######## obstacle_scheduler_flat ########
## src/rtl/obstacle_scheduler_if.sv

```systemverilog
`default_nettype none
// ============================================================================
//  Module      : obstacle_scheduler_if
//  Description : Spawn-offer handshake between the obstacle scheduler and the
//                obstacle engine.
//                  spawn_valid   scheduler -> engine  offer present
//                  spawn_ready   engine -> scheduler  offer accepted
//                  spawn_type    scheduler -> engine  0 small, 1 large, 2 bird
//                  spawn_height  scheduler -> engine  bird height 0..2
//  Revision    : 1.0  initial release
// ============================================================================
interface obstacle_scheduler_if;
  logic       spawn_valid;
  logic       spawn_ready;
  logic [1:0] spawn_type;
  logic [1:0] spawn_height;

  modport master (
    output spawn_valid,
    output spawn_type,
    output spawn_height,
    input  spawn_ready
  );

  modport slave (
    input  spawn_valid,
    input  spawn_type,
    input  spawn_height,
    output spawn_ready
  );
endinterface
`default_nettype wire

```

## src/rtl/obstacle_scheduler.sv

```systemverilog
`default_nettype none
// ============================================================================
//  Module      : obstacle_scheduler
//  Description : Obstacle spawn controller for the dino game. Counts frame
//                ticks between spawns, draws obstacle kind/height and the next
//                gap from the LFSR byte, and offers each spawn over a
//                valid/ready handshake. Gaps shrink as the level rises.
//  Ports       : clk           system clock
//                rst_n         asynchronous active-low reset
//                i_tick        one-cycle game-frame pulse
//                i_run         high while the game runs
//                i_rnd         LFSR byte, sampled in DRAW
//                spawn_if      master side of the spawn handshake
//                o_spawn_count accepted spawns since start, saturating at 255
//                o_level       min(spawn_count[7:3], LEVEL_MAX)
//  Revision    : 1.0  initial release
// ============================================================================
module obstacle_scheduler #(
  parameter int unsigned FIRST_GAP = 30,
  parameter int unsigned GAP_MIN   = 40,
  parameter int unsigned GAP_FLOOR = 20,
  parameter int unsigned LEVEL_MAX = 15
) (
  input  logic                        clk,
  input  logic                        rst_n,
  input  logic                        i_tick,
  input  logic                        i_run,
  input  logic [7:0]                  i_rnd,
  obstacle_scheduler_if.master        spawn_if,
  output logic [7:0]                  o_spawn_count,
  output logic [4:0]                  o_level
);

  localparam logic [1:0] c_ST_IDLE  = 2'd0;
  localparam logic [1:0] c_ST_WAIT  = 2'd1;
  localparam logic [1:0] c_ST_DRAW  = 2'd2;
  localparam logic [1:0] c_ST_OFFER = 2'd3;

  localparam logic [7:0] c_FIRST_GAP = 8'(FIRST_GAP);
  localparam logic [8:0] c_GAP_MIN   = 9'(GAP_MIN);
  localparam logic [8:0] c_FLOOR9    = 9'(GAP_FLOOR);
  localparam logic [7:0] c_FLOOR8    = 8'(GAP_FLOOR);
  localparam logic [4:0] c_LEVEL_MAX = 5'(LEVEL_MAX);

  logic [1:0] r_state, w_state_nxt;
  logic [7:0] r_gap_cnt, w_gap_nxt;
  logic [7:0] r_next_gap, w_next_gap_nxt;
  logic       r_last_bird, w_last_bird_nxt;
  logic       r_valid, w_valid_nxt;
  logic [1:0] r_type, w_type_nxt;
  logic [1:0] r_height, w_height_nxt;
  logic [7:0] r_count, w_count_nxt;
  logic [4:0] r_level, w_level_nxt;

  logic       w_accept;
  logic [1:0] w_draw_type;
  logic [1:0] w_draw_height;
  logic [8:0] w_s;
  logic [8:0] w_lvl9;
  logic [7:0] w_draw_gap;
  logic [7:0] w_count_inc;
  logic [4:0] w_level_inc;

  assign w_accept = r_valid & spawn_if.spawn_ready;

  // Draw decode: a bird right after a bird becomes a small cactus, and only
  // birds carry a height (code 3 folds onto the lowest height).
  always_comb begin
    case (i_rnd[1:0])
      2'd2:    w_draw_type = 2'd1;
      2'd3:    w_draw_type = r_last_bird ? 2'd0 : 2'd2;
      default: w_draw_type = 2'd0;
    endcase
    w_draw_height = ((w_draw_type == 2'd2) && (i_rnd[3:2] != 2'd3)) ? i_rnd[3:2] : 2'd0;
  end

  // Gap shortening; comparing s against level+floor avoids wrap when the
  // level exceeds the base gap.
  assign w_s        = c_GAP_MIN + {4'd0, i_rnd[7:4], 1'b0};
  assign w_lvl9     = {4'd0, r_level};
  assign w_draw_gap = (w_s < (w_lvl9 + c_FLOOR9)) ? c_FLOOR8 : 8'(w_s - w_lvl9);

  assign w_count_inc = (r_count == 8'hFF) ? r_count : (r_count + 8'd1);
  assign w_level_inc = (w_count_inc[7:3] > c_LEVEL_MAX) ? c_LEVEL_MAX : w_count_inc[7:3];

  // State register
  always_ff @(posedge clk or negedge rst_n) begin
    if (!rst_n) r_state <= c_ST_IDLE;
    else        r_state <= w_state_nxt;
  end

  // Next-state logic; a falling run overrides tick and handshake
  always_comb begin
    w_state_nxt = r_state;
    if (r_state == c_ST_IDLE) begin
      if (i_run) w_state_nxt = c_ST_WAIT;
    end else if (!i_run) begin
      w_state_nxt = c_ST_IDLE;
    end else begin
      case (r_state)
        c_ST_WAIT:  if (i_tick && (r_gap_cnt == 8'd1)) w_state_nxt = c_ST_DRAW;
        c_ST_DRAW:  w_state_nxt = c_ST_OFFER;
        c_ST_OFFER: if (w_accept) w_state_nxt = c_ST_WAIT;
        default:    w_state_nxt = c_ST_IDLE;
      endcase
    end
  end

  // Next values of the registered outputs and datapath
  always_comb begin
    w_gap_nxt       = r_gap_cnt;
    w_next_gap_nxt  = r_next_gap;
    w_last_bird_nxt = r_last_bird;
    w_valid_nxt     = r_valid;
    w_type_nxt      = r_type;
    w_height_nxt    = r_height;
    w_count_nxt     = r_count;
    w_level_nxt     = r_level;
    if (r_state == c_ST_IDLE) begin
      w_valid_nxt = 1'b0;
      if (i_run) begin
        w_count_nxt     = 8'd0;
        w_level_nxt     = 5'd0;
        w_last_bird_nxt = 1'b0;
        w_gap_nxt       = c_FIRST_GAP;
      end
    end else if (!i_run) begin
      // Count and level are kept for the score display until restart
      w_gap_nxt   = 8'd0;
      w_valid_nxt = 1'b0;
    end else begin
      case (r_state)
        c_ST_WAIT: begin
          if (i_tick) w_gap_nxt = r_gap_cnt - 8'd1;
        end
        c_ST_DRAW: begin
          w_type_nxt     = w_draw_type;
          w_height_nxt   = w_draw_height;
          w_next_gap_nxt = w_draw_gap;
          w_valid_nxt    = 1'b1;
        end
        c_ST_OFFER: begin
          if (w_accept) begin
            w_gap_nxt       = r_next_gap;
            w_count_nxt     = w_count_inc;
            w_level_nxt     = w_level_inc;
            w_last_bird_nxt = (r_type == 2'd2);
            w_valid_nxt     = 1'b0;
          end
        end
        default: ;
      endcase
    end
  end

  always_ff @(posedge clk or negedge rst_n) begin
    if (!rst_n) begin
      r_gap_cnt   <= 8'd0;
      r_next_gap  <= 8'd0;
      r_last_bird <= 1'b0;
      r_valid     <= 1'b0;
      r_type      <= 2'd0;
      r_height    <= 2'd0;
      r_count     <= 8'd0;
      r_level     <= 5'd0;
    end else begin
      r_gap_cnt   <= w_gap_nxt;
      r_next_gap  <= w_next_gap_nxt;
      r_last_bird <= w_last_bird_nxt;
      r_valid     <= w_valid_nxt;
      r_type      <= w_type_nxt;
      r_height    <= w_height_nxt;
      r_count     <= w_count_nxt;
      r_level     <= w_level_nxt;
    end
  end

  assign spawn_if.spawn_valid  = r_valid;
  assign spawn_if.spawn_type   = r_type;
  assign spawn_if.spawn_height = r_height;
  assign o_spawn_count         = r_count;
  assign o_level               = r_level;

endmodule
`default_nettype wire

```

## src/flat_wrapper.sv

```systemverilog
// flat-port wrapper written by rule: the top's interface ports become plain ports
module obstacle_scheduler_flat 
#(
  parameter int unsigned FIRST_GAP = 30,
  parameter int unsigned GAP_MIN   = 40,
  parameter int unsigned GAP_FLOOR = 20,
  parameter int unsigned LEVEL_MAX = 15
)
  (clk, rst_n, i_tick, i_run, i_rnd, o_spawn_count, o_level, spawn_if_spawn_valid, spawn_if_spawn_type, spawn_if_spawn_height, spawn_if_spawn_ready);
  obstacle_scheduler_if spawn_if_i ();
  input  logic clk;
  input  logic rst_n;
  input  logic i_tick;
  input  logic i_run;
  input  logic [7:0] i_rnd;
  output logic [7:0] o_spawn_count;
  output logic [4:0] o_level;
  output wire logic [$bits(spawn_if_i.spawn_valid)-1:0] spawn_if_spawn_valid;
  output wire logic [$bits(spawn_if_i.spawn_type)-1:0] spawn_if_spawn_type;
  output wire logic [$bits(spawn_if_i.spawn_height)-1:0] spawn_if_spawn_height;
  input wire logic [$bits(spawn_if_i.spawn_ready)-1:0] spawn_if_spawn_ready;
  assign spawn_if_spawn_valid = spawn_if_i.spawn_valid;
  assign spawn_if_spawn_type = spawn_if_i.spawn_type;
  assign spawn_if_spawn_height = spawn_if_i.spawn_height;
  assign spawn_if_i.spawn_ready = spawn_if_spawn_ready;
  obstacle_scheduler #(.FIRST_GAP(FIRST_GAP), .GAP_MIN(GAP_MIN), .GAP_FLOOR(GAP_FLOOR), .LEVEL_MAX(LEVEL_MAX)) u_core (.clk(clk), .rst_n(rst_n), .i_tick(i_tick), .i_run(i_run), .i_rnd(i_rnd), .spawn_if(spawn_if_i), .o_spawn_count(o_spawn_count), .o_level(o_level));
endmodule
```

## config.mk

```make
export PLATFORM = sky130hd
export DESIGN_NAME = obstacle_scheduler_flat
export DESIGN_NICKNAME = d
export VERILOG_FILES = /design/src/rtl/obstacle_scheduler_if.sv /design/src/rtl/obstacle_scheduler.sv /design/src/flat_wrapper.sv
export SDC_FILE = /design/constraint.sdc
export NUM_CORES = 1
export LEC_CHECK = 0
export ABC_AREA = 1
export CORE_UTILIZATION = 40
export CTS_BUF_LIST = sky130_fd_sc_hd__clkbuf_8 sky130_fd_sc_hd__clkbuf_16
export DETAILED_ROUTE_END_ITERATION = 8
export PLACE_DENSITY = 0.74
export SLEW_MARGIN = 20
export SYNTH_ARGS = -nofsm -noshare
export SYNTH_HDL_FRONTEND = slang
export SYNTH_SLANG_ARGS = --single-unit
export TNS_END_PERCENT = 20
```

## constraint.sdc

```tcl
create_clock -name clk -period 1.6 [get_ports clk]
set_clock_uncertainty 0.05 [all_clocks]
set_input_delay 0.32 -clock clk [delete_from_list [all_inputs] [get_ports clk]]
set_output_delay 0.32 -clock clk [all_outputs]
set_load 0.05 [all_outputs]
```

######## ahb2apb_bridge ########
## src/rtl/ahb2apb_pkg.sv

```systemverilog
// Shared types for the AHB-Lite to APB bridge.
//   htrans_e       : AHB transfer type encoding
//   bridge_state_e : bridge FSM states
//   HBURST_* / HSIZE_* : AHB control encodings (not decoded by the bridge)
package ahb2apb_pkg;

    typedef enum logic [1:0] {
        HT_IDLE   = 2'b00,
        HT_BUSY   = 2'b01,
        HT_NONSEQ = 2'b10,
        HT_SEQ    = 2'b11
    } htrans_e;

    localparam logic [2:0] HBURST_SINGLE = 3'b000;
    localparam logic [2:0] HBURST_INCR   = 3'b001;
    localparam logic [2:0] HSIZE_BYTE    = 3'b000;
    localparam logic [2:0] HSIZE_WORD    = 3'b010;

    typedef enum logic [1:0] {
        ST_IDLE   = 2'b00,
        ST_WDATA  = 2'b01,
        ST_SETUP  = 2'b10,
        ST_ACCESS = 2'b11
    } bridge_state_e;

endpackage

```

## src/rtl/ahb2apb_bridge.sv

```systemverilog
// AHB-Lite slave to APB master bridge. Each NONSEQ/SEQ beat becomes one
// APB SETUP/ACCESS transfer; hready is held low until the completer answers
// or the ACCESS timeout expires.
// Ports:
//   clk, reset                     : clock, synchronous active-high reset
//   haddr, hwdata, hwrite, htrans  : AHB request (hburst/hsize not decoded)
//   hrdata, hready                 : AHB response
//   paddr, pwdata, pwrite, psel, penable, prdata, pready : APB requester
//   timeout_err                    : sticky APB timeout flag
module ahb2apb_bridge
    import ahb2apb_pkg::*;
#(
    parameter int unsigned AHB_DW      = 32,
    parameter int unsigned AHB_AW      = 32,
    parameter int unsigned TIMEOUT_CYC = 16
) (
    input  logic              clk,
    input  logic              reset,
    input  logic [AHB_AW-1:0] haddr,
    input  logic [AHB_DW-1:0] hwdata,
    output logic [AHB_DW-1:0] hrdata,
    input  logic [2:0]        hburst,
    input  logic [2:0]        hsize,
    input  logic              hwrite,
    input  logic [1:0]        htrans,
    output logic              hready,
    output logic [AHB_AW-1:0] paddr,
    output logic [AHB_DW-1:0] pwdata,
    input  logic [AHB_DW-1:0] prdata,
    output logic              pwrite,
    output logic              psel,
    output logic              penable,
    input  logic              pready,
    output logic              timeout_err
);

    localparam int unsigned CNT_W   = (TIMEOUT_CYC == 0) ? 1 : $clog2(TIMEOUT_CYC + 1);
    localparam int unsigned CNT_SAT = (TIMEOUT_CYC == 0) ? 1 : TIMEOUT_CYC;
    localparam int unsigned CNT_TO  = (TIMEOUT_CYC == 0) ? 0 : TIMEOUT_CYC - 1;

    bridge_state_e     state_q, state_d;
    logic [CNT_W-1:0]  cnt_q, cnt_d;
    logic              hready_q, hready_d;
    logic [AHB_DW-1:0] hrdata_q, hrdata_d;
    logic [AHB_AW-1:0] paddr_q, paddr_d;
    logic [AHB_DW-1:0] pwdata_q, pwdata_d;
    logic              pwrite_q, pwrite_d;
    logic              psel_q, psel_d;
    logic              penable_q, penable_d;
    logic              terr_q, terr_d;

    htrans_e           ht;
    logic              beat_valid;
    logic              timeout_hit;
    logic [3:0]        unused_ahb_ctrl;

    // Burst type and size are accepted but not acted upon.
    assign unused_ahb_ctrl = {hburst == HBURST_SINGLE, hburst == HBURST_INCR,
                              hsize == HSIZE_BYTE, hsize == HSIZE_WORD};

    assign ht          = htrans_e'(htrans);
    assign beat_valid  = (ht == HT_NONSEQ) || (ht == HT_SEQ);
    assign timeout_hit = (TIMEOUT_CYC != 0) && (cnt_q == CNT_W'(CNT_TO));

    // Next-state and registered-output logic.
    always_comb begin
        state_d   = state_q;
        cnt_d     = cnt_q;
        hready_d  = hready_q;
        hrdata_d  = hrdata_q;
        paddr_d   = paddr_q;
        pwdata_d  = pwdata_q;
        pwrite_d  = pwrite_q;
        psel_d    = psel_q;
        penable_d = penable_q;
        terr_d    = terr_q;

        case (state_q)
            ST_IDLE: begin
                if (hready_q && beat_valid) begin
                    paddr_d  = haddr;
                    pwrite_d = hwrite;
                    hready_d = 1'b0;
                    if (hwrite) begin
                        state_d = ST_WDATA;
                    end else begin
                        // psel is registered, so raise it on entry to SETUP.
                        psel_d  = 1'b1;
                        state_d = ST_SETUP;
                    end
                end
            end
            ST_WDATA: begin
                pwdata_d = hwdata;
                psel_d   = 1'b1;
                state_d  = ST_SETUP;
            end
            ST_SETUP: begin
                penable_d = 1'b1;
                cnt_d     = '0;
                state_d   = ST_ACCESS;
            end
            ST_ACCESS: begin
                if (pready) begin
                    psel_d    = 1'b0;
                    penable_d = 1'b0;
                    hready_d  = 1'b1;
                    if (!pwrite_q) begin
                        hrdata_d = prdata;
                    end
                    state_d   = ST_IDLE;
                end else if (timeout_hit) begin
                    psel_d    = 1'b0;
                    penable_d = 1'b0;
                    hready_d  = 1'b1;
                    hrdata_d  = '0;
                    terr_d    = 1'b1;
                    state_d   = ST_IDLE;
                end else if (cnt_q != CNT_W'(CNT_SAT)) begin
                    cnt_d = cnt_q + CNT_W'(1);
                end
            end
            default: begin
                state_d = ST_IDLE;
            end
        endcase
    end

    // State and output registers.
    always_ff @(posedge clk) begin
        if (reset) begin
            state_q   <= ST_IDLE;
            cnt_q     <= '0;
            hready_q  <= 1'b1;
            hrdata_q  <= '0;
            paddr_q   <= '0;
            pwdata_q  <= '0;
            pwrite_q  <= 1'b0;
            psel_q    <= 1'b0;
            penable_q <= 1'b0;
            terr_q    <= 1'b0;
        end else begin
            state_q   <= state_d;
            cnt_q     <= cnt_d;
            hready_q  <= hready_d;
            hrdata_q  <= hrdata_d;
            paddr_q   <= paddr_d;
            pwdata_q  <= pwdata_d;
            pwrite_q  <= pwrite_d;
            psel_q    <= psel_d;
            penable_q <= penable_d;
            terr_q    <= terr_d;
        end
    end

    assign hready      = hready_q;
    assign hrdata      = hrdata_q;
    assign paddr       = paddr_q;
    assign pwdata      = pwdata_q;
    assign pwrite      = pwrite_q;
    assign psel        = psel_q;
    assign penable     = penable_q;
    assign timeout_err = terr_q;

endmodule

```

## config.mk

```make
export PLATFORM = sky130hd
export DESIGN_NAME = ahb2apb_bridge
export DESIGN_NICKNAME = d
export VERILOG_FILES = /design/src/rtl/ahb2apb_pkg.sv /design/src/rtl/ahb2apb_bridge.sv
export SDC_FILE = /design/constraint.sdc
export NUM_CORES = 1
export LEC_CHECK = 0
export CORE_ASPECT_RATIO = 1.4
export CORE_MARGIN = 2
export CORE_UTILIZATION = 36
export CTS_CLUSTER_DIAMETER = 30
export DETAILED_ROUTE_END_ITERATION = 6
export PLACE_DENSITY = 0.77
export REMOVE_ABC_BUFFERS = 1
export SYNTH_ARGS = -nofsm -noshare
export SYNTH_HDL_FRONTEND = slang
export SYNTH_SLANG_ARGS = --single-unit
export TNS_END_PERCENT = 1
```

## constraint.sdc

```tcl
create_clock -name clk -period 1.85 [get_ports clk]
set_clock_uncertainty 0.2 [all_clocks]
set_input_delay 0.4625 -clock clk [delete_from_list [all_inputs] [get_ports clk]]
set_output_delay 0.4625 -clock clk [all_outputs]
set_load 0.05 [all_outputs]
```

######## interrupt_controller ########
[src/rtl/interrupt_controller.sv]
// Five-source, two-level interrupt controller: arbitration, vector generation and in-service tracking.
// Define INT_NESTING_EN to let a high-priority source preempt a low-priority ISR.
module interrupt_controller #(
    parameter logic [7:0] VEC_BASE   = 8'h03,
    parameter logic [7:0] VEC_STRIDE = 8'h08
) (
    input  logic       clock_i,
    input  logic       reset_ni,
    input  logic [4:0] irq_i,
    input  logic [7:0] ie_i,
    input  logic [4:0] ip_i,
    input  logic       boundary_i,
    input  logic       reti_i,
    input  logic       int_ack_i,
    output logic       int_o,
    output logic [7:0] int_vec_o,
    output logic [4:0] clr_flag_o,
    output logic [1:0] in_service_o
);

    typedef enum logic [1:0] {StIdle, StReq, StAck} state_e;

    state_e     state_q, state_d;
    logic [2:0] idx_q, idx_d;
    logic       lvl_q, lvl_d;
    logic [7:0] vec_q, vec_d;
    logic [4:0] clr_q, clr_d;
    logic [1:0] is_q, is_d;

    logic [4:0] elig_raw, elig, hi, pick;
    logic [2:0] win_idx;
    logic       win_lvl;
    logic [7:0] win_vec;

    always_comb begin
        elig_raw = ie_i[7] ? (irq_i & ie_i[4:0]) : 5'b0;
`ifdef INT_NESTING_EN
        if (is_q[1]) begin
            elig = 5'b0;
        end else if (is_q[0]) begin
            elig = elig_raw & ip_i;
        end else begin
            elig = elig_raw;
        end
`else
        elig = (|is_q) ? 5'b0 : elig_raw;
`endif
    end

    // High-priority set wins outright; otherwise fall back to all eligible sources.
    always_comb begin
        hi      = elig & ip_i;
        win_lvl = |hi;
        pick    = win_lvl ? hi : elig;
        win_idx = 3'd0;
        for (int i = 4; i >= 0; i--) begin
            if (pick[i]) begin
                win_idx = 3'(i);
            end
        end
        win_vec = VEC_BASE + ({5'b0, win_idx} * VEC_STRIDE);
    end

    always_comb begin
        state_d = state_q;
        idx_d   = idx_q;
        lvl_d   = lvl_q;
        vec_d   = vec_q;
        clr_d   = 5'b0;
        is_d    = is_q;

        // RETI retires the innermost level before any new level is marked.
        if (reti_i) begin
            if (is_q[1]) begin
                is_d[1] = 1'b0;
            end else if (is_q[0]) begin
                is_d[0] = 1'b0;
            end
        end

        unique case (state_q)
            StIdle: begin
                if (boundary_i && (|elig) && !reti_i) begin
                    state_d = StReq;
                    idx_d   = win_idx;
                    lvl_d   = win_lvl;
                    vec_d   = win_vec;
                end
            end
            StReq: begin
                if (int_ack_i) begin
                    state_d     = StAck;
                    is_d[lvl_q] = 1'b1;
                    if (idx_q != 3'd4) begin
                        clr_d[idx_q] = 1'b1;
                    end
                end
            end
            StAck: begin
                state_d = StIdle;
            end
            default: begin
                state_d = StIdle;
            end
        endcase
    end

    always_ff @(posedge clock_i or negedge reset_ni) begin
        if (!reset_ni) begin
            state_q <= StIdle;
            idx_q   <= 3'd0;
            lvl_q   <= 1'b0;
            vec_q   <= 8'h00;
            clr_q   <= 5'b0;
            is_q    <= 2'b00;
        end else begin
            state_q <= state_d;
            idx_q   <= idx_d;
            lvl_q   <= lvl_d;
            vec_q   <= vec_d;
            clr_q   <= clr_d;
            is_q    <= is_d;
        end
    end

    assign int_o        = (state_q == StReq);
    assign int_vec_o    = vec_q;
    assign clr_flag_o   = clr_q;
    assign in_service_o = is_q;

endmodule

[config.mk]
export PLATFORM = sky130hd
export DESIGN_NAME = interrupt_controller
export DESIGN_NICKNAME = d
export VERILOG_FILES = /design/src/rtl/interrupt_controller.sv
export SDC_FILE = /design/constraint.sdc
export NUM_CORES = 1
export LEC_CHECK = 0
export CAP_MARGIN = 20
export CORE_UTILIZATION = 40
export CTS_BUF_LIST = sky130_fd_sc_hd__clkbuf_4
export CTS_CLUSTER_SIZE = 20
export DETAILED_ROUTE_END_ITERATION = 10
export GPL_ROUTABILITY_DRIVEN = 0
export PLACE_DENSITY_LB_ADDON = 0.2
export SLEW_MARGIN = 0
export SYNTH_ARGS = -nofsm -noshare
export SYNTH_HDL_FRONTEND = slang
export SYNTH_SLANG_ARGS = --single-unit
[constraint.sdc]
create_clock -name clock_i -period 2.1 [get_ports clock_i]
set_input_delay 0.63 -clock clock_i [delete_from_list [all_inputs] [get_ports clock_i]]
set_output_delay 0.63 -clock clock_i [all_outputs]
set_load 0.02 [all_outputs]
Figure 1. Close-up of the layout (obstacle_scheduler_flat).
Window x 19 to 59, y 19 to 59 um. Cells in gray, sequential cells in the stronger gray; small squares are vias.
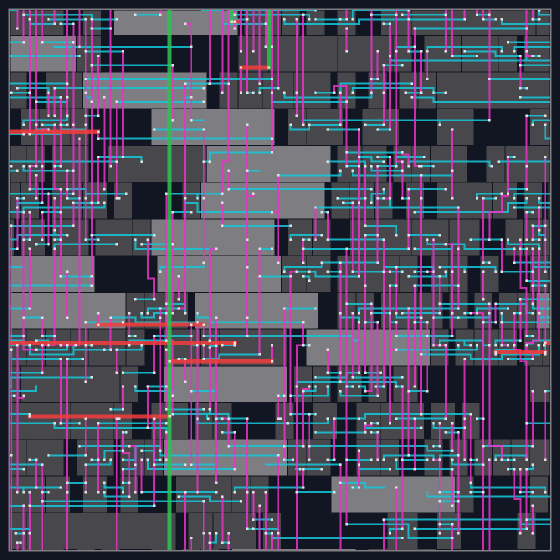
layer	color
met4	green
met1	cyan
met2	magenta
met3	red
sequential cells in the window	15
cells with their middle in the window	169
most frequent	nand2_1 (38), nor2_1 (25), buf_4 (16)
netlist names of flops here include	u_core.r_next_gap (5), u_core.o_spawn_count (4), u_core.r_gap_cnt (4)

==> reports/qor.yml, obstacle_scheduler_flat <==
routing:
  post_drt_wl_per_cell_um: 12.5
  drt_iter0_drc: 120
  wl_met1_mm: 2.64
  drcViolationCount: 0
  via_count: 2329
timing:
  whs_ns: 0.341
  setup_viol: 7
  fin_ws_ns: -0.179
  period_used_share: 1.11
finish:
  fillers: 460
  num-nonclk-buffers: 76
  nMultiInputCombCells: 238
  final_layout_size_suffix_gt1_frac: 0.270
  comb_share: 0.389
  num_antenna_cells: 0
  final_cell_area_um2: 3480
  final_util: 0.629
placed_design:
  place_hpwl_mm: 4.24
  place_ws_ns: -0.639
  gp_congestion: 0.835
  placedCellCount: 464
  place_area_um2: 3240
job:
  max-cap-violations: 0
outcome:
  violations: "negative setup slack"
  status: "finished, violations left"
clock_tree:
  clk-insertion-delay-late_ns: 0.30
  hold_buffers: 0
synth:
  edf_count: 0
  synth_warnings: 0
  syn_nets: 349
  common_cells: "nand2_1, nor2_1, inv_1"
setup_path:
  crit_start: "u_core.o_level[3]"
  start_kind: "flop"
  path_max_fanout: 6
grt:
  met2_usage: 0.348
  grt_use_met1: 0.258
-- obstacle_scheduler_flat: kinds of logic after synthesis --
logic type,share of synthesized area
and+or+nand+nor,0.328
buffers and inverters,0.0727
AOI/OAI and AO/OA,0.0889
DFF,0.390
adders and majority gates,0.101
xor gates and xnor gates,0.0190
-- obstacle_scheduler_flat: registers in the layout, summed over array words and instances, names as in the netlist --
name                          count
u_core.r_gap_cnt                  8
u_core.r_next_gap                 7
u_core.r_last_bird                1
u_core.spawn_if.spawn_type        2
u_core.o_level                    5
u_core.r_state                    2
u_core.o_spawn_count              8
u_core.spawn_if.spawn_height      2
u_core.spawn_if.spawn_valid       1
-- obstacle_scheduler_flat: report_power, final --
part	switching, W	internal [W]	total, W
clock network	0.000356	0.000550	0.000906
logic	0.00196	0.00167	0.00362
registers	0.000269	0.00123	0.00150
-- obstacle_scheduler_flat: timing repair --
item,4_1_cts,5_1_grt
gates resized,13,21
setup endpoints to repair,28,29
pin swaps,5,9
-- obstacle_scheduler_flat: worst max-delay path, delay by kind of cell, from the launching register on --
family        cells  cell delay, ns
flops             1            0.43
fa+ha+maj         2            0.46
xor+xnor          1            0.13
buf+inv           1            0.04
simple gates      7            0.56
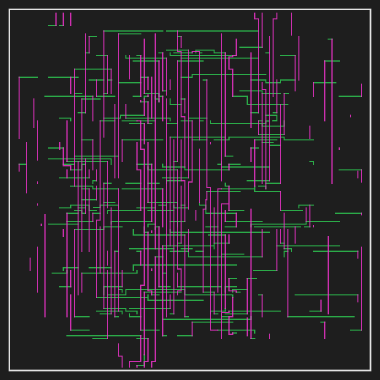
Figure 2: interrupt_controller, routed metal, one color a layer.
Drawn at 8 px/um. Only two layers are drawn.
layer	color	wire length
met2	magenta	1120 um
met1	green	688 um
Vias: 768
gr usage total: 0.240
Detailed Route WL: 2.04 mm

==> reports/qor.yml, interrupt_controller <==
outcome:
  status: "complete, no violations"
grt:
  grt_pass1_vias: 782
  grt_overflow: 0
synth:
  simple_gate_share: 0.310
  aoi_share: 0.154
  ys_seq_share: 0.475
  topCellsByArea: "dfrtp_1, nand4_1, o21ai_1"
  logic_family: "simple AND/OR/NAND/NOR gates"
finish:
  seq_cells: 14
  final_common_cell: "clkdlybuf4s50_1"
  final_cell_area_um2: 1250
  largestClassByArea: "buffers"
  fin_nets: 149
  buf_share: 0.336
setup_path:
  start_kind: "input pin"
  cp_slowest_stage_delay_ns: 0.38
  reg2reg_from: "in_service_o[0]"
  path_max_fanout: 5
  reg2reg_to: "idx_q[2]"
routing:
  detail-route-antenna-nets: 0
  drt_iter0_drc: 11
  dr.pass1.iters: 6
placed_design:
  port-buffer-count: 33
clock_tree:
  cts_max_path_buffers: 2
  cts_root_buf: "clkbuf_4"
power_and_ir_drop:
  power_leakage_nw: 0.602
  irDropWorstVdd_uv: 262
timing:
  finalCriticalPeriod_ns: 2.03
  hold_viol: 0
die:
  initCoreUtil: 0.428
## interrupt_controller: routing by layer
layer | track usage | wire [um] | share of wire
met5 | 0 | 0 | 0
met4 | 0.200 | 111 | 0.054
met3 | 0.0480 | 122 | 0.060
met2 | 0.429 | 1120 | 0.55
met1 | 0.234 | 688 | 0.34
## interrupt_controller: through the flow
stage          worst slack, ns  std cells   util  setup TNS, ns
6_report                0.0693        150  0.727              0
5_1_grt                 0.0114        150  0.727              0
4_1_cts                0.00302        150  0.721              0
3_5_place_dp            -0.600        142  0.670          -2.05
3_3_place_gp            -0.461        142  0.670          -1.79
2_1_floorplan            0.207         78      -              0
## interrupt_controller: logic make-up after synthesis
kind of cell    after synthesis
simple gates                 36
compound gates               17
flops                        14
buf+inv                       7
other cells                   1
## interrupt_controller: report_power, final
part	switching, W	internal, W
Clock	0.0000906	0.0000690
Sequential	0.0000358	0.000302
Combinational	0.000128	0.000134
Total	0.000254	0.000505
## interrupt_controller: worst max-delay path: cells and delay by family
family	cells	cell delay [ns]
AND-OR/OR-AND	2	0.30
buffers and inverters	1	0.23
AND/OR/NAND/NOR	4	1.08
Figure 3. The metal 2 layer (ahb2apb_bridge).
Drawn at 3 px/um. Cells faint in the background.
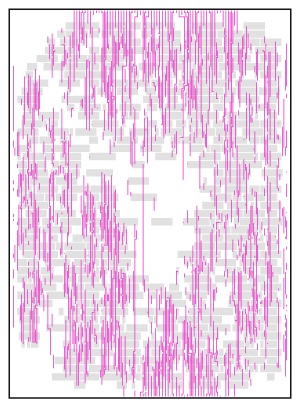
share of all routed wire	54%
wire length on this layer	6680 um
main direction	vertical
nets with wire on the layer	662
longest straight run	47.6 um
met2 Usage GRT: 0.377
Detailed Route WL: 12.5 mm
Vias: 3856

==> reports/qor.yml, ahb2apb_bridge <==
synth:
  yosysTopAreaCell: "dfxtp_1"
  synth.distinct_cells: 36
  syn_area_um2: 4020
  synthCells: 430
  edf_count: 0
  synthArstFlopShare: 0
  ys_cells: 430
  topCellsByArea: "dfxtp_1, mux2i_1, nor2_1"
  ys_seq_share: 0.537
  top_area_frac: 0.537
timing:
  whs_ns: 0.291
  maxSlewViolCount: 0
  fin_ws_ns: -0.0511
  finalCriticalPeriod_ns: 1.90
  tns_ns: -0.0555
  setup_viol: 2
clock_tree:
  numCtsBuffers: 9
  tritoncts: "built"
  clk-insertion-delay-late_ns: 0.33
finish:
  largestClassByArea: "buffers"
  ff_latch_area_um2: 2160
  sh_seq_area: 0.281
  area_growth_pct: 91.8
  fin_nets: 754
  stdcell_count: 782
grt:
  grt_pass1_wl_mm: 19.5
  grt_overflow: 0
  antenna_found_initial: 0
die:
  dieArea_um2: 12000
  io_pins: 209
  taps: 141
  initCoreUtil: 0.370
  rows: 45
  fp.coreArea_um2: 10900
  die_w_um: 93.3
outcome:
  violations: "negative setup slack"
  status: "finished, violations left"
job:
  warning_count: 40
routing:
  dr.pass1.iters: 4
  drt_iter0_drc: 72
  drcViolationCount: 0
  vias_per_cell: 4.93
setup_path:
  cp.depth: 8
  start_kind: "flop"
  endpoint: "cnt_q[0]"
  cp.required_ns: 1.88
placed_design:
  gp_congestion: 0.792
  place_hpwl_mm: 9.14
power_and_ir_drop:
  power_leakage_nw: 2.95
## ahb2apb_bridge: what timing repair did
action	CTS	global route
buffers inserted	5	0
setup endpoints to repair	41	75
pin swaps	9	5
gates resized	14	10
## ahb2apb_bridge: metal layers
metal	GRT usage	vias to the layer above	wire, um	share of wire
met5	0	-	0	0
met4	0.103	0	480	0.038
met3	0.0453	36	774	0.062
met2	0.377	158	6680	0.54
met1	0.215	1813	4540	0.36
li1	-	1849	-	-
## ahb2apb_bridge: power by group
group	internal (W)	switching, W	leakage [nW]
clock network	0.000941	0.000816	0.131
logic	0.00222	0.00239	1.94
registers	0.00271	0.000406	0.879
## ahb2apb_bridge: cells by family (layout without fill, tap and decap cells)
logic type	after synthesis	count (layout)	synth area share
compound gates	80	80	0.133
simple gates	157	157	0.162
fa+ha+maj	9	9	0.0280
xor+xnor	2	2	0.00436
buf+inv	39	250	0.0473
flops	108	108	0.537
mux	35	35	0.0874
## ahb2apb_bridge: registers in the layout, summed over array words and instances, names as in the netlist
name and flops:
pwdata 32, pwrite 1, hready 1, state_q 2, cnt_q 5, psel 1
hrdata 32, timeout_err 1, paddr 32, penable 1

######## uart_tx_fifo_flat ########
Figure 4. Close-up of the layout (uart_tx_fifo_flat).
Window x 30 to 70, y 30 to 70 um. Cells in gray, sequential cells in the stronger gray; small squares are vias.
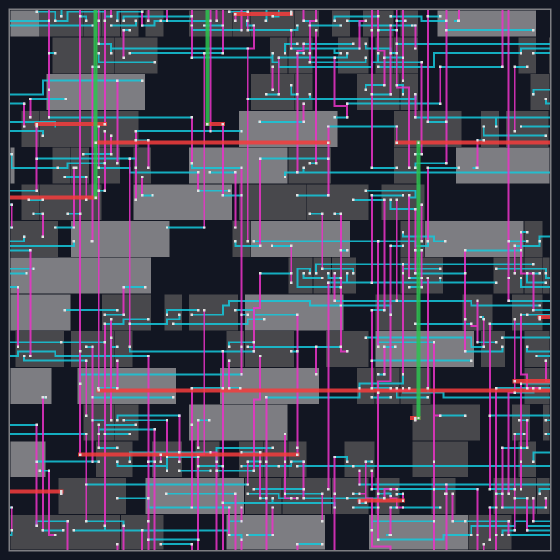

### src/rtl/uart_tx_fifo_if.sv
`default_nettype none
// ============================================================================
//  Module   : uart_tx_fifo_if
//  Brief    : Processor-side write bus and FIFO status of the UART transmitter.
//  Revision : 1.0
// ============================================================================
interface uart_tx_fifo_if #(
   parameter int LVL_W = 3
);
   logic             wr;
   logic [7:0]       wdata;
   logic             txrdy;
   logic             empty;
   logic [LVL_W-1:0] level;
   logic             ovf;

   modport master (
      output wr, wdata,
      input  txrdy, empty, level, ovf
   );

   modport slave (
      input  wr, wdata,
      output txrdy, empty, level, ovf
   );
endinterface
`default_nettype wire

### src/rtl/uart_tx_fifo.sv
`default_nettype none
// ============================================================================
//  Module   : uart_tx_fifo
//  Brief    : UART transmitter with write FIFO, runtime divisor, 5-8 data bits,
//             parity and 1/2 stop bits.
//  Revision : 1.0
// ============================================================================
module uart_tx_fifo #(
   parameter int DEPTH = 4,
   parameter int DIV_W = 19,
   parameter int LVL_W = 3
) (
   input  logic             clk,
   input  logic             rst,
   input  logic [DIV_W-1:0] div,
   input  logic [1:0]       dbits,
   input  logic [2:0]       pmode,
   input  logic             stop2,
   uart_tx_fifo_if.slave    bus,
   output logic             busy,
   output logic             tx
);
   localparam int AW = $clog2(DEPTH);

   typedef enum logic [2:0] {
      S_IDLE  = 3'd0,
      S_START = 3'd1,
      S_DATA  = 3'd2,
      S_PAR   = 3'd3,
      S_STOP  = 3'd4
   } state_t;

   logic [7:0]       mem_q [DEPTH];
   logic [AW-1:0]    wptr_q, wptr_d;
   logic [AW-1:0]    rptr_q, rptr_d;
   logic [LVL_W-1:0] level_q, level_d;
   logic             ovf_q, ovf_d;

   state_t           state_q, state_d;
   logic [DIV_W-1:0] baud_q, baud_d;
   logic [DIV_W-1:0] div_l_q, div_l_d;
   logic [1:0]       dbits_l_q, dbits_l_d;
   logic             par_en_q, par_en_d;
   logic             stop2_l_q, stop2_l_d;
   logic             par_q, par_d;
   logic [7:0]       shift_q, shift_d;
   logic [2:0]       bit_cnt_q, bit_cnt_d;
   logic             stop_cnt_q, stop_cnt_d;
   logic             tx_q, tx_d;
   logic             busy_q, busy_d;

   logic             full, empty_w, wr_en, pop, load, tick;
   logic [7:0]       mask, masked;
   logic             par_new;
   logic [2:0]       last_bit;

   always_comb begin
      full    = (level_q == LVL_W'(DEPTH));
      empty_w = (level_q == '0);
      wr_en   = bus.wr && !full;
      ovf_d   = bus.wr && full;
      tick    = (baud_q == div_l_q);
      last_bit = {1'b0, dbits_l_q} + 3'd4;

      // Head entry is masked and its parity resolved with the live config at pop time.
      case (dbits)
         2'b00:   mask = 8'h1F;
         2'b01:   mask = 8'h3F;
         2'b10:   mask = 8'h7F;
         default: mask = 8'hFF;
      endcase
      masked = mem_q[rptr_q] & mask;
      case (pmode[1:0])
         2'b00:   par_new = ^masked;
         2'b01:   par_new = ~^masked;
         2'b10:   par_new = 1'b1;
         default: par_new = 1'b0;
      endcase

      state_d    = state_q;
      baud_d     = tick ? '0 : baud_q + DIV_W'(1);
      div_l_d    = div_l_q;
      dbits_l_d  = dbits_l_q;
      par_en_d   = par_en_q;
      stop2_l_d  = stop2_l_q;
      par_d      = par_q;
      shift_d    = shift_q;
      bit_cnt_d  = bit_cnt_q;
      stop_cnt_d = stop_cnt_q;
      tx_d       = tx_q;
      busy_d     = busy_q;
      load       = 1'b0;

      case (state_q)
         S_IDLE: begin
            baud_d = '0;
            tx_d   = 1'b1;
            load   = !empty_w;
         end
         S_START: begin
            if (tick) begin
               state_d   = S_DATA;
               tx_d      = shift_q[0];
               shift_d   = {1'b0, shift_q[7:1]};
               bit_cnt_d = '0;
            end
         end
         S_DATA: begin
            if (tick) begin
               if (bit_cnt_q == last_bit) begin
                  stop_cnt_d = 1'b0;
                  if (par_en_q) begin
                     state_d = S_PAR;
                     tx_d    = par_q;
                  end else begin
                     state_d = S_STOP;
                     tx_d    = 1'b1;
                  end
               end else begin
                  bit_cnt_d = bit_cnt_q + 3'd1;
                  tx_d      = shift_q[0];
                  shift_d   = {1'b0, shift_q[7:1]};
               end
            end
         end
         S_PAR: begin
            if (tick) begin
               state_d = S_STOP;
               tx_d    = 1'b1;
            end
         end
         S_STOP: begin
            if (tick) begin
               if (stop2_l_q && !stop_cnt_q) begin
                  stop_cnt_d = 1'b1;
               end else if (!empty_w) begin
                  load = 1'b1;
               end else begin
                  state_d = S_IDLE;
                  busy_d  = 1'b0;
               end
            end
         end
         default: begin
            state_d = S_IDLE;
            tx_d    = 1'b1;
            busy_d  = 1'b0;
         end
      endcase

      pop = load;
      if (load) begin
         state_d   = S_START;
         tx_d      = 1'b0;
         busy_d    = 1'b1;
         baud_d    = '0;
         div_l_d   = div;
         dbits_l_d = dbits;
         par_en_d  = pmode[2];
         stop2_l_d = stop2;
         par_d     = par_new;
         shift_d   = masked;
      end

      wptr_d  = wptr_q + AW'(wr_en);
      rptr_d  = rptr_q + AW'(pop);
      level_d = level_q + LVL_W'(wr_en) - LVL_W'(pop);
   end

   always_ff @(posedge clk) begin
      if (wr_en) begin
         mem_q[wptr_q] <= bus.wdata;
      end
      if (rst) begin
         wptr_q     <= '0;
         rptr_q     <= '0;
         level_q    <= '0;
         ovf_q      <= 1'b0;
         state_q    <= S_IDLE;
         baud_q     <= '0;
         div_l_q    <= '0;
         dbits_l_q  <= '0;
         par_en_q   <= 1'b0;
         stop2_l_q  <= 1'b0;
         par_q      <= 1'b0;
         shift_q    <= '0;
         bit_cnt_q  <= '0;
         stop_cnt_q <= 1'b0;
         tx_q       <= 1'b1;
         busy_q     <= 1'b0;
      end else begin
         wptr_q     <= wptr_d;
         rptr_q     <= rptr_d;
         level_q    <= level_d;
         ovf_q      <= ovf_d;
         state_q    <= state_d;
         baud_q     <= baud_d;
         div_l_q    <= div_l_d;
         dbits_l_q  <= dbits_l_d;
         par_en_q   <= par_en_d;
         stop2_l_q  <= stop2_l_d;
         par_q      <= par_d;
         shift_q    <= shift_d;
         bit_cnt_q  <= bit_cnt_d;
         stop_cnt_q <= stop_cnt_d;
         tx_q       <= tx_d;
         busy_q     <= busy_d;
      end
   end

   assign bus.txrdy = !full;
   assign bus.empty = empty_w;
   assign bus.level = level_q;
   assign bus.ovf   = ovf_q;
   assign busy      = busy_q;
   assign tx        = tx_q;
endmodule
`default_nettype wire

### src/flat_wrapper.sv
// flat-port wrapper written by rule: the top's interface ports become plain ports
module uart_tx_fifo_flat 
#(
   parameter int DEPTH = 4,
   parameter int DIV_W = 19,
   parameter int LVL_W = 3
)
  (clk, rst, div, dbits, pmode, stop2, busy, tx, bus_wr, bus_wdata, bus_txrdy, bus_empty, bus_level, bus_ovf);
  uart_tx_fifo_if #(.LVL_W(LVL_W)) bus_i ();
  input  logic clk;
  input  logic rst;
  input  logic [DIV_W-1:0] div;
  input  logic [1:0] dbits;
  input  logic [2:0] pmode;
  input  logic stop2;
  output logic busy;
  output logic tx;
  input wire logic [$bits(bus_i.wr)-1:0] bus_wr;
  input wire logic [$bits(bus_i.wdata)-1:0] bus_wdata;
  output wire logic [$bits(bus_i.txrdy)-1:0] bus_txrdy;
  output wire logic [$bits(bus_i.empty)-1:0] bus_empty;
  output wire logic [$bits(bus_i.level)-1:0] bus_level;
  output wire logic [$bits(bus_i.ovf)-1:0] bus_ovf;
  assign bus_i.wr = bus_wr;
  assign bus_i.wdata = bus_wdata;
  assign bus_txrdy = bus_i.txrdy;
  assign bus_empty = bus_i.empty;
  assign bus_level = bus_i.level;
  assign bus_ovf = bus_i.ovf;
  uart_tx_fifo #(.DEPTH(DEPTH), .DIV_W(DIV_W), .LVL_W(LVL_W)) u_core (.clk(clk), .rst(rst), .div(div), .dbits(dbits), .pmode(pmode), .stop2(stop2), .bus(bus_i), .busy(busy), .tx(tx));
endmodule
### config.mk
export PLATFORM = sky130hd
export DESIGN_NAME = uart_tx_fifo_flat
export DESIGN_NICKNAME = d
export VERILOG_FILES = /design/src/rtl/uart_tx_fifo_if.sv /design/src/rtl/uart_tx_fifo.sv /design/src/flat_wrapper.sv
export SDC_FILE = /design/constraint.sdc
export NUM_CORES = 1
export LEC_CHECK = 0
export CORE_UTILIZATION = 45
export DETAILED_ROUTE_END_ITERATION = 7
export DONT_BUFFER_PORTS = 1
export PLACE_DENSITY = 0.67
export SLEW_MARGIN = 25
export SYNTH_ARGS = -nofsm -noshare
export SYNTH_HDL_FRONTEND = slang
export SYNTH_SLANG_ARGS = --single-unit
### constraint.sdc
create_clock -name clk -period 8.7 [get_ports clk]
set_input_delay 0.87 -clock clk [delete_from_list [all_inputs] [get_ports clk]]
set_output_delay 0.87 -clock clk [all_outputs]
set_load 0.01 [all_outputs]
######## io_input_ctrl ########
<file path="src/rtl/io_input_ctrl.sv">
// Input-port sequencer: debounced ready switch, byte latch and
// ack/timeout handshake toward the CPU.
module io_input_ctrl #(
  parameter int DEBOUNCE_CYCLES = 16,
  parameter int HOLD_CYCLES     = 1024,
  parameter int CNT_W           = 16
) (
  input  logic       clk,
  input  logic       reset,
  input  logic       sw_ready,
  input  logic [7:0] sw_data,
  input  logic       ack,
  output logic       in_ready,
  output logic [7:0] in_data,
  output logic       busy,
  output logic [7:0] xfer_count,
  output logic       dropped
);

  typedef enum logic [2:0] {
    IDLE,
    DB_PRESS,
    PRESENT,
    WAIT_REL,
    DB_REL
  } state_t;

  localparam logic [CNT_W-1:0] DB_LAST = CNT_W'(DEBOUNCE_CYCLES - 1);
  localparam logic [CNT_W-1:0] HOLD_LAST = CNT_W'(HOLD_CYCLES - 1);
  localparam logic HOLD_EN = (HOLD_CYCLES != 0);

  state_t           state, state_n;
  logic [CNT_W-1:0] cnt, cnt_n;
  logic             rdy_n;
  logic [7:0]       data_n;
  logic [7:0]       xfer_n;
  logic             drop_n;
  logic             sync1, s_rdy;

  always_ff @(posedge clk or posedge reset) begin
    if (reset) begin
      sync1 <= 1'b0;
      s_rdy <= 1'b0;
    end else begin
      sync1 <= sw_ready;
      s_rdy <= sync1;
    end
  end

  always_ff @(posedge clk or posedge reset) begin
    if (reset) begin
      state      <= IDLE;
      cnt        <= '0;
      in_ready   <= 1'b0;
      in_data    <= 8'h00;
      xfer_count <= 8'h00;
      dropped    <= 1'b0;
    end else begin
      state      <= state_n;
      cnt        <= cnt_n;
      in_ready   <= rdy_n;
      in_data    <= data_n;
      xfer_count <= xfer_n;
      dropped    <= drop_n;
    end
  end

  always_comb begin
    state_n = state;
    cnt_n   = cnt;
    rdy_n   = in_ready;
    data_n  = in_data;
    xfer_n  = xfer_count;
    drop_n  = dropped;
    unique case (state)
      IDLE: begin
        if (s_rdy) begin
          state_n = DB_PRESS;
          cnt_n   = CNT_W'(1);
        end
      end
      DB_PRESS: begin
        if (!s_rdy) begin
          state_n = IDLE;
          cnt_n   = '0;
        end else if (cnt >= DB_LAST) begin
          state_n = PRESENT;
          data_n  = sw_data;
          rdy_n   = 1'b1;
          cnt_n   = '0;
        end else begin
          cnt_n = cnt + 1'b1;
        end
      end
      PRESENT: begin
        // ack takes priority over a timeout landing on the same cycle
        if (ack) begin
          state_n = WAIT_REL;
          rdy_n   = 1'b0;
          xfer_n  = xfer_count + 8'd1;
          cnt_n   = '0;
        end else if (HOLD_EN && cnt == HOLD_LAST) begin
          state_n = WAIT_REL;
          rdy_n   = 1'b0;
          drop_n  = 1'b1;
          cnt_n   = '0;
        end else begin
          cnt_n = cnt + 1'b1;
        end
      end
      WAIT_REL: begin
        if (!s_rdy) begin
          state_n = DB_REL;
          cnt_n   = CNT_W'(1);
        end
      end
      DB_REL: begin
        if (s_rdy) begin
          state_n = WAIT_REL;
          cnt_n   = '0;
        end else if (cnt >= DB_LAST) begin
          state_n = IDLE;
          cnt_n   = '0;
        end else begin
          cnt_n = cnt + 1'b1;
        end
      end
      default: begin
        state_n = IDLE;
        cnt_n   = '0;
      end
    endcase
  end

  assign busy = (state != IDLE);

endmodule

</file>
<file path="config.mk">
export PLATFORM = sky130hd
export DESIGN_NAME = io_input_ctrl
export DESIGN_NICKNAME = d
export VERILOG_FILES = /design/src/rtl/io_input_ctrl.sv
export SDC_FILE = /design/constraint.sdc
export NUM_CORES = 1
export LEC_CHECK = 0
export CORE_UTILIZATION = 58
export DETAILED_ROUTE_END_ITERATION = 6
export HOLD_SLACK_MARGIN = 0.12
export PLACE_DENSITY = 0.85
export SLEW_MARGIN = 0
export SYNTH_ARGS = -nofsm -noshare
export SYNTH_HDL_FRONTEND = slang
export SYNTH_SLANG_ARGS = --single-unit
</file>
<file path="constraint.sdc">
create_clock -name clk -period 4.5 [get_ports clk]
set_input_delay 0.9 -clock clk [delete_from_list [all_inputs] [get_ports clk]]
set_output_delay 0.9 -clock clk [all_outputs]
set_load 0.03 [all_outputs]
</file>
######## uart_reg_bank ########
## config.mk

```make
export PLATFORM = sky130hd
export DESIGN_NAME = uart_reg_bank
export DESIGN_NICKNAME = d
export VERILOG_FILES = /design/src/rtl/uart_reg_pkg.sv /design/src/rtl/uart_sync_fifo.sv /design/src/rtl/uart_reg_bank.sv
export SDC_FILE = /design/constraint.sdc
export NUM_CORES = 1
export LEC_CHECK = 0
export CAP_MARGIN = 0
export CELL_PAD_IN_SITES_DETAIL_PLACEMENT = 0
export CELL_PAD_IN_SITES_GLOBAL_PLACEMENT = 2
export CORE_MARGIN = 4
export CORE_UTILIZATION = 41
export DETAILED_ROUTE_END_ITERATION = 12
export PLACE_DENSITY = 0.82
export REMOVE_ABC_BUFFERS = 1
export SYNTH_ARGS = -nofsm -noshare
export SYNTH_HDL_FRONTEND = slang
export SYNTH_SLANG_ARGS = --single-unit
export TNS_END_PERCENT = 100
```

## constraint.sdc

```tcl
create_clock -name clk -period 5.6 [get_ports clk]
set_input_delay 0.56 -clock clk [delete_from_list [all_inputs] [get_ports clk]]
set_output_delay 0.56 -clock clk [all_outputs]
set_load 0.02 [all_outputs]
```

## src/rtl/uart_reg_pkg.sv

```systemverilog
// Shared register map, STATUS/CONTROL bit positions and reset constants for the UART register bank.
package uart_reg_pkg;

  localparam logic [2:0] REG_TXDATA  = 3'd0;
  localparam logic [2:0] REG_RXDATA  = 3'd1;
  localparam logic [2:0] REG_STATUS  = 3'd2;
  localparam logic [2:0] REG_CONTROL = 3'd3;
  localparam logic [2:0] REG_BAUD_LO = 3'd4;
  localparam logic [2:0] REG_BAUD_HI = 3'd5;
  localparam logic [2:0] REG_INT_EN  = 3'd6;
  localparam logic [2:0] REG_SCRATCH = 3'd7;

  localparam int ST_TX_FULL      = 0;
  localparam int ST_TX_EMPTY     = 1;
  localparam int ST_RX_NOT_EMPTY = 2;
  localparam int ST_RX_FULL      = 3;
  localparam int ST_RX_OVERRUN   = 4;
  localparam int ST_TX_OVERFLOW  = 5;

  localparam int CTRL_TX_EN    = 0;
  localparam int CTRL_RX_EN    = 1;
  localparam int CTRL_TX_FLUSH = 2;
  localparam int CTRL_RX_FLUSH = 3;

  localparam logic [7:0] CONTROL_RESET = 8'h03;
  // Flush bits are pulses, so they never live in the stored CONTROL value.
  localparam logic [7:0] CONTROL_STORE_MASK = 8'hF3;

  function automatic logic [2:0] onehotIndex(input logic [7:0] sel);
    logic [2:0] idx;
    idx = '0;
    for (int i = 0; i < 8; i++) begin
      if (sel[i]) idx = 3'(i);
    end
    return idx;
  endfunction

endpackage

```

## src/rtl/uart_sync_fifo.sv

```systemverilog
// Small synchronous FIFO with flush; head data is read combinationally from storage.
module uart_sync_fifo #(
  parameter int WIDTH = 8,
  parameter int DEPTH = 4
) (
  input  logic                     clk,
  input  logic                     reset,
  input  logic                     push,
  input  logic                     pop,
  input  logic                     flush,
  input  logic [WIDTH-1:0]         pushData,
  output logic [WIDTH-1:0]         headData,
  output logic                     full,
  output logic                     empty,
  output logic [$clog2(DEPTH):0]   count
);

  localparam int AW = $clog2(DEPTH);
  localparam logic [AW:0] FULL_COUNT = (AW + 1)'(DEPTH);

  logic [WIDTH-1:0] mem [DEPTH];
  logic [AW-1:0]    rdPtr;
  logic [AW-1:0]    wrPtr;
  logic             doPush;
  logic             doPop;

  // A push into a full FIFO still lands when the head leaves in the same cycle.
  assign full     = (count == FULL_COUNT);
  assign empty    = (count == '0);
  assign doPop    = pop && !empty;
  assign doPush   = push && (!full || doPop);
  assign headData = mem[rdPtr];

  always_ff @(posedge clk) begin
    if (reset || flush) begin
      rdPtr <= '0;
      wrPtr <= '0;
      count <= '0;
    end else begin
      if (doPush) wrPtr <= wrPtr + 1'b1;
      if (doPop)  rdPtr <= rdPtr + 1'b1;
      case ({doPush, doPop})
        2'b10:   count <= count + 1'b1;
        2'b01:   count <= count - 1'b1;
        default: count <= count;
      endcase
    end
  end

  always_ff @(posedge clk) begin
    if (doPush) mem[wrPtr] <= pushData;
  end

endmodule

```

## src/rtl/uart_reg_bank.sv

```systemverilog
// CPU-visible UART register bank: TX/RX FIFOs, control, baud divisor, interrupt enable and scratch.
module uart_reg_bank
  import uart_reg_pkg::*;
#(
  parameter int          FIFO_DEPTH = 4,
  parameter logic [15:0] BAUD_RESET = 16'd325
) (
  input  logic        clk,
  input  logic        reset,
  input  logic [7:0]  regSelect,
  input  logic        writeStrobe,
  input  logic        readStrobe,
  input  logic [7:0]  dataIn,
  output logic [7:0]  dataOut,
  output logic [7:0]  txData,
  output logic        txValid,
  input  logic        txReady,
  input  logic [7:0]  rxData,
  input  logic        rxValid,
  output logic [15:0] baudDivisor,
  output logic        irq
);

  localparam int CW = $clog2(FIFO_DEPTH) + 1;

  logic       selValid;
  logic [2:0] selIndex;
  logic       wrEn;
  logic       rdEn;

  logic [7:0] control;
  logic [7:0] baudLo;
  logic [7:0] baudHi;
  logic [7:0] intEn;
  logic [7:0] scratch;
  logic       rxOverrun;
  logic       txOverflow;

  logic          txPush, txPop, txFlush, txFull, txEmpty;
  logic          rxPush, rxPop, rxFlush, rxFull, rxEmpty;
  logic [7:0]    rxHead;
  logic [CW-1:0] txCount;
  logic [CW-1:0] rxCount;
  logic          unusedCounts;

  logic       statusClear;
  logic       setOverrun;
  logic       setOverflow;
  logic [7:0] status;
  logic [7:0] readValue;

  // A select with zero or several bits set is treated as no access at all.
  assign selValid = (regSelect != 8'h00) && ((regSelect & (regSelect - 8'd1)) == 8'h00);
  assign selIndex = onehotIndex(regSelect);
  assign wrEn     = writeStrobe && selValid;
  assign rdEn     = readStrobe && !writeStrobe && selValid;

  assign txValid = !txEmpty && control[CTRL_TX_EN];
  assign txPush  = wrEn && (selIndex == REG_TXDATA);
  assign txPop   = txValid && txReady;
  assign txFlush = wrEn && (selIndex == REG_CONTROL) && dataIn[CTRL_TX_FLUSH];

  assign rxPush  = rxValid && control[CTRL_RX_EN];
  assign rxPop   = rdEn && (selIndex == REG_RXDATA);
  assign rxFlush = wrEn && (selIndex == REG_CONTROL) && dataIn[CTRL_RX_FLUSH];

  assign unusedCounts = ^{txCount, rxCount};

  uart_sync_fifo #(.WIDTH(8), .DEPTH(FIFO_DEPTH)) txFifo (
    .clk(clk), .reset(reset), .push(txPush), .pop(txPop), .flush(txFlush),
    .pushData(dataIn), .headData(txData), .full(txFull), .empty(txEmpty), .count(txCount)
  );

  uart_sync_fifo #(.WIDTH(8), .DEPTH(FIFO_DEPTH)) rxFifo (
    .clk(clk), .reset(reset), .push(rxPush), .pop(rxPop), .flush(rxFlush),
    .pushData(rxData), .headData(rxHead), .full(rxFull), .empty(rxEmpty), .count(rxCount)
  );

  assign statusClear = rdEn && (selIndex == REG_STATUS);
  assign setOverrun  = rxPush && rxFull && !rxPop;
  assign setOverflow = txPush && txFull && !txPop;

  always_comb begin
    status                  = 8'h00;
    status[ST_TX_FULL]      = txFull;
    status[ST_TX_EMPTY]     = txEmpty;
    status[ST_RX_NOT_EMPTY] = !rxEmpty;
    status[ST_RX_FULL]      = rxFull;
    status[ST_RX_OVERRUN]   = rxOverrun;
    status[ST_TX_OVERFLOW]  = txOverflow;
  end

  always_comb begin
    readValue = 8'h00;
    case (selIndex)
      REG_RXDATA:  readValue = rxEmpty ? 8'h00 : rxHead;
      REG_STATUS:  readValue = status;
      REG_CONTROL: readValue = control;
      REG_BAUD_LO: readValue = baudLo;
      REG_BAUD_HI: readValue = baudHi;
      REG_INT_EN:  readValue = intEn;
      REG_SCRATCH: readValue = scratch;
      default:     readValue = 8'h00;
    endcase
  end

  // A sticky flag set in the same cycle as a STATUS read survives the clear.
  always_ff @(posedge clk) begin
    if (reset) begin
      control    <= CONTROL_RESET;
      baudLo     <= BAUD_RESET[7:0];
      baudHi     <= BAUD_RESET[15:8];
      intEn      <= 8'h00;
      scratch    <= 8'h00;
      rxOverrun  <= 1'b0;
      txOverflow <= 1'b0;
      irq        <= 1'b0;
    end else begin
      rxOverrun  <= setOverrun  || (rxOverrun  && !statusClear);
      txOverflow <= setOverflow || (txOverflow && !statusClear);
      irq        <= |(intEn[2:0] & {rxOverrun, txEmpty, !rxEmpty});
      if (wrEn) begin
        case (selIndex)
          REG_CONTROL: control <= dataIn & CONTROL_STORE_MASK;
          REG_BAUD_LO: baudLo  <= dataIn;
          REG_BAUD_HI: baudHi  <= dataIn;
          REG_INT_EN:  intEn   <= dataIn;
          REG_SCRATCH: scratch <= dataIn;
          default:     ;
        endcase
      end
    end
  end

  // Rejected accesses (bad select, read-only target, read-with-write) drive zero onto dataOut.
  always_ff @(posedge clk) begin
    if (reset) begin
      dataOut <= 8'h00;
    end else if (readStrobe) begin
      dataOut <= rdEn ? readValue : 8'h00;
    end else if (writeStrobe &&
                 (!selValid || selIndex == REG_RXDATA || selIndex == REG_STATUS)) begin
      dataOut <= 8'h00;
    end
  end

  assign baudDivisor = {baudHi, baudLo};

endmodule
```

######## timer_sequencer ########
--- src/rtl/timer_sequencer.sv ---
// timer_sequencer
//   Control sequencer for the stopwatch/timer BCD counter datapath. It turns
//   debounced button levels into single-cycle presses, handles per-digit
//   preset programming, selects up or down counting, gates the datapath count
//   enable, and raises a timed alarm when a countdown expires.
//
// Ports
//   clk              in   1      system clock, rising edge
//   resetN           in   1      asynchronous active-low reset
//   startStopButton  in   1      debounced level: start / pause / resume
//   setButton        in   1      debounced level: enter programming / next digit
//   incButton        in   1      debounced level: increment selected digit
//   modeButton       in   1      debounced level: toggle up/down (IDLE only)
//   countZero        in   1      datapath count == 0
//   clear            out  1      datapath synchronous clear
//   cnt              out  1      datapath count enable
//   countDown        out  1      0 = count up, 1 = count down
//   digitSel         out  DIG_W  digit being programmed
//   digitInc         out  1      one-cycle increment pulse for digitSel
//   alarm            out  1      expiry alarm
//   stateOut         out  3      current state encoding
//
// state   | meaning
// --------+-----------------------------------------------------------
// IDLE    | 000  datapath held clear; mode may be toggled
// PROG    | 001  programming preset, one digit at a time
// READY   | 010  preset loaded, waiting for start
// RUN     | 011  counting
// PAUSE   | 100  count held
// EXPIRED | 101  countdown hit zero, alarm asserted for ALARM_CYCLES

module timer_sequencer #(
    parameter int  NUM_DIGITS   = 4,
    parameter int  ALARM_CYCLES = 1000,
    localparam int DIG_W        = $clog2(NUM_DIGITS)
) (
    input  logic             clk,
    input  logic             resetN,
    input  logic             startStopButton,
    input  logic             setButton,
    input  logic             incButton,
    input  logic             modeButton,
    input  logic             countZero,
    output logic             clear,
    output logic             cnt,
    output logic             countDown,
    output logic [DIG_W-1:0] digitSel,
    output logic             digitInc,
    output logic             alarm,
    output logic [2:0]       stateOut
);

    localparam logic [2:0] S_IDLE    = 3'b000;
    localparam logic [2:0] S_PROG    = 3'b001;
    localparam logic [2:0] S_READY   = 3'b010;
    localparam logic [2:0] S_RUN     = 3'b011;
    localparam logic [2:0] S_PAUSE   = 3'b100;
    localparam logic [2:0] S_EXPIRED = 3'b101;

    localparam int               ALM_W    = (ALARM_CYCLES > 1) ? $clog2(ALARM_CYCLES) : 1;
    localparam logic [ALM_W-1:0] ALM_LAST = ALM_W'(ALARM_CYCLES - 1);
    localparam logic [DIG_W-1:0] SEL_LAST = DIG_W'(NUM_DIGITS - 1);

    logic [2:0]       r_state;
    logic             r_count_down;
    logic [DIG_W-1:0] r_digit_sel;
    logic             r_digit_inc;
    logic [ALM_W-1:0] r_alarm_cnt;
    logic             r_prev_ss;
    logic             r_prev_set;
    logic             r_prev_inc;
    logic             r_prev_mode;

    logic             w_ss_raw, w_set_raw, w_inc_raw, w_mode_raw;
    logic             w_ss_p, w_set_p, w_inc_p, w_mode_p, w_any_p;
    logic             w_zero_dn;
    logic [2:0]       w_state_nxt;
    logic             w_count_down_nxt;
    logic [DIG_W-1:0] w_digit_sel_nxt;
    logic             w_digit_inc_nxt;
    logic [ALM_W-1:0] w_alarm_cnt_nxt;

    // History regs reset to 1 so a button held through reset is not a press.
    assign w_ss_raw   = startStopButton & ~r_prev_ss;
    assign w_set_raw  = setButton       & ~r_prev_set;
    assign w_inc_raw  = incButton       & ~r_prev_inc;
    assign w_mode_raw = modeButton      & ~r_prev_mode;

    // Only the highest-priority press of a cycle survives.
    assign w_ss_p   = w_ss_raw;
    assign w_set_p  = w_set_raw  & ~w_ss_raw;
    assign w_inc_p  = w_inc_raw  & ~w_ss_raw & ~w_set_raw;
    assign w_mode_p = w_mode_raw & ~w_ss_raw & ~w_set_raw & ~w_inc_raw;
    assign w_any_p  = w_ss_raw | w_set_raw | w_inc_raw | w_mode_raw;

    assign w_zero_dn = r_count_down & countZero;

    always_comb begin
        w_state_nxt      = r_state;
        w_count_down_nxt = r_count_down;
        w_digit_sel_nxt  = r_digit_sel;
        w_digit_inc_nxt  = 1'b0;
        w_alarm_cnt_nxt  = '0;
        case (r_state)
            S_IDLE: begin
                if (w_ss_p) begin
                    // A countdown from a cleared preset has nothing to count.
                    if (!r_count_down) w_state_nxt = S_RUN;
                end else if (w_set_p) begin
                    w_state_nxt     = S_PROG;
                    w_digit_sel_nxt = '0;
                end else if (w_mode_p) begin
                    w_count_down_nxt = ~r_count_down;
                end
            end
            S_PROG: begin
                if (w_ss_p) begin
                    w_state_nxt     = S_READY;
                    w_digit_sel_nxt = '0;
                end else if (w_set_p) begin
                    if (r_digit_sel == SEL_LAST) begin
                        w_state_nxt     = S_READY;
                        w_digit_sel_nxt = '0;
                    end else begin
                        w_digit_sel_nxt = r_digit_sel + 1'b1;
                    end
                end else if (w_inc_p) begin
                    w_digit_inc_nxt = 1'b1;
                end
            end
            S_READY: begin
                if (w_ss_p) begin
                    w_state_nxt = w_zero_dn ? S_EXPIRED : S_RUN;
                end else if (w_set_p) begin
                    w_state_nxt     = S_PROG;
                    w_digit_sel_nxt = '0;
                end
            end
            S_RUN: begin
                if (w_zero_dn)   w_state_nxt = S_EXPIRED;
                else if (w_ss_p) w_state_nxt = S_PAUSE;
            end
            S_PAUSE: begin
                if (w_ss_p) w_state_nxt = S_RUN;
            end
            S_EXPIRED: begin
                if (w_any_p || (r_alarm_cnt == ALM_LAST)) w_state_nxt = S_IDLE;
                else                                      w_alarm_cnt_nxt = r_alarm_cnt + 1'b1;
            end
            default: w_state_nxt = S_IDLE;
        endcase
    end

    always_ff @(posedge clk or negedge resetN) begin
        if (!resetN) begin
            r_state      <= S_IDLE;
            r_count_down <= 1'b0;
            r_digit_sel  <= '0;
            r_digit_inc  <= 1'b0;
            r_alarm_cnt  <= '0;
            r_prev_ss    <= 1'b1;
            r_prev_set   <= 1'b1;
            r_prev_inc   <= 1'b1;
            r_prev_mode  <= 1'b1;
        end else begin
            r_state      <= w_state_nxt;
            r_count_down <= w_count_down_nxt;
            r_digit_sel  <= w_digit_sel_nxt;
            r_digit_inc  <= w_digit_inc_nxt;
            r_alarm_cnt  <= w_alarm_cnt_nxt;
            r_prev_ss    <= startStopButton;
            r_prev_set   <= setButton;
            r_prev_inc   <= incButton;
            r_prev_mode  <= modeButton;
        end
    end

    assign clear     = (r_state == S_IDLE);
    // Gated combinationally so the datapath never steps below zero.
    assign cnt       = (r_state == S_RUN) & ~w_zero_dn;
    assign alarm     = (r_state == S_EXPIRED);
    assign countDown = r_count_down;
    assign digitSel  = r_digit_sel;
    assign digitInc  = r_digit_inc;
    assign stateOut  = r_state;

endmodule

--- config.mk ---
export PLATFORM = sky130hd
export DESIGN_NAME = timer_sequencer
export DESIGN_NICKNAME = d
export VERILOG_FILES = /design/src/rtl/timer_sequencer.sv
export SDC_FILE = /design/constraint.sdc
export NUM_CORES = 1
export LEC_CHECK = 0
export CELL_PAD_IN_SITES_DETAIL_PLACEMENT = 1
export CELL_PAD_IN_SITES_GLOBAL_PLACEMENT = 1
export CORE_UTILIZATION = 40
export CTS_CLUSTER_DIAMETER = 60
export DETAILED_ROUTE_END_ITERATION = 6
export HOLD_SLACK_MARGIN = 0.08
export PLACE_DENSITY_LB_ADDON = 0.3
export SLEW_MARGIN = 20
export SYNTH_ARGS = -nofsm -noshare
export SYNTH_HDL_FRONTEND = slang
export SYNTH_SLANG_ARGS = --single-unit
--- constraint.sdc ---
create_clock -name clk -period 2.4 [get_ports clk]
set_input_delay 0.6 -clock clk [delete_from_list [all_inputs] [get_ports clk]]
set_output_delay 0.6 -clock clk [all_outputs]
set_load 0.05 [all_outputs]

==> notes/layouts.md <==
Pictures saved along the way, in no particular order.

Placed standard cells.
picture 1
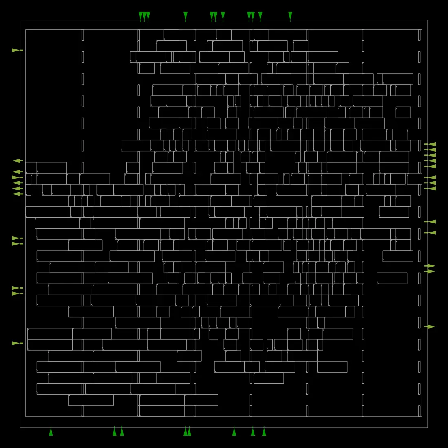
picture 2
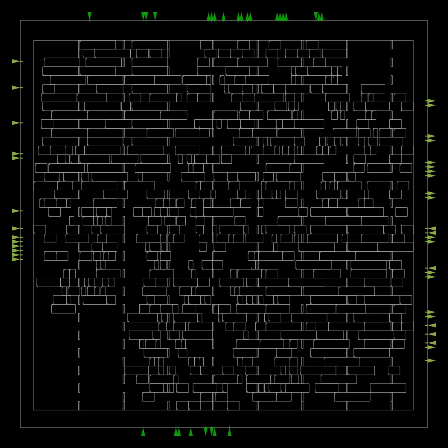
picture 3
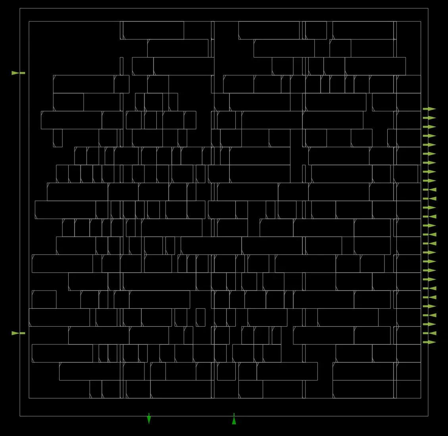
picture 4
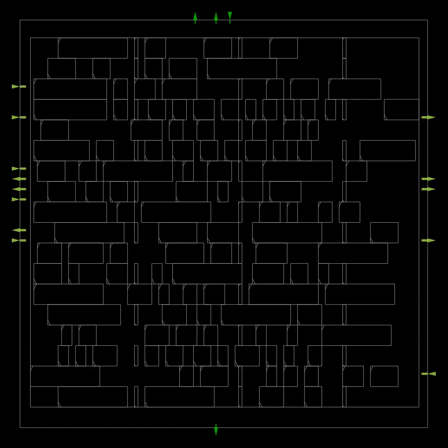
The one with the most cells is picture 2.
The one with the most sequential cells is picture 2.
picture 2: uart_reg_bank
picture 4: timer_sequencer
picture 1: uart_tx_fifo_flat
picture 3: io_input_ctrl

Figure 5. Routed metal, one color a layer (uart_reg_bank).
Drawn at 3 px/um. Only two layers are drawn.
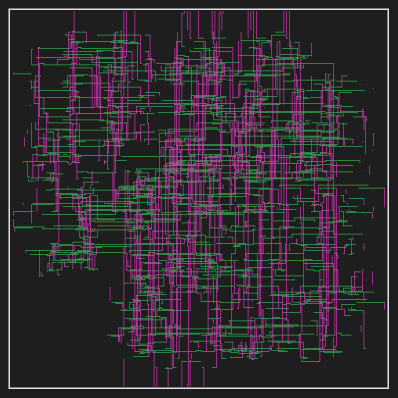
layer	color	wire length
met2	magenta	6450 um
met1	green	5950 um

==> reports/qor.yml, uart_reg_bank <==
clock_tree:
  numCtsBuffers: 17
  clk-insertion-delay-late_ns: 0.42
placed_design:
  place_area_um2: 6440
  place_hpwl_mm: 9.35
finish:
  num_antenna_cells: 0
  buf_share: 0.0924
  final_util: 0.522
synth:
  ff_type: "dfxtp_1"
  synth.avg_cell_area_um2: 12.1
  ys_area_um2: 5700
outcome:
  status: "complete, no violations"
setup_path:
  cp.required_ns: 5.67
  start_kind: "input pin"
grt:
  grt_max_degree: 47
timing:
  whs_ns: 0.474
-- uart_reg_bank: how the worst max path moves through the flow --
| stage | startpoint | endpoint | slack, ns | depth (start not counted) |
|---|---|---|---|---|
| floorplan | regSelect[4] | rxFifo.count[2] | 2.59 | 7 |
| global route | regSelect[7] | dataOut[4] | 1.80 | 6 |
| finish | regSelect[7] | rxFifo.mem[1][4] | 2.02 | 5 |
| detailed placement | regSelect[7] | rxFifo.mem[1][4] | 1.58 | 5 |
| CTS | regSelect[7] | rxFifo.mem[1][4] | 2.02 | 5 |
| global placement | regSelect[7] | rxFifo.mem[1][4] | 1.68 | 5 |
-- uart_reg_bank: cells by family after synthesis --
logic type	after synthesis
buffers and inverters	49
adders and majority gates	10
muxes	55
and+or+nand+nor	151
AOI/OAI and AO/OA	66
DFF	131
xor gates and xnor gates	8
-- uart_reg_bank: per-layer routing --
metal | wire (um) | vias up
li1 | - | 1847
met1 | 5950 | 1868
met2 | 6450 | 105
met3 | 748 | 8
met4 | 109 | 0
met5 | 0 | -
-- uart_reg_bank: power breakdown --
| part | internal, W | switching [W] |
|---|---|---|
| combinational | 0.000111 | 0.000127 |
| clock | 0.000575 | 0.000447 |
| sequential | 0.00103 | 0.0000266 |
Figure 6. Ports around the boundary (io_input_ctrl).
Drawn at 8 px/um. Pins as bars across the die edge, other pins in gray.
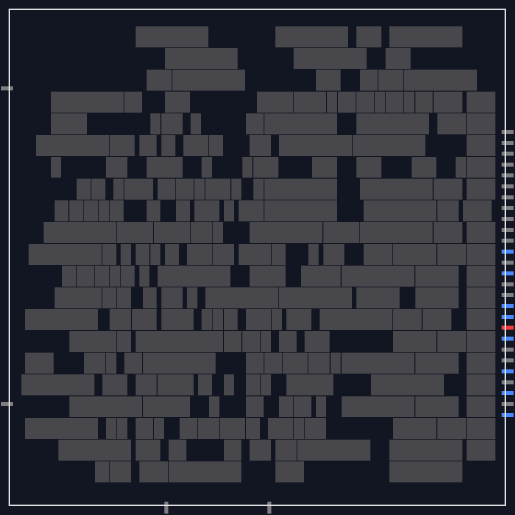
port	color	pins	direction	edge
in_data	blue	8	output	right
in_ready	red	1	output	right
Die H: 61.8 um
port buffer count: 30
Die Span X: 61.8 um

Figure 7. The metal 2 layer (io_input_ctrl).
Drawn at 6 px/um. Cells faint in the background.
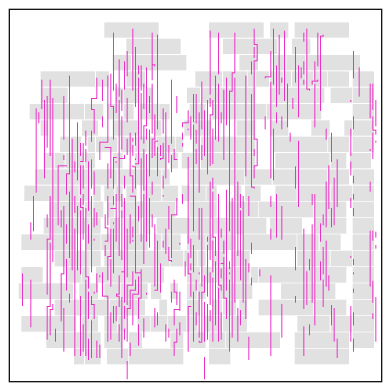
nets with wire on the layer	215
share of all routed wire	50%
main direction	vertical
longest straight run	37.4 um
wire length on this layer	2160 um
met2 Usage GRT: 0.444
Vias: 1653
Detailed Route WL: 4.31 mm

==> reports/qor.yml, io_input_ctrl <==
routing:
  post_drt_wl_per_cell_um: 16.0
setup_path:
  cp_num_buf_inv: 1
  cp.required_ns: 3.60
  cp_slowest_stage_delay_ns: 0.61
power_and_ir_drop:
  power-top-group: "sequential cells"
  combinationalPower_w: 0.000429
  intPower_w: 0.000699
  power_clock_w: 0.000249
  p_seq_w: 0.000479
synth:
  muxShareOfSynthArea: 0.0633
  ys_seq_share: 0.470
  logic_family: "simple AND/OR/NAND/NOR gates"
  aoi_share: 0.145
outcome:
  status: "complete, no violations"
worst_hold_path:
  hold_end: "s_rdy"
  hp-start: "sync1"
finish:
  fin_nets: 236
  lay_top_cells: "dfrtp_1, clkdlybuf4s50_1, nand2_1"
  largest_register_ffs: 16
grt:
  antenna_found_initial: 0
timing:
  maxSlewHeadroom: 0.632
clock_tree:
  cts_root_buf: "clkbuf_4"
  tritoncts: "built"
## io_input_ctrl: cells in the mapped netlist (3+ instances only)
cell,n
nor2_1,8
mux2_4,8
nand4_1,6
xnor2_1,6
o32ai_2,3
inv_1,3
o21ai_0,10
xor2_1,5
nor3_1,6
nand2_1,25
dfrtp_1,39
a21oi_1,3
nand3_1,6
buf_6,3
buf_2,3
and4_1,3
and3_1,4
## io_input_ctrl: stage by stage
stage | power [W] | worst slack, ns | area, um^2 | hold slack [ns] | util
after floorplan | 0.000788 | 2.54 | 2080 | 0.331 | -
after global placement | 0.000887 | 1.98 | 2380 | 0.338 | 0.702
after detailed placement | 0.000910 | 1.90 | 2380 | 0.341 | 0.702
after CTS | 0.00116 | 1.64 | 2470 | 0.366 | 0.728
after global routing | 0.00122 | 1.58 | 2470 | 0.380 | 0.728
final | 0.00116 | 1.62 | 2470 | 0.364 | 0.728
## io_input_ctrl: area by class of cell
type,count,share of cell area
multi-input combinational,142,0.417
sequential,39,0.396
timing repair buffer,31,0.125
tap,46,0.0233
clock buffer,6,0.0208
clock inverter,2,0.0142
inverter,3,0.00456
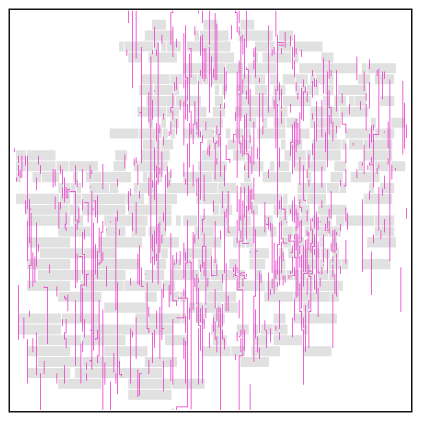
Figure 8: uart_tx_fifo_flat, the metal 2 layer.
Drawn at 4 px/um. Cells faint in the background.
main direction	vertical
nets with wire on the layer	337
longest straight run	51.5 um

Notes on Figure 4 above:
layer	color
met3	red
met4	green
met1	cyan
met2	magenta
netlist names of flops here include	u_core.baud_q (5), u_core.bit_cnt_q (3), u_core.bus.level (2)
sequential cells in the window	18
most frequent	nor2_1 (18), dfxtp_1 (17), nand3_1 (9)
cells with their middle in the window	113

==> reports/qor.yml, uart_tx_fifo_flat <==
power_and_ir_drop:
  pwr-share-clk: 0.207
  power_clock_w: 0.000289
grt:
  grt_pass1_wl_mm: 13.2
  grt_use_met1: 0.230
setup_path:
  path_class: "reg -> reg"
  endpoint: "u_core.bus.level[2]"
  reg2reg_slack_ns: 4.88
timing:
  whs_ns: 0.475
synth:
  ys_cells: 389
  ys_area_um2: 4340
  synth.distinct_cells: 53
placed_design:
  port-buffer-count: 0
die:
  initCoreUtil: 0.468
clock_tree:
  hold_buffers: 0
  numCtsBuffers: 9
finish:
  lay_top_cells: "dfxtp_1, nor2_1, edfxtp_1"
routing:
  post_drt_wl_per_cell_um: 15.2
  drcViolationCount: 0
outcome:
  status: "complete, no violations"
uart_tx_fifo_flat: layout make-up:
type | count | area, um^2
multi-input cells | 262 | 1900
repair buffers | 2 | 15.0
clock buffers | 9 | 124
inverters | 11 | 41.3
clock inverters | 7 | 67.6
fillers | 861 | 4650
well taps | 129 | 161
flip-flops and latches | 100 | 2320
uart_tx_fifo_flat: state kept, by name, indices dropped and copies added, names as in the netlist, 2 cells and up:
register	flops
u_core.mem_q	32
u_core.baud_q	19
u_core.div_l_q	19
u_core.shift_q	8
u_core.bit_cnt_q	3
u_core.bus.level	3
u_core.state_q	3
u_core.dbits_l_q	2
u_core.rptr_q	2
u_core.wptr_q	2
uart_tx_fifo_flat: per-stage QoR:
stage          std cells  area, um^2  total power, W  utilization
4_1_cts              520        4630         0.00141        0.499
5_1_grt              520        4630         0.00149        0.499
3_3_place_gp         504        4440         0.00110        0.479
6_report             520        4630         0.00139        0.499
3_5_place_dp         504        4440         0.00112        0.479
2_1_floorplan        389        4340         0.00103            -
uart_tx_fifo_flat: metal layers:
metal	vias up	wire length [um]
met5	-	0
met4	0	97
met3	10	424
met2	61	3610
met1	1309	3780
li1	1384	-
Figure 9. Supply network (timer_sequencer).
Drawn at 8 px/um. Pins as bars on the die edge. Tap cells in gray.
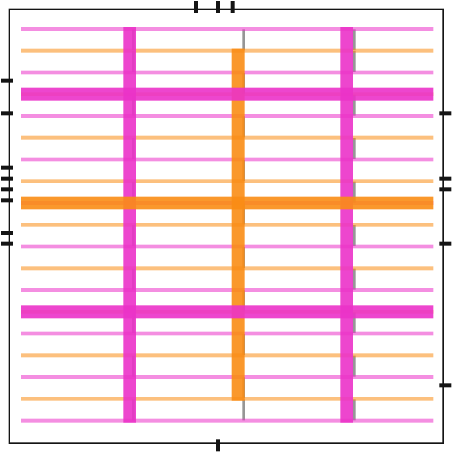
net	color
VDD	orange
VSS	magenta
rows	18
met5 straps	3
tap cells	30
met4 straps	3
signal pins	17

==> reports/qor.yml, timer_sequencer <==
outcome:
  status: "complete, no violations"
grt:
  grt_use_met1: 0.261
clock_tree:
  hold_buffers: 0
  ctsHtreeMaxLevel: 1
  cts_sinks: 21
  cts_root_buf: "clkbuf_4"
power_and_ir_drop:
  power.switching_w: 0.000703
  power_leakage_nw: 0.563
  intPower_w: 0.000816
timing:
  fmax_ghz: 0.442
  finalCriticalPeriod_ns: 2.26
  hold_viol: 0
  maxSlewViolCount: 0
placed_design:
  place_hpwl_mm: 1.92
  gp_congestion: 0.876
finish:
  final.clkbuf_count: 3
  area_growth_pct: 25.4
  num-nonclk-buffers: 22
  num_antenna_cells: 0
  clk_share: 0.0203
die:
  taps: 30
job:
  max-cap-violations: 0
routing:
  wl_met2_mm: 1.30
  route.met3.wl_um: 118
  via_count: 892
  drcViolationCount: 0
synth:
  syn_nets: 116
  yosysTopAreaCell: "dfrtp_1"
  top_area_frac: 0.393
setup_path:
  cp.required_ns: 1.80
-- timer_sequencer: critical path: stages, from the launching register on --
cell and delay (ns):
dfrtp_1 0.58, or2_2 0.41, nor2_2 0.18, buf_12 0.16
-- timer_sequencer: repair_timing --
item / 4_1_cts / 5_1_grt
setup endpoints to repair: 0 / 1
hold endpoints to repair: 0 / 0
resized: 0 / 1
-- timer_sequencer: worst paths after layout --
path / cells past startpoint / endpoint / from / slack, ns
max in group asynchronous: 2 / r_prev_ss / resetN / 1.51
worst max-delay path: 3 / clear / stateOut[2] / 0.14
worst min-delay path: 1 / r_alarm_cnt[0] / r_alarm_cnt[0] / 0.48
worst min register to register: 1 / r_alarm_cnt[0] / r_alarm_cnt[0] / 0.48
worst max register to register: 6 / stateOut[2] / r_alarm_cnt[0] / 0.42
min in group asynchronous: 2 / r_alarm_cnt[7] / resetN / 0.61
-- timer_sequencer: cells by family after synthesis --
family                     after synthesis  share of synthesized area
and+or+nand+nor                         51                      0.263
buffers and inverters                    7                     0.0346
muxes                                    5                     0.0520
adders and majority gates                2                     0.0231
xor gates and xnor gates                 7                     0.0566
AOI/OAI and AO/OA                       14                     0.0808
DFF                                     21                      0.490

######## exec_controller ########
Figure 10. Placed standard cells (exec_controller).
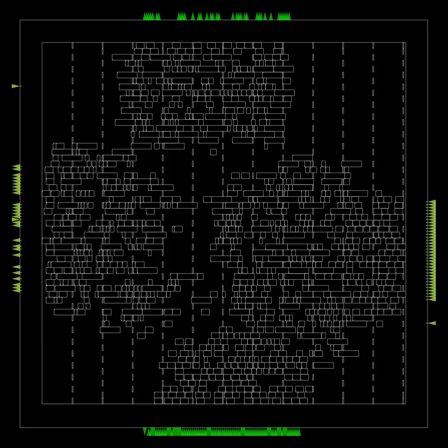

==> config.mk <==
export PLATFORM = sky130hd
export DESIGN_NAME = exec_controller
export DESIGN_NICKNAME = d
export VERILOG_FILES = /design/src/rtl/exec_controller_pkg.sv /design/src/rtl/exec_controller_sat_counter.sv /design/src/rtl/exec_controller.sv
export SDC_FILE = /design/constraint.sdc
export NUM_CORES = 1
export LEC_CHECK = 0
export CORE_MARGIN = 10
export CORE_UTILIZATION = 25
export DETAILED_ROUTE_END_ITERATION = 12
export GPL_ROUTABILITY_DRIVEN = 0
export GPL_TIMING_DRIVEN = 1
export PLACE_DENSITY = 0.58
export SYNTH_ARGS = -nofsm -noshare
export SYNTH_HDL_FRONTEND = slang
export SYNTH_SLANG_ARGS = --single-unit
==> constraint.sdc <==
create_clock -name clk -period 5.7 [get_ports clk]
set_input_delay 1.71 -clock clk [delete_from_list [all_inputs] [get_ports clk]]
set_output_delay 1.71 -clock clk [all_outputs]
set_load 0.01 [all_outputs]
==> src/rtl/exec_controller_pkg.sv <==
// Shared encodings for the run/halt sequencer: FSM states, halt causes, default widths.
// Pure declarations; no timing or flow-control behaviour.
package exec_ctrl_pkg;

    localparam int DEF_PC_W  = 32;
    localparam int DEF_CNT_W = 32;

    localparam logic [1:0] ST_IDLE = 2'd0;
    localparam logic [1:0] ST_RUN  = 2'd1;
    localparam logic [1:0] ST_STEP = 2'd2;
    localparam logic [1:0] ST_HALT = 2'd3;

    localparam logic [2:0] HC_NONE    = 3'd0;
    localparam logic [2:0] HC_INVALID = 3'd1;
    localparam logic [2:0] HC_BP      = 3'd2;
    localparam logic [2:0] HC_WDT     = 3'd3;
    localparam logic [2:0] HC_STOP    = 3'd4;
    localparam logic [2:0] HC_STEP    = 3'd5;

    // Halt reason while running; stop is the fallback because it is the only other halt source.
    function automatic logic [2:0] run_halt_cause(input logic invalid, input logic bp, input logic wdt);
        if (invalid)  return HC_INVALID;
        else if (bp)  return HC_BP;
        else if (wdt) return HC_WDT;
        else          return HC_STOP;
    endfunction

endpackage

==> src/rtl/exec_controller_sat_counter.sv <==
// Saturating up-counter with synchronous clear (clear beats increment).
// Count updates one cycle after inc/clr; holds at all-ones instead of wrapping.
module sat_counter #(
    parameter int CNT_W = 32
) (
    input  logic             clk,
    input  logic             rst,
    input  logic             inc,
    input  logic             clr,
    output logic [CNT_W-1:0] count
);

    always_ff @(posedge clk or negedge rst) begin
        if (!rst) begin
            count <= '0;
        end else if (clr) begin
            count <= '0;
        end else if (inc && (count != '1)) begin
            count <= count + 1'b1;
        end
    end

endmodule

==> src/rtl/exec_controller.sv <==
// Run/halt sequencer for the single-cycle core: gates PC update and architectural commit.
// pc_en/commit_en are combinational from state and inputs; state changes on the next edge.
module exec_controller
    import exec_ctrl_pkg::*;
#(
    parameter int PC_W  = DEF_PC_W,
    parameter int CNT_W = DEF_CNT_W
) (
    input  logic             clk,
    input  logic             rst,
    input  logic             start,
    input  logic             stop,
    input  logic             step,
    input  logic             clear,
    input  logic             bp_en,
    input  logic [PC_W-1:0]  bp_addr,
    input  logic [PC_W-1:0]  pc,
    input  logic             invalid_inst,
    input  logic [CNT_W-1:0] wdt_limit,
    output logic             pc_en,
    output logic             commit_en,
    output logic [1:0]       state,
    output logic             halted,
    output logic [2:0]       halt_cause,
    output logic [CNT_W-1:0] cycle_cnt,
    output logic [CNT_W-1:0] retired_cnt
);

    logic             bp_mask;
    logic             run_st;
    logic             step_st;
    logic             bp_hit;
    logic             wdt_hit;
    logic             halt_now;
    logic             start_run;
    logic             cnt_zero;
    logic [CNT_W-1:0] run_cnt;
    logic [1:0]       state_nxt;
    logic [2:0]       cause_nxt;
    logic             mask_nxt;

    assign run_st   = (state == ST_RUN);
    assign step_st  = (state == ST_STEP);
    assign halted   = (state == ST_HALT);
    assign bp_hit   = bp_en & ~bp_mask & (pc == bp_addr);
    assign wdt_hit  = (wdt_limit != '0) & (run_cnt == wdt_limit);
    assign halt_now = run_st & (invalid_inst | bp_hit | wdt_hit | stop);

    assign commit_en = ~clear & ((run_st & ~halt_now) | (step_st & ~invalid_inst));
    assign pc_en     = commit_en;

    // In HALT a pending step outranks start, so start only launches RUN without step.
    assign start_run = start & ((state == ST_IDLE) | (halted & ~step));
    assign cnt_zero  = clear | ((state == ST_IDLE) & start);

    always_comb begin
        state_nxt = state;
        cause_nxt = halt_cause;
        mask_nxt  = bp_mask;
        if (run_st || step_st) begin
            mask_nxt = 1'b0;
        end
        if (clear) begin
            state_nxt = ST_IDLE;
            cause_nxt = HC_NONE;
            mask_nxt  = 1'b0;
        end else begin
            case (state)
                ST_IDLE: begin
                    if (start)     state_nxt = ST_RUN;
                    else if (step) state_nxt = ST_STEP;
                end
                ST_RUN: begin
                    if (halt_now) begin
                        state_nxt = ST_HALT;
                        cause_nxt = run_halt_cause(invalid_inst, bp_hit, wdt_hit);
                    end
                end
                ST_STEP: begin
                    state_nxt = ST_HALT;
                    cause_nxt = invalid_inst ? HC_INVALID : HC_STEP;
                end
                default: begin
                    // Mask the breakpoint for one cycle so resuming at the bp PC makes progress.
                    if (step || start) begin
                        state_nxt = step ? ST_STEP : ST_RUN;
                        cause_nxt = HC_NONE;
                        mask_nxt  = 1'b1;
                    end
                end
            endcase
        end
    end

    always_ff @(posedge clk or negedge rst) begin
        if (!rst) begin
            state      <= ST_IDLE;
            halt_cause <= HC_NONE;
            bp_mask    <= 1'b0;
        end else begin
            state      <= state_nxt;
            halt_cause <= cause_nxt;
            bp_mask    <= mask_nxt;
        end
    end

    sat_counter #(.CNT_W(CNT_W)) u_cycle_cnt (
        .clk   (clk),
        .rst   (rst),
        .inc   (run_st | step_st),
        .clr   (cnt_zero),
        .count (cycle_cnt)
    );

    sat_counter #(.CNT_W(CNT_W)) u_retired_cnt (
        .clk   (clk),
        .rst   (rst),
        .inc   (commit_en),
        .clr   (cnt_zero),
        .count (retired_cnt)
    );

    sat_counter #(.CNT_W(CNT_W)) u_run_cnt (
        .clk   (clk),
        .rst   (rst),
        .inc   (run_st & ~halt_now),
        .clr   (clear | start_run),
        .count (run_cnt)
    );

endmodule

######## ascii_to_ps2_tx ########
==> config.mk <==
export PLATFORM = sky130hd
export DESIGN_NAME = ascii_to_ps2_tx
export DESIGN_NICKNAME = d
export VERILOG_FILES = /design/src/rtl/ps2_pkg.sv /design/src/rtl/ascii_to_scan.sv /design/src/rtl/ascii_to_ps2_tx.sv
export SDC_FILE = /design/constraint.sdc
export NUM_CORES = 1
export LEC_CHECK = 0
export ABC_AREA = 1
export CAP_MARGIN = 5
export CORE_ASPECT_RATIO = 0.9
export CORE_MARGIN = 5
export CORE_UTILIZATION = 45
export CTS_CLUSTER_SIZE = 25
export DETAILED_ROUTE_END_ITERATION = 8
export SLEW_MARGIN = 20
export SYNTH_ARGS = -nofsm -noshare
export SYNTH_HDL_FRONTEND = slang
export SYNTH_SLANG_ARGS = --single-unit
export TNS_END_PERCENT = 20
==> constraint.sdc <==
create_clock -name clk -period 2.1 [get_ports clk]
set_input_delay 0.42 -clock clk [delete_from_list [all_inputs] [get_ports clk]]
set_output_delay 0.42 -clock clk [all_outputs]
set_load 0.03 [all_outputs]
==> src/rtl/ps2_pkg.sv <==
// Shared definitions for the ASCII-to-PS/2 keyboard emulator: scan codes, frame size, FSM states.
// PS2TX_BREAK_EN adds the break prefix constant used by the make/F0/make sequence.
package ps2_pkg;

  localparam logic [7:0] SC_0 = 8'h45;
  localparam logic [7:0] SC_1 = 8'h16;
  localparam logic [7:0] SC_2 = 8'h1E;
  localparam logic [7:0] SC_3 = 8'h26;
  localparam logic [7:0] SC_4 = 8'h25;
  localparam logic [7:0] SC_5 = 8'h2E;
  localparam logic [7:0] SC_6 = 8'h36;
  localparam logic [7:0] SC_7 = 8'h3D;
  localparam logic [7:0] SC_8 = 8'h3E;
  localparam logic [7:0] SC_9 = 8'h46;
  localparam logic [7:0] SC_A = 8'h1C;
  localparam logic [7:0] SC_B = 8'h32;
  localparam logic [7:0] SC_C = 8'h21;
  localparam logic [7:0] SC_D = 8'h23;
  localparam logic [7:0] SC_E = 8'h24;
  localparam logic [7:0] SC_F = 8'h2B;

`ifdef PS2TX_BREAK_EN
  localparam logic [7:0] PS2_BREAK = 8'hF0;
`endif

  localparam int FRAME_BITS = 11;

  typedef enum logic [1:0] {
    IDLE  = 2'd0,
    FRAME = 2'd1,
    GAP   = 2'd2
  } state_t;

  // Frame bits after the start bit, LSB shifted out first: data, odd parity, stop.
  function automatic logic [9:0] frame_payload(input logic [7:0] code);
    return {1'b1, ~^code, code};
  endfunction

endpackage

==> src/rtl/ascii_to_scan.sv <==
// Combinational ASCII (0-9, A-F) to PS/2 set-2 make-code lookup.
// valid is low for any character outside those sixteen.
module ascii_to_scan
  import ps2_pkg::*;
(
  input  logic [7:0] ascii,
  output logic [7:0] code,
  output logic       valid
);

  always_comb begin
    code  = 8'h00;
    valid = 1'b1;
    case (ascii)
      8'h30:   code = SC_0;
      8'h31:   code = SC_1;
      8'h32:   code = SC_2;
      8'h33:   code = SC_3;
      8'h34:   code = SC_4;
      8'h35:   code = SC_5;
      8'h36:   code = SC_6;
      8'h37:   code = SC_7;
      8'h38:   code = SC_8;
      8'h39:   code = SC_9;
      8'h41:   code = SC_A;
      8'h42:   code = SC_B;
      8'h43:   code = SC_C;
      8'h44:   code = SC_D;
      8'h45:   code = SC_E;
      8'h46:   code = SC_F;
      default: valid = 1'b0;
    endcase
  end

endmodule

==> src/rtl/ascii_to_ps2_tx.sv <==
// Keyboard emulator: accepts an ASCII hex digit and sends its scan code as PS/2 device-to-host frames.
// Define PS2TX_BREAK_EN to send make, F0, make per key instead of the make code alone.
module ascii_to_ps2_tx
  import ps2_pkg::*;
#(
  parameter int HALF_DIV = 2500,
  parameter int GAP_BITS = 2
) (
  input  logic       clk,
  input  logic       reset_n,
  input  logic [7:0] in_data,
  input  logic       in_valid,
  output logic       in_ready,
  output logic       ps2_clk,
  output logic       ps2_data,
  output logic       busy,
  output logic       err
);

  localparam int DIV_W      = (HALF_DIV > 1) ? $clog2(HALF_DIV) : 1;
  localparam int GAP_CYCLES = GAP_BITS * 2 * HALF_DIV;
  localparam int GAP_W      = $clog2(GAP_CYCLES);

  localparam logic [DIV_W-1:0] DIV_LAST = DIV_W'(HALF_DIV - 1);
  localparam logic [GAP_W-1:0] GAP_LAST = GAP_W'(GAP_CYCLES - 1);
  localparam logic [3:0]       BIT_LAST = 4'(FRAME_BITS - 1);

  state_t           state_reg;
  logic [DIV_W-1:0] div_reg;
  logic             low_phase_reg;
  logic [3:0]       bit_reg;
  logic [GAP_W-1:0] gap_reg;
  logic [9:0]       shift_reg;
  logic             ps2_clk_reg;
  logic             ps2_data_reg;
  logic             in_ready_reg;
  logic             busy_reg;
  logic             err_reg;

`ifdef PS2TX_BREAK_EN
  localparam logic [1:0] BYTE_LAST = 2'd2;
  logic [1:0] byte_reg;
  logic [7:0] make_reg;
`endif

  logic [7:0] scan_code;
  logic       scan_valid;

  ascii_to_scan u_map (
    .ascii (in_data),
    .code  (scan_code),
    .valid (scan_valid)
  );

  always_ff @(posedge clk) begin
    if (!reset_n) begin
      state_reg     <= IDLE;
      div_reg       <= '0;
      low_phase_reg <= 1'b0;
      bit_reg       <= 4'd0;
      gap_reg       <= '0;
      shift_reg     <= '1;
      ps2_clk_reg   <= 1'b1;
      ps2_data_reg  <= 1'b1;
      in_ready_reg  <= 1'b1;
      busy_reg      <= 1'b0;
      err_reg       <= 1'b0;
`ifdef PS2TX_BREAK_EN
      byte_reg      <= 2'd0;
      make_reg      <= 8'h00;
`endif
    end else begin
      err_reg <= 1'b0;
      case (state_reg)
        IDLE: begin
          ps2_clk_reg  <= 1'b1;
          ps2_data_reg <= 1'b1;
          busy_reg     <= 1'b0;
          in_ready_reg <= 1'b1;
          if (in_valid && in_ready_reg) begin
            in_ready_reg <= 1'b0;
            if (scan_valid) begin
              // Start bit goes out on the accepting edge itself.
              state_reg     <= FRAME;
              busy_reg      <= 1'b1;
              ps2_data_reg  <= 1'b0;
              shift_reg     <= frame_payload(scan_code);
              div_reg       <= '0;
              low_phase_reg <= 1'b0;
              bit_reg       <= 4'd0;
`ifdef PS2TX_BREAK_EN
              make_reg      <= scan_code;
              byte_reg      <= 2'd0;
`endif
            end else begin
              err_reg <= 1'b1;
            end
          end
        end

        FRAME: begin
          if (div_reg == DIV_LAST) begin
            div_reg <= '0;
            if (!low_phase_reg) begin
              ps2_clk_reg   <= 1'b0;
              low_phase_reg <= 1'b1;
            end else begin
              // End of a bit: data only moves here, while the clock goes back high.
              low_phase_reg <= 1'b0;
              ps2_clk_reg   <= 1'b1;
              if (bit_reg == BIT_LAST) begin
                state_reg    <= GAP;
                gap_reg      <= '0;
                ps2_data_reg <= 1'b1;
              end else begin
                bit_reg      <= bit_reg + 4'd1;
                ps2_data_reg <= shift_reg[0];
                shift_reg    <= {1'b1, shift_reg[9:1]};
              end
            end
          end else begin
            div_reg <= div_reg + DIV_W'(1);
          end
        end

        GAP: begin
          if (gap_reg == GAP_LAST) begin
`ifdef PS2TX_BREAK_EN
            if (byte_reg != BYTE_LAST) begin
              // Byte 1 is the break prefix, byte 2 repeats the make code.
              byte_reg      <= byte_reg + 2'd1;
              state_reg     <= FRAME;
              ps2_data_reg  <= 1'b0;
              div_reg       <= '0;
              low_phase_reg <= 1'b0;
              bit_reg       <= 4'd0;
              shift_reg     <= frame_payload((byte_reg == 2'd0) ? PS2_BREAK : make_reg);
            end else begin
              state_reg    <= IDLE;
              in_ready_reg <= 1'b1;
              busy_reg     <= 1'b0;
            end
`else
            state_reg    <= IDLE;
            in_ready_reg <= 1'b1;
            busy_reg     <= 1'b0;
`endif
          end else begin
            gap_reg <= gap_reg + GAP_W'(1);
          end
        end

        default: begin
          state_reg    <= IDLE;
          ps2_clk_reg  <= 1'b1;
          ps2_data_reg <= 1'b1;
          in_ready_reg <= 1'b1;
          busy_reg     <= 1'b0;
        end
      endcase
    end
  end

  assign in_ready = in_ready_reg;
  assign ps2_clk  = ps2_clk_reg;
  assign ps2_data = ps2_data_reg;
  assign busy     = busy_reg;
  assign err      = err_reg;

endmodule

Figure 11. The metal 2 layer (exec_controller).
Drawn at 2 px/um. Cells faint in the background.
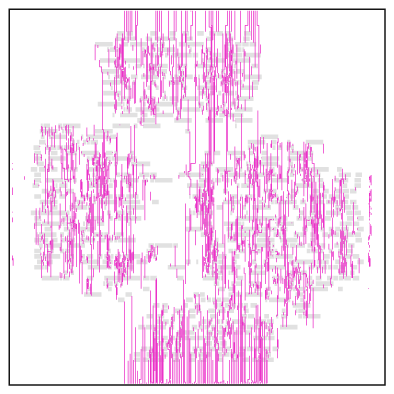
nets with wire on the layer	888
longest straight run	76.1 um
Detailed Route WL: 22.8 mm
Vias: 6592
met2 Usage GRT: 0.212

## Picture notes: Figure 10
registers: 102
FP Rows: 61

==> reports/qor.yml, exec_controller <==
outcome:
  status: "complete, no violations"
clock_tree:
  cts_root_buf: "clkbuf_16"
  cts_resized: 4
  hold_buffers: 0
power_and_ir_drop:
  irDropWorstVdd_uv: 142
  p_per_area_nw_per_um2: 196
  pwr-share-clk: 0.312
  power-top-group: "sequential cells"
  swShare: 0.330
  combinationalPower_w: 0.000561
  p_seq_w: 0.000754
job:
  warning_count: 29
die:
  die_y_um: 187
  initCoreUtil: 0.252
placed_design:
  place_area_um2: 9450
  port-buffer-count: 175
timing:
  fmax_ghz: 0.180
  period_used_share: 0.974
synth:
  ys_area_um2: 6980
  synth_warnings: 0
  aoi_share: 0.128
finish:
  final_layout_size_suffix_gt1_frac: 0.0955
  lay_top_cells: "clkdlybuf4s50_1, dfrtp_1, nand2_1"
  comb_share: 0.435
setup_path:
  cp_num_buf_inv: 2
  reg2reg_from: "state[1]"
  path_max_fanout: 2
grt:
  grt_overflow: 0
  antenna_found_initial: 1
-- exec_controller: sequential cells by signal, indices dropped and copies added (netlist names) --
register             cells
u_retired_cnt.count     32
u_cycle_cnt.count       32
u_run_cnt.count         32
halt_cause               3
state                    2
bp_mask                  1
-- exec_controller: layer usage --
| metal | global-route usage | wire length (um) |
|---|---|---|
| met5 | 0 | 0 |
| met3 | 0.0296 | 1210 |
| met4 | 0.0245 | 201 |
| met2 | 0.212 | 11100 |
| met1 | 0.164 | 10300 |
-- exec_controller: cells by family (layout without fill, tap and decap cells) --
| group | Yosys count | count (layout) |
|---|---|---|
| compound gates | 124 | 124 |
| xor+xnor | 93 | 93 |
| fa+ha+maj | 7 | 7 |
| buf+inv | 51 | 260 |
| flops | 102 | 102 |
| mux | 28 | 28 |
| other cells | 0 | 1 |
| simple gates | 391 | 391 |
-- exec_controller: metrics by stage --
step           instances  setup slack, ns
5_1_grt             1383          0.00696
2_1_floorplan        796            0.448
4_1_cts             1383           0.0778
3_3_place_gp        1367           -0.284
6_report            1384            0.149
3_5_place_dp        1367           -0.319
Figure 12. Ports around the boundary (ascii_to_ps2_tx).
Drawn at 4 px/um. Pins as bars across the die edge, other pins in gray.
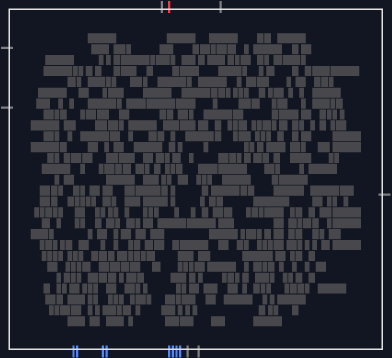
port	color	pins	direction	edge
in_data	blue	8	input	bottom
in_ready	red	1	output	top
all pins by edge	10 bottom, 3 top, 2 left, 1 right
Die Span X: 92.9 um
port buffer count: 15

==> reports/qor.yml, ascii_to_ps2_tx <==
placed_design:
  place_ws_ns: -0.330
  place_hpwl_mm: 5.31
  placedCellCount: 568
  gp_congestion: 0.857
clock_tree:
  clk-insertion-delay-late_ns: 0.30
  cts_root_buf: "clkbuf_8"
worst_hold_path:
  hp-class: "reg -> reg"
setup_path:
  start_kind: "input pin"
  path_delay_family: "simple AND/OR/NAND/NOR gates"
  path_max_fanout: 5
finish:
  buf_share: 0.173
  comb_share: 0.474
synth:
  synthMostInstantiatedCell: "nand2_1"
grt:
  antenna_found_initial: 0
outcome:
  status: "complete, no violations"
power_and_ir_drop:
  irDropWorstVdd_uv: 459
timing:
  maxSlewHeadroom: 0.707
routing:
  post_drt_wl_per_cell_um: 11.9
-- ascii_to_ps2_tx: routing by layer --
layer | up-vias | GRT usage
li1 | 1568 | -
met1 | 1376 | 0.227
met3 | 7 | 0.0349
met2 | 26 | 0.298
met4 | 0 | 0.0439
met5 | - | 0
-- ascii_to_ps2_tx: worst paths after layout --
path	start	slack [ns]	to
max	in_data[2]	0.1	shift_reg[8]
min	shift_reg[8]	0.46	shift_reg[7]
max reg2reg	div_reg[1]	0.12	shift_reg[5]
min reg2reg	shift_reg[8]	0.46	shift_reg[7]
-- ascii_to_ps2_tx: logic make-up after synthesis --
| group | count (synthesis) | share of synthesized area |
|---|---|---|
| AND/OR/NAND/NOR | 257 | 0.415 |
| buffers and inverters | 56 | 0.0841 |
| flip-flops | 47 | 0.338 |
| XOR/XNOR | 8 | 0.0252 |
| AND-OR/OR-AND | 61 | 0.119 |
| adder cells (fa/ha/maj) | 4 | 0.0180 |
-- ascii_to_ps2_tx: power breakdown --
group / switching, W / total, W / internal [W]
Combinational: 0.000528 / 0.000934 / 0.000406
Clock: 0.000313 / 0.000615 / 0.000301
Sequential: 0.0000763 / 0.00106 / 0.000988
Total: 0.000917 / 0.00261 / 0.00170

## Gallery

Close-up of the layout.
shot_01.png
Window x 74 to 114, y 74 to 114 um. Cells in gray, sequential cells in the stronger gray; small squares are vias.
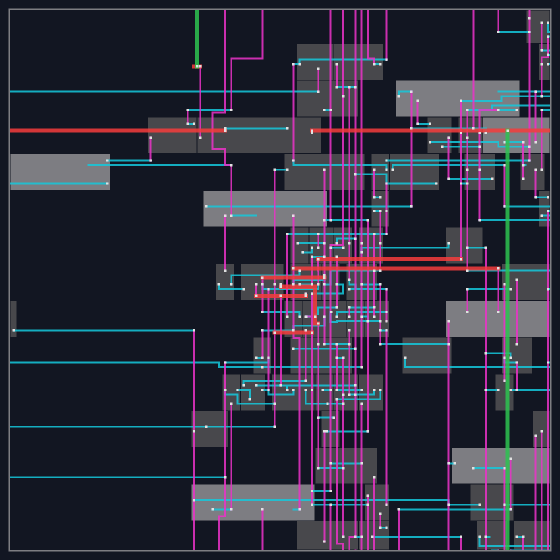
shot_02.png
Window x 26 to 66, y 22 to 62 um. Cells in gray, sequential cells in the stronger gray; small squares are vias.
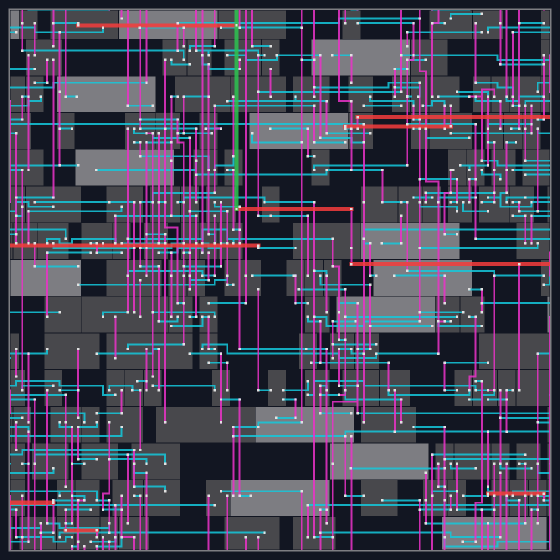
exec_controller is shot_01.png.
ascii_to_ps2_tx is shot_02.png.

Key to shot_01.png:
layer	color
met3	red
met4	green
met2	magenta
met1	cyan
most frequent	nand2_1 (7), dfrtp_1 (7), a21oi_1 (6)
sequential cells in the window	7
netlist names of flops here include	u_run_cnt.count (4), state (2)
cells with their middle in the window	55


######## requan_seq_ctrl ########
Figure 13. Placed standard cells (requan_seq_ctrl).
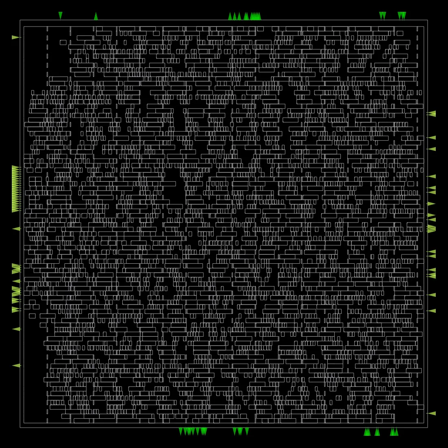

$ cat src/rtl/requan_seq_ctrl_pkg.sv
// Shared DLA requantization package: parameter record, sequencer states and
// common widths used by the requantization sequencer and its parameter table.
package requan_seq_ctrl_pkg;

    localparam int HWORD  = 16;
    localparam int CH_MAX = 16;

    typedef struct packed {
        logic [15:0] mult;
        logic [4:0]  shift;
        logic [7:0]  zp;
    } requan_param_t;

    typedef enum logic [1:0] {
        IDLE  = 2'd0,
        RUN   = 2'd1,
        DRAIN = 2'd2,
        DONE  = 2'd3
    } seq_state_t;

endpackage

$ cat src/rtl/requan_param_tbl.sv
// Per-channel requantization parameter register file: one write port and two
// asynchronous read ports (Requan1 channel and stage-register channel).
module requan_param_tbl
    import requan_seq_ctrl_pkg::*;
#(
    parameter int DEPTH = 16,
    parameter int AW    = $clog2(DEPTH)
) (
    input  logic          clk,
    input  logic          rst,
    input  logic          we,
    input  logic [AW-1:0] waddr,
    input  requan_param_t wdata,
    input  logic [AW-1:0] raddr_a,
    input  logic [AW-1:0] raddr_b,
    output requan_param_t rdata_a,
    output requan_param_t rdata_b
);

    requan_param_t mem_q [DEPTH];
    requan_param_t mem_d [DEPTH];

    always_comb begin
        mem_d = mem_q;
        if (we) begin
            mem_d[waddr] = wdata;
        end
    end

    always_ff @(posedge clk or negedge rst) begin
        if (!rst) begin
            for (int i = 0; i < DEPTH; i++) begin
                mem_q[i] <= '0;
            end
        end else begin
            mem_q <= mem_d;
        end
    end

    assign rdata_a = mem_q[raddr_a];
    assign rdata_b = mem_q[raddr_b];

endmodule

$ cat src/rtl/requan_seq_ctrl.sv
// Requantization sequencer: tile FSM, element counters, valid/channel pipeline
// aligned with Requan1/Requan2, and the shared stall for both pipeline registers.
module requan_seq_ctrl #(
    parameter int CH_MAX = requan_seq_ctrl_pkg::CH_MAX,
    parameter int CW     = $clog2(CH_MAX)
) (
    input  logic          clk,
    input  logic          rst,
    input  logic          cfg_we,
    input  logic [CW-1:0] cfg_idx,
    input  logic [15:0]   cfg_mult,
    input  logic [4:0]    cfg_shift,
    input  logic [7:0]    cfg_zp,
    output logic          cfg_err,
    input  logic          start,
    input  logic [CW:0]   num_ch,
    input  logic [15:0]   num_out,
    input  logic          in_valid,
    output logic          in_ready,
    output logic          stall,
    output logic          s1_valid,
    output logic          s2_valid,
    output logic [15:0]   p1_mult,
    output logic [4:0]    p2_shift,
    output logic [7:0]    p2_zp,
    output logic          out_valid,
    input  logic          out_ready,
    output logic          busy,
    output logic          done
);

    import requan_seq_ctrl_pkg::*;

    seq_state_t       state_q, state_d;
    logic [CW:0]      num_ch_q, num_ch_d;
    logic [HWORD-1:0] num_out_q, num_out_d;
    logic [HWORD-1:0] in_cnt_q, in_cnt_d;
    logic [HWORD-1:0] out_cnt_q, out_cnt_d;
    logic [CW-1:0]    ch_in_q, ch_in_d;
    logic [CW-1:0]    ch1_q, ch1_d;
    logic             s1_valid_q, s1_valid_d;
    logic             s2_valid_q, s2_valid_d;
    logic             cfg_err_q, cfg_err_d;

    logic             in_fire;
    logic             out_fire;
    logic             tbl_we;
    requan_param_t    cfg_word;
    requan_param_t    p1_param;
    requan_param_t    p2_param;

    assign stall    = s2_valid_q & ~out_ready;
    assign in_ready = (state_q == RUN) & ~stall & (in_cnt_q < num_out_q);
    assign in_fire  = in_valid & in_ready;
    assign out_fire = s2_valid_q & out_ready;

    // Table writes are only legal while no tile is in flight.
    assign tbl_we   = cfg_we & (state_q == IDLE);
    assign cfg_word = '{mult: cfg_mult, shift: cfg_shift, zp: cfg_zp};

    requan_param_tbl #(
        .DEPTH (CH_MAX),
        .AW    (CW)
    ) u_tbl (
        .clk     (clk),
        .rst     (rst),
        .we      (tbl_we),
        .waddr   (cfg_idx),
        .wdata   (cfg_word),
        .raddr_a (ch_in_q),
        .raddr_b (ch1_q),
        .rdata_a (p1_param),
        .rdata_b (p2_param)
    );

    always_comb begin
        state_d    = state_q;
        num_ch_d   = num_ch_q;
        num_out_d  = num_out_q;
        in_cnt_d   = in_cnt_q;
        out_cnt_d  = out_cnt_q;
        ch_in_d    = ch_in_q;
        ch1_d      = ch1_q;
        s1_valid_d = s1_valid_q;
        s2_valid_d = s2_valid_q;
        cfg_err_d  = cfg_we & (state_q != IDLE);

        if (in_fire) begin
            in_cnt_d = in_cnt_q + HWORD'(1);
            ch_in_d  = ({1'b0, ch_in_q} == num_ch_q - (CW+1)'(1)) ? '0 : ch_in_q + CW'(1);
        end
        if (out_fire) begin
            out_cnt_d = out_cnt_q + HWORD'(1);
        end

        // Stage register and output register advance together; a stall freezes both.
        if (!stall) begin
            s1_valid_d = in_fire;
            s2_valid_d = s1_valid_q;
            ch1_d      = ch_in_q;
        end

        case (state_q)
            IDLE: begin
                if (start) begin
                    num_ch_d  = num_ch;
                    num_out_d = num_out;
                    in_cnt_d  = '0;
                    out_cnt_d = '0;
                    ch_in_d   = '0;
                    state_d   = (num_out == '0) ? DONE : RUN;
                end
            end
            RUN: begin
                if (in_cnt_d == num_out_q) begin
                    state_d = DRAIN;
                end
            end
            DRAIN: begin
                if (out_cnt_d == num_out_q) begin
                    state_d = DONE;
                end
            end
            DONE: begin
                state_d = IDLE;
            end
            default: begin
                state_d = IDLE;
            end
        endcase
    end

    always_ff @(posedge clk or negedge rst) begin
        if (!rst) begin
            state_q    <= IDLE;
            num_ch_q   <= '0;
            num_out_q  <= '0;
            in_cnt_q   <= '0;
            out_cnt_q  <= '0;
            ch_in_q    <= '0;
            ch1_q      <= '0;
            s1_valid_q <= 1'b0;
            s2_valid_q <= 1'b0;
            cfg_err_q  <= 1'b0;
        end else begin
            state_q    <= state_d;
            num_ch_q   <= num_ch_d;
            num_out_q  <= num_out_d;
            in_cnt_q   <= in_cnt_d;
            out_cnt_q  <= out_cnt_d;
            ch_in_q    <= ch_in_d;
            ch1_q      <= ch1_d;
            s1_valid_q <= s1_valid_d;
            s2_valid_q <= s2_valid_d;
            cfg_err_q  <= cfg_err_d;
        end
    end

    assign s1_valid  = s1_valid_q;
    assign s2_valid  = s2_valid_q;
    assign out_valid = s2_valid_q;
    assign cfg_err   = cfg_err_q;
    assign p1_mult   = p1_param.mult;
    assign p2_shift  = p2_param.shift;
    assign p2_zp     = p2_param.zp;
    assign busy      = (state_q == RUN) | (state_q == DRAIN);
    assign done      = (state_q == DONE);

endmodule

$ cat config.mk
export PLATFORM = sky130hd
export DESIGN_NAME = requan_seq_ctrl
export DESIGN_NICKNAME = d
export VERILOG_FILES = /design/src/rtl/requan_seq_ctrl_pkg.sv /design/src/rtl/requan_param_tbl.sv /design/src/rtl/requan_seq_ctrl.sv
export SDC_FILE = /design/constraint.sdc
export NUM_CORES = 1
export LEC_CHECK = 0
export ABC_AREA = 1
export CAP_MARGIN = 20
export CELL_PAD_IN_SITES_DETAIL_PLACEMENT = 0
export CELL_PAD_IN_SITES_GLOBAL_PLACEMENT = 1
export CORE_MARGIN = 2
export CORE_UTILIZATION = 49
export DETAILED_ROUTE_END_ITERATION = 8
export PLACE_DENSITY_LB_ADDON = 0.1
export SKIP_CTS_REPAIR_TIMING = 1
export SLEW_MARGIN = 10
export SYNTH_ARGS = -nofsm -noshare
export SYNTH_HDL_FRONTEND = slang
export SYNTH_HIERARCHICAL = 1
export SYNTH_SLANG_ARGS = --single-unit
$ cat constraint.sdc
create_clock -name clk -period 5.7 [get_ports clk]
set_input_delay 0.57 -clock clk [delete_from_list [all_inputs] [get_ports clk]]
set_output_delay 0.57 -clock clk [all_outputs]
set_load 0.05 [all_outputs]
######## charge_counter ########
## config.mk

```make
export PLATFORM = sky130hd
export DESIGN_NAME = charge_counter
export DESIGN_NICKNAME = d
export VERILOG_FILES = /design/src/rtl/tdc_pkg.sv /design/src/rtl/sync_ff.sv /design/src/rtl/charge_counter.sv
export SDC_FILE = /design/constraint.sdc
export NUM_CORES = 1
export LEC_CHECK = 0
export ABC_AREA = 1
export CAP_MARGIN = 20
export CORE_ASPECT_RATIO = 1.25
export CORE_MARGIN = 2
export CORE_UTILIZATION = 40
export DETAILED_ROUTE_END_ITERATION = 10
export PLACE_DENSITY = 0.6
export SETUP_SLACK_MARGIN = 0.3
export SYNTH_ARGS = -nofsm -noshare
export SYNTH_HDL_FRONTEND = slang
export SYNTH_HIERARCHICAL = 1
export SYNTH_SLANG_ARGS = --single-unit
```

## constraint.sdc

```tcl
create_clock -name clk -period 2.14 [get_ports clk]
set_input_delay 0.321 -clock clk [delete_from_list [all_inputs] [get_ports clk]]
set_output_delay 0.321 -clock clk [all_outputs]
set_load 0.005 [all_outputs]
```

## src/rtl/tdc_pkg.sv

```systemverilog
// Shared definitions for the RC time-to-digital converter: measurement state
// encoding, the common result width and the saturation pattern.
package tdc_pkg;

  localparam int TDC_WIDTH = 24;

  // Wide enough for any practical counter width; users slice the low bits.
  localparam logic [63:0] TDC_ALL_ONES = '1;

  typedef enum logic [1:0] {
    IDLE   = 2'd0,
    CHARGE = 2'd1,
    DONE   = 2'd2
  } state_e;

endpackage

```

## src/rtl/sync_ff.sv

```systemverilog
// Reset-to-zero multi-flop synchronizer for asynchronous TDC inputs.
module sync_ff #(
  parameter int STAGES = 2
) (
  input  logic clk,
  input  logic reset,
  input  logic d,
  output logic q
);

  logic [STAGES-1:0] stages;

  always_ff @(posedge clk or posedge reset) begin
    if (reset) begin
      stages <= '0;
    end else begin
      stages <= {stages[STAGES-2:0], d};
    end
  end

  assign q = stages[STAGES-1];

endmodule

```

## src/rtl/charge_counter.sv

```systemverilog
// RC charge-time measurement: counts clk cycles in CHARGE until the comparator trips.
// Define CHARGE_COUNTER_FILTER_EN to require FILTER_LEN consecutive high samples per trip.
module charge_counter
  import tdc_pkg::*;
#(
  parameter int WIDTH       = TDC_WIDTH,
  parameter int SYNC_STAGES = 2,
  parameter int FILTER_LEN  = 3
) (
  input  logic             clk,
  input  logic             reset,
  input  logic             start,
  input  logic             clear,
  input  logic             comp_in,
  output logic             charge_en,
  output logic             busy,
  output logic [WIDTH-1:0] counter,
  output logic             finished,
  output logic             overflow
);

  localparam logic [WIDTH-1:0] SAT = TDC_ALL_ONES[WIDTH-1:0];

  state_e           state;
  state_e           state_next;
  logic [WIDTH-1:0] count;
  logic [WIDTH-1:0] count_next;
  logic [WIDTH-1:0] counter_next;
  logic [WIDTH-1:0] capture;
  logic             comp_sync;
  logic             trip;
  logic             saturated;
  logic             charge_en_next;
  logic             busy_next;
  logic             finished_next;
  logic             overflow_next;

  sync_ff #(
    .STAGES(SYNC_STAGES)
  ) u_comp_sync (
    .clk  (clk),
    .reset(reset),
    .d    (comp_in),
    .q    (comp_sync)
  );

  assign saturated = (count == SAT);

`ifdef CHARGE_COUNTER_FILTER_EN
  localparam int               RUN_W    = $clog2(FILTER_LEN + 1);
  localparam logic [RUN_W-1:0] RUN_LAST = RUN_W'(FILTER_LEN - 1);
  localparam logic [WIDTH-1:0] BACKOFF  = WIDTH'(FILTER_LEN - 1);

  logic [RUN_W-1:0] run;

  // Length of the current unbroken run of high samples seen while charging.
  always_ff @(posedge clk or posedge reset) begin
    if (reset) begin
      run <= '0;
    end else if (state != CHARGE || !comp_sync) begin
      run <= '0;
    end else if (!trip) begin
      run <= run + RUN_W'(1);
    end
  end

  assign trip    = comp_sync && (run == RUN_LAST);
  // Report the cycle of the first high sample of the qualifying run.
  assign capture = (count >= BACKOFF) ? (count - BACKOFF) : '0;
`else
  logic unused_filter_len;

  assign unused_filter_len = FILTER_LEN[0];
  assign trip              = comp_sync;
  assign capture           = count;
`endif

  always_ff @(posedge clk or posedge reset) begin
    if (reset) begin
      state     <= IDLE;
      count     <= '0;
      counter   <= '0;
      finished  <= 1'b0;
      overflow  <= 1'b0;
      charge_en <= 1'b0;
      busy      <= 1'b0;
    end else begin
      state     <= state_next;
      count     <= count_next;
      counter   <= counter_next;
      finished  <= finished_next;
      overflow  <= overflow_next;
      charge_en <= charge_en_next;
      busy      <= busy_next;
    end
  end

  // clear outranks both start and trip in every state.
  always_comb begin
    state_next = state;
    case (state)
      IDLE: begin
        if (start && !clear) begin
          state_next = CHARGE;
        end
      end
      CHARGE: begin
        if (clear) begin
          state_next = IDLE;
        end else if (trip || saturated) begin
          state_next = DONE;
        end
      end
      DONE: begin
        if (clear) begin
          state_next = IDLE;
        end
      end
      default: state_next = IDLE;
    endcase
  end

  always_comb begin
    count_next     = count;
    counter_next   = counter;
    finished_next  = finished;
    overflow_next  = overflow;
    charge_en_next = charge_en;
    busy_next      = busy;
    case (state)
      IDLE: begin
        if (start && !clear) begin
          count_next     = '0;
          charge_en_next = 1'b1;
          busy_next      = 1'b1;
          finished_next  = 1'b0;
          overflow_next  = 1'b0;
        end
      end
      CHARGE: begin
        if (clear) begin
          charge_en_next = 1'b0;
          busy_next      = 1'b0;
        end else if (trip) begin
          counter_next   = capture;
          finished_next  = 1'b1;
          charge_en_next = 1'b0;
          busy_next      = 1'b0;
        end else if (saturated) begin
          counter_next   = SAT;
          overflow_next  = 1'b1;
          finished_next  = 1'b1;
          charge_en_next = 1'b0;
          busy_next      = 1'b0;
        end else begin
          count_next = count + WIDTH'(1);
        end
      end
      DONE: begin
        charge_en_next = 1'b0;
        busy_next      = 1'b0;
        if (clear) begin
          finished_next = 1'b0;
          overflow_next = 1'b0;
        end
      end
      default: begin
        charge_en_next = 1'b0;
        busy_next      = 1'b0;
      end
    endcase
  end

endmodule
```

######## axi_perf_sched_flat ########
## src/rtl/axi_perf_sched_if.sv

```systemverilog
// Signal bundle between the UART command front end, the performance
// scheduler and the AXI traffic generator.
//
// Handshakes (cmd_*, burst_*, res_*): a transfer happens on a rising clock
// edge where valid and ready are both 1. Once valid is raised, the payload
// stays stable and valid stays high until that transfer. ready may be driven
// independently of valid. burst_done is a single-cycle pulse with no ready.
interface axi_perf_sched_if #(
    parameter int ADDR_WIDTH = 16,
    parameter int LEN_WIDTH  = 8,
    parameter int CNT_WIDTH  = 16,
    parameter int STAT_WIDTH = 16
);
    logic                  cmd_valid;
    logic                  cmd_ready;
    logic [1:0]            cmd_mode;
    logic [ADDR_WIDTH-1:0] cmd_addr;
    logic [LEN_WIDTH-1:0]  cmd_len;
    logic [CNT_WIDTH-1:0]  cmd_bursts;

    logic                  burst_valid;
    logic                  burst_ready;
    logic                  burst_write;
    logic [ADDR_WIDTH-1:0] burst_addr;
    logic [LEN_WIDTH-1:0]  burst_len;
    logic                  burst_done;

    logic                  res_valid;
    logic                  res_ready;
    logic [STAT_WIDTH-1:0] res_wr_cycles;
    logic [STAT_WIDTH-1:0] res_rd_cycles;
    logic                  res_err;

    // Scheduler FSM state, exported for checkers (0 idle, 1 wr, 2 rd, 3 report)
    logic [1:0]            dbg_state;

    // Scheduler side
    modport master (
        input  cmd_valid, cmd_mode, cmd_addr, cmd_len, cmd_bursts,
        output cmd_ready,
        output burst_valid, burst_write, burst_addr, burst_len,
        input  burst_ready, burst_done,
        output res_valid, res_wr_cycles, res_rd_cycles, res_err,
        input  res_ready,
        output dbg_state
    );

    // Front end / traffic generator side
    modport slave (
        output cmd_valid, cmd_mode, cmd_addr, cmd_len, cmd_bursts,
        input  cmd_ready,
        input  burst_valid, burst_write, burst_addr, burst_len,
        output burst_ready, burst_done,
        input  res_valid, res_wr_cycles, res_rd_cycles, res_err,
        output res_ready,
        input  dbg_state
    );
endinterface

```

## src/rtl/axi_perf_sched.sv

```systemverilog
// AXI memory performance scheduler: takes one test command, issues a run of
// fixed-length bursts with a cap on bursts in flight, times the write and/or
// read phase, and hands back one result record per command.
module axi_perf_sched #(
    parameter int ADDR_WIDTH      = 16,
    parameter int LEN_WIDTH       = 8,
    parameter int CNT_WIDTH       = 16,
    parameter int STAT_WIDTH      = 16,
    parameter int BEAT_BYTES      = 4,
    parameter int MAX_OUTSTANDING = 4
) (
    input  logic             clk,
    input  logic             rst_n,
    axi_perf_sched_if.master bus
);
    // Wide enough for MAX_OUTSTANDING up to 15 plus a same-cycle increment
    localparam int OUT_W      = 5;
    localparam int BEAT_SHIFT = $clog2(BEAT_BYTES);

    typedef enum logic [1:0] {
        IDLE   = 2'd0,
        WR     = 2'd1,
        RD     = 2'd2,
        REPORT = 2'd3
    } state_t;

    state_t state, state_next;

    logic                  cmd_ready_q;
    logic                  burst_valid_q;
    logic                  burst_write_q;
    logic [ADDR_WIDTH-1:0] burst_addr_q;
    logic [LEN_WIDTH-1:0]  burst_len_q;
    logic                  res_valid_q;
    logic [STAT_WIDTH-1:0] wr_cnt_q;
    logic [STAT_WIDTH-1:0] rd_cnt_q;
    logic                  err_q;

    logic [1:0]            mode_q;
    logic [ADDR_WIDTH-1:0] base_q;
    logic [LEN_WIDTH-1:0]  len_q;
    logic [CNT_WIDTH-1:0]  bursts_q;
    logic [ADDR_WIDTH-1:0] addr_q;      // address of the next burst to present
    logic [CNT_WIDTH-1:0]  issued_q;    // bursts presented in this phase
    logic [OUT_W-1:0]      out_q;       // bursts accepted but not yet done

    logic                  cmd_fire;
    logic                  burst_acc;
    logic                  in_phase;
    logic                  issue;
    logic                  phase_end;
    logic                  spurious;
    logic [OUT_W-1:0]      out_next;
    logic [ADDR_WIDTH-1:0] addr_step;

    assign bus.cmd_ready     = cmd_ready_q;
    assign bus.burst_valid   = burst_valid_q;
    assign bus.burst_write   = burst_write_q;
    assign bus.burst_addr    = burst_addr_q;
    assign bus.burst_len     = burst_len_q;
    assign bus.res_valid     = res_valid_q;
    assign bus.res_wr_cycles = wr_cnt_q;
    assign bus.res_rd_cycles = rd_cnt_q;
    assign bus.res_err       = err_q;
    assign bus.dbg_state     = state;

    assign cmd_fire  = (state == IDLE) && cmd_ready_q && bus.cmd_valid;
    assign burst_acc = burst_valid_q && bus.burst_ready;
    assign in_phase  = (state == WR) || (state == RD);
    // Burst footprint in bytes; wraps silently at the top of the address space
    assign addr_step = (ADDR_WIDTH'(len_q) + ADDR_WIDTH'(1)) << BEAT_SHIFT;

    // State register
    always_ff @(posedge clk or negedge rst_n) begin
        if (!rst_n) state <= IDLE;
        else        state <= state_next;
    end

    // Next state plus in-flight accounting, issue and phase-end decisions
    always_comb begin
        state_next = state;
        out_next   = out_q;
        issue      = 1'b0;
        phase_end  = 1'b0;
        spurious   = 1'b0;

        if (in_phase) begin
            if (burst_acc && !bus.burst_done) begin
                out_next = out_q + OUT_W'(1);
            end else if (!burst_acc && bus.burst_done) begin
                if (out_q == '0) spurious = 1'b1;
                else             out_next = out_q - OUT_W'(1);
            end
            // A presented burst that is accepted this cycle frees the slot,
            // so the next one can follow back-to-back.
            issue = (issued_q < bursts_q) && (!burst_valid_q || bus.burst_ready) &&
                    (out_next < OUT_W'(MAX_OUTSTANDING));
            phase_end = (issued_q == bursts_q) && (out_next == '0) && !burst_valid_q;
        end

        case (state)
            IDLE: begin
                if (cmd_fire) begin
                    case (bus.cmd_mode)
                        2'b01, 2'b11: state_next = WR;
                        2'b10:        state_next = RD;
                        default:      state_next = REPORT;
                    endcase
                end
            end
            WR:      if (phase_end) state_next = (mode_q == 2'b11) ? RD : REPORT;
            RD:      if (phase_end) state_next = REPORT;
            REPORT:  if (res_valid_q && bus.res_ready) state_next = IDLE;
            default: state_next = IDLE;
        endcase
    end

    // Registered outputs, command latch, burst issue and phase timers
    always_ff @(posedge clk or negedge rst_n) begin
        if (!rst_n) begin
            cmd_ready_q   <= 1'b0;
            burst_valid_q <= 1'b0;
            burst_write_q <= 1'b0;
            burst_addr_q  <= '0;
            burst_len_q   <= '0;
            res_valid_q   <= 1'b0;
            wr_cnt_q      <= '0;
            rd_cnt_q      <= '0;
            err_q         <= 1'b0;
            mode_q        <= '0;
            base_q        <= '0;
            len_q         <= '0;
            bursts_q      <= '0;
            addr_q        <= '0;
            issued_q      <= '0;
            out_q         <= '0;
        end else begin
            cmd_ready_q   <= (state_next == IDLE);
            res_valid_q   <= (state_next == REPORT);
            burst_write_q <= (state_next == WR);

            if (cmd_fire) begin
                mode_q        <= bus.cmd_mode;
                base_q        <= bus.cmd_addr;
                len_q         <= bus.cmd_len;
                bursts_q      <= bus.cmd_bursts;
                addr_q        <= bus.cmd_addr;
                issued_q      <= '0;
                out_q         <= '0;
                wr_cnt_q      <= '0;
                rd_cnt_q      <= '0;
                err_q         <= 1'b0;
                burst_valid_q <= 1'b0;
            end else if (in_phase) begin
                out_q <= out_next;
                if (spurious) err_q <= 1'b1;

                if (issue) begin
                    burst_valid_q <= 1'b1;
                    burst_addr_q  <= addr_q;
                    burst_len_q   <= len_q;
                    addr_q        <= addr_q + addr_step;
                    issued_q      <= issued_q + CNT_WIDTH'(1);
                end else if (burst_acc) begin
                    burst_valid_q <= 1'b0;
                end

                // An empty phase ends on entry and reports zero cycles
                if (bursts_q != '0) begin
                    if (state == WR && wr_cnt_q != {STAT_WIDTH{1'b1}})
                        wr_cnt_q <= wr_cnt_q + STAT_WIDTH'(1);
                    if (state == RD && rd_cnt_q != {STAT_WIDTH{1'b1}})
                        rd_cnt_q <= rd_cnt_q + STAT_WIDTH'(1);
                end

                // Read phase restarts at the command address
                if (phase_end) begin
                    addr_q   <= base_q;
                    issued_q <= '0;
                    out_q    <= '0;
                end
            end
        end
    end
endmodule

```

## src/flat_wrapper.sv

```systemverilog
// flat-port wrapper written by rule: the top's interface ports become plain ports
module axi_perf_sched_flat 
#(
    parameter int ADDR_WIDTH      = 16,
    parameter int LEN_WIDTH       = 8,
    parameter int CNT_WIDTH       = 16,
    parameter int STAT_WIDTH      = 16,
    parameter int BEAT_BYTES      = 4,
    parameter int MAX_OUTSTANDING = 4
)
  (clk, rst_n, bus_cmd_valid, bus_cmd_mode, bus_cmd_addr, bus_cmd_len, bus_cmd_bursts, bus_cmd_ready, bus_burst_valid, bus_burst_write, bus_burst_addr, bus_burst_len, bus_burst_ready, bus_burst_done, bus_res_valid, bus_res_wr_cycles, bus_res_rd_cycles, bus_res_err, bus_res_ready, bus_dbg_state);
  axi_perf_sched_if #(.ADDR_WIDTH(ADDR_WIDTH), .LEN_WIDTH(LEN_WIDTH), .CNT_WIDTH(CNT_WIDTH), .STAT_WIDTH(STAT_WIDTH)) bus_i ();
  input  logic clk;
  input  logic rst_n;
  input wire logic [$bits(bus_i.cmd_valid)-1:0] bus_cmd_valid;
  input wire logic [$bits(bus_i.cmd_mode)-1:0] bus_cmd_mode;
  input wire logic [$bits(bus_i.cmd_addr)-1:0] bus_cmd_addr;
  input wire logic [$bits(bus_i.cmd_len)-1:0] bus_cmd_len;
  input wire logic [$bits(bus_i.cmd_bursts)-1:0] bus_cmd_bursts;
  output wire logic [$bits(bus_i.cmd_ready)-1:0] bus_cmd_ready;
  output wire logic [$bits(bus_i.burst_valid)-1:0] bus_burst_valid;
  output wire logic [$bits(bus_i.burst_write)-1:0] bus_burst_write;
  output wire logic [$bits(bus_i.burst_addr)-1:0] bus_burst_addr;
  output wire logic [$bits(bus_i.burst_len)-1:0] bus_burst_len;
  input wire logic [$bits(bus_i.burst_ready)-1:0] bus_burst_ready;
  input wire logic [$bits(bus_i.burst_done)-1:0] bus_burst_done;
  output wire logic [$bits(bus_i.res_valid)-1:0] bus_res_valid;
  output wire logic [$bits(bus_i.res_wr_cycles)-1:0] bus_res_wr_cycles;
  output wire logic [$bits(bus_i.res_rd_cycles)-1:0] bus_res_rd_cycles;
  output wire logic [$bits(bus_i.res_err)-1:0] bus_res_err;
  input wire logic [$bits(bus_i.res_ready)-1:0] bus_res_ready;
  output wire logic [$bits(bus_i.dbg_state)-1:0] bus_dbg_state;
  assign bus_i.cmd_valid = bus_cmd_valid;
  assign bus_i.cmd_mode = bus_cmd_mode;
  assign bus_i.cmd_addr = bus_cmd_addr;
  assign bus_i.cmd_len = bus_cmd_len;
  assign bus_i.cmd_bursts = bus_cmd_bursts;
  assign bus_cmd_ready = bus_i.cmd_ready;
  assign bus_burst_valid = bus_i.burst_valid;
  assign bus_burst_write = bus_i.burst_write;
  assign bus_burst_addr = bus_i.burst_addr;
  assign bus_burst_len = bus_i.burst_len;
  assign bus_i.burst_ready = bus_burst_ready;
  assign bus_i.burst_done = bus_burst_done;
  assign bus_res_valid = bus_i.res_valid;
  assign bus_res_wr_cycles = bus_i.res_wr_cycles;
  assign bus_res_rd_cycles = bus_i.res_rd_cycles;
  assign bus_res_err = bus_i.res_err;
  assign bus_i.res_ready = bus_res_ready;
  assign bus_dbg_state = bus_i.dbg_state;
  axi_perf_sched #(.ADDR_WIDTH(ADDR_WIDTH), .LEN_WIDTH(LEN_WIDTH), .CNT_WIDTH(CNT_WIDTH), .STAT_WIDTH(STAT_WIDTH), .BEAT_BYTES(BEAT_BYTES), .MAX_OUTSTANDING(MAX_OUTSTANDING)) u_core (.clk(clk), .rst_n(rst_n), .bus(bus_i));
endmodule
```

## config.mk

```make
export PLATFORM = sky130hd
export DESIGN_NAME = axi_perf_sched_flat
export DESIGN_NICKNAME = d
export VERILOG_FILES = /design/src/rtl/axi_perf_sched_if.sv /design/src/rtl/axi_perf_sched.sv /design/src/flat_wrapper.sv
export SDC_FILE = /design/constraint.sdc
export NUM_CORES = 1
export LEC_CHECK = 0
export CAP_MARGIN = 20
export CORE_MARGIN = 5
export CORE_UTILIZATION = 59
export CTS_BUF_LIST = sky130_fd_sc_hd__clkbuf_8 sky130_fd_sc_hd__clkbuf_16
export DETAILED_ROUTE_END_ITERATION = 6
export PLACE_DENSITY = 0.83
export SYNTH_ARGS = -nofsm -noshare
export SYNTH_HDL_FRONTEND = slang
export SYNTH_SLANG_ARGS = --single-unit
```

## constraint.sdc

```tcl
create_clock -name clk -period 6.4 [get_ports clk]
set_clock_uncertainty 0.2 [all_clocks]
set_input_delay 1.6 -clock clk [delete_from_list [all_inputs] [get_ports clk]]
set_output_delay 1.6 -clock clk [all_outputs]
set_load 0.05 [all_outputs]
```

Figure 14. The metal 2 layer (axi_perf_sched_flat).
Drawn at 3 px/um. Cells faint in the background.
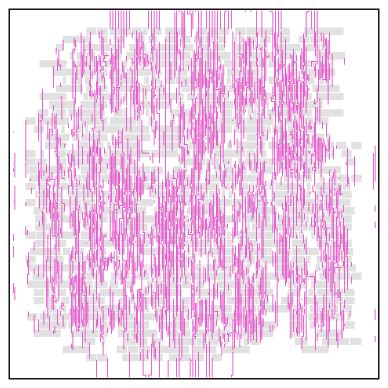
main direction	vertical
nets with wire on the layer	869
wire length on this layer	9550 um

==> reports/qor.yml, axi_perf_sched_flat <==
finish:
  buf_share: 0.123
  fillers: 933
  final.clkbuf_count: 22
  lay_top_cells: "dfrtp_1, nand2_1, clkdlybuf4s50_1"
  seq_cells: 142
  ff_latch_area_um2: 3550
timing:
  whs_ns: 0.280
  maxSlewHeadroom: 0.355
  tightestPinTransition_ns: 0.968
routing:
  via_count: 6380
clock_tree:
  hold_buffers: 0
  numCtsBuffers: 17
  clk-insertion-delay-late_ns: 0.42
setup_path:
  cp_num_buf_inv: 3
  worst_r2r_path_depth: 10
  critical_path.slowest_cell: "clkdlybuf4s50_1"
  crit_start: "bus_burst_done"
grt:
  grt_overflow: 0
  grt_use_met1: 0.319
synth:
  synth_warnings: 0
  synthArstFlopShare: 1.00
power_and_ir_drop:
  power_leakage_nw: 4.15
  seqPwrFrac: 0.323
  pwr-share-clk: 0.207
  p_seq_w: 0.00151
  swShare: 0.424
outcome:
  status: "complete, no violations"
worst_hold_path:
  whs_path_depth: 2
placed_design:
  place_hpwl_mm: 12.9
-- axi_perf_sched_flat: Yosys cell counts (all sizes together), types with 3 or more instances --
cell    number  area, um^2
ha          35         438
a211oi       7        70.1
mux2        25         282
or3          7        43.8
and2         5        31.3
mux2i        4        40.0
o31ai        3        22.5
nor2b        7        43.8
xor2        22         193
buf         13        60.1
nor2        79         299
o21ai       36         180
nand3       29         145
and4         5        43.8
nor4         9        71.3
a31oi        8        50.1
and3        12        75.1
a31o         3        26.3
nand2      134         503
dfrtp      142        3550
a21oi       38         194
nor3        12        60.1
xnor2       33         289
o211ai      12        90.1
inv         40         150
nand4       15        93.8
nand4b       3        26.3
clkbuf      21        78.8
-- axi_perf_sched_flat: cells by family after synthesis --
family | synth area share
and+or+nand+nor | 0.207
DFF | 0.474
AOI/OAI and AO/OA | 0.112
buffers and inverters | 0.0386
xor gates and xnor gates | 0.0643
adders and majority gates | 0.0611
muxes | 0.0429
-- axi_perf_sched_flat: worst min-delay path: cells and delay by family (launching register included) --
family        cells  cell delay [ns]
flops             1             0.33
simple gates      2             0.12
Figure 15. Placed standard cells (charge_counter).
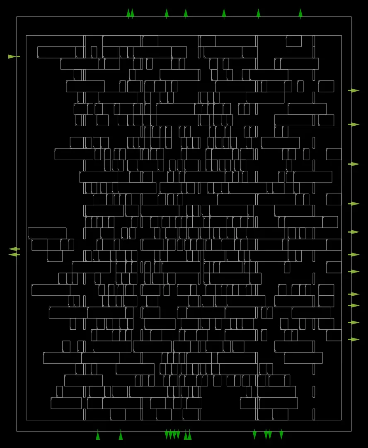
Fillers: 705
sequential share of cell area: 0.385
Finished Layout Cells: 521
post-layout util: 0.511

==> reports/qor.yml, charge_counter <==
clock_tree:
  post_cts_buffers: 0
  cts_sinks: 55
  ctsHtreeMaxLevel: 2
  clk-insertion-delay-late_ns: 0.30
job:
  max-cap-violations: 0
routing:
  post_drt_wl_per_cell_um: 14.1
  dr.pass1.iters: 5
power_and_ir_drop:
  p_seq_w: 0.00145
  combinationalPower_w: 0.00142
  seqPwrFrac: 0.426
synth:
  ff_type: "dfrtp_1"
  ys_cells: 386
  syn_area_um2: 2930
finish:
  clk_share: 0.0202
  final_layout_size_suffix_gt1_frac: 0.121
  num-nonclk-buffers: 52
timing:
  finalCriticalPeriod_ns: 1.77
  fmax_ghz: 0.565
outcome:
  status: "complete, no violations"
setup_path:
  endpoint: "counter[8]"
  critical_path.slowest_cell: "dfrtp_1"
-- charge_counter: layout by cell type, fill, tap and decap left out, types with 3 or more instances in the layout --
cell and n:
nand2_1 118, nor2_1 58, dfrtp_1 52, clkdlybuf4s50_1 32, inv_1 29, nand3_1 26, o21ai_1 24, buf_4 14
nor3_1 10, o21ai_0 9, nand4_1 7, nand2_2 5, o21ai_2 5, clkbuf_8 5, nor2_2 4, nand2_4 4
xor2_1 4, dfrtp_2 3, buf_12 3
-- charge_counter: through the flow --
step / utilization / cell area [um^2]
3_3_place_gp: 0.481 / 3380
3_5_place_dp: 0.481 / 3380
4_1_cts: 0.492 / 3450
6_report: 0.511 / 3580
2_1_floorplan: - / 2930
5_1_grt: 0.511 / 3580
-- charge_counter: synthesized netlist by cell type (2+ instances only) --
cell,instances
clkbuf_1,2
o21ai_2,5
buf_4,2
nor3_1,10
inv_1,30
o21bai_1,2
nor2_2,2
buf_6,6
nand2_1,120
buf_2,3
o21ai_0,9
nand2_4,2
nor3b_1,2
dfrtp_1,55
xnor2_1,2
xor2_1,4
a21oi_1,2
nor2_1,60
nand2_2,5
nand3_1,26
nand4_1,7
o21ai_1,24
Figure 16. Routed metal, one color a layer (requan_seq_ctrl).
Drawn at 1.5 px/um. Only two layers are drawn.
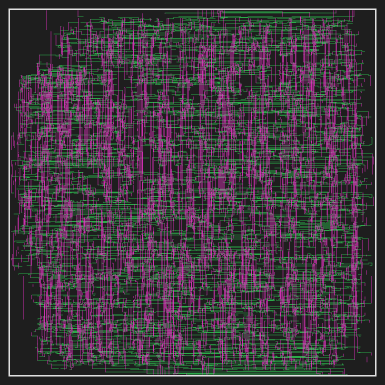
layer	color	wire length
met1	green	36.7 mm
met2	magenta	35.8 mm
gr usage total: 0.275
Detailed Route WL: 80.2 mm
Vias: 23134
Routed wire per std cell: 18.1 um

Figure 17. Close-up of the layout (requan_seq_ctrl).
Window x 102 to 142, y 102 to 142 um. Cells in gray, sequential cells in the stronger gray; small squares are vias.
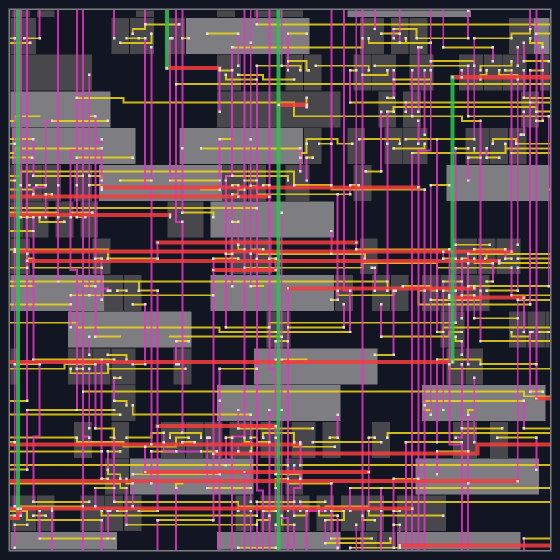
layer	color
met1	yellow
met2	magenta
met4	green
met3	red
most frequent	nand2_1 (38), inv_1 (21), dfrtp_1 (18)
cells with their middle in the window	115
sequential cells in the window	18
netlist names of flops here include	u_tbl/mem_q (18)

Notes on Figure 13 above:
Fillers: 5400
CORE AREA: 56500 um^2

==> reports/qor.yml, requan_seq_ctrl <==
outcome:
  status: "complete, no violations"
grt:
  grt_pass1_vias: 22048
  met3_usage: 0.0491
  met2_usage: 0.430
  grt_pass1_wl_mm: 127
routing:
  dr.pass1.iters: 6
  drt_iter0_drc: 2069
  vias_per_cell: 5.22
timing:
  rsz0062_at_grt: "false"
power_and_ir_drop:
  combinationalPower_w: 0.00658
  seqPwrFrac: 0.376
  pwr-share-clk: 0.231
  p_per_area_nw_per_um2: 548
  power.switching_w: 0.00667
  irDropWorstVdd_uv: 350
  power_leakage_nw: 15.0
  p_seq_w: 0.00628
  power-top-group: "combinational cells"
worst_hold_path:
  whs_path_depth: 2
  hp-class: "reg -> reg"
  hold_end: "u_tbl/mem_q[341]"
synth:
  syn_nets: 3846
  synth.avg_cell_area_um2: 7.46
  synth_warnings: 6
finish:
  num_antenna_cells: 2
  lay_top_cells: "nand2_1, inv_1, dfrtp_1"
  ff_latch_area_um2: 13300
  largest_register_ffs: 464
  final.clkbuf_count: 90
  comb_share: 0.352
die:
  taps: 756
  io_pins: 97
  die_y_um: 243
  dieArea_um2: 59200
clock_tree:
  ctsHtreeMaxLevel: 2
setup_path:
  cp.required_ns: 5.13
  path_delay_family: "buffers and inverters"
placed_design:
  port-buffer-count: 96
## requan_seq_ctrl: per-layer routing
metal	vias up	share of wire
li1	11340	-
met1	10958	0.46
met2	683	0.45
met3	147	0.068
met4	6	0.028
met5	-	0.00032
## requan_seq_ctrl: worst register-to-register path: stages (launching register included)
cell	delay [ns]
dfrtp_1	0.44
inv_1	0.11
ha_1	0.33
a21oi_1	0.18
o21a_1	0.14
nand2_1	0.10
nand2_2	0.62
nand3_2	0.58
nand2_1	0.23
nand2_1	0.09
nand2_1	0.06
nand2_1	0.04
nor2_1	0.10
nand2_1	0.06
nor2_1	0.12
nand2_1	0.10
nand2_2	0.10
nand2_2	0.05
nand2_1	0.06
nand2_1	0.06
## requan_seq_ctrl: through the flow
stage | power (W) | instances | area (um^2) | utilization
5_1_grt | 0.0181 | 4431 | 30500 | 0.540
4_1_cts | 0.0168 | 4427 | 30400 | 0.539
3_5_place_dp | 0.0129 | 4320 | 28500 | 0.504
3_3_place_gp | 0.0127 | 4320 | 28500 | 0.504
6_report | 0.0167 | 4432 | 30500 | 0.540
2_1_floorplan | 0.0112 | 3763 | 28100 | -

######## uart_tx_param ########
## src/rtl/uart_tx_param.sv

```systemverilog
// uart_tx_param: parametrised UART transmitter; one word per valid/ready handshake,
// LSB first, optional odd/even parity, one or two stop bits, exact CLKS_PER_BIT timing.
module uart_tx_param #(
  parameter int CLKS_PER_BIT = 521,
  parameter int DATA_BITS    = 8,
  parameter int PARITY       = 0,
  parameter int STOP_BITS    = 1
) (
  input  logic                 tx_clk,
  input  logic                 rst_n,
  input  logic [DATA_BITS-1:0] tx_data,
  input  logic                 tx_valid,
  output logic                 tx_ready,
  output logic                 tx_out,
  output logic                 tx_busy,
  output logic                 tx_done
);
  localparam int CW = $clog2(CLKS_PER_BIT);
  localparam int IW = $clog2(DATA_BITS);
  localparam logic [CW-1:0] CLK_LAST = CW'(CLKS_PER_BIT - 1);
  localparam logic [CW-1:0] DONE_AT = CW'(CLKS_PER_BIT - 2);
  localparam logic [IW-1:0] BIT_LAST = IW'(DATA_BITS - 1);
  localparam logic STOP_LAST = 1'(STOP_BITS - 1);
  if (PARITY < 0 || PARITY > 2) begin : g_bad_parity
    $error("uart_tx_param: PARITY must be 0, 1 or 2");
  end
  if (STOP_BITS < 1 || STOP_BITS > 2) begin : g_bad_stop
    $error("uart_tx_param: STOP_BITS must be 1 or 2");
  end
  if (DATA_BITS < 5 || DATA_BITS > 9) begin : g_bad_data
    $error("uart_tx_param: DATA_BITS must be 5..9");
  end
  if (CLKS_PER_BIT < 2 || CLKS_PER_BIT > 65535) begin : g_bad_clks
    $error("uart_tx_param: CLKS_PER_BIT must be 2..65535");
  end
  typedef enum logic [2:0] {S_IDLE, S_START, S_DATA, S_PAR, S_STOP} state_t;
  state_t               state;
  logic [CW-1:0]        clk_cnt;
  logic [IW-1:0]        bit_idx;
  logic                 stop_cnt;
  logic [DATA_BITS-1:0] shreg;
  logic                 par;
  logic                 bit_end;
  assign bit_end  = clk_cnt == CLK_LAST;
  assign tx_ready = state == S_IDLE;
  assign tx_busy  = state != S_IDLE;
  always_ff @(posedge tx_clk or negedge rst_n) begin
    if (!rst_n) begin
      state    <= S_IDLE;
      clk_cnt  <= '0;
      bit_idx  <= '0;
      stop_cnt <= 1'b0;
      shreg    <= '0;
      par      <= 1'b0;
      tx_out   <= 1'b1;
      tx_done  <= 1'b0;
    end else begin
      tx_done <= 1'b0;
      clk_cnt <= (state == S_IDLE || bit_end) ? '0 : clk_cnt + 1'b1;
      case (state)
        S_IDLE: if (tx_valid) begin
          shreg  <= tx_data;
          par    <= (PARITY == 1) ? ~^tx_data : ^tx_data;
          tx_out <= 1'b0;
          state  <= S_START;
        end
        S_START: if (bit_end) begin
          tx_out <= shreg[0];
          state  <= S_DATA;
        end
        S_DATA: if (bit_end) begin
          shreg <= shreg >> 1;
          if (bit_idx == BIT_LAST) begin
            bit_idx <= '0;
            tx_out  <= (PARITY != 0) ? par : 1'b1;
            state   <= (PARITY != 0) ? S_PAR : S_STOP;
          end else begin
            bit_idx <= bit_idx + 1'b1;
            tx_out  <= shreg[1];
          end
        end
        S_PAR: if (bit_end) begin
          tx_out <= 1'b1;
          state  <= S_STOP;
        end
        S_STOP: begin
          // registered pulse: raised one cycle early so it lands on the final stop cycle
          if (stop_cnt == STOP_LAST && clk_cnt == DONE_AT) tx_done <= 1'b1;
          if (bit_end) begin
            stop_cnt <= (stop_cnt == STOP_LAST) ? 1'b0 : stop_cnt + 1'b1;
            if (stop_cnt == STOP_LAST) state <= S_IDLE;
          end
        end
        default: state <= S_IDLE;
      endcase
    end
  end
endmodule

```

## config.mk

```make
export PLATFORM = sky130hd
export DESIGN_NAME = uart_tx_param
export DESIGN_NICKNAME = d
export VERILOG_FILES = /design/src/rtl/uart_tx_param.sv
export SDC_FILE = /design/constraint.sdc
export NUM_CORES = 1
export LEC_CHECK = 0
export CAP_MARGIN = 20
export CORE_AREA = 2 2 59 56
export CTS_CLUSTER_DIAMETER = 150
export DETAILED_ROUTE_END_ITERATION = 16
export DIE_AREA = 0 0 61 58
export PLACE_DENSITY = 0.71
export SLEW_MARGIN = 0
export SYNTH_ARGS = -nofsm -noshare
export SYNTH_HDL_FRONTEND = slang
export SYNTH_SLANG_ARGS = --single-unit
```

## constraint.sdc

```tcl
create_clock -name tx_clk -period 1.8 [get_ports tx_clk]
set_input_delay 0.36 -clock tx_clk [delete_from_list [all_inputs] [get_ports tx_clk]]
set_output_delay 0.36 -clock tx_clk [all_outputs]
set_load 0.05 [all_outputs]
```

######## lsu_flat ########
--- src/rtl/lsu_if.sv ---
// Core request/response and RAM port-2 signals of the load/store unit.
// slave is the LSU side; master is the core/RAM side.
interface lsu_if;
  logic        req_valid;
  logic        req_ready;
  logic        req_we;
  logic [2:0]  req_size;
  logic [31:0] req_addr;
  logic [31:0] req_wdata;
  logic        rsp_valid;
  logic        rsp_ready;
  logic [31:0] rsp_rdata;
  logic        rsp_err;
  logic [31:0] mem_addr;
  logic [31:0] mem_rd;
  logic        mem_we;
  logic [31:0] mem_wd;

  modport slave (
    input  req_valid, req_we, req_size, req_addr, req_wdata, rsp_ready, mem_rd,
    output req_ready, rsp_valid, rsp_rdata, rsp_err, mem_addr, mem_we, mem_wd
  );

  modport master (
    output req_valid, req_we, req_size, req_addr, req_wdata, rsp_ready, mem_rd,
    input  req_ready, rsp_valid, rsp_rdata, rsp_err, mem_addr, mem_we, mem_wd
  );
endinterface

--- src/rtl/lsu.sv ---
// Load/store unit: turns byte/half/word core accesses into whole-word RAM traffic,
// with lane extraction on loads and read-modify-write on sub-word stores.
module lsu #(
  parameter int unsigned MEM_SIZE = 4096
) (
  input logic  clk,
  input logic  rst_n,
  lsu_if.slave bus
);

  typedef enum logic [2:0] {StIdle, StLoad, StMerge, StWrite, StResp} state_e;

  localparam logic [32:0] MemLast = 33'(MEM_SIZE) - 33'd1;

  state_e      state_q;
  logic [31:0] addr_q;
  logic [2:0]  size_q;
  logic [31:0] wdata_q;
  logic [31:0] rdata_q;
  logic        err_q;

  logic [31:0] waddr;
  logic [32:0] req_last;
  logic        req_err;
  logic [7:0]  lane8;
  logic [15:0] lane16;
  logic [31:0] load_val;
  logic [31:0] merge_val;

  assign waddr    = {addr_q[31:2], 2'b00};
  // 33-bit sum so addresses near 0xFFFFFFFF cannot wrap into range.
  assign req_last = {1'b0, bus.req_addr[31:2], 2'b00} + 33'd3;

  always_comb begin
    req_err = 1'b0;
    if (bus.req_size[1:0] == 2'b11) begin
      req_err = 1'b1;
    end else if (bus.req_size[1:0] == 2'b01 && bus.req_addr[0]) begin
      req_err = 1'b1;
    end else if (bus.req_size[1:0] == 2'b10 && bus.req_addr[1:0] != 2'b00) begin
      req_err = 1'b1;
    end else if (req_last > MemLast) begin
      req_err = 1'b1;
    end
  end

  always_comb begin
    unique case (addr_q[1:0])
      2'd0:    lane8 = bus.mem_rd[7:0];
      2'd1:    lane8 = bus.mem_rd[15:8];
      2'd2:    lane8 = bus.mem_rd[23:16];
      default: lane8 = bus.mem_rd[31:24];
    endcase
    lane16 = addr_q[1] ? bus.mem_rd[31:16] : bus.mem_rd[15:0];
    unique case (size_q[1:0])
      2'b00:   load_val = size_q[2] ? {24'd0, lane8} : {{24{lane8[7]}}, lane8};
      2'b01:   load_val = size_q[2] ? {16'd0, lane16} : {{16{lane16[15]}}, lane16};
      default: load_val = bus.mem_rd;
    endcase
  end

  always_comb begin
    merge_val = bus.mem_rd;
    if (size_q[1:0] == 2'b00) begin
      unique case (addr_q[1:0])
        2'd0:    merge_val[7:0]   = wdata_q[7:0];
        2'd1:    merge_val[15:8]  = wdata_q[7:0];
        2'd2:    merge_val[23:16] = wdata_q[7:0];
        default: merge_val[31:24] = wdata_q[7:0];
      endcase
    end else if (addr_q[1]) begin
      merge_val[31:16] = wdata_q[15:0];
    end else begin
      merge_val[15:0] = wdata_q[15:0];
    end
  end

  // wdata_q doubles as the write-data register: MERGE overwrites it with the merged word.
  always_ff @(posedge clk or negedge rst_n) begin
    if (!rst_n) begin
      state_q <= StIdle;
      addr_q  <= '0;
      size_q  <= '0;
      wdata_q <= '0;
      rdata_q <= '0;
      err_q   <= 1'b0;
    end else begin
      unique case (state_q)
        StIdle: begin
          if (bus.req_valid) begin
            addr_q  <= bus.req_addr;
            size_q  <= bus.req_size;
            wdata_q <= bus.req_wdata;
            if (req_err) begin
              err_q   <= 1'b1;
              state_q <= StResp;
            end else if (!bus.req_we) begin
              state_q <= StLoad;
            end else if (bus.req_size[1:0] == 2'b10) begin
              state_q <= StWrite;
            end else begin
              state_q <= StMerge;
            end
          end
        end
        StLoad: begin
          rdata_q <= load_val;
          state_q <= StResp;
        end
        StMerge: begin
          wdata_q <= merge_val;
          state_q <= StWrite;
        end
        StWrite: state_q <= StResp;
        StResp: begin
          if (bus.rsp_ready) begin
            err_q   <= 1'b0;
            rdata_q <= '0;
            state_q <= StIdle;
          end
        end
        default: state_q <= StIdle;
      endcase
    end
  end

  assign bus.req_ready = (state_q == StIdle);
  assign bus.rsp_valid = (state_q == StResp);
  assign bus.rsp_rdata = rdata_q;
  assign bus.rsp_err   = err_q;
  assign bus.mem_we    = (state_q == StWrite);
  assign bus.mem_wd    = wdata_q;
  assign bus.mem_addr  = (state_q == StLoad || state_q == StMerge || state_q == StWrite) ?
                         waddr : 32'd0;

endmodule
--- src/flat_wrapper.sv ---
// flat-port wrapper written by rule: the top's interface ports become plain ports
module lsu_flat 
#(
  parameter int unsigned MEM_SIZE = 4096
)
  (clk, rst_n, bus_req_valid, bus_req_we, bus_req_size, bus_req_addr, bus_req_wdata, bus_rsp_ready, bus_mem_rd, bus_req_ready, bus_rsp_valid, bus_rsp_rdata, bus_rsp_err, bus_mem_addr, bus_mem_we, bus_mem_wd);
  lsu_if bus_i ();
  input logic clk;
  input logic rst_n;
  input wire logic [$bits(bus_i.req_valid)-1:0] bus_req_valid;
  input wire logic [$bits(bus_i.req_we)-1:0] bus_req_we;
  input wire logic [$bits(bus_i.req_size)-1:0] bus_req_size;
  input wire logic [$bits(bus_i.req_addr)-1:0] bus_req_addr;
  input wire logic [$bits(bus_i.req_wdata)-1:0] bus_req_wdata;
  input wire logic [$bits(bus_i.rsp_ready)-1:0] bus_rsp_ready;
  input wire logic [$bits(bus_i.mem_rd)-1:0] bus_mem_rd;
  output wire logic [$bits(bus_i.req_ready)-1:0] bus_req_ready;
  output wire logic [$bits(bus_i.rsp_valid)-1:0] bus_rsp_valid;
  output wire logic [$bits(bus_i.rsp_rdata)-1:0] bus_rsp_rdata;
  output wire logic [$bits(bus_i.rsp_err)-1:0] bus_rsp_err;
  output wire logic [$bits(bus_i.mem_addr)-1:0] bus_mem_addr;
  output wire logic [$bits(bus_i.mem_we)-1:0] bus_mem_we;
  output wire logic [$bits(bus_i.mem_wd)-1:0] bus_mem_wd;
  assign bus_i.req_valid = bus_req_valid;
  assign bus_i.req_we = bus_req_we;
  assign bus_i.req_size = bus_req_size;
  assign bus_i.req_addr = bus_req_addr;
  assign bus_i.req_wdata = bus_req_wdata;
  assign bus_i.rsp_ready = bus_rsp_ready;
  assign bus_i.mem_rd = bus_mem_rd;
  assign bus_req_ready = bus_i.req_ready;
  assign bus_rsp_valid = bus_i.rsp_valid;
  assign bus_rsp_rdata = bus_i.rsp_rdata;
  assign bus_rsp_err = bus_i.rsp_err;
  assign bus_mem_addr = bus_i.mem_addr;
  assign bus_mem_we = bus_i.mem_we;
  assign bus_mem_wd = bus_i.mem_wd;
  lsu #(.MEM_SIZE(MEM_SIZE)) u_core (.clk(clk), .rst_n(rst_n), .bus(bus_i));
endmodule
--- config.mk ---
export PLATFORM = sky130hd
export DESIGN_NAME = lsu_flat
export DESIGN_NICKNAME = d
export VERILOG_FILES = /design/src/rtl/lsu_if.sv /design/src/rtl/lsu.sv /design/src/flat_wrapper.sv
export SDC_FILE = /design/constraint.sdc
export NUM_CORES = 1
export LEC_CHECK = 0
export CAP_MARGIN = 20
export CORE_ASPECT_RATIO = 0.75
export CORE_UTILIZATION = 40
export CTS_CLUSTER_SIZE = 8
export DETAILED_ROUTE_END_ITERATION = 16
export PLACE_DENSITY_LB_ADDON = 0.3
export SLEW_MARGIN = 0
export SYNTH_ARGS = -nofsm -noshare
export SYNTH_HDL_FRONTEND = slang
export SYNTH_SLANG_ARGS = --single-unit
--- constraint.sdc ---
create_clock -name clk -period 1.7 [get_ports clk]
set_clock_uncertainty 0.1 [all_clocks]
set_input_delay 0.34 -clock clk [delete_from_list [all_inputs] [get_ports clk]]
set_output_delay 0.34 -clock clk [all_outputs]
set_load 0.02 [all_outputs]
Figure 18. Placed standard cells (uart_tx_param).
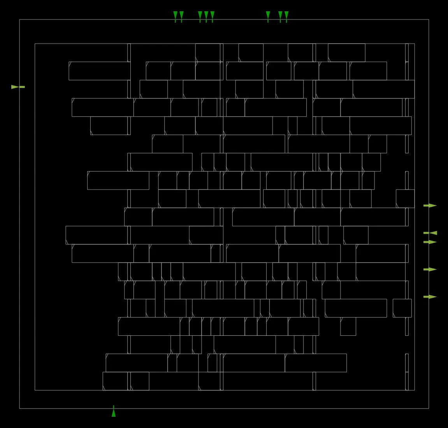
sequential share of cell area: 0.391
Fillers: 252
registers: 26
CORE AREA: 2920 um^2
tap cells: 42

==> reports/qor.yml, uart_tx_param <==
outcome:
  status: "complete, no violations"
grt:
  grt_overflow: 0
  grt_pass1_vias: 884
synth:
  topCellsByArea: "dfrtp_1, mux2_4, mux2_2"
  yosysTopAreaCell: "dfrtp_1"
  ys_area_um2: 1360
  synth.avg_cell_area_um2: 11.7
  synthXorXnorAreaFrac: 0.0515
  muxShareOfSynthArea: 0.152
  aoi_share: 0.0450
die:
  die_y_um: 58
  initCoreUtil: 0.466
  io_pins: 15
finish:
  num-nonclk-buffers: 22
  clk_share: 0.0218
clock_tree:
  ctsHtreeMaxLevel: 1
  cts_max_path_buffers: 2
power_and_ir_drop:
  total_power_w: 0.00141
  swShare: 0.289
  power_leakage_nw: 0.743
  seqPwrFrac: 0.550
  p_per_area_nw_per_um2: 847
setup_path:
  critical_path.slowest_cell: "dfrtp_1"
  reg2reg_to: "shreg[6]"
placed_design:
  placedCellCount: 175
  place_area_um2: 1600
timing:
  hold_viol: 0
  maxSlewViolCount: 0
  fin_ws_ns: 0.0759
==> uart_tx_param: power by group through the flow <==
stage               Clock (W)  Combinational (W)  Sequential, W
floorplan                   0           0.000251       0.000762
global placement            0           0.000325       0.000783
detailed placement          0           0.000336       0.000790
CTS                  0.000300           0.000340       0.000778
global route         0.000331           0.000387       0.000792
finish               0.000288           0.000347       0.000776
==> uart_tx_param: metal layers <==
| metal | vias up | part of all wire |
|---|---|---|
| met5 | - | 0 |
| met2 | 6 | 0.49 |
| met4 | 0 | 0.0056 |
| met1 | 448 | 0.48 |
| met3 | 2 | 0.022 |
| li1 | 450 | - |
==> uart_tx_param: flip-flops by register name, summed over array words and instances (netlist names) <==
| register | flops |
|---|---|
| clk_cnt | 10 |
| state | 3 |
| bit_idx | 3 |
| tx_done | 1 |
| tx_out | 1 |
| shreg | 8 |
==> uart_tx_param: cell families after synthesis <==
| logic type | after synthesis |
|---|---|
| compound gates | 8 |
| xor+xnor | 8 |
| fa+ha+maj | 4 |
| buf+inv | 8 |
| flops | 26 |
| mux | 16 |
| simple gates | 46 |
==> uart_tx_param: timing repair <==
item,CTS,global route
gates resized,0,1
buffers inserted,0,3
setup endpoints to repair,0,1
Figure 19. Placed standard cells (lsu_flat).
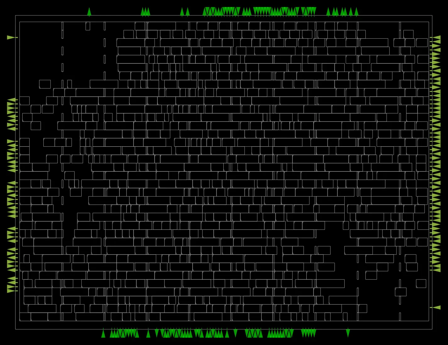
tap cells: 171
FP Rows: 36
CORE AREA: 13100 um^2

==> reports/qor.yml, lsu_flat <==
synth:
  synth_warnings: 0
  muxShareOfSynthArea: 0.184
  common_cells: "dfrtp_1, mux2_2, o21ai_0"
  syn_area_um2: 5420
  ys_cells: 471
  synthXorXnorAreaFrac: 0
  yosysTopAreaCell: "dfrtp_1"
  synthMostInstantiatedCell: "dfrtp_1"
timing:
  setup_viol: 135
  hold_viol: 0
  period_used_share: 1.16
  fin_ws_ns: -0.268
  rsz0062_at_grt: "true"
finish:
  lay_top_cells: "clkdlybuf4s50_1, dfrtp_1, buf_4"
  fin_nets: 875
clock_tree:
  cts_max_path_buffers: 2
  numCtsBuffers: 9
routing:
  drcViolationCount: 0
  highest_layer: "met4"
  detail-route-antenna-nets: 0
outcome:
  violations: "negative setup slack"
  status: "finished, violations left"
setup_path:
  cp.depth: 6
  reg2reg_to: "u_core.bus.mem_wd[28]"
placed_design:
  place_ws_ns: -0.813
[lsu_flat: repair_timing]
action	4_1_cts	5_1_grt
pin swaps	25	21
setup buffers	18	10
hold buffers	1	0
gates cloned	4	6
gates resized	292	107
hold endpoints to repair	23	0
endpoints found under the setup margin	196	135
[lsu_flat: final cells by class]
class | instances | area (um^2)
clock buffer | 9 | 225
clock inverter | 7 | 55.1
fill | 814 | 3560
inverter | 8 | 30.0
tap | 171 | 214
multi-input combinational | 323 | 3130
sequential | 103 | 2580
timing repair buffer | 326 | 3310
[lsu_flat: flip-flops by register name (all words and copies together), names as in the netlist]
register and count:
u_core.addr_q 32, u_core.bus.mem_wd 32, u_core.bus.rsp_err 1, u_core.bus.rsp_rdata 32
u_core.size_q 3, u_core.state_q 3
[lsu_flat: power by group]
part	internal [W]	total (W)	leakage (nW)	switching (W)
sequential	0.00281	0.00314	1.28	0.000326
combinational	0.00190	0.00362	3.06	0.00172
clock	0.00101	0.00201	0.138	0.000999
total	0.00572	0.00876	4.48	0.00304
[lsu_flat: worst reg2reg max path: stages, from the launching register on]
cell,delay (ns)
dfrtp_2,0.46
buf_6,0.16
buf_12,0.16
o21ai_0,0.33
o31ai_1,0.15
a221o_1,0.37
o221a_2,0.14

######## spi_master ########
===== src/rtl/spi_master.sv =====
// Single-frame SPI master, mode 0 (CPOL=0, CPHA=0), MSB first.
// One START pulse runs a complete CS/SCK/MOSI frame and returns the received word on DIN.
module spi_master #(
  parameter int WIDTH   = 8,
  parameter int CLK_DIV = 1
) (
  input  logic             CLK,
  input  logic             RST_N,
  input  logic             START,
  input  logic [WIDTH-1:0] DOUT,
  output logic [WIDTH-1:0] DIN,
  output logic             SCK,
  output logic             CS,
  output logic             MOSI,
  input  logic             MISO,
  output logic             BUSY,
  output logic             DONE
);

  localparam int CNT_W = $clog2(WIDTH);
  localparam int DIV_W = (CLK_DIV > 1) ? $clog2(CLK_DIV) : 1;
  localparam logic [CNT_W-1:0] LAST_BIT = CNT_W'(WIDTH - 1);
  localparam logic [DIV_W-1:0] DIV_LAST = DIV_W'(CLK_DIV - 1);

  typedef enum logic [1:0] {
    IDLE,
    XFER,
    FINISH
  } state_e;

  state_e            state_q, state_d;
  logic              sck_q, sck_d;
  logic              cs_q, cs_d;
  logic              busy_q, busy_d;
  logic              done_q, done_d;
  logic [WIDTH-1:0]  din_q, din_d;
  logic [WIDTH-1:0]  tx_shift_q, tx_shift_d;
  logic [WIDTH-1:0]  rx_shift_q, rx_shift_d;
  logic [CNT_W-1:0]  bit_cnt_q, bit_cnt_d;
  logic [DIV_W-1:0]  div_cnt_q, div_cnt_d;

  always_comb begin
    state_d    = state_q;
    sck_d      = sck_q;
    cs_d       = cs_q;
    busy_d     = busy_q;
    done_d     = 1'b0;
    din_d      = din_q;
    tx_shift_d = tx_shift_q;
    rx_shift_d = rx_shift_q;
    bit_cnt_d  = bit_cnt_q;
    div_cnt_d  = div_cnt_q;

    case (state_q)
      IDLE: begin
        sck_d  = 1'b0;
        cs_d   = 1'b1;
        busy_d = 1'b0;
        if (START) begin
          tx_shift_d = DOUT;
          rx_shift_d = '0;
          cs_d       = 1'b0;
          busy_d     = 1'b1;
          bit_cnt_d  = '0;
          div_cnt_d  = '0;
          state_d    = XFER;
        end
      end

      XFER: begin
        if (div_cnt_q == DIV_LAST) begin
          div_cnt_d = '0;
          sck_d     = ~sck_q;
          if (!sck_q) begin
            rx_shift_d = {rx_shift_q[WIDTH-2:0], MISO};
          end else if (bit_cnt_q == LAST_BIT) begin
            state_d = FINISH;
          end else begin
            // MOSI is the top bit of tx_shift, so it only moves on SCK falling edges
            tx_shift_d = {tx_shift_q[WIDTH-2:0], 1'b0};
            bit_cnt_d  = bit_cnt_q + CNT_W'(1);
          end
        end else begin
          div_cnt_d = div_cnt_q + DIV_W'(1);
        end
      end

      FINISH: begin
        cs_d       = 1'b1;
        tx_shift_d = '0;
        din_d      = rx_shift_q;
        done_d     = 1'b1;
        busy_d     = 1'b0;
        state_d    = IDLE;
      end

      default: begin
        state_d = IDLE;
      end
    endcase
  end

  always_ff @(posedge CLK or negedge RST_N) begin
    if (!RST_N) begin
      state_q    <= IDLE;
      sck_q      <= 1'b0;
      cs_q       <= 1'b1;
      busy_q     <= 1'b0;
      done_q     <= 1'b0;
      din_q      <= '0;
      tx_shift_q <= '0;
      rx_shift_q <= '0;
      bit_cnt_q  <= '0;
      div_cnt_q  <= '0;
    end else begin
      state_q    <= state_d;
      sck_q      <= sck_d;
      cs_q       <= cs_d;
      busy_q     <= busy_d;
      done_q     <= done_d;
      din_q      <= din_d;
      tx_shift_q <= tx_shift_d;
      rx_shift_q <= rx_shift_d;
      bit_cnt_q  <= bit_cnt_d;
      div_cnt_q  <= div_cnt_d;
    end
  end

  assign SCK  = sck_q;
  assign CS   = cs_q;
  assign MOSI = tx_shift_q[WIDTH-1];
  assign DIN  = din_q;
  assign BUSY = busy_q;
  assign DONE = done_q;

endmodule


===== config.mk =====
export PLATFORM = sky130hd
export DESIGN_NAME = spi_master
export DESIGN_NICKNAME = d
export VERILOG_FILES = /design/src/rtl/spi_master.sv
export SDC_FILE = /design/constraint.sdc
export NUM_CORES = 1
export LEC_CHECK = 0
export CORE_ASPECT_RATIO = 0.5
export CORE_MARGIN = 2
export CORE_UTILIZATION = 40
export CTS_BUF_LIST = sky130_fd_sc_hd__clkbuf_8
export CTS_CLUSTER_DIAMETER = 150
export DETAILED_ROUTE_END_ITERATION = 6
export GPL_ROUTABILITY_DRIVEN = 0
export GPL_TIMING_DRIVEN = 0
export PLACE_DENSITY = 0.64
export SLEW_MARGIN = 40
export SYNTH_ARGS = -nofsm -noshare
export SYNTH_HDL_FRONTEND = slang
export SYNTH_SLANG_ARGS = --single-unit

===== constraint.sdc =====
create_clock -name CLK -period 1.95 [get_ports CLK]
set_input_delay 0.2925 -clock CLK [delete_from_list [all_inputs] [get_ports CLK]]
set_output_delay 0.2925 -clock CLK [all_outputs]
set_load 0.01 [all_outputs]

######## conv_window_reader ########
`src/rtl/conv_window_reader.sv`:
```
// conv_window_reader: sweeps every KxK stride-1 window of a row-major feature map and streams the taps.
// Optional zero padding of (K-1)/2 on every border is built when CONV_WIN_PAD_EN is defined.
module conv_window_reader #(
  parameter int DATA_W = 8,
  parameter int ADDR_W = 10,
  parameter int IMG_W = 8,
  parameter int K = 3
) (
  input  logic              clk,
  input  logic              rst,
  input  logic              start,
  input  logic [ADDR_W-1:0] base_addr,
  output logic              busy,
  output logic              done,
  output logic              mem_rd_en,
  output logic [ADDR_W-1:0] mem_addr,
  input  logic [DATA_W-1:0] mem_rd_data,
  output logic              out_valid,
  input  logic              out_ready,
  output logic [DATA_W-1:0] out_data,
  output logic              out_last_win,
  output logic              out_last
);
`ifdef CONV_WIN_PAD_EN
  localparam int P = (K - 1) / 2;
`else
  localparam int P = 0;
`endif
  localparam int NW = IMG_W - K + 1 + 2 * P;
  localparam int CW = $clog2(IMG_W + K) + 1;
  localparam logic [CW-1:0] K_LAST = CW'(K - 1);
  localparam logic [CW-1:0] N_LAST = CW'(NW - 1);
  localparam logic [ADDR_W-1:0] ROW_STEP = ADDR_W'(IMG_W);
  localparam logic [ADDR_W-1:0] WIN_STEP = ADDR_W'(IMG_W - NW + 1);
  localparam logic [ADDR_W-1:0] ORIGIN = ADDR_W'(P * IMG_W + P);

  typedef enum logic [1:0] {IDLE, RUN, DRAIN, DONE} state_t;
  state_t state, state_nx;
  logic [CW-1:0] r, c, ky, kx;
  logic [ADDR_W-1:0] win, row, addr;
  logic [1:0] cnt, flw, flast;
  logic wp, rp, pv, pz, plw, plast;
  logic [DATA_W-1:0] fd [2];
  logic lkx, lky, lc, lr, fin, pop, issue, in_img;

  assign lkx = kx == K_LAST;
  assign lky = ky == K_LAST;
  assign lc = c == N_LAST;
  assign lr = r == N_LAST;
  assign fin = lkx & lky & lc & lr;
  assign out_valid = cnt != 2'd0;
  assign pop = out_valid & out_ready;
  // A slot freed by this cycle's pop is reusable at once, so a full-rate stream has no bubbles.
  assign issue = state == RUN && (3'(cnt) + 3'(pv) - 3'(pop)) < 3'd2;
`ifdef CONV_WIN_PAD_EN
  logic [CW-1:0] y, x;
  assign y = r + ky;
  assign x = c + kx;
  assign in_img = y >= CW'(P) && y < CW'(IMG_W + P) && x >= CW'(P) && x < CW'(IMG_W + P);
`else
  assign in_img = 1'b1;
`endif
  assign mem_rd_en = issue & in_img;
  assign mem_addr = addr;
  assign busy = state == RUN || state == DRAIN;
  assign done = state == DONE;
  assign out_data = out_valid ? fd[rp] : '0;
  assign out_last_win = out_valid & flw[rp];
  assign out_last = out_valid & flast[rp];

  always_ff @(posedge clk or posedge rst)
    if (rst) state <= IDLE;
    else state <= state_nx;

  always_comb begin
    state_nx = state;
    case (state)
      IDLE: state_nx = start ? RUN : IDLE;
      RUN: state_nx = issue && fin ? DRAIN : RUN;
      DRAIN: state_nx = pop && out_last ? DONE : DRAIN;
      default: state_nx = IDLE;
    endcase
  end

  // win tracks the window origin, row the current kernel row; addr is always row + kx.
  always_ff @(posedge clk or posedge rst)
    if (rst) begin
      r <= '0;
      c <= '0;
      ky <= '0;
      kx <= '0;
      win <= '0;
      row <= '0;
      addr <= '0;
    end else if (state == IDLE && start) begin
      r <= '0;
      c <= '0;
      ky <= '0;
      kx <= '0;
      win <= base_addr - ORIGIN;
      row <= base_addr - ORIGIN;
      addr <= base_addr - ORIGIN;
    end else if (issue) begin
      kx <= lkx ? '0 : kx + 1'b1;
      if (!lkx) addr <= addr + 1'b1;
      else if (!lky) begin
        ky <= ky + 1'b1;
        row <= row + ROW_STEP;
        addr <= row + ROW_STEP;
      end else if (!lc) begin
        ky <= '0;
        c <= c + 1'b1;
        win <= win + 1'b1;
        row <= win + 1'b1;
        addr <= win + 1'b1;
      end else begin
        ky <= '0;
        c <= '0;
        r <= lr ? '0 : r + 1'b1;
        win <= win + WIN_STEP;
        row <= win + WIN_STEP;
        addr <= win + WIN_STEP;
      end
    end

  always_ff @(posedge clk or posedge rst)
    if (rst) begin
      pv <= 1'b0;
      pz <= 1'b0;
      plw <= 1'b0;
      plast <= 1'b0;
      cnt <= '0;
      wp <= 1'b0;
      rp <= 1'b0;
      fd[0] <= '0;
      fd[1] <= '0;
      flw <= '0;
      flast <= '0;
    end else begin
      pv <= issue;
      pz <= !in_img;
      plw <= lkx & lky;
      plast <= fin;
      if (pv) begin
        fd[wp] <= pz ? '0 : mem_rd_data;
        flw[wp] <= plw;
        flast[wp] <= plast;
        wp <= ~wp;
      end
      if (pop) rp <= ~rp;
      cnt <= cnt + 2'(pv) - 2'(pop);
    end
endmodule
```
`config.mk`:
```
export PLATFORM = sky130hd
export DESIGN_NAME = conv_window_reader
export DESIGN_NICKNAME = d
export VERILOG_FILES = /design/src/rtl/conv_window_reader.sv
export SDC_FILE = /design/constraint.sdc
export NUM_CORES = 1
export LEC_CHECK = 0
export ABC_AREA = 1
export CORE_AREA = 2 2 110 112
export CTS_CLUSTER_DIAMETER = 60
export DETAILED_ROUTE_END_ITERATION = 10
export DIE_AREA = 0 0 112 114
export HOLD_SLACK_MARGIN = 0.08
export MAX_ROUTING_LAYER = met4
export SYNTH_ARGS = -nofsm -noshare
export SYNTH_HDL_FRONTEND = slang
export SYNTH_SLANG_ARGS = --single-unit
export TNS_END_PERCENT = 5
```
`constraint.sdc`:
```
create_clock -name clk -period 2.75 [get_ports clk]
set_input_delay 0.6875 -clock clk [delete_from_list [all_inputs] [get_ports clk]]
set_output_delay 0.6875 -clock clk [all_outputs]
set_load 0.1 [all_outputs]
```
######## reset_sequencer ########
--- src/rtl/reset_sequencer.sv ---
// Reset sequencer: synchronizes an asynchronous active-low reset, holds
// for a fixed time, then releases CHANNELS active-high resets one by one
// with a fixed gap. Once running, a soft request reruns the hold/release
// sequence without going back through the synchronizer.
module reset_sequencer #(
  parameter int STAGES      = 2,
  parameter int HOLD_CYCLES = 16,
  parameter int CHANNELS    = 4,
  parameter int GAP_CYCLES  = 8
) (
  input  logic                clk,
  input  logic                reset,
  input  logic                soft_req,
  output logic                soft_ack,
  output logic [CHANNELS-1:0] reset_sync,
  output logic                reset_done
);

  // One shared counter serves both the hold and the gap phases.
  localparam int CNT_MAX = (HOLD_CYCLES > GAP_CYCLES) ? HOLD_CYCLES : GAP_CYCLES;
  localparam int CNT_W   = (CNT_MAX > 1) ? $clog2(CNT_MAX) : 1;
  localparam logic [CNT_W-1:0] HOLD_LAST = CNT_W'(HOLD_CYCLES - 1);
  localparam logic [CNT_W-1:0] GAP_LAST  = CNT_W'(GAP_CYCLES - 1);

  typedef enum logic [1:0] {
    ST_ASSERT  = 2'd0,
    ST_HOLD    = 2'd1,
    ST_RELEASE = 2'd2,
    ST_RUN     = 2'd3
  } state_t;

  logic [STAGES-1:0]   sync_q;
  logic                sync_ok;
  state_t              state_q, state_d;
  logic [CNT_W-1:0]    cnt_q, cnt_d;
  logic [CHANNELS-1:0] reset_sync_q, reset_sync_d;
  logic                reset_done_q, reset_done_d;
  logic                soft_ack_q, soft_ack_d;
  logic [CHANNELS-1:0] released_vec;

  assign sync_ok = sync_q[STAGES-1];

  // Release synchronizer: cleared asynchronously, fills with ones on clk.
  always_ff @(posedge clk or negedge reset) begin
    if (!reset) begin
      sync_q <= '0;
    end else begin
      sync_q <= {sync_q[STAGES-2:0], 1'b1};
    end
  end

  // FSM, counter and output registers; all outputs come straight from here.
  always_ff @(posedge clk or negedge reset) begin
    if (!reset) begin
      state_q      <= ST_ASSERT;
      cnt_q        <= '0;
      reset_sync_q <= '1;
      reset_done_q <= 1'b0;
      soft_ack_q   <= 1'b0;
    end else begin
      state_q      <= state_d;
      cnt_q        <= cnt_d;
      reset_sync_q <= reset_sync_d;
      reset_done_q <= reset_done_d;
      soft_ack_q   <= soft_ack_d;
    end
  end

  // Next-state logic. Channels release from bit 0 upward by shifting a zero
  // in at the bottom, so a released bit can never come back on its own.
  always_comb begin
    state_d      = state_q;
    cnt_d        = cnt_q;
    reset_sync_d = reset_sync_q;
    reset_done_d = reset_done_q;
    soft_ack_d   = 1'b0;
    released_vec = reset_sync_q << 1;

    case (state_q)
      ST_ASSERT: begin
        if (sync_ok) begin
          state_d = ST_HOLD;
          cnt_d   = '0;
        end
      end

      ST_HOLD, ST_RELEASE: begin
        if ((state_q == ST_HOLD    && cnt_q == HOLD_LAST) ||
            (state_q == ST_RELEASE && cnt_q == GAP_LAST)) begin
          reset_sync_d = released_vec;
          cnt_d        = '0;
          if (released_vec == '0) begin
            state_d      = ST_RUN;
            reset_done_d = 1'b1;
          end else begin
            state_d = ST_RELEASE;
          end
        end else begin
          cnt_d = cnt_q + CNT_W'(1);
        end
      end

      ST_RUN: begin
        if (soft_req) begin
          state_d      = ST_HOLD;
          cnt_d        = '0;
          reset_sync_d = '1;
          reset_done_d = 1'b0;
          soft_ack_d   = 1'b1;
        end
      end

      default: begin
        state_d = ST_ASSERT;
      end
    endcase
  end

  assign reset_sync = reset_sync_q;
  assign reset_done = reset_done_q;
  assign soft_ack   = soft_ack_q;

endmodule

--- config.mk ---
export PLATFORM = sky130hd
export DESIGN_NAME = reset_sequencer
export DESIGN_NICKNAME = d
export VERILOG_FILES = /design/src/rtl/reset_sequencer.sv
export SDC_FILE = /design/constraint.sdc
export NUM_CORES = 1
export LEC_CHECK = 0
export ABC_AREA = 1
export CAP_MARGIN = 20
export CORE_UTILIZATION = 56
export DETAILED_ROUTE_END_ITERATION = 16
export PLACE_DENSITY = 0.79
export RECOVER_POWER = 25
export SETUP_SLACK_MARGIN = 0.4
export SYNTH_ARGS = -nofsm -noshare
export SYNTH_HDL_FRONTEND = slang
export SYNTH_SLANG_ARGS = --single-unit
--- constraint.sdc ---
create_clock -name clk -period 3.9 [get_ports clk]
set_clock_uncertainty 0.1 [all_clocks]
set_input_delay 0.975 -clock clk [delete_from_list [all_inputs] [get_ports clk]]
set_output_delay 0.975 -clock clk [all_outputs]
set_load 0.03 [all_outputs]
######## wb_port_arbiter ########
**src/rtl/wb_arb_pkg.sv**
```systemverilog
// Shared constants and state encoding for the Wishbone port arbiter.
package wb_arb_pkg;

  localparam logic [2:0] CTI_CLASSIC = 3'b000;
  localparam logic [2:0] CTI_INCR    = 3'b010;
  localparam logic [2:0] CTI_EOB     = 3'b111;

  typedef enum logic [1:0] {
    ST_IDLE    = 2'd0,
    ST_GRANT   = 2'd1,
    ST_RELEASE = 2'd2
  } arb_state_t;

endpackage

```
**src/rtl/rr_prio_enc.sv**
```systemverilog
// Round-robin priority encoder: first set req bit after 'last', wrapping at NR_PORTS.
module rr_prio_enc #(
  parameter int NR_PORTS = 3,
  parameter int IDX_W    = 2
) (
  input  logic [NR_PORTS-1:0] req,
  input  logic [IDX_W-1:0]    last,
  output logic [NR_PORTS-1:0] win_onehot,
  output logic [IDX_W-1:0]    win_idx,
  output logic                win_vld
);

  int unsigned cand;

  always_comb begin
    win_onehot = '0;
    win_idx    = '0;
    win_vld    = 1'b0;
    cand       = 0;
    // Walk the distances from farthest to nearest so the nearest requester wins.
    for (int unsigned k = NR_PORTS; k > 0; k--) begin
      cand = (k + 32'(last)) % NR_PORTS;
      if (|(req & (NR_PORTS'(1) << cand))) begin
        win_onehot = NR_PORTS'(1) << cand;
        win_idx    = IDX_W'(cand);
        win_vld    = 1'b1;
      end
    end
  end

endmodule

```
**src/rtl/wb_port_arbiter.sv**
```systemverilog
// Round-robin, burst-aware Wishbone port arbiter for one wb_clk domain.
// Optional forced-release timeout enabled by defining WB_ARB_TIMEOUT_EN.
module wb_port_arbiter
  import wb_arb_pkg::*;
#(
  parameter int NR_PORTS = 3,
  parameter int IDX_W    = 2,
  parameter int TIMEOUT  = 255
) (
  input  logic                  wb_clk,
  input  logic                  wb_rst,
  input  logic [NR_PORTS-1:0]   cyc_i,
  input  logic [NR_PORTS-1:0]   stb_i,
  input  logic [3*NR_PORTS-1:0] cti_i,
  input  logic                  ack_i,
  output logic [NR_PORTS-1:0]   grant_o,
  output logic [IDX_W-1:0]      grant_idx_o,
  output logic                  grant_vld_o,
  output logic                  timeout_o
);

  arb_state_t            state_q, state_d;
  logic [NR_PORTS-1:0]   req;
  logic [NR_PORTS-1:0]   win_onehot;
  logic [IDX_W-1:0]      win_idx;
  logic                  win_vld;
  logic [IDX_W-1:0]      last_q;
  logic [2:0]            cti_g;
  logic                  cyc_g;
  logic                  release_c;
  logic                  tmo_hit;

  assign req = cyc_i & stb_i;

  rr_prio_enc #(
    .NR_PORTS (NR_PORTS),
    .IDX_W    (IDX_W)
  ) u_prio_enc (
    .req        (req),
    .last       (last_q),
    .win_onehot (win_onehot),
    .win_idx    (win_idx),
    .win_vld    (win_vld)
  );

  // The one-hot grant selects the granted port's cyc/cti without a variable index.
  always_comb begin
    cti_g = CTI_CLASSIC;
    for (int unsigned p = 0; p < NR_PORTS; p++) begin
      if (grant_o[p]) cti_g = cti_i[3*p +: 3];
    end
  end

  assign cyc_g     = |(cyc_i & grant_o);
  assign release_c = !cyc_g
                   | (ack_i & ((cti_g == CTI_EOB) | (cti_g == CTI_CLASSIC)))
                   | tmo_hit;

  always_comb begin
    state_d = state_q;
    case (state_q)
      ST_IDLE:    if (win_vld) state_d = ST_GRANT;
      ST_GRANT:   if (release_c) state_d = ST_RELEASE;
      ST_RELEASE: state_d = ST_IDLE;
      default:    state_d = ST_IDLE;
    endcase
  end

  always_ff @(posedge wb_clk or posedge wb_rst) begin
    if (wb_rst) begin
      state_q     <= ST_IDLE;
      grant_o     <= '0;
      grant_idx_o <= '0;
      grant_vld_o <= 1'b0;
      last_q      <= IDX_W'(NR_PORTS - 1);
    end else begin
      state_q <= state_d;
      if (state_q == ST_IDLE && win_vld) begin
        grant_o     <= win_onehot;
        grant_idx_o <= win_idx;
        grant_vld_o <= 1'b1;
      end else if (state_q == ST_GRANT && release_c) begin
        grant_o     <= '0;
        grant_vld_o <= 1'b0;
        last_q      <= grant_idx_o;
      end
    end
  end

`ifdef WB_ARB_TIMEOUT_EN
  localparam int CNT_W = $clog2(TIMEOUT + 1);

  logic [CNT_W-1:0] tmo_cnt;

  // Release fires on the ack-less cycle that would bring the count up to TIMEOUT.
  assign tmo_hit = (state_q == ST_GRANT) && !ack_i && (tmo_cnt == CNT_W'(TIMEOUT - 1));

  always_ff @(posedge wb_clk or posedge wb_rst) begin
    if (wb_rst) begin
      tmo_cnt   <= '0;
      timeout_o <= 1'b0;
    end else begin
      timeout_o <= tmo_hit;
      if ((state_q == ST_IDLE && win_vld) || ack_i) tmo_cnt <= '0;
      else if (state_q == ST_GRANT)                 tmo_cnt <= tmo_cnt + CNT_W'(1);
    end
  end
`else
  assign tmo_hit   = 1'b0;
  assign timeout_o = 1'b0;
`endif

endmodule

```
**config.mk**
```make
export PLATFORM = sky130hd
export DESIGN_NAME = wb_port_arbiter
export DESIGN_NICKNAME = d
export VERILOG_FILES = /design/src/rtl/wb_arb_pkg.sv /design/src/rtl/rr_prio_enc.sv /design/src/rtl/wb_port_arbiter.sv
export SDC_FILE = /design/constraint.sdc
export NUM_CORES = 1
export LEC_CHECK = 0
export ABC_AREA = 1
export CAP_MARGIN = 20
export CORE_MARGIN = 4
export CORE_UTILIZATION = 45
export DETAILED_ROUTE_END_ITERATION = 8
export GPL_TIMING_DRIVEN = 0
export HOLD_SLACK_MARGIN = 0.03
export PLACE_DENSITY = 0.78
export SYNTH_ARGS = -nofsm -noshare
export SYNTH_HDL_FRONTEND = slang
export SYNTH_SLANG_ARGS = --single-unit
```
**constraint.sdc**
```tcl
create_clock -name wb_clk -period 1.9 [get_ports wb_clk]
set_input_delay 0.38 -clock wb_clk [delete_from_list [all_inputs] [get_ports wb_clk]]
set_output_delay 0.38 -clock wb_clk [all_outputs]
set_load 0.005 [all_outputs]
```
Figure 20. The metal 2 layer (wb_port_arbiter).
Drawn at 8 px/um. Cells faint in the background.
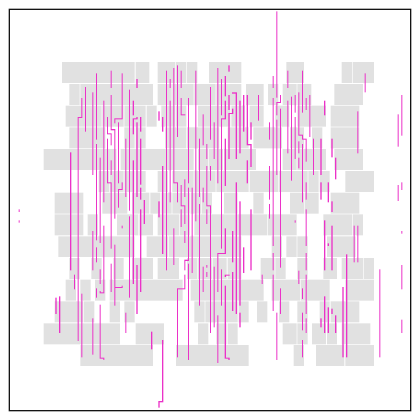
share of all routed wire	48%
nets with wire on the layer	136
wire length on this layer	1010 um

Figure 21. Routed metal, one color a layer (wb_port_arbiter).
Drawn at 8 px/um. Only two layers are drawn.
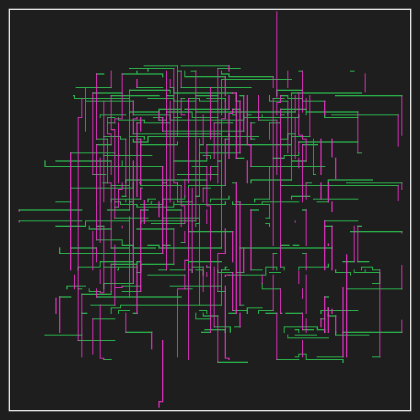
layer	color	wire length
met2	magenta	1010 um
met1	green	907 um

==> reports/qor.yml, wb_port_arbiter <==
finish:
  logic_area_um2: 498
  area_growth_pct: 43.8
  fillers: 152
  ff_latch_area_um2: 253
  lay_top_cells: "nand2_1, clkdlybuf4s50_1, nand3_1"
  fin_nets: 167
routing:
  detail-route-antenna-nets: 0
  wl_mm: 2.08
  dr.pass1.iters: 5
  highest_layer: "met3"
die:
  dieArea_um2: 2500
  rows: 14
  die_w_um: 50.0
  fp.coreArea_um2: 1580
setup_path:
  cp_cell_sequence: "inv_1, ha_4, inv_2, nor2_4, nor2_4, inv_4, nor2_4, nand2_4, nand2_4, inv_4, o211ai_1, nand2_1"
  worst_r2r_path_depth: 12
  critPathCaptureType: "flop"
  start_kind: "flop"
  endpoint: "grant_o[2]"
  path_max_fanout: 7
  reg2reg_to: "grant_o[2]"
clock_tree:
  clk_pin_slew_worst_paths_ns: 0.07
  post_cts_buffers: 3
placed_design:
  place_area_um2: 1040
  place_ws_ns: -0.0219
timing:
  fmax_ghz: 0.554
  fin_ws_ns: 0.0938
  tns_ns: 0
  period_used_share: 0.951
  maxSlewViolCount: 0
synth:
  yosysTopAreaCell: "dfrtp_1"
  top_area_frac: 0.284
  ys_seq_share: 0.317
  common_cells: "nand2_1, nand3_1, inv_1"
  synthArstFlopShare: 1.00
  topCellsByArea: "dfrtp_1, nand2_1, nand3_1"
  syn_nets: 133
outcome:
  status: "complete, no violations"
grt:
  antenna_found_initial: 0
  grt_pass1_wl_mm: 3.39
wb_port_arbiter: cell families (layout without fill, tap and decap cells):
group / after synthesis / after routing / share of synthesized area
other: 1 / 1 / 0.00473
buffers and inverters: 16 / 49 / 0.0867
DFF: 10 / 10 / 0.317
and+or+nand+nor: 62 / 62 / 0.393
adders and majority gates: 4 / 4 / 0.0631
AOI/OAI and AO/OA: 18 / 18 / 0.136
wb_port_arbiter: sequential cells by signal (all words and copies together) (netlist names):
| name | flops |
|---|---|
| last_q | 2 |
| grant_idx_o | 2 |
| grant_vld_o | 1 |
| state_q | 2 |
| grant_o | 3 |
wb_port_arbiter: area by class of cell:
cell class                 count  area share
multi-input combinational     85       0.436
tap                           16      0.0175
buffer                         1     0.00658
timing repair buffer          29       0.241
sequential                    10       0.221
inverter                      15      0.0537
clock buffer                   4      0.0230
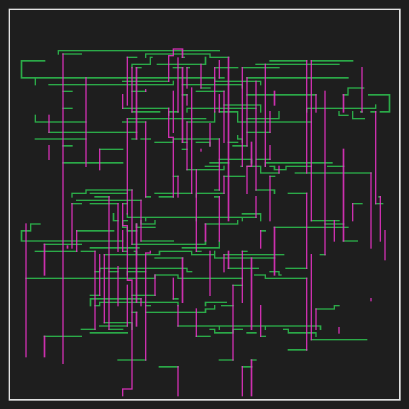
Figure 22: reset_sequencer, routed metal, one color a layer.
Drawn at 10 px/um. Only two layers are drawn.
layer	color	wire length
met1	green	585 um
met2	magenta	539 um

==> reports/qor.yml, reset_sequencer <==
setup_path:
  reg2reg_from: "state_q[0]"
  path_delay_family: "buffers and inverters"
  crit_start: "reset_sync[0]"
  arrival_ns: 1.54
  path_max_fanout: 4
  start_kind: "flop"
grt:
  grt_max_degree: 15
  antenna_found_initial: 0
  met3_usage: 0.0520
  grt_pass1_vias: 459
  grt_use_met1: 0.251
finish:
  fillers: 90
  logic_area_um2: 350
  num-nonclk-buffers: 8
  largestClassByArea: "sequential cells"
  nMultiInputCombCells: 54
  comb_share: 0.391
  final_common_cell: "nand2_1"
  final_util: 0.756
  clk_share: 0.0404
  seq_cells: 14
  fin_nets: 103
routing:
  drt_iter0_drc: 6
  detail-route-antenna-nets: 0
worst_hold_path:
  hp-start: "sync_q[0]"
  hold_end: "sync_q[1]"
  whs_path_depth: 0
die:
  initCoreUtil: 0.643
  die_w_um: 38.9
  die_y_um: 38.9
  dieArea_um2: 1510
  io_pins: 9
outcome:
  status: "complete, no violations"
clock_tree:
  hold_buffers: 0
  numCtsBuffers: 3
  clk-insertion-delay-late_ns: 0.28
  cts_resized: 0
job:
  warning_count: 29
synth:
  simple_gate_share: 0.254
  muxShareOfSynthArea: 0
  ys_sh_adder: 0.0820
  ys_area_um2: 763
  synthCells: 82
  ys_ff: 14
  ys_cells: 82
placed_design:
  place_hpwl_um: 891
  gp_congestion: 0.710
timing:
  maxSlewViolCount: 0
  period_used_share: 0.669
  tns_ns: 0
  whs_ns: 0.257
  maxSlewHeadroom: 0.596
  fin_ws_ns: 1.29
==> reset_sequencer: cell usage after synthesis <==
library cell,n,share of area
nor2_1,7,0.034
o21ai_2,4,0.046
nand3_1,3,0.020
conb_1,1,0.0049
inv_6,1,0.011
o21ai_0,1,0.0066
nand2_8,1,0.026
nand2_1,15,0.074
nand3_2,1,0.013
inv_1,12,0.059
nand2_2,5,0.041
a21oi_1,4,0.026
nand2_4,2,0.030
o21ai_1,1,0.0066
ha_1,5,0.082
dfstp_2,4,0.14
dfrtp_1,10,0.33
o21ai_4,1,0.021
o21a_2,1,0.011
nand4_1,2,0.016
inv_2,1,0.0049
==> reset_sequencer: per-layer routing <==
layer | up-vias | wire length [um] | part of all wire
li1 | 280 | - | -
met1 | 238 | 585 | 0.49
met2 | 8 | 539 | 0.45
met3 | 3 | 46 | 0.039
met4 | 0 | 17 | 0.014
met5 | - | 0 | 0
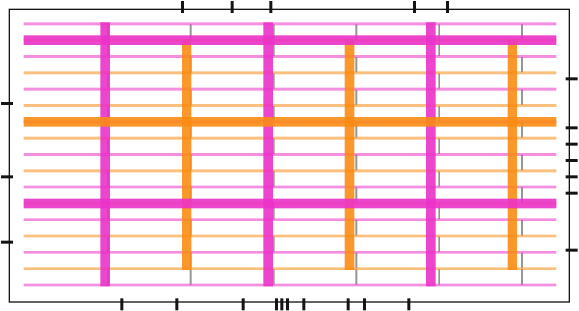
Figure 23: spi_master, supply network.
Drawn at 6 px/um. Pins as bars on the die edge. Tap cells in gray.
net	color
VDD	orange
VSS	magenta
met4 straps	6
met1 rails	17
Die H: 48.6 um
Die Span X: 93.1 um
CORE AREA: 3860 um^2

==> reports/qor.yml, spi_master <==
setup_path:
  reg2reg_to: "tx_shift_q[6]"
  path_max_fanout: 12
  critical_path.slowest_cell: "dfrtp_1"
routing:
  via_count: 1090
finish:
  ff_latch_area_um2: 827
  fillers: 351
  clk_share: 0.0477
  final_cell_area_um2: 2120
  num_antenna_cells: 0
outcome:
  status: "complete, no violations"
synth:
  ys_seq_share: 0.521
  yosysTopAreaCell: "dfrtp_1"
  synthArstFlopShare: 1.00
  common_cells: "dfrtp_1, inv_1, mux2_2"
  ys_ff: 33
job:
  max-cap-violations: 0
  warning_count: 30
placed_design:
  port-buffer-count: 24
timing:
  period_used_share: 0.962
spi_master: sequential cells by signal, indices dropped and copies added (netlist names):
signal and cells:
state_q 2, rx_shift_q 8, bit_cnt_q 3, BUSY 1
tx_shift_q 8, CS 1, SCK 1, DONE 1
DIN 8
spi_master: metrics by stage:
stage           util
2_1_floorplan      -
3_3_place_gp   0.497
3_5_place_dp   0.503
4_1_cts        0.543
5_1_grt        0.550
6_report       0.550
spi_master: what timing repair did:
action,CTS,global route
gates resized,6,2
hold buffers,1,0
pin swaps,2,2
setup buffers,3,3
endpoints found under the hold margin,12,0
setup endpoints to repair,18,12
spi_master: routing by layer:
layer | GRT usage | share of wire
met1 | 0.194 | 0.48
met5 | 0 | 0
met4 | 0.0662 | 0.0089
met2 | 0.239 | 0.45
met3 | 0.0623 | 0.056
Figure 24. Routed metal, one color a layer (conv_window_reader).
Drawn at 3 px/um. Only two layers are drawn.
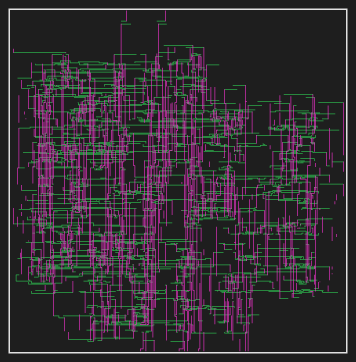
layer	color	wire length
met2	magenta	5720 um
met1	green	4850 um
gr usage total: 0.193
Detailed Route WL: 11.4 mm
Routed wire per std cell: 14.0 um
Vias: 4095

Figure 25. The metal 2 layer (conv_window_reader).
Drawn at 3 px/um. Cells faint in the background.
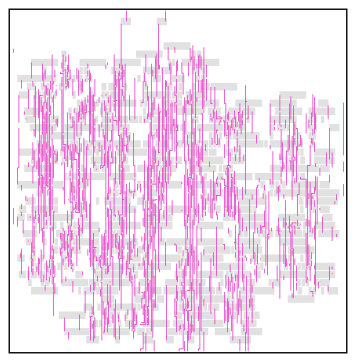
nets with wire on the layer	581
share of all routed wire	50%
main direction	vertical
longest straight run	42.5 um
wire length on this layer	5720 um
met2 Usage GRT: 0.325

==> reports/qor.yml, conv_window_reader <==
timing:
  fin_ws_ns: -0.430
  setup_viol: 12
  period_used_share: 1.16
  maxSlewHeadroom: 0.594
grt:
  antenna_found_initial: 0
synth:
  synthArstFlopShare: 1.00
  edf_count: 0
  synthMostInstantiatedCell: "nand2_1"
  synth.avg_cell_area_um2: 7.80
setup_path:
  reg2reg_from: "cnt[0]"
  cp_num_buf_inv: 5
  cp.required_ns: 2.06
  start_kind: "flop"
worst_hold_path:
  hold_end: "flw[0]"
clock_tree:
  cts_root_buf: "clkbuf_16"
outcome:
  violations: "negative setup slack"
  status: "finished, violations left"
die:
  rows: 40
  fp.coreArea_um2: 11700
conv_window_reader: area by class of cell:
type / count / area share
Multi-Input combinational cell: 411 / 0.382
Clock inverter: 5 / 0.0140
Tap cell: 147 / 0.0312
Inverter: 71 / 0.0471
Clock buffer: 11 / 0.0395
Timing Repair Buffer: 85 / 0.151
Sequential cell: 79 / 0.335
conv_window_reader: routing by layer:
| metal | routed length (um) | global-route usage | up-vias | part of all wire |
|---|---|---|---|---|
| li1 | - | - | 2032 | - |
| met1 | 4850 | 0.226 | 1940 | 0.43 |
| met2 | 5720 | 0.325 | 102 | 0.50 |
| met3 | 507 | 0.0499 | 21 | 0.045 |
| met4 | 284 | 0.0659 | 0 | 0.025 |
| met5 | 0 | - | - | 0 |
conv_window_reader: metrics by stage:
step	instance area, um^2	hold WS [ns]
after floorplan	4540	0.453
after global placement	5420	0.468
after detailed placement	5420	0.473
after CTS	5810	0.488
after global routing	5900	0.506
final	5900	0.484
conv_window_reader: what timing repair did:
item / CTS / global route
hold endpoints to repair: 0 / 0
endpoints found under the setup margin: 40 / 53
pin swaps: 5 / 5
resized: 12 / 20
setup buffers: 5 / 6

==> layout pictures side by side <==
Ports around the boundary.
panel A
Drawn at 10 px/um. Pins as bars across the die edge, other pins in gray.
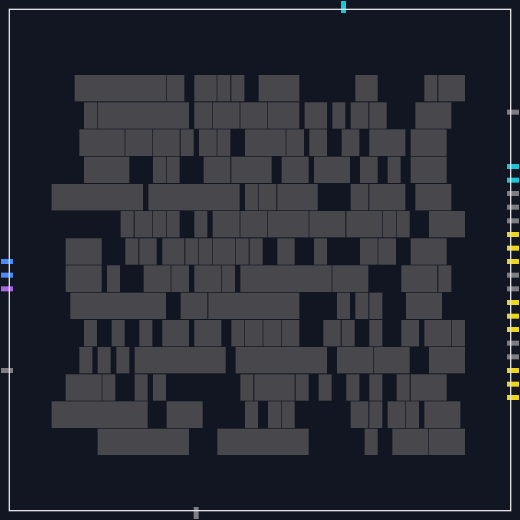
panel B
Drawn at 6 px/um. Pins as bars across the die edge, other pins in gray.
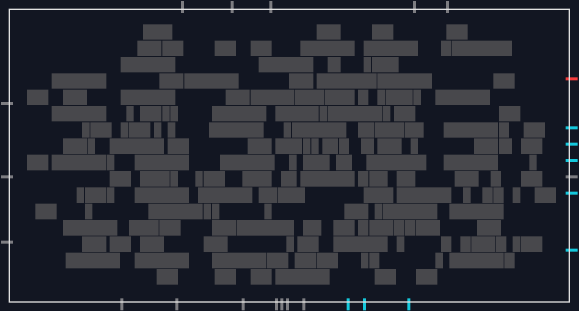
panel C
Drawn at 4 px/um. Pins as bars across the die edge, other pins in gray.
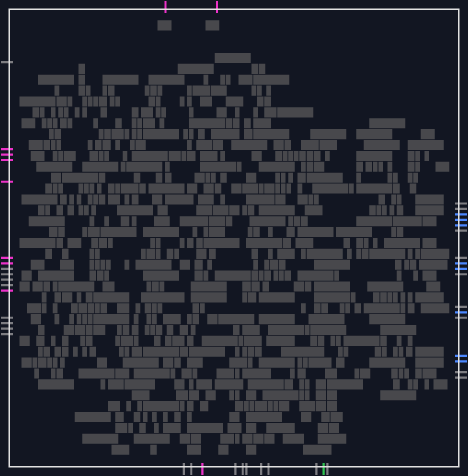
panel D
Drawn at 12 px/um. Pins as bars across the die edge, other pins in gray.
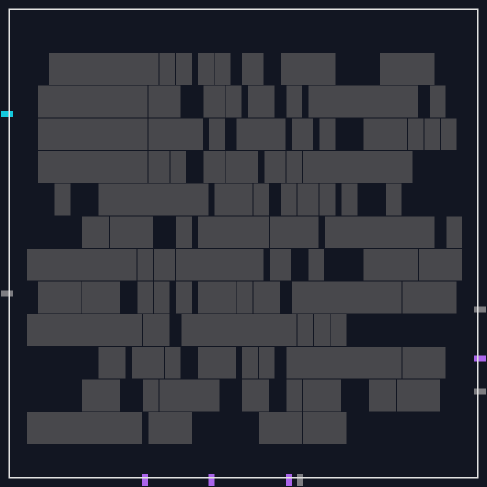
The one with the largest die is panel C.
- panel B = spi_master
- panel A = wb_port_arbiter
- panel D = reset_sequencer
- panel C = conv_window_reader

Key to panel D:
port	color	pins	direction	edge
reset_sync	purple	4	output	3 bottom, 1 right
clk	cyan	1	input	left


######## jpeg_byte_unstuff ########
File: src/rtl/jpeg_byte_unstuff.sv
// JPEG entropy-coded-segment unstuffer: drops 0xFF00 stuffing and 0xFF fill bytes,
// strips RSTn/EOI markers and hands clean bytes plus an end-of-image flag to the bit buffer.
module jpeg_byte_unstuff #(
  parameter bit CHECK_RST_SEQ = 1'b1
) (
  input  logic       clk_i,
  input  logic       rst_i,
  input  logic       img_start_i,
  input  logic       inport_valid_i,
  input  logic [7:0] inport_data_i,
  input  logic       inport_last_i,
  output logic       inport_accept_o,
  output logic       outport_valid_o,
  output logic [7:0] outport_data_o,
  output logic       outport_last_o,
  input  logic       outport_accept_i,
  output logic       restart_o,
  output logic [2:0] restart_idx_o,
  output logic       marker_err_o
);

  typedef enum logic [2:0] {S_DATA, S_FF, S_RST, S_EOI, S_DONE} state_t;

  state_t     r_state;
  logic       r_p_v;
  logic [7:0] r_p_data;
  logic       r_o_v;
  logic [7:0] r_o_data;
  logic       r_o_last;
  logic       r_o_nodata;
  logic       r_last_sent;
  logic       r_pend_eoi;
  logic [2:0] r_rst_exp;
  logic [2:0] r_restart_idx;
  logic       r_restart;
  logic       r_marker_err;

  logic       w_o_clear;
  logic       w_ofree;
  logic       w_in_xfer;
  logic       w_is_data;
  logic       w_is_rst;
  logic       w_bad;
  logic [7:0] w_data;
  state_t     w_dec_state;

  // A last-only entry carries no data, so it retires without a handshake.
  always_comb begin
    w_o_clear = r_o_v && (r_o_nodata || outport_accept_i);
    w_ofree   = !r_o_v || w_o_clear;
    case (r_state)
      S_DONE:       inport_accept_o = 1'b1;
      S_RST, S_EOI: inport_accept_o = 1'b0;
      default:      inport_accept_o = !r_p_v || w_ofree;
    endcase
    w_in_xfer = inport_valid_i && inport_accept_o;
    w_data    = (r_state == S_FF) ? 8'hFF : inport_data_i;
  end

  always_comb begin
    w_is_data   = 1'b0;
    w_is_rst    = 1'b0;
    w_bad       = 1'b0;
    w_dec_state = r_state;
    case (r_state)
      S_DATA: begin
        if (inport_data_i == 8'hFF) w_dec_state = S_FF;
        else                        w_is_data   = 1'b1;
      end
      S_FF: begin
        if (inport_data_i == 8'h00) begin
          w_is_data   = 1'b1;
          w_dec_state = S_DATA;
        end else if (inport_data_i == 8'hFF) begin
          w_dec_state = S_FF;
        end else if (inport_data_i[7:3] == 5'b11010) begin
          w_is_rst    = 1'b1;
          w_dec_state = S_RST;
        end else if (inport_data_i == 8'hD9) begin
          w_dec_state = S_EOI;
        end else begin
          w_bad       = 1'b1;
          w_dec_state = S_EOI;
        end
      end
      default: ;
    endcase
  end

  always_ff @(posedge clk_i) begin
    if (rst_i || img_start_i) begin
      r_state       <= S_DATA;
      r_p_v         <= 1'b0;
      r_p_data      <= 8'h00;
      r_o_v         <= 1'b0;
      r_o_data      <= 8'h00;
      r_o_last      <= 1'b0;
      r_o_nodata    <= 1'b0;
      r_last_sent   <= 1'b0;
      r_pend_eoi    <= 1'b0;
      r_rst_exp     <= 3'd0;
      r_restart_idx <= 3'd0;
      r_restart     <= 1'b0;
      r_marker_err  <= 1'b0;
    end else begin
      r_restart    <= 1'b0;
      r_marker_err <= 1'b0;
      if (w_o_clear) r_o_v <= 1'b0;
      case (r_state)
        S_DATA, S_FF: begin
          if (w_in_xfer) begin
            if (w_is_data) begin
              if (r_p_v) begin
                r_o_v      <= 1'b1;
                r_o_data   <= r_p_data;
                r_o_last   <= 1'b0;
                r_o_nodata <= 1'b0;
              end
              r_p_v    <= 1'b1;
              r_p_data <= w_data;
            end
            if (w_is_rst) begin
              r_restart_idx <= inport_data_i[2:0];
              if (CHECK_RST_SEQ && (inport_data_i[2:0] != r_rst_exp)) r_marker_err <= 1'b1;
              r_rst_exp <= inport_data_i[2:0] + 3'd1;
            end
            if (w_bad) r_marker_err <= 1'b1;
            // End of stream wins over everything except an in-flight restart.
            if (inport_last_i) begin
              if (w_is_rst) begin
                r_state    <= S_RST;
                r_pend_eoi <= 1'b1;
              end else begin
                r_state <= S_EOI;
              end
            end else begin
              r_state <= w_dec_state;
            end
          end
        end
        S_RST: begin
          if (r_p_v && w_ofree) begin
            r_o_v      <= 1'b1;
            r_o_data   <= r_p_data;
            r_o_last   <= 1'b0;
            r_o_nodata <= 1'b0;
            r_p_v      <= 1'b0;
          end
          if (!r_p_v && !r_o_v) begin
            r_restart  <= 1'b1;
            r_pend_eoi <= 1'b0;
            r_state    <= r_pend_eoi ? S_EOI : S_DATA;
          end
        end
        S_EOI: begin
          if (r_p_v && w_ofree) begin
            r_o_v       <= 1'b1;
            r_o_data    <= r_p_data;
            r_o_last    <= 1'b1;
            r_o_nodata  <= 1'b0;
            r_p_v       <= 1'b0;
            r_last_sent <= 1'b1;
          end else if (!r_p_v && !r_last_sent && w_ofree) begin
            r_o_v       <= 1'b1;
            r_o_last    <= 1'b1;
            r_o_nodata  <= 1'b1;
            r_last_sent <= 1'b1;
          end
          if (r_last_sent && !r_o_v) r_state <= S_DONE;
        end
        default: ;
      endcase
    end
  end

  assign outport_valid_o = r_o_v && !r_o_nodata;
  assign outport_data_o  = r_o_data;
  assign outport_last_o  = r_o_v && r_o_last;
  assign restart_o       = r_restart;
  assign restart_idx_o   = r_restart_idx;
  assign marker_err_o    = r_marker_err;

endmodule

File: config.mk
export PLATFORM = sky130hd
export DESIGN_NAME = jpeg_byte_unstuff
export DESIGN_NICKNAME = d
export VERILOG_FILES = /design/src/rtl/jpeg_byte_unstuff.sv
export SDC_FILE = /design/constraint.sdc
export NUM_CORES = 1
export LEC_CHECK = 0
export CAP_MARGIN = 20
export CORE_MARGIN = 3
export CORE_UTILIZATION = 36
export CTS_CLUSTER_DIAMETER = 80
export DETAILED_ROUTE_END_ITERATION = 10
export GPL_TIMING_DRIVEN = 0
export MAX_ROUTING_LAYER = met4
export PLACE_DENSITY_LB_ADDON = 0.2
export SETUP_SLACK_MARGIN = 0.2
export SYNTH_ARGS = -nofsm -noshare
export SYNTH_HDL_FRONTEND = slang
export SYNTH_SLANG_ARGS = --single-unit
File: constraint.sdc
create_clock -name clk_i -period 1.7 [get_ports clk_i]
set_input_delay 0.425 -clock clk_i [delete_from_list [all_inputs] [get_ports clk_i]]
set_output_delay 0.425 -clock clk_i [all_outputs]
set_load 0.01 [all_outputs]
######## alu_mips_rr_sched ########
**config.mk**
```make
export PLATFORM = sky130hd
export DESIGN_NAME = alu_mips_rr_sched
export DESIGN_NICKNAME = d
export VERILOG_FILES = /design/src/rtl/alu_mips_pkg.sv /design/src/rtl/rr_arbiter.sv /design/src/rtl/alu_mips_rr_sched.sv
export SDC_FILE = /design/constraint.sdc
export NUM_CORES = 1
export LEC_CHECK = 0
export CAP_MARGIN = 25
export CORE_AREA = 3 3 221 223
export DETAILED_ROUTE_END_ITERATION = 16
export DIE_AREA = 0 0 224 226
export PLACE_DENSITY = 0.54
export SYNTH_ARGS = -nofsm -noshare
export SYNTH_HDL_FRONTEND = slang
export SYNTH_SLANG_ARGS = --single-unit
```
**constraint.sdc**
```tcl
create_clock -name clk -period 8.65 [get_ports clk]
set_clock_uncertainty 0.1 [all_clocks]
set_input_delay 2.595 -clock clk [delete_from_list [all_inputs] [get_ports clk]]
set_output_delay 2.595 -clock clk [all_outputs]
set_load 0.02 [all_outputs]
```
**src/rtl/alu_mips_pkg.sv**
```systemverilog
// ============================================================================
// Module      : alu_mips_pkg
// Description : Shared widths, MIPS ALU ctl encodings and flag bit positions.
// Revision    : 1.0 - initial release
// ============================================================================
`default_nettype none

package alu_mips_pkg;

    localparam int ALU_W   = 32;
    localparam int OPCTL_W = 11;
    localparam int CTL_W   = 6;
    localparam int SHAMT_W = 5;
    localparam int FLAG_W  = 3;

    localparam logic [CTL_W-1:0] CTL_SLL  = 6'b000000;
    localparam logic [CTL_W-1:0] CTL_SRL  = 6'b000010;
    localparam logic [CTL_W-1:0] CTL_ADD  = 6'b100000;
    localparam logic [CTL_W-1:0] CTL_SUB  = 6'b100010;
    localparam logic [CTL_W-1:0] CTL_AND  = 6'b100100;
    localparam logic [CTL_W-1:0] CTL_OR   = 6'b100101;
    localparam logic [CTL_W-1:0] CTL_XOR  = 6'b100110;
    localparam logic [CTL_W-1:0] CTL_NOR  = 6'b100111;
    localparam logic [CTL_W-1:0] CTL_SLT  = 6'b101010;
    localparam logic [CTL_W-1:0] CTL_SLTU = 6'b101011;

    // Positions inside the {overflow, carryout, zero} response flag field
    localparam int FLAG_ZERO  = 0;
    localparam int FLAG_CARRY = 1;
    localparam int FLAG_OVF   = 2;

endpackage

`default_nettype wire

```
**src/rtl/rr_arbiter.sv**
```systemverilog
// ============================================================================
// Module      : rr_arbiter
// Description : Combinational round-robin arbiter; search starts at ptr.
// Revision    : 1.0 - initial release
// ============================================================================
`default_nettype none

module rr_arbiter #(
    parameter int N = 4
) (
    input  logic [N-1:0]         eligible,
    input  logic [$clog2(N)-1:0] ptr,
    output logic [N-1:0]         grant,
    output logic [$clog2(N)-1:0] grant_idx
);

    localparam int IDX_W = $clog2(N);

    logic [IDX_W:0] w_cand;
    logic           w_found;

    always_comb begin
        grant     = '0;
        grant_idx = '0;
        w_found   = 1'b0;
        w_cand    = '0;
        for (int k = 0; k < N; k++) begin
            // ptr is always below N, so one conditional subtract wraps it
            w_cand = {1'b0, ptr} + (IDX_W+1)'(k);
            if (w_cand >= (IDX_W+1)'(N)) begin
                w_cand = w_cand - (IDX_W+1)'(N);
            end
            if (!w_found && eligible[w_cand[IDX_W-1:0]]) begin
                w_found                     = 1'b1;
                grant[w_cand[IDX_W-1:0]]    = 1'b1;
                grant_idx                   = w_cand[IDX_W-1:0];
            end
        end
    end

endmodule

`default_nettype wire

```
**src/rtl/alu_mips_rr_sched.sv**
```systemverilog
// ============================================================================
// Module      : alu_mips_rr_sched
// Description : Shares one MIPS ALU among N_REQ requesters, round-robin issue.
// Revision    : 1.0 - initial release
// ============================================================================
`default_nettype none

module alu_mips_rr_sched
    import alu_mips_pkg::*;
#(
    parameter int N_REQ = 4
) (
    input  logic                       clk,
    input  logic                       rst_n,
    input  logic [N_REQ-1:0]           req_valid,
    output logic [N_REQ-1:0]           req_ready,
    input  logic [ALU_W*N_REQ-1:0]     req_a,
    input  logic [ALU_W*N_REQ-1:0]     req_b,
    input  logic [OPCTL_W*N_REQ-1:0]   req_op_ctl,
    output logic [N_REQ-1:0]           rsp_valid,
    input  logic [N_REQ-1:0]           rsp_ready,
    output logic [ALU_W*N_REQ-1:0]     rsp_z,
    output logic [FLAG_W*N_REQ-1:0]    rsp_flags,
    output logic [ALU_W-1:0]           alu_a,
    output logic [ALU_W-1:0]           alu_b,
    output logic [OPCTL_W-1:0]         alu_op_ctl,
    input  logic [ALU_W-1:0]           alu_z,
    input  logic                       alu_overflow,
    input  logic                       alu_carryout,
    input  logic                       alu_zero
);

    localparam int IDX_W = $clog2(N_REQ);

    logic [N_REQ-1:0]   r_busy;
    logic [N_REQ-1:0]   w_eligible;
    logic [N_REQ-1:0]   w_grant;
    logic [N_REQ-1:0]   w_drain;
    logic [IDX_W-1:0]   r_ptr;
    logic [IDX_W-1:0]   w_grant_idx;
    logic               w_any_grant;

    logic               r_s1_valid;
    logic [IDX_W-1:0]   r_s1_idx;
    logic [ALU_W-1:0]   r_s1_a;
    logic [ALU_W-1:0]   r_s1_b;
    logic [OPCTL_W-1:0] r_s1_op;

    logic [ALU_W-1:0]   w_a  [N_REQ];
    logic [ALU_W-1:0]   w_b  [N_REQ];
    logic [OPCTL_W-1:0] w_op [N_REQ];
    logic [FLAG_W-1:0]  w_flags;

    // Gating with rst_n keeps req_ready low while reset is held
    assign w_eligible  = req_valid & ~r_busy & {N_REQ{rst_n}};
    assign w_any_grant = |w_grant;
    assign req_ready   = w_grant;
    assign w_drain     = rsp_valid & rsp_ready;

    assign alu_a      = r_s1_a;
    assign alu_b      = r_s1_b;
    assign alu_op_ctl = r_s1_op;

    always_comb begin
        w_flags             = '0;
        w_flags[FLAG_OVF]   = alu_overflow;
        w_flags[FLAG_CARRY] = alu_carryout;
        w_flags[FLAG_ZERO]  = alu_zero;
    end

    rr_arbiter #(
        .N         (N_REQ)
    ) u_arb (
        .eligible  (w_eligible),
        .ptr       (r_ptr),
        .grant     (w_grant),
        .grant_idx (w_grant_idx)
    );

    always_ff @(posedge clk or negedge rst_n) begin
        if (!rst_n) begin
            r_busy     <= '0;
            r_ptr      <= '0;
            r_s1_valid <= 1'b0;
            r_s1_idx   <= '0;
            r_s1_a     <= '0;
            r_s1_b     <= '0;
            r_s1_op    <= '0;
        end else begin
            r_busy     <= (r_busy & ~w_drain) | w_grant;
            r_s1_valid <= w_any_grant;
            if (w_any_grant) begin
                r_ptr    <= (w_grant_idx == IDX_W'(N_REQ-1)) ? '0 : w_grant_idx + IDX_W'(1);
                r_s1_idx <= w_grant_idx;
                r_s1_a   <= w_a[w_grant_idx];
                r_s1_b   <= w_b[w_grant_idx];
                r_s1_op  <= w_op[w_grant_idx];
            end
        end
    end

    for (genvar i = 0; i < N_REQ; i++) begin : g_req
        logic              r_valid;
        logic [ALU_W-1:0]  r_z;
        logic [FLAG_W-1:0] r_flags;
        logic              w_capture;

        assign w_a[i]  = req_a[i*ALU_W +: ALU_W];
        assign w_b[i]  = req_b[i*ALU_W +: ALU_W];
        assign w_op[i] = req_op_ctl[i*OPCTL_W +: OPCTL_W];

        assign w_capture = r_s1_valid && (r_s1_idx == IDX_W'(i));

        // busy guarantees capture and drain never target the same full slot
        always_ff @(posedge clk or negedge rst_n) begin
            if (!rst_n) begin
                r_valid <= 1'b0;
                r_z     <= '0;
                r_flags <= '0;
            end else if (w_capture) begin
                r_valid <= 1'b1;
                r_z     <= alu_z;
                r_flags <= w_flags;
            end else if (w_drain[i]) begin
                r_valid <= 1'b0;
            end
        end

        assign rsp_valid[i]                   = r_valid;
        assign rsp_z[i*ALU_W +: ALU_W]        = r_z;
        assign rsp_flags[i*FLAG_W +: FLAG_W]  = r_flags;
    end

endmodule

`default_nettype wire

```
######## ram_burst_reader_flat ########
File: src/rtl/ram_pkg.sv
// rtl/ram_pkg.sv - shared constants and FSM state type for the RAM burst reader
// Contents:
//   RAM_ADDR_W / RAM_DATA_W : default geometry of the 64x8 dual-port RAM
//   RAM_DEPTH               : number of RAM words
//   FIFO_DEPTH              : entries in the read-data FIFO (also the read credit limit)
//   state_t                 : burst reader FSM states
package ram_pkg;

  localparam int RAM_ADDR_W = 6;
  localparam int RAM_DATA_W = 8;
  localparam int RAM_DEPTH  = 2 ** RAM_ADDR_W;
  localparam int FIFO_DEPTH = 2;

  typedef enum logic [1:0] {
    IDLE  = 2'd0,
    READ  = 2'd1,
    DRAIN = 2'd2
  } state_t;

endpackage

File: src/rtl/ram_burst_reader_if.sv
// rtl/ram_burst_reader_if.sv - command, RAM read port and output stream bundle
// Signals:
//   start, base_addr, len, busy, done          : burst command / status
//   ram_addr, ram_rd, ram_q                    : RAM read port (q valid the cycle after rd)
//   out_data, out_valid, out_ready, out_last   : output word stream
// Modports:
//   master : the burst reader
//   slave  : the surrounding logic (command source, RAM, consumer)
interface ram_burst_reader_if
  import ram_pkg::*;
#(
  parameter int ADDR_W = RAM_ADDR_W,
  parameter int DATA_W = RAM_DATA_W
);

  logic              start;
  logic [ADDR_W-1:0] base_addr;
  logic [ADDR_W:0]   len;
  logic              busy;
  logic              done;

  logic [ADDR_W-1:0] ram_addr;
  logic              ram_rd;
  logic [DATA_W-1:0] ram_q;

  logic [DATA_W-1:0] out_data;
  logic              out_valid;
  logic              out_ready;
  logic              out_last;

  modport master (
    input  start, base_addr, len, ram_q, out_ready,
    output busy, done, ram_addr, ram_rd, out_data, out_valid, out_last
  );

  modport slave (
    output start, base_addr, len, ram_q, out_ready,
    input  busy, done, ram_addr, ram_rd, out_data, out_valid, out_last
  );

endinterface

File: src/rtl/ram_rd_fifo2.sv
// rtl/ram_rd_fifo2.sv - two-entry synchronous FIFO for returned RAM words
// Ports:
//   clock, reset_n : clock and asynchronous active-low reset
//   push, push_data: write an entry ({last, data} in the reader)
//   pop            : remove the head entry
//   count          : current number of entries (0..2)
//   head           : head entry contents
//   head_valid     : FIFO is non-empty
module ram_rd_fifo2
  import ram_pkg::*;
#(
  parameter int WIDTH = RAM_DATA_W + 1
) (
  input  logic             clock,
  input  logic             reset_n,
  input  logic             push,
  input  logic [WIDTH-1:0] push_data,
  input  logic             pop,
  output logic [1:0]       count,
  output logic [WIDTH-1:0] head,
  output logic             head_valid
);

  logic [WIDTH-1:0] mem [FIFO_DEPTH];
  logic             rd_ptr;
  logic             wr_ptr;
  logic             do_push;
  logic             do_pop;

  assign do_pop  = pop && (count != 2'd0);
  // A push into a full FIFO is only legal when the head leaves in the same cycle.
  assign do_push = push && ((count < 2'(FIFO_DEPTH)) || do_pop);

  always_ff @(posedge clock or negedge reset_n) begin
    if (!reset_n) begin
      for (int i = 0; i < FIFO_DEPTH; i++) begin
        mem[i] <= '0;
      end
      rd_ptr <= 1'b0;
      wr_ptr <= 1'b0;
      count  <= 2'd0;
    end else begin
      if (do_push) begin
        mem[wr_ptr] <= push_data;
        wr_ptr      <= ~wr_ptr;
      end
      if (do_pop) begin
        rd_ptr <= ~rd_ptr;
      end
      count <= count + {1'b0, do_push} - {1'b0, do_pop};
    end
  end

  assign head       = mem[rd_ptr];
  assign head_valid = (count != 2'd0);

endmodule

File: src/rtl/ram_burst_reader.sv
// rtl/ram_burst_reader.sv - burst read master for the 64x8 RAM with a streaming output
// Ports:
//   clock   : single clock, rising edge
//   reset_n : asynchronous active-low reset
//   bus     : ram_burst_reader_if master modport
//             start/base_addr/len in, busy/done out
//             ram_addr/ram_rd out, ram_q in (one-cycle read latency)
//             out_data/out_valid/out_last out, out_ready in
module ram_burst_reader
  import ram_pkg::*;
#(
  parameter int ADDR_W = RAM_ADDR_W,
  parameter int DATA_W = RAM_DATA_W
) (
  input  logic                clock,
  input  logic                reset_n,
  ram_burst_reader_if.master  bus
);

  state_t            state;
  state_t            state_n;

  logic [ADDR_W-1:0] ram_addr;
  logic [ADDR_W:0]   remaining;
  logic              inflight;
  logic              inflight_last;
  logic              done;

  logic              accept;
  logic              accept_zero;
  logic              issue;
  logic              finish;

  logic [1:0]        fifo_count;
  logic [DATA_W:0]   fifo_head;
  logic              fifo_valid;
  logic              pop;
  logic [2:0]        occupancy;
  logic              credit_ok;

  assign pop = fifo_valid && bus.out_ready;

  // Words that will occupy the FIFO after this edge if no new read is issued.
  // Issuing only while this is below the FIFO depth means every returned word
  // has a slot, so the RAM never needs to be stalled.
  assign occupancy = {1'b0, fifo_count} + {2'b00, inflight} - {2'b00, pop};
  assign credit_ok = (occupancy < 3'(FIFO_DEPTH));

  always_ff @(posedge clock or negedge reset_n) begin
    if (!reset_n) begin
      state <= IDLE;
    end else begin
      state <= state_n;
    end
  end

  always_comb begin
    state_n     = state;
    accept      = 1'b0;
    accept_zero = 1'b0;
    issue       = 1'b0;
    finish      = 1'b0;
    unique case (state)
      IDLE: begin
        if (bus.start) begin
          if (bus.len != '0) begin
            accept  = 1'b1;
            state_n = READ;
          end else begin
            accept_zero = 1'b1;
          end
        end
      end
      READ: begin
        if (credit_ok) begin
          issue = 1'b1;
          if (remaining == (ADDR_W+1)'(1)) begin
            state_n = DRAIN;
          end
        end
      end
      DRAIN: begin
        if (!inflight && (fifo_count == 2'd0)) begin
          finish  = 1'b1;
          state_n = IDLE;
        end
      end
      default: begin
        state_n = IDLE;
      end
    endcase
  end

  always_ff @(posedge clock or negedge reset_n) begin
    if (!reset_n) begin
      ram_addr      <= '0;
      remaining     <= '0;
      inflight      <= 1'b0;
      inflight_last <= 1'b0;
      done          <= 1'b0;
    end else begin
      done          <= accept_zero || finish;
      inflight      <= issue;
      inflight_last <= issue && (remaining == (ADDR_W+1)'(1));
      if (accept) begin
        ram_addr  <= bus.base_addr;
        remaining <= bus.len;
      end else if (issue) begin
        // Natural ADDR_W-bit overflow gives the 63 -> 0 wrap.
        ram_addr  <= ram_addr + ADDR_W'(1);
        remaining <= remaining - (ADDR_W+1)'(1);
      end
    end
  end

  ram_rd_fifo2 #(
    .WIDTH (DATA_W + 1)
  ) u_fifo (
    .clock      (clock),
    .reset_n    (reset_n),
    .push       (inflight),
    .push_data  ({inflight_last, bus.ram_q}),
    .pop        (pop),
    .count      (fifo_count),
    .head       (fifo_head),
    .head_valid (fifo_valid)
  );

  assign bus.busy      = (state != IDLE);
  assign bus.done      = done;
  assign bus.ram_addr  = ram_addr;
  assign bus.ram_rd    = issue;
  assign bus.out_data  = fifo_head[DATA_W-1:0];
  assign bus.out_valid = fifo_valid;
  assign bus.out_last  = fifo_valid && fifo_head[DATA_W];

endmodule

File: src/flat_wrapper.sv
// flat-port wrapper written by rule: the top's interface ports become plain ports
module ram_burst_reader_flat import ram_pkg::*;
#(
  parameter int ADDR_W = RAM_ADDR_W,
  parameter int DATA_W = RAM_DATA_W
)
  (clock, reset_n, bus_start, bus_base_addr, bus_len, bus_ram_q, bus_out_ready, bus_busy, bus_done, bus_ram_addr, bus_ram_rd, bus_out_data, bus_out_valid, bus_out_last);
  ram_burst_reader_if #(.ADDR_W(ADDR_W), .DATA_W(DATA_W)) bus_i ();
  input  logic clock;
  input  logic reset_n;
  input wire logic [$bits(bus_i.start)-1:0] bus_start;
  input wire logic [$bits(bus_i.base_addr)-1:0] bus_base_addr;
  input wire logic [$bits(bus_i.len)-1:0] bus_len;
  input wire logic [$bits(bus_i.ram_q)-1:0] bus_ram_q;
  input wire logic [$bits(bus_i.out_ready)-1:0] bus_out_ready;
  output wire logic [$bits(bus_i.busy)-1:0] bus_busy;
  output wire logic [$bits(bus_i.done)-1:0] bus_done;
  output wire logic [$bits(bus_i.ram_addr)-1:0] bus_ram_addr;
  output wire logic [$bits(bus_i.ram_rd)-1:0] bus_ram_rd;
  output wire logic [$bits(bus_i.out_data)-1:0] bus_out_data;
  output wire logic [$bits(bus_i.out_valid)-1:0] bus_out_valid;
  output wire logic [$bits(bus_i.out_last)-1:0] bus_out_last;
  assign bus_i.start = bus_start;
  assign bus_i.base_addr = bus_base_addr;
  assign bus_i.len = bus_len;
  assign bus_i.ram_q = bus_ram_q;
  assign bus_i.out_ready = bus_out_ready;
  assign bus_busy = bus_i.busy;
  assign bus_done = bus_i.done;
  assign bus_ram_addr = bus_i.ram_addr;
  assign bus_ram_rd = bus_i.ram_rd;
  assign bus_out_data = bus_i.out_data;
  assign bus_out_valid = bus_i.out_valid;
  assign bus_out_last = bus_i.out_last;
  ram_burst_reader #(.ADDR_W(ADDR_W), .DATA_W(DATA_W)) u_core (.clock(clock), .reset_n(reset_n), .bus(bus_i));
endmodule
File: config.mk
export PLATFORM = sky130hd
export DESIGN_NAME = ram_burst_reader_flat
export DESIGN_NICKNAME = d
export VERILOG_FILES = /design/src/rtl/ram_pkg.sv /design/src/rtl/ram_burst_reader_if.sv /design/src/rtl/ram_rd_fifo2.sv /design/src/rtl/ram_burst_reader.sv /design/src/flat_wrapper.sv
export SDC_FILE = /design/constraint.sdc
export NUM_CORES = 1
export LEC_CHECK = 0
export CORE_MARGIN = 1.5
export CORE_UTILIZATION = 40
export DETAILED_ROUTE_END_ITERATION = 10
export SETUP_SLACK_MARGIN = 0.4
export SYNTH_ARGS = -nofsm -noshare
export SYNTH_HDL_FRONTEND = slang
export SYNTH_HIERARCHICAL = 1
export SYNTH_SLANG_ARGS = --single-unit
File: constraint.sdc
create_clock -name clock -period 9.3 [get_ports clock]
set_clock_uncertainty 0.15 [all_clocks]
set_input_delay 2.325 -clock clock [delete_from_list [all_inputs] [get_ports clock]]
set_output_delay 2.325 -clock clock [all_outputs]
set_load 0.05 [all_outputs]
######## sram_arbiter ########
**config.mk**
```make
export PLATFORM = sky130hd
export DESIGN_NAME = sram_arbiter
export DESIGN_NICKNAME = d
export VERILOG_FILES = /design/src/rtl/sram_pkg.sv /design/src/rtl/arb_prio2.sv /design/src/rtl/sram_arbiter.sv
export SDC_FILE = /design/constraint.sdc
export NUM_CORES = 1
export LEC_CHECK = 0
export ABC_AREA = 1
export CAP_MARGIN = 10
export CORE_MARGIN = 10
export CORE_UTILIZATION = 40
export CTS_CLUSTER_SIZE = 40
export DETAILED_ROUTE_END_ITERATION = 7
export PLACE_DENSITY = 0.86
export SLEW_MARGIN = 25
export SYNTH_ARGS = -nofsm -noshare
export SYNTH_HDL_FRONTEND = slang
export SYNTH_SLANG_ARGS = --single-unit
```
**constraint.sdc**
```tcl
create_clock -name sram_clk -period 3 [get_ports sram_clk]
set_input_delay 0.45 -clock sram_clk [delete_from_list [all_inputs] [get_ports sram_clk]]
set_output_delay 0.45 -clock sram_clk [all_outputs]
set_load 0.1 [all_outputs]
```
**src/rtl/sram_pkg.sv**
```systemverilog
// ---------------------------------------------------------------------------
// sram_pkg : shared state encoding and mux-select values for the SRAM arbiter
// Rev 1.0
// ---------------------------------------------------------------------------
`default_nettype none

package sram_pkg;

  typedef enum logic [2:0] {
    IDLE      = 3'd0,
    ISSUE     = 3'd1,
    WAIT_BUSY = 3'd2,
    WAIT_DONE = 3'd3,
    ACK       = 3'd4
  } state_t;

  localparam logic SEL_A = 1'b0;
  localparam logic SEL_B = 1'b1;

endpackage

`default_nettype wire

```
**src/rtl/arb_prio2.sv**
```systemverilog
// ---------------------------------------------------------------------------
// arb_prio2 : A-priority winner select with a starvation override for B
// Rev 1.0
// ---------------------------------------------------------------------------
`default_nettype none

module arb_prio2 (
  input  logic req_a,
  input  logic req_b,
  input  logic starve_hit,
  output logic win_b
);

  assign win_b = req_b & (~req_a | starve_hit);

endmodule

`default_nettype wire

```
**src/rtl/sram_arbiter.sv**
```systemverilog
// ---------------------------------------------------------------------------
// sram_arbiter : two-port scheduler (display reader A, SPI host B) in front of
//                the SRAM mux/controller; issues start, tracks ready, acks.
// Rev 1.0
// ---------------------------------------------------------------------------
`default_nettype none

module sram_arbiter
  import sram_pkg::*;
#(
  parameter int AW        = 16,
  parameter int DW        = 16,
  parameter int B_MAXWAIT = 4,
  parameter int TIMEOUT   = 255
) (
  input  logic          sram_clk,
  input  logic          reset,
  input  logic          req_a,
  input  logic          rw_a,
  input  logic [AW-1:0] addr_a,
  input  logic [DW-1:0] wdata_a,
  input  logic          req_b,
  input  logic          rw_b,
  input  logic [AW-1:0] addr_b,
  input  logic [DW-1:0] wdata_b,
  output logic          ack_a,
  output logic          ack_b,
  output logic [DW-1:0] rdata,
  output logic          err,
  output logic          select,
  output logic          start,
  input  logic          sram_ready,
  input  logic [DW-1:0] sram_rdata
);

  state_t        state_q;
  logic          sel_q;
  logic          rw_q;
  logic          start_q;
  logic          ack_a_q;
  logic          ack_b_q;
  logic          err_q;
  logic [DW-1:0] rdata_q;
  logic [3:0]    starve_q;
  logic [7:0]    tmo_q;

  logic starve_hit;
  logic tmo_hit;
  logic win_b;
  logic unused_buses;

  // Address/write-data buses go straight from the requesters to the mux.
  assign unused_buses = ^{addr_a, addr_b, wdata_a, wdata_b};

  assign starve_hit = (starve_q == 4'(B_MAXWAIT));
  // tmo counts 0..TIMEOUT-1, so the abort fires after TIMEOUT waiting cycles
  assign tmo_hit    = (tmo_q == 8'(TIMEOUT - 1));

  arb_prio2 u_prio (
    .req_a      (req_a),
    .req_b      (req_b),
    .starve_hit (starve_hit),
    .win_b      (win_b)
  );

  always_ff @(posedge sram_clk or posedge reset) begin
    if (reset) begin
      state_q  <= IDLE;
      sel_q    <= SEL_A;
      rw_q     <= 1'b0;
      start_q  <= 1'b0;
      ack_a_q  <= 1'b0;
      ack_b_q  <= 1'b0;
      err_q    <= 1'b0;
      rdata_q  <= '0;
      starve_q <= '0;
      tmo_q    <= '0;
    end else begin
      start_q <= 1'b0;
      ack_a_q <= 1'b0;
      ack_b_q <= 1'b0;
      tmo_q   <= '0;
      unique case (state_q)
        IDLE: begin
          if (req_a || req_b) begin
            sel_q   <= win_b ? SEL_B : SEL_A;
            rw_q    <= win_b ? rw_b : rw_a;
            start_q <= 1'b1;
            state_q <= ISSUE;
            if (win_b) begin
              starve_q <= '0;
            end else if (req_b && !starve_hit) begin
              starve_q <= starve_q + 4'd1;
            end
          end
        end
        ISSUE: begin
          state_q <= WAIT_BUSY;
        end
        WAIT_BUSY: begin
          if (!sram_ready) begin
            state_q <= WAIT_DONE;
          end else if (tmo_hit) begin
            err_q   <= 1'b1;
            ack_a_q <= (sel_q == SEL_A);
            ack_b_q <= (sel_q == SEL_B);
            state_q <= ACK;
          end else begin
            tmo_q <= tmo_q + 8'd1;
          end
        end
        WAIT_DONE: begin
          if (sram_ready) begin
            if (rw_q) begin
              rdata_q <= sram_rdata;
            end
            ack_a_q <= (sel_q == SEL_A);
            ack_b_q <= (sel_q == SEL_B);
            state_q <= ACK;
          end else if (tmo_hit) begin
            err_q   <= 1'b1;
            ack_a_q <= (sel_q == SEL_A);
            ack_b_q <= (sel_q == SEL_B);
            state_q <= ACK;
          end else begin
            tmo_q <= tmo_q + 8'd1;
          end
        end
        ACK: begin
          state_q <= IDLE;
        end
        default: begin
          state_q <= IDLE;
        end
      endcase
    end
  end

  assign ack_a  = ack_a_q;
  assign ack_b  = ack_b_q;
  assign rdata  = rdata_q;
  assign err    = err_q;
  assign select = sel_q;
  assign start  = start_q;

endmodule

`default_nettype wire

```
Figure 26. Ports around the boundary (sram_arbiter).
Drawn at 6 px/um. Pins as bars across the die edge, other pins in gray.
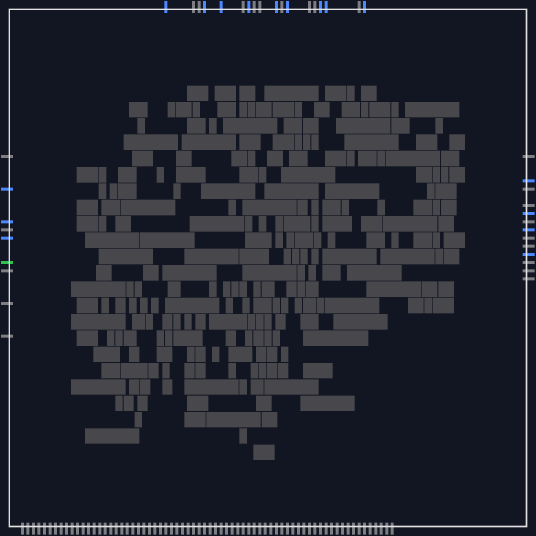
port	color	pins	direction	edge
select	green	1	output	left
sram_rdata	blue	16	input	9 top, 4 right, 3 left

Figure 27. Placed standard cells (sram_arbiter).
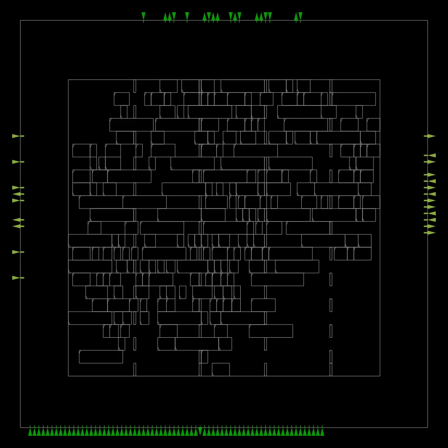
Finished Layout Cells: 288
FP Rows: 23
sequential share of cell area: 0.410
CORE AREA: 4120 um^2

==> reports/qor.yml, sram_arbiter <==
routing:
  wl_mm: 3.53
  dr.pass1.iters: 4
  vias_per_cell: 4.64
  drcViolationCount: 0
power_and_ir_drop:
  swShare: 0.536
  p_seq_w: 0.000771
worst_hold_path:
  hp-class: "reg -> reg"
finish:
  nNonClkInverters: 33
  ff_latch_area_um2: 926
  num_antenna_cells: 0
setup_path:
  start_kind: "input pin"
  path_max_fanout: 32
clock_tree:
  cts_sinks: 37
synth:
  ys_seq_share: 0.532
  syn_nets: 281
  ys_ff: 37
grt:
  met3_usage: 0.0511
  grt_pass1_vias: 1323
  met2_usage: 0.160
timing:
  finalCriticalPeriod_ns: 1.54
outcome:
  status: "complete, no violations"
==> sram_arbiter: logic make-up after synthesis <==
family / Yosys count / synth area share
compound gates: 27 / 0.115
xor+xnor: 6 / 0.0302
fa+ha+maj: 4 / 0.0288
buf+inv: 36 / 0.0906
flops: 37 / 0.532
simple gates: 80 / 0.203
==> sram_arbiter: synthesized netlist by cell type, drive strengths merged <==
library cell and number:
nor3 1, nand3 13, buf 3, nand2 42, xnor2 2, xor2 4, o22ai 1, o21ai 20
nor2 20, dfrtp 37, nand3b 1, ha 4, nand4 3, a21oi 4, o21bai 1, inv 33
a31oi 1
==> sram_arbiter: worst register-to-register path, cell delays in order, from the launching register on <==
cell and delay [ns]:
dfrtp_1 0.39, inv_1 0.09, nand2_2 0.09, nor2_4 0.15
nand3_4 0.35, nand2_1 0.21, o21ai_2 0.07
==> sram_arbiter: flip-flops by register name, indices dropped and copies added, names as in the netlist <==
signal	cells
ack_a	1
ack_b	1
err	1
rdata	16
rw_q	1
select	1
start	1
starve_q	4
state_q	3
tmo_q	8
==> sram_arbiter: per-stage QoR <==
step                setup slack (ns)  instances
CTS                             1.44        288
global route                    1.32        288
global placement                1.16        281
floorplan                       1.64        190
finish                          1.46        288
detailed placement              1.15        281
Figure 28. Close-up of the layout (ram_burst_reader_flat).
Window x 18 to 58, y 18 to 58 um. Cells in gray, sequential cells in the stronger gray; small squares are vias.
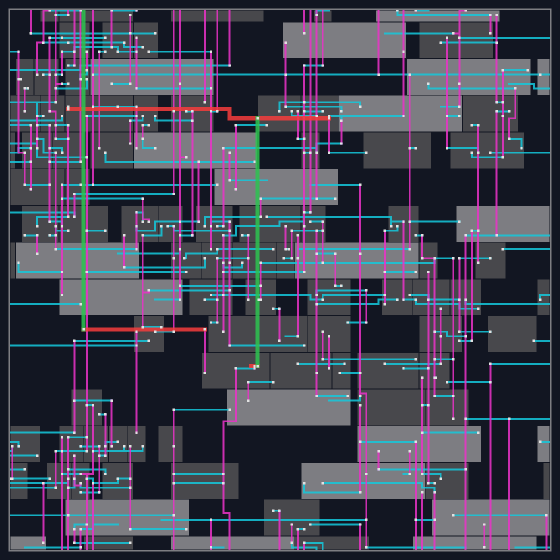
layer	color
met4	green
met1	cyan
met2	magenta
met3	red
cells with their middle in the window	83
most frequent	dfrtp_1 (15), nand2b_1 (6)
sequential cells in the window	15
netlist names of flops here include	u_core/remaining (3), u_core/u_fifo/mem (3), u_core/state (2)

Figure 29. Placed standard cells (ram_burst_reader_flat).
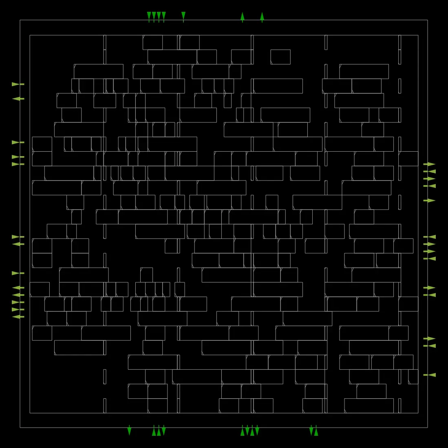
Fillers: 485
FP Rows: 26

==> reports/qor.yml, ram_burst_reader_flat <==
outcome:
  status: "complete, no violations"
die:
  die_y_um: 76.3
setup_path:
  cp_cell_sequence: "clkdlybuf4s50_1, and2_1, ha_1, nand2b_1, fa_1, nand3b_1, nand2b_1, inv_1, clkdlybuf4s50_1"
  cp_num_buf_inv: 3
  arrival_ns: 5.55
  endpoint: "bus_ram_rd"
  crit_start: "bus_out_ready"
  cp.required_ns: 6.83
grt:
  grt_pass1_wl_mm: 7.37
finish:
  largestClassByArea: "combinational gates"
  clk_share: 0.0342
  final_util: 0.526
placed_design:
  place_hpwl_mm: 2.95
power_and_ir_drop:
  seqPwrFrac: 0.301
  power.switching_w: 0.000486
  swShare: 0.445
  p_seq_w: 0.000329
  intPower_w: 0.000607
  power-top-group: "combinational cells"
routing:
  via_count: 1466
  post_drt_wl_per_cell_um: 14.6
  wl_mm: 4.21
  drcViolationCount: 0
synth:
  ff_type: "dfrtp_1"
  synthMostInstantiatedCell: "dfrtp_1"
  synthXorXnorAreaFrac: 0.0326
  logic_family: "multiplexers"
  syn_nets: 205
  topCellsByArea: "dfrtp_1, mux2_4, mux2_2"
  yosysTopAreaCell: "dfrtp_1"
  ys_seq_share: 0.466
timing:
  finalCriticalPeriod_ns: 8.02
  maxSlewHeadroom: 0.394
  hold_viol: 0
worst_hold_path:
  hp-start: "u_core/u_fifo/wr_ptr"
  whs_path_depth: 1
clock_tree:
  cts_sinks: 40
  hold_buffers: 0
-- ram_burst_reader_flat: per-stage QoR --
stage	instances	cell area [um^2]	total power, W	worst slack (ns)
floorplan	173	2150	0.000815	2.73
global placement	280	2610	0.000964	1.35
detailed placement	280	2610	0.000978	1.31
CTS	288	2700	0.00111	1.28
global route	288	2700	0.00117	1.10
finish	288	2700	0.00109	1.28
-- ram_burst_reader_flat: layout by cell type, fill, tap and decap left out, types with 4 or more instances in the layout --
| cell | count |
|---|---|
| nand2b_1 | 7 |
| nor2_1 | 5 |
| clkdlybuf4s50_1 | 42 |
| nand2_1 | 8 |
| a221o_1 | 8 |
| ha_1 | 6 |
| nor3_1 | 4 |
| inv_1 | 5 |
| or2_2 | 5 |
| o21ai_0 | 6 |
| xnor2_1 | 6 |
| mux2_2 | 9 |
| dfrtp_1 | 40 |
| clkbuf_8 | 6 |
| mux2_4 | 18 |
| a21oi_1 | 8 |
-- ram_burst_reader_flat: per-layer routing --
layer	GRT usage	wire length (um)
met5	0	0
met4	0.0611	48
met3	0.0347	135
met2	0.265	2090
met1	0.200	1940
Figure 30. Ports around the boundary (jpeg_byte_unstuff).
Drawn at 6 px/um. Pins as bars across the die edge, other pins in gray.
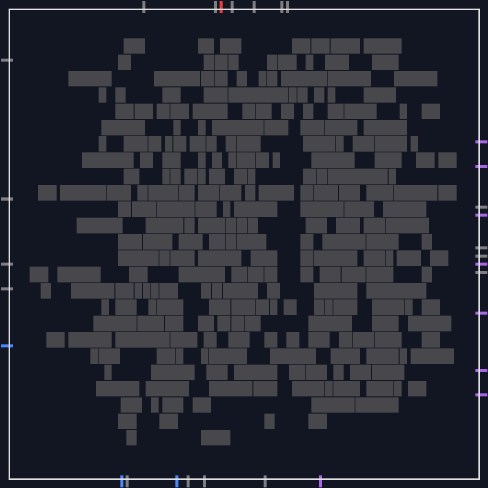
port	color	pins	direction	edge
outport_valid_o	red	1	output	top
outport_data_o	purple	8	output	7 right, 1 bottom
restart_idx_o	blue	3	output	2 bottom, 1 left
all pins by edge	11 right, 7 top, 7 bottom, 5 left
port buffer count: 28
Die Span X: 78.1 um
Die H: 78.1 um

==> reports/qor.yml, jpeg_byte_unstuff <==
outcome:
  status: "complete, no violations"
routing:
  post_drt_wl_per_cell_um: 15.3
  dr.pass1.iters: 4
  drt_iter0_drc: 78
  wl_mm: 4.97
finish:
  final_layout_size_suffix_gt1_frac: 0.450
  sh_seq_area: 0.245
  ff_latch_area_um2: 673
  final_common_cell: "dfxtp_1"
  fillers: 441
  area_growth_pct: 46.7
grt:
  met3_usage: 0.0378
  met2_usage: 0.277
  grt_pass1_vias: 1661
  antenna_found_initial: 0
  grt_usage: 0.172
  grt_overflow: 0
  grt_use_met1: 0.211
die:
  fp.coreArea_um2: 4880
  io_pins: 30
  dieArea_um2: 6100
  taps: 67
  rows: 25
power_and_ir_drop:
  power.switching_w: 0.000476
  swShare: 0.281
  pwr-share-comb: 0.194
  irDropWorstVdd_uv: 391
job:
  warning_count: 30
synth:
  syn_area_um2: 1870
  syn_nets: 221
  ys_sh_adder: 0.0201
  ys_area_um2: 1870
  ys_ff: 33
setup_path:
  cp_num_buf_inv: 1
  critical_path.slowest_cell: "dfxtp_2"
  reg2reg_slack_ns: 0.16
  path_max_fanout: 3
  cp.required_ns: 1.27
  endpoint: "inport_accept_o"
  start_kind: "flop"
clock_tree:
  cts_root_buf: "clkbuf_8"
  ctsHtreeMaxLevel: 2
  post_cts_buffers: 15
worst_hold_path:
  hp-class: "in -> reg"
timing:
  period_used_share: 0.926
  whs_ns: 0.454
## jpeg_byte_unstuff: power groups by stage
stage                     logic, W  clock network [W]  registers, W
after floorplan           0.000150                  0      0.000816
after global placement    0.000233                  0      0.000817
after detailed placement  0.000234                  0      0.000817
after CTS                 0.000297           0.000583      0.000800
after global routing      0.000352           0.000607      0.000804
final                     0.000329           0.000564      0.000802
## jpeg_byte_unstuff: metal layers
layer | vias up | wire [um]
met3 | 11 | 179
met4 | 0 | 108
li1 | 852 | -
met1 | 805 | 2270
met5 | - | 0
met2 | 37 | 2410
## jpeg_byte_unstuff: synthesized netlist by cell type, drive strengths merged, types with 2 or more instances
master	number	area [um^2]
ha	3	37.5
a21oi	10	53.8
o2bb2ai	3	26.3
nand2b	4	25.0
nand2	16	60.1
nor2b	4	25.0
a32oi	2	17.5
or2	2	12.5
o21ai	8	51.3
a32o	2	20.0
mux2i	4	40.0
and2	3	18.8
nand3	13	87.6
nor3	9	60.1
a31oi	2	12.5
a22oi	8	100
xor2	3	26.3
o221ai	8	114
nand4	2	12.5
inv	4	15.0
nor4	12	81.3
clkbuf	5	20.0
dfxtp	33	661
buf	9	72.6
nor2	26	120
Figure 31. The metal 2 layer (alu_mips_rr_sched).
Drawn at 1.5 px/um. Cells faint in the background.
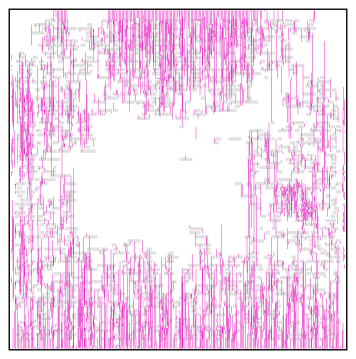
wire length on this layer	22.5 mm
share of all routed wire	53%
nets with wire on the layer	1547

==> reports/qor.yml, alu_mips_rr_sched <==
routing:
  post_drt_wl_per_cell_um: 21.2
  dr.pass1.iters: 4
  drt_iter0_drc: 388
setup_path:
  endpoint: "req_ready[2]"
  worst_r2r_path_depth: 8
  path_max_fanout: 6
  reg2reg_slack_ns: 4.42
  reg2reg_from: "r_ptr[0]"
  path_class: "in -> out"
timing:
  tns_ns: 0
  setup_viol: 0
  period_used_share: 0.912
  maxSlewHeadroom: 0.312
  tightestPinTransition_ns: 1.03
synth:
  ff_type: "dfrtp_1"
  ys_sh_adder: 0.00967
  simple_gate_share: 0.0177
  synth_warnings: 0
  aoi_share: 0.0148
power_and_ir_drop:
  power.switching_w: 0.00276
  power-top-group: "combinational cells"
  pwr-share-clk: 0.167
  swShare: 0.368
  total_power_w: 0.00750
grt:
  antenna_found_initial: 3
  grt_pass1_vias: 9514
clock_tree:
  cts_sinks: 228
  post_cts_buffers: 0
  cts_root_buf: "clkbuf_16"
  ctsHtreeMaxLevel: 1
finish:
  final_layout_size_suffix_gt1_frac: 0.211
  area_growth_pct: 62.4
  final_common_cell: "clkdlybuf4s50_1"
worst_hold_path:
  hold_end: "g_req[1].r_z[26]"
placed_design:
  place_area_um2: 17900
  place_hpwl_mm: 32.5
job:
  warning_count: 33
die:
  initCoreUtil: 0.249
  fp.coreArea_um2: 46800
outcome:
  status: "complete, no violations"
-- alu_mips_rr_sched: flip-flops by register name, indices dropped and copies added, names as in the netlist --
name / flops
alu_b: 32
alu_op_ctl: 11
r_ptr: 2
g_req.r_valid: 4
r_s1_idx: 2
g_req.r_z: 128
r_s1_valid: 1
r_busy: 4
g_req.r_flags: 12
alu_a: 32
-- alu_mips_rr_sched: area by class of cell --
type / count / area [um^2]
clock buffer: 36 / 779
antenna: 1 / 2.50
fill: 4445 / 27800
inverter: 10 / 37.5
clock inverter: 14 / 215
tap: 607 / 759
timing repair buffer: 580 / 5800
sequential: 228 / 5710
multi-input combinational: 519 / 5620
-- alu_mips_rr_sched: cell families (layout without fill, tap and decap cells) --
| family | after synthesis | in the layout |
|---|---|---|
| AND-OR/OR-AND | 24 | 24 |
| adder cells (fa/ha/maj) | 9 | 9 |
| buffers and inverters | 66 | 640 |
| flip-flops | 228 | 228 |
| multiplexers | 449 | 449 |
| other | 0 | 1 |
| AND/OR/NAND/NOR | 37 | 37 |
-- alu_mips_rr_sched: metal layers --
layer,part of all wire,vias to the layer above
met2,0.53,299
met5,0.00045,-
li1,-,4062
met3,0.064,45
met4,0.017,4
met1,0.39,4322

==> layout pictures side by side <==
Routed metal, one color a layer.
image #1
Drawn at 1.5 px/um. Only two layers are drawn.
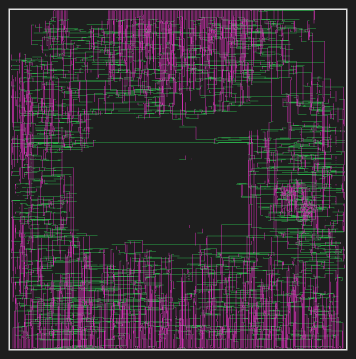
image #2
Drawn at 4 px/um. Only two layers are drawn.
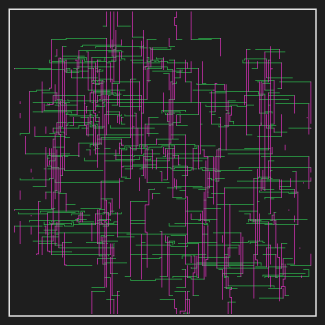
image #3
Drawn at 4 px/um. Only two layers are drawn.
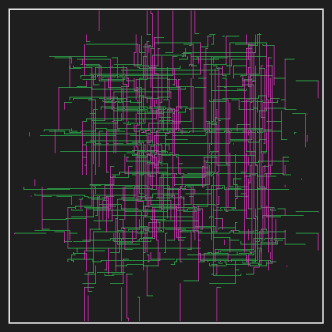
image #4
Drawn at 4 px/um. Only two layers are drawn.
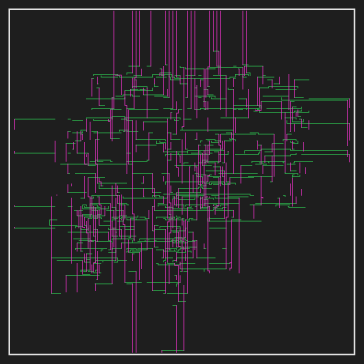
- ram_burst_reader_flat = image #2
- jpeg_byte_unstuff = image #3
- alu_mips_rr_sched = image #1
- sram_arbiter = image #4
- most wire: image #1
- least wire: image #4

Key to image #2:
layer	color	wire length
met2	magenta	2090 um
met1	green	1940 um


######## pulse_bram_arbiter_flat ########
Figure 32. The metal 2 layer (pulse_bram_arbiter_flat).
Drawn at 3 px/um. Cells faint in the background.
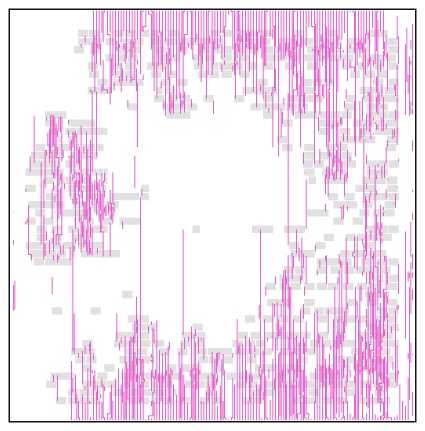
Figure 33. Routed metal, one color a layer (pulse_bram_arbiter_flat).
Drawn at 3 px/um. Only two layers are drawn.
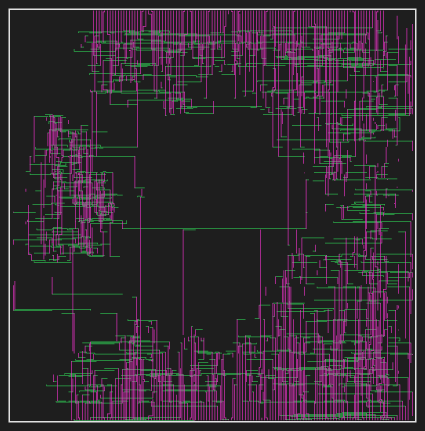
$ cat src/rtl/pulse_arb_pkg.sv
// Shared types and helpers for the pulse-BRAM round-robin arbiter.
//   arb_state_t : arbiter FSM states (IDLE, ARB, BUSY, GAP)
//   MAX_REQ     : largest supported requester count
//   IDX_MAX_W   : index width for MAX_REQ requesters
//   onehot()    : index -> one-hot vector of MAX_REQ bits
package pulse_arb_pkg;

  localparam int unsigned MAX_REQ   = 8;
  localparam int unsigned IDX_MAX_W = $clog2(MAX_REQ);

  typedef enum logic [1:0] {
    IDLE = 2'd0,
    ARB  = 2'd1,
    BUSY = 2'd2,
    GAP  = 2'd3
  } arb_state_t;

  function automatic logic [MAX_REQ-1:0] onehot(input logic [IDX_MAX_W-1:0] idx);
    logic [MAX_REQ-1:0] v;
    v      = '0;
    v[idx] = 1'b1;
    return v;
  endfunction

endpackage

$ cat src/rtl/pulse_bram_arbiter_if.sv
// Bus bundle between the pulse generators, the arbiter and the pulse BRAM.
//   req/req_addr/req_din/req_we/req_en : per-requester request side (flattened)
//   gnt                                : one-hot grant back to the requesters
//   bram_addr/bram_din/bram_we/bram_en : muxed single BRAM port
// Modports: master = generator side, slave = arbiter, mem = BRAM side.
interface pulse_bram_arbiter_if #(
  parameter int unsigned NUM_REQ = 4,
  parameter int unsigned AW      = 32,
  parameter int unsigned DW      = 32
);
  logic [NUM_REQ-1:0]    req;
  logic [NUM_REQ*AW-1:0] req_addr;
  logic [NUM_REQ*DW-1:0] req_din;
  logic [NUM_REQ-1:0]    req_we;
  logic [NUM_REQ-1:0]    req_en;
  logic [NUM_REQ-1:0]    gnt;
  logic [AW-1:0]         bram_addr;
  logic [DW-1:0]         bram_din;
  logic                  bram_we;
  logic                  bram_en;

  modport master (
    output req, req_addr, req_din, req_we, req_en,
    input  gnt
  );

  modport slave (
    input  req, req_addr, req_din, req_we, req_en,
    output gnt, bram_addr, bram_din, bram_we, bram_en
  );

  modport mem (
    input bram_addr, bram_din, bram_we, bram_en
  );
endinterface

$ cat src/rtl/rr_arbiter.sv
// Combinational round-robin pick.
//   i_req   : request vector
//   i_mask  : requesters excluded from this pick
//   i_ptr   : index where the search starts (wraps NUM_REQ-1 -> 0)
//   o_idx   : first eligible requester at or after i_ptr
//   o_valid : any eligible requester present
module rr_arbiter #(
  parameter int unsigned NUM_REQ = 4
) (
  input  logic [NUM_REQ-1:0]         i_req,
  input  logic [NUM_REQ-1:0]         i_mask,
  input  logic [$clog2(NUM_REQ)-1:0] i_ptr,
  output logic [$clog2(NUM_REQ)-1:0] o_idx,
  output logic                       o_valid
);
  localparam int unsigned IDX_W = $clog2(NUM_REQ);

  logic [NUM_REQ-1:0] w_eligible;
  int unsigned        w_j;

  always_comb begin
    w_eligible = i_req & ~i_mask;
    o_idx      = '0;
    o_valid    = 1'b0;
    w_j        = 0;
    for (int unsigned k = 0; k < NUM_REQ; k++) begin
      w_j = (32'(i_ptr) + k) % NUM_REQ;
      if (!o_valid && w_eligible[w_j]) begin
        o_idx   = IDX_W'(w_j);
        o_valid = 1'b1;
      end
    end
  end
endmodule

$ cat src/rtl/pulse_bram_arbiter.sv
// Round-robin arbiter sharing one pulse-BRAM port among NUM_REQ pulse
// generators. A requester holds the port for a whole burst (req high) and
// releases it by dropping req; one dead GAP cycle follows every burst.
// Ports:
//   clk, rst_n : clock, asynchronous active-low reset
//   bus        : pulse_bram_arbiter_if.slave (requests in, grant + BRAM port out)
//   busy       : a grant is active
//   owner      : index of the current or last owner
//   timeout    : 1-cycle pulse when a burst is forcibly revoked
// Optional feature: define PULSE_ARB_TIMEOUT_EN to limit bursts to MAX_HOLD
// BUSY cycles; the revoked requester is masked until its req goes low.
module pulse_bram_arbiter
  import pulse_arb_pkg::*;
#(
  parameter int unsigned NUM_REQ  = 4,
  parameter int unsigned AW       = 32,
  parameter int unsigned DW       = 32,
  parameter int unsigned MAX_HOLD = 64
) (
  input  logic                       clk,
  input  logic                       rst_n,
  pulse_bram_arbiter_if.slave        bus,
  output logic                       busy,
  output logic [$clog2(NUM_REQ)-1:0] owner,
  output logic                       timeout
);
  localparam int unsigned IDX_W = $clog2(NUM_REQ);

  arb_state_t         r_state;
  arb_state_t         w_next;
  logic [IDX_W-1:0]   r_owner;
  logic [IDX_W-1:0]   r_ptr;
  logic [IDX_W-1:0]   w_pick_idx;
  logic [IDX_W-1:0]   w_ptr_next;
  logic               w_pick_valid;
  logic [NUM_REQ-1:0] r_gnt;
  logic [NUM_REQ-1:0] w_mask;
  logic [NUM_REQ-1:0] w_owner_oh;
  logic               r_busy;
  logic               w_owner_req;
  logic               w_release;
  logic               w_expire;

  assign w_owner_oh  = NUM_REQ'(onehot(IDX_MAX_W'(r_owner)));
  assign w_ptr_next  = (r_owner == IDX_W'(NUM_REQ - 1)) ? '0 : r_owner + IDX_W'(1);
  assign w_owner_req = bus.req[r_owner];
  assign w_release   = (r_state == BUSY) && !w_owner_req;

  rr_arbiter #(
    .NUM_REQ (NUM_REQ)
  ) u_rr (
    .i_req   (bus.req),
    .i_mask  (w_mask),
    .i_ptr   (r_ptr),
    .o_idx   (w_pick_idx),
    .o_valid (w_pick_valid)
  );

`ifdef PULSE_ARB_TIMEOUT_EN
  localparam int unsigned HOLD_W = $clog2(MAX_HOLD) + 1;

  logic [HOLD_W-1:0]  r_hold;
  logic [NUM_REQ-1:0] r_mask;
  logic               r_timeout;

  // A voluntary release in the same cycle wins over the limit.
  assign w_expire = (r_state == BUSY) && w_owner_req &&
                    (r_hold == HOLD_W'(MAX_HOLD - 1));

  always_ff @(posedge clk or negedge rst_n) begin
    if (!rst_n) begin
      r_hold    <= '0;
      r_mask    <= '0;
      r_timeout <= 1'b0;
    end else begin
      r_timeout <= w_expire;
      // A revoked requester stays masked until it drops its req.
      r_mask    <= (r_mask & bus.req) | (w_expire ? w_owner_oh : '0);
      if (r_state == ARB) begin
        r_hold <= '0;
      end else if (r_state == BUSY) begin
        r_hold <= r_hold + HOLD_W'(1);
      end
    end
  end

  assign w_mask  = r_mask;
  assign timeout = r_timeout;
`else
  assign w_expire = 1'b0;
  assign w_mask   = '0;
  assign timeout  = 1'b0;
`endif

  // State register
  always_ff @(posedge clk or negedge rst_n) begin
    if (!rst_n) begin
      r_state <= IDLE;
    end else begin
      r_state <= w_next;
    end
  end

  // Next-state logic
  always_comb begin
    w_next = r_state;
    case (r_state)
      IDLE:    if (w_pick_valid) w_next = ARB;
      ARB:     w_next = BUSY;
      BUSY:    if (w_release || w_expire) w_next = GAP;
      GAP:     w_next = IDLE;
      default: w_next = IDLE;
    endcase
  end

  // Registered grant, owner and pointer
  always_ff @(posedge clk or negedge rst_n) begin
    if (!rst_n) begin
      r_owner <= '0;
      r_ptr   <= '0;
      r_gnt   <= '0;
      r_busy  <= 1'b0;
    end else begin
      case (r_state)
        IDLE: if (w_pick_valid) r_owner <= w_pick_idx;
        ARB: begin
          r_gnt  <= w_owner_oh;
          r_busy <= 1'b1;
        end
        BUSY: if (w_release || w_expire) begin
          r_gnt  <= '0;
          r_busy <= 1'b0;
          r_ptr  <= w_ptr_next;
        end
        default: ;
      endcase
    end
  end

  // BRAM port mux; strobes only pass while BUSY, so they drop with reset.
  always_comb begin
    bus.bram_addr = bus.req_addr[32'(r_owner) * AW +: AW];
    bus.bram_din  = bus.req_din[32'(r_owner) * DW +: DW];
    bus.bram_en   = 1'b0;
    bus.bram_we   = 1'b0;
    if (r_state == BUSY) begin
      bus.bram_en = bus.req_en[r_owner];
      bus.bram_we = bus.req_we[r_owner];
    end
  end

  assign bus.gnt = r_gnt;
  assign busy    = r_busy;
  assign owner   = r_owner;
endmodule

$ cat src/flat_wrapper.sv
// flat-port wrapper written by rule: the top's interface ports become plain ports
module pulse_bram_arbiter_flat import pulse_arb_pkg::*;
#(
  parameter int unsigned NUM_REQ  = 4,
  parameter int unsigned AW       = 32,
  parameter int unsigned DW       = 32,
  parameter int unsigned MAX_HOLD = 64
)
  (clk, rst_n, busy, owner, timeout, bus_req, bus_req_addr, bus_req_din, bus_req_we, bus_req_en, bus_gnt, bus_bram_addr, bus_bram_din, bus_bram_we, bus_bram_en);
  pulse_bram_arbiter_if #(.NUM_REQ(NUM_REQ), .AW(AW), .DW(DW)) bus_i ();
  input  logic clk;
  input  logic rst_n;
  output logic busy;
  output logic [$clog2(NUM_REQ)-1:0] owner;
  output logic timeout;
  input wire logic [$bits(bus_i.req)-1:0] bus_req;
  input wire logic [$bits(bus_i.req_addr)-1:0] bus_req_addr;
  input wire logic [$bits(bus_i.req_din)-1:0] bus_req_din;
  input wire logic [$bits(bus_i.req_we)-1:0] bus_req_we;
  input wire logic [$bits(bus_i.req_en)-1:0] bus_req_en;
  output wire logic [$bits(bus_i.gnt)-1:0] bus_gnt;
  output wire logic [$bits(bus_i.bram_addr)-1:0] bus_bram_addr;
  output wire logic [$bits(bus_i.bram_din)-1:0] bus_bram_din;
  output wire logic [$bits(bus_i.bram_we)-1:0] bus_bram_we;
  output wire logic [$bits(bus_i.bram_en)-1:0] bus_bram_en;
  assign bus_i.req = bus_req;
  assign bus_i.req_addr = bus_req_addr;
  assign bus_i.req_din = bus_req_din;
  assign bus_i.req_we = bus_req_we;
  assign bus_i.req_en = bus_req_en;
  assign bus_gnt = bus_i.gnt;
  assign bus_bram_addr = bus_i.bram_addr;
  assign bus_bram_din = bus_i.bram_din;
  assign bus_bram_we = bus_i.bram_we;
  assign bus_bram_en = bus_i.bram_en;
  pulse_bram_arbiter #(.NUM_REQ(NUM_REQ), .AW(AW), .DW(DW), .MAX_HOLD(MAX_HOLD)) u_core (.clk(clk), .rst_n(rst_n), .bus(bus_i), .busy(busy), .owner(owner), .timeout(timeout));
endmodule
$ cat config.mk
export PLATFORM = sky130hd
export DESIGN_NAME = pulse_bram_arbiter_flat
export DESIGN_NICKNAME = d
export VERILOG_FILES = /design/src/rtl/pulse_arb_pkg.sv /design/src/rtl/pulse_bram_arbiter_if.sv /design/src/rtl/rr_arbiter.sv /design/src/rtl/pulse_bram_arbiter.sv /design/src/flat_wrapper.sv
export SDC_FILE = /design/constraint.sdc
export NUM_CORES = 1
export LEC_CHECK = 0
export CORE_AREA = 5 5 130 132
export CTS_CLUSTER_SIZE = 16
export DETAILED_ROUTE_END_ITERATION = 10
export DIE_AREA = 0 0 135 137
export HOLD_SLACK_MARGIN = 0.1
export SLEW_MARGIN = 25
export SYNTH_ARGS = -nofsm -noshare
export SYNTH_HDL_FRONTEND = slang
export SYNTH_SLANG_ARGS = --single-unit
$ cat constraint.sdc
create_clock -name clk -period 3.2 [get_ports clk]
set_clock_uncertainty 0.1 [all_clocks]
set_input_delay 0.48 -clock clk [delete_from_list [all_inputs] [get_ports clk]]
set_output_delay 0.48 -clock clk [all_outputs]
set_load 0.02 [all_outputs]
==> reports/qor.yml <==
placed_design:
  gp_congestion: 0.915
  placedCellCount: 704
  place_ws_ns: 0.487
  place_hpwl_mm: 13.4
setup_path:
  arrival_ns: 2.33
  path_class: "reg -> out"
  path_max_fanout: 22
  start_kind: "flop"
  worst_r2r_path_depth: 5
synth:
  common_cells: "mux4_2, dfrtp_1, buf_2, ha_1"
  syn_area_um2: 2330
  ff_type: "dfrtp_1"
  top_area_frac: 0.637
  ys_cells: 154
  synth_warnings: 0
  synthXorXnorAreaFrac: 0
  topCellsByArea: "mux4_2, dfrtp_1, ha_1"
  muxShareOfSynthArea: 0.672
  edf_count: 0
  simple_gate_share: 0.0483
  ys_seq_share: 0.118
routing:
  detail-route-antenna-nets: 0
  dr.pass1.iters: 4
  wl_met1_mm: 5.08
finish:
  final_util: 0.392
  area_growth_pct: 162
  final_cell_area_um2: 6110
  logic_area_um2: 1920
  final_common_cell: "clkdlybuf4s50_1"
  fillers: 1488
clock_tree:
  clk_pin_slew_worst_paths_ns: 0.04
  numCtsBuffers: 3
  hold_buffers: 0
  clk-insertion-delay-late_ns: 0.24
grt:
  grt_overflow: 0
  antenna_found_initial: 0
  grt_pass1_vias: 3409
  met3_usage: 0.0364
  grt-busiest-layer: "met2"
worst_hold_path:
  hp-class: "reg -> reg"
timing:
  rsz0062_at_grt: "false"
  tns_ns: 0
  setup_viol: 0
  maxSlewHeadroom: 0.568
  maxSlewViolCount: 0
outcome:
  status: "complete, no violations"
die:
  dieArea_um2: 18500
  io_pins: 344
  fp.coreArea_um2: 15600
power_and_ir_drop:
  seqPwrFrac: 0.079
  pwr-share-clk: 0.057
  irDropWorstVdd_uv: 392
job:
  max-cap-violations: 0
## Picture notes: Figure 32
share of all routed wire	56%
wire length on this layer	8490 um

## Picture notes: Figure 33
layer	color	wire length
met1	green	5080 um
met2	magenta	8490 um
gr usage total: 0.150
Routed wire per std cell: 21.4 um
Vias: 3011
Detailed Route WL: 15.1 mm

==> path summary, 6_finish.rpt <==
check / endpoint / slack (ns)
hold / removal: u_core.bus.gnt[1] / 0.39
setup / recovery: bus_bram_din[5] / 0.29
hold reg to reg: u_core.bus.gnt[1] / 0.39
max in group asynchronous: u_core.owner[0] / 2.10
min in group asynchronous: u_core.busy / 0.49
setup reg to reg: u_core.r_ptr[0] / 1.34
==> final cells by class <==
cell class / instances / area share
flip-flops and latches: 11 / 0.0458
repair buffers: 352 / 0.580
inverters: 5 / 0.00307
multi-input cells: 120 / 0.314
clock buffers: 4 / 0.0129
well taps: 216 / 0.0442
==> state kept, by name (all words and copies together) (netlist names) <==
register,count
u_core.r_state,2
u_core.bus.gnt,4
u_core.r_ptr,2
u_core.owner,2
u_core.busy,1
==> power by group through the flow <==
stage / Combinational, W / Clock, W / Sequential (W)
4_1_cts: 0.00363 / 0.000238 / 0.000335
5_1_grt: 0.00377 / 0.000243 / 0.000349
3_5_place_dp: 0.00362 / 0 / 0.000336
2_1_floorplan: 0.00212 / 0 / 0.000281
3_3_place_gp: 0.00358 / 0 / 0.000330
6_report: 0.00357 / 0.000234 / 0.000324


==> notes/layouts.md <==
Pictures saved along the way, in no particular order.

Placed standard cells.
(a)
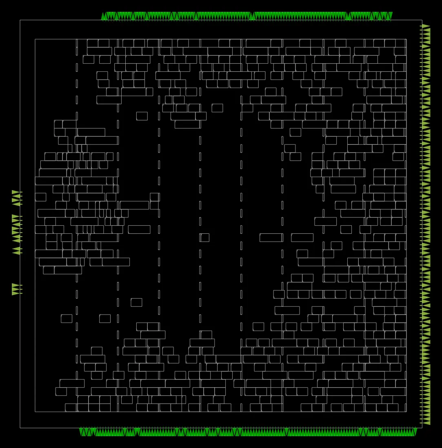
(b)
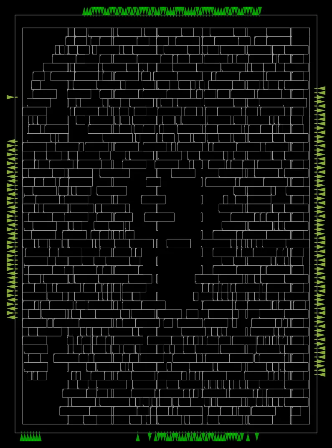
(c)
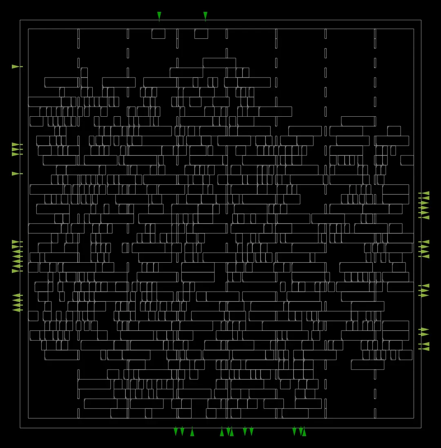
(d)
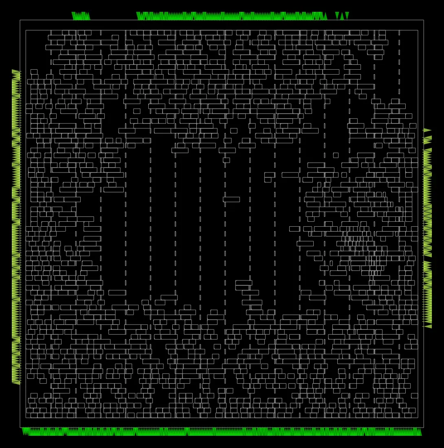
(e)
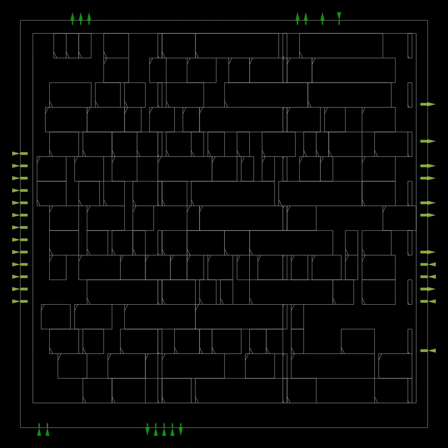
(f)
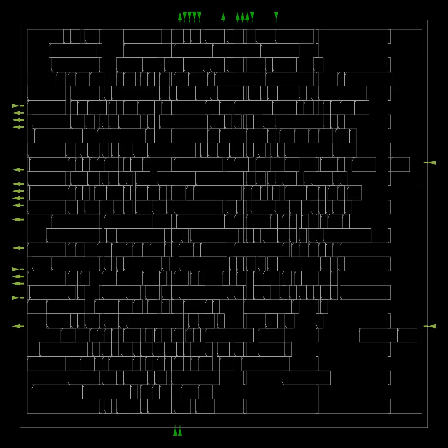
interrupt_controller: (e)
obstacle_scheduler_flat: (f)
conv_window_reader: (c)
pulse_bram_arbiter_flat: (a)
ahb2apb_bridge: (b)
alu_mips_rr_sched: (d)
Of these, most cells: (d)
Of these, fewest cells: (e)


==> screenshots <==
Supply network.
Plate I
Drawn at 12 px/um. Pins as bars on the die edge. Tap cells in gray.
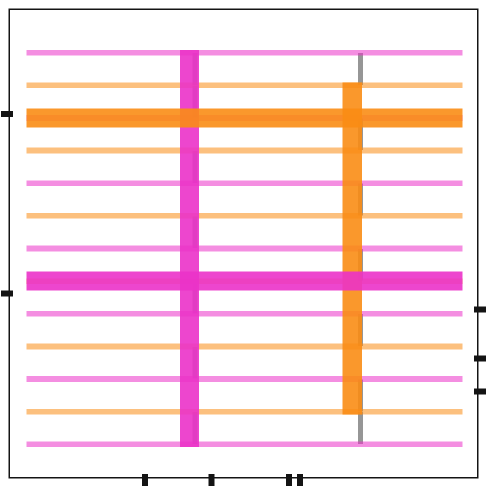
Plate II
Drawn at 12 px/um. Pins as bars on the die edge. Tap cells in gray.
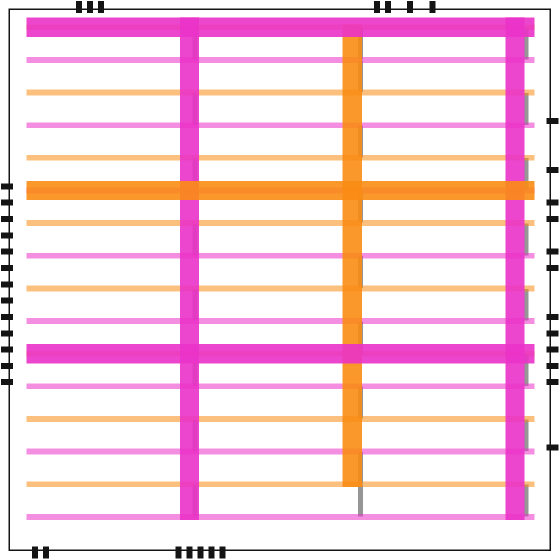
Plate III
Drawn at 2 px/um. Pins as bars on the die edge. Tap cells in gray.
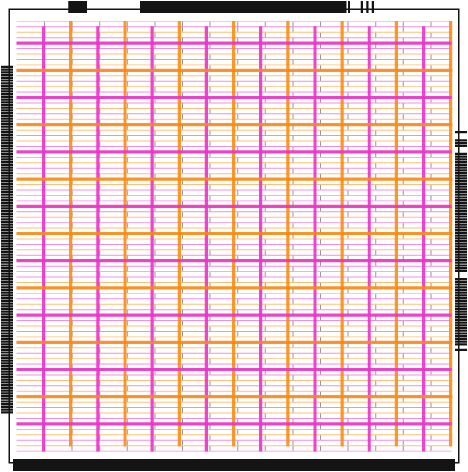
Plate IV
Drawn at 3 px/um. Pins as bars on the die edge. Tap cells in gray.
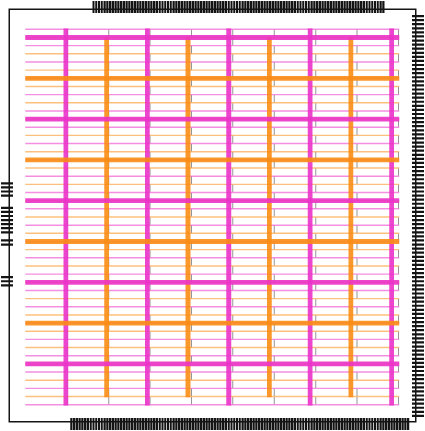
Plate V
Drawn at 10 px/um. Pins as bars on the die edge. Tap cells in gray.
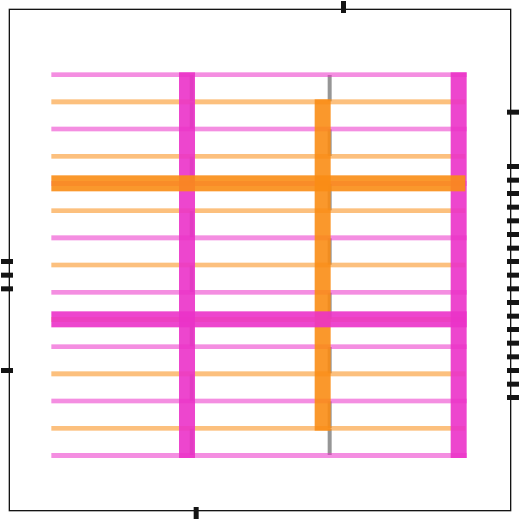
Plate VI
Drawn at 8 px/um. Pins as bars on the die edge. Tap cells in gray.
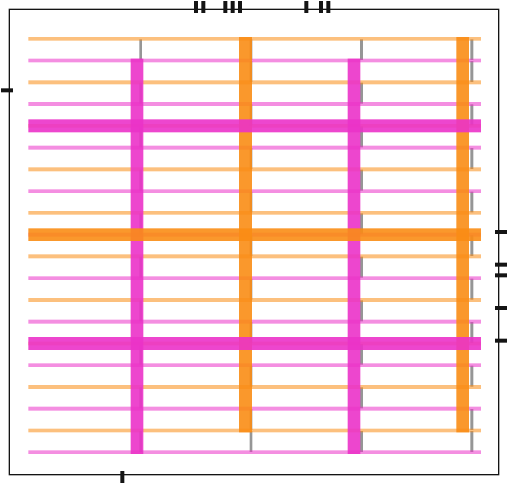
Plate II is interrupt_controller.
Plate I is reset_sequencer.
Plate III is alu_mips_rr_sched.
Plate VI is uart_tx_param.
Plate V is wb_port_arbiter.
Plate IV is pulse_bram_arbiter_flat.

Key to Plate III:
net	color
VDD	orange
VSS	magenta
met4 straps	16
met1 rails	80
signal pins	568

Power figures rest on the tool's default switching activity, not on a simulated workload.
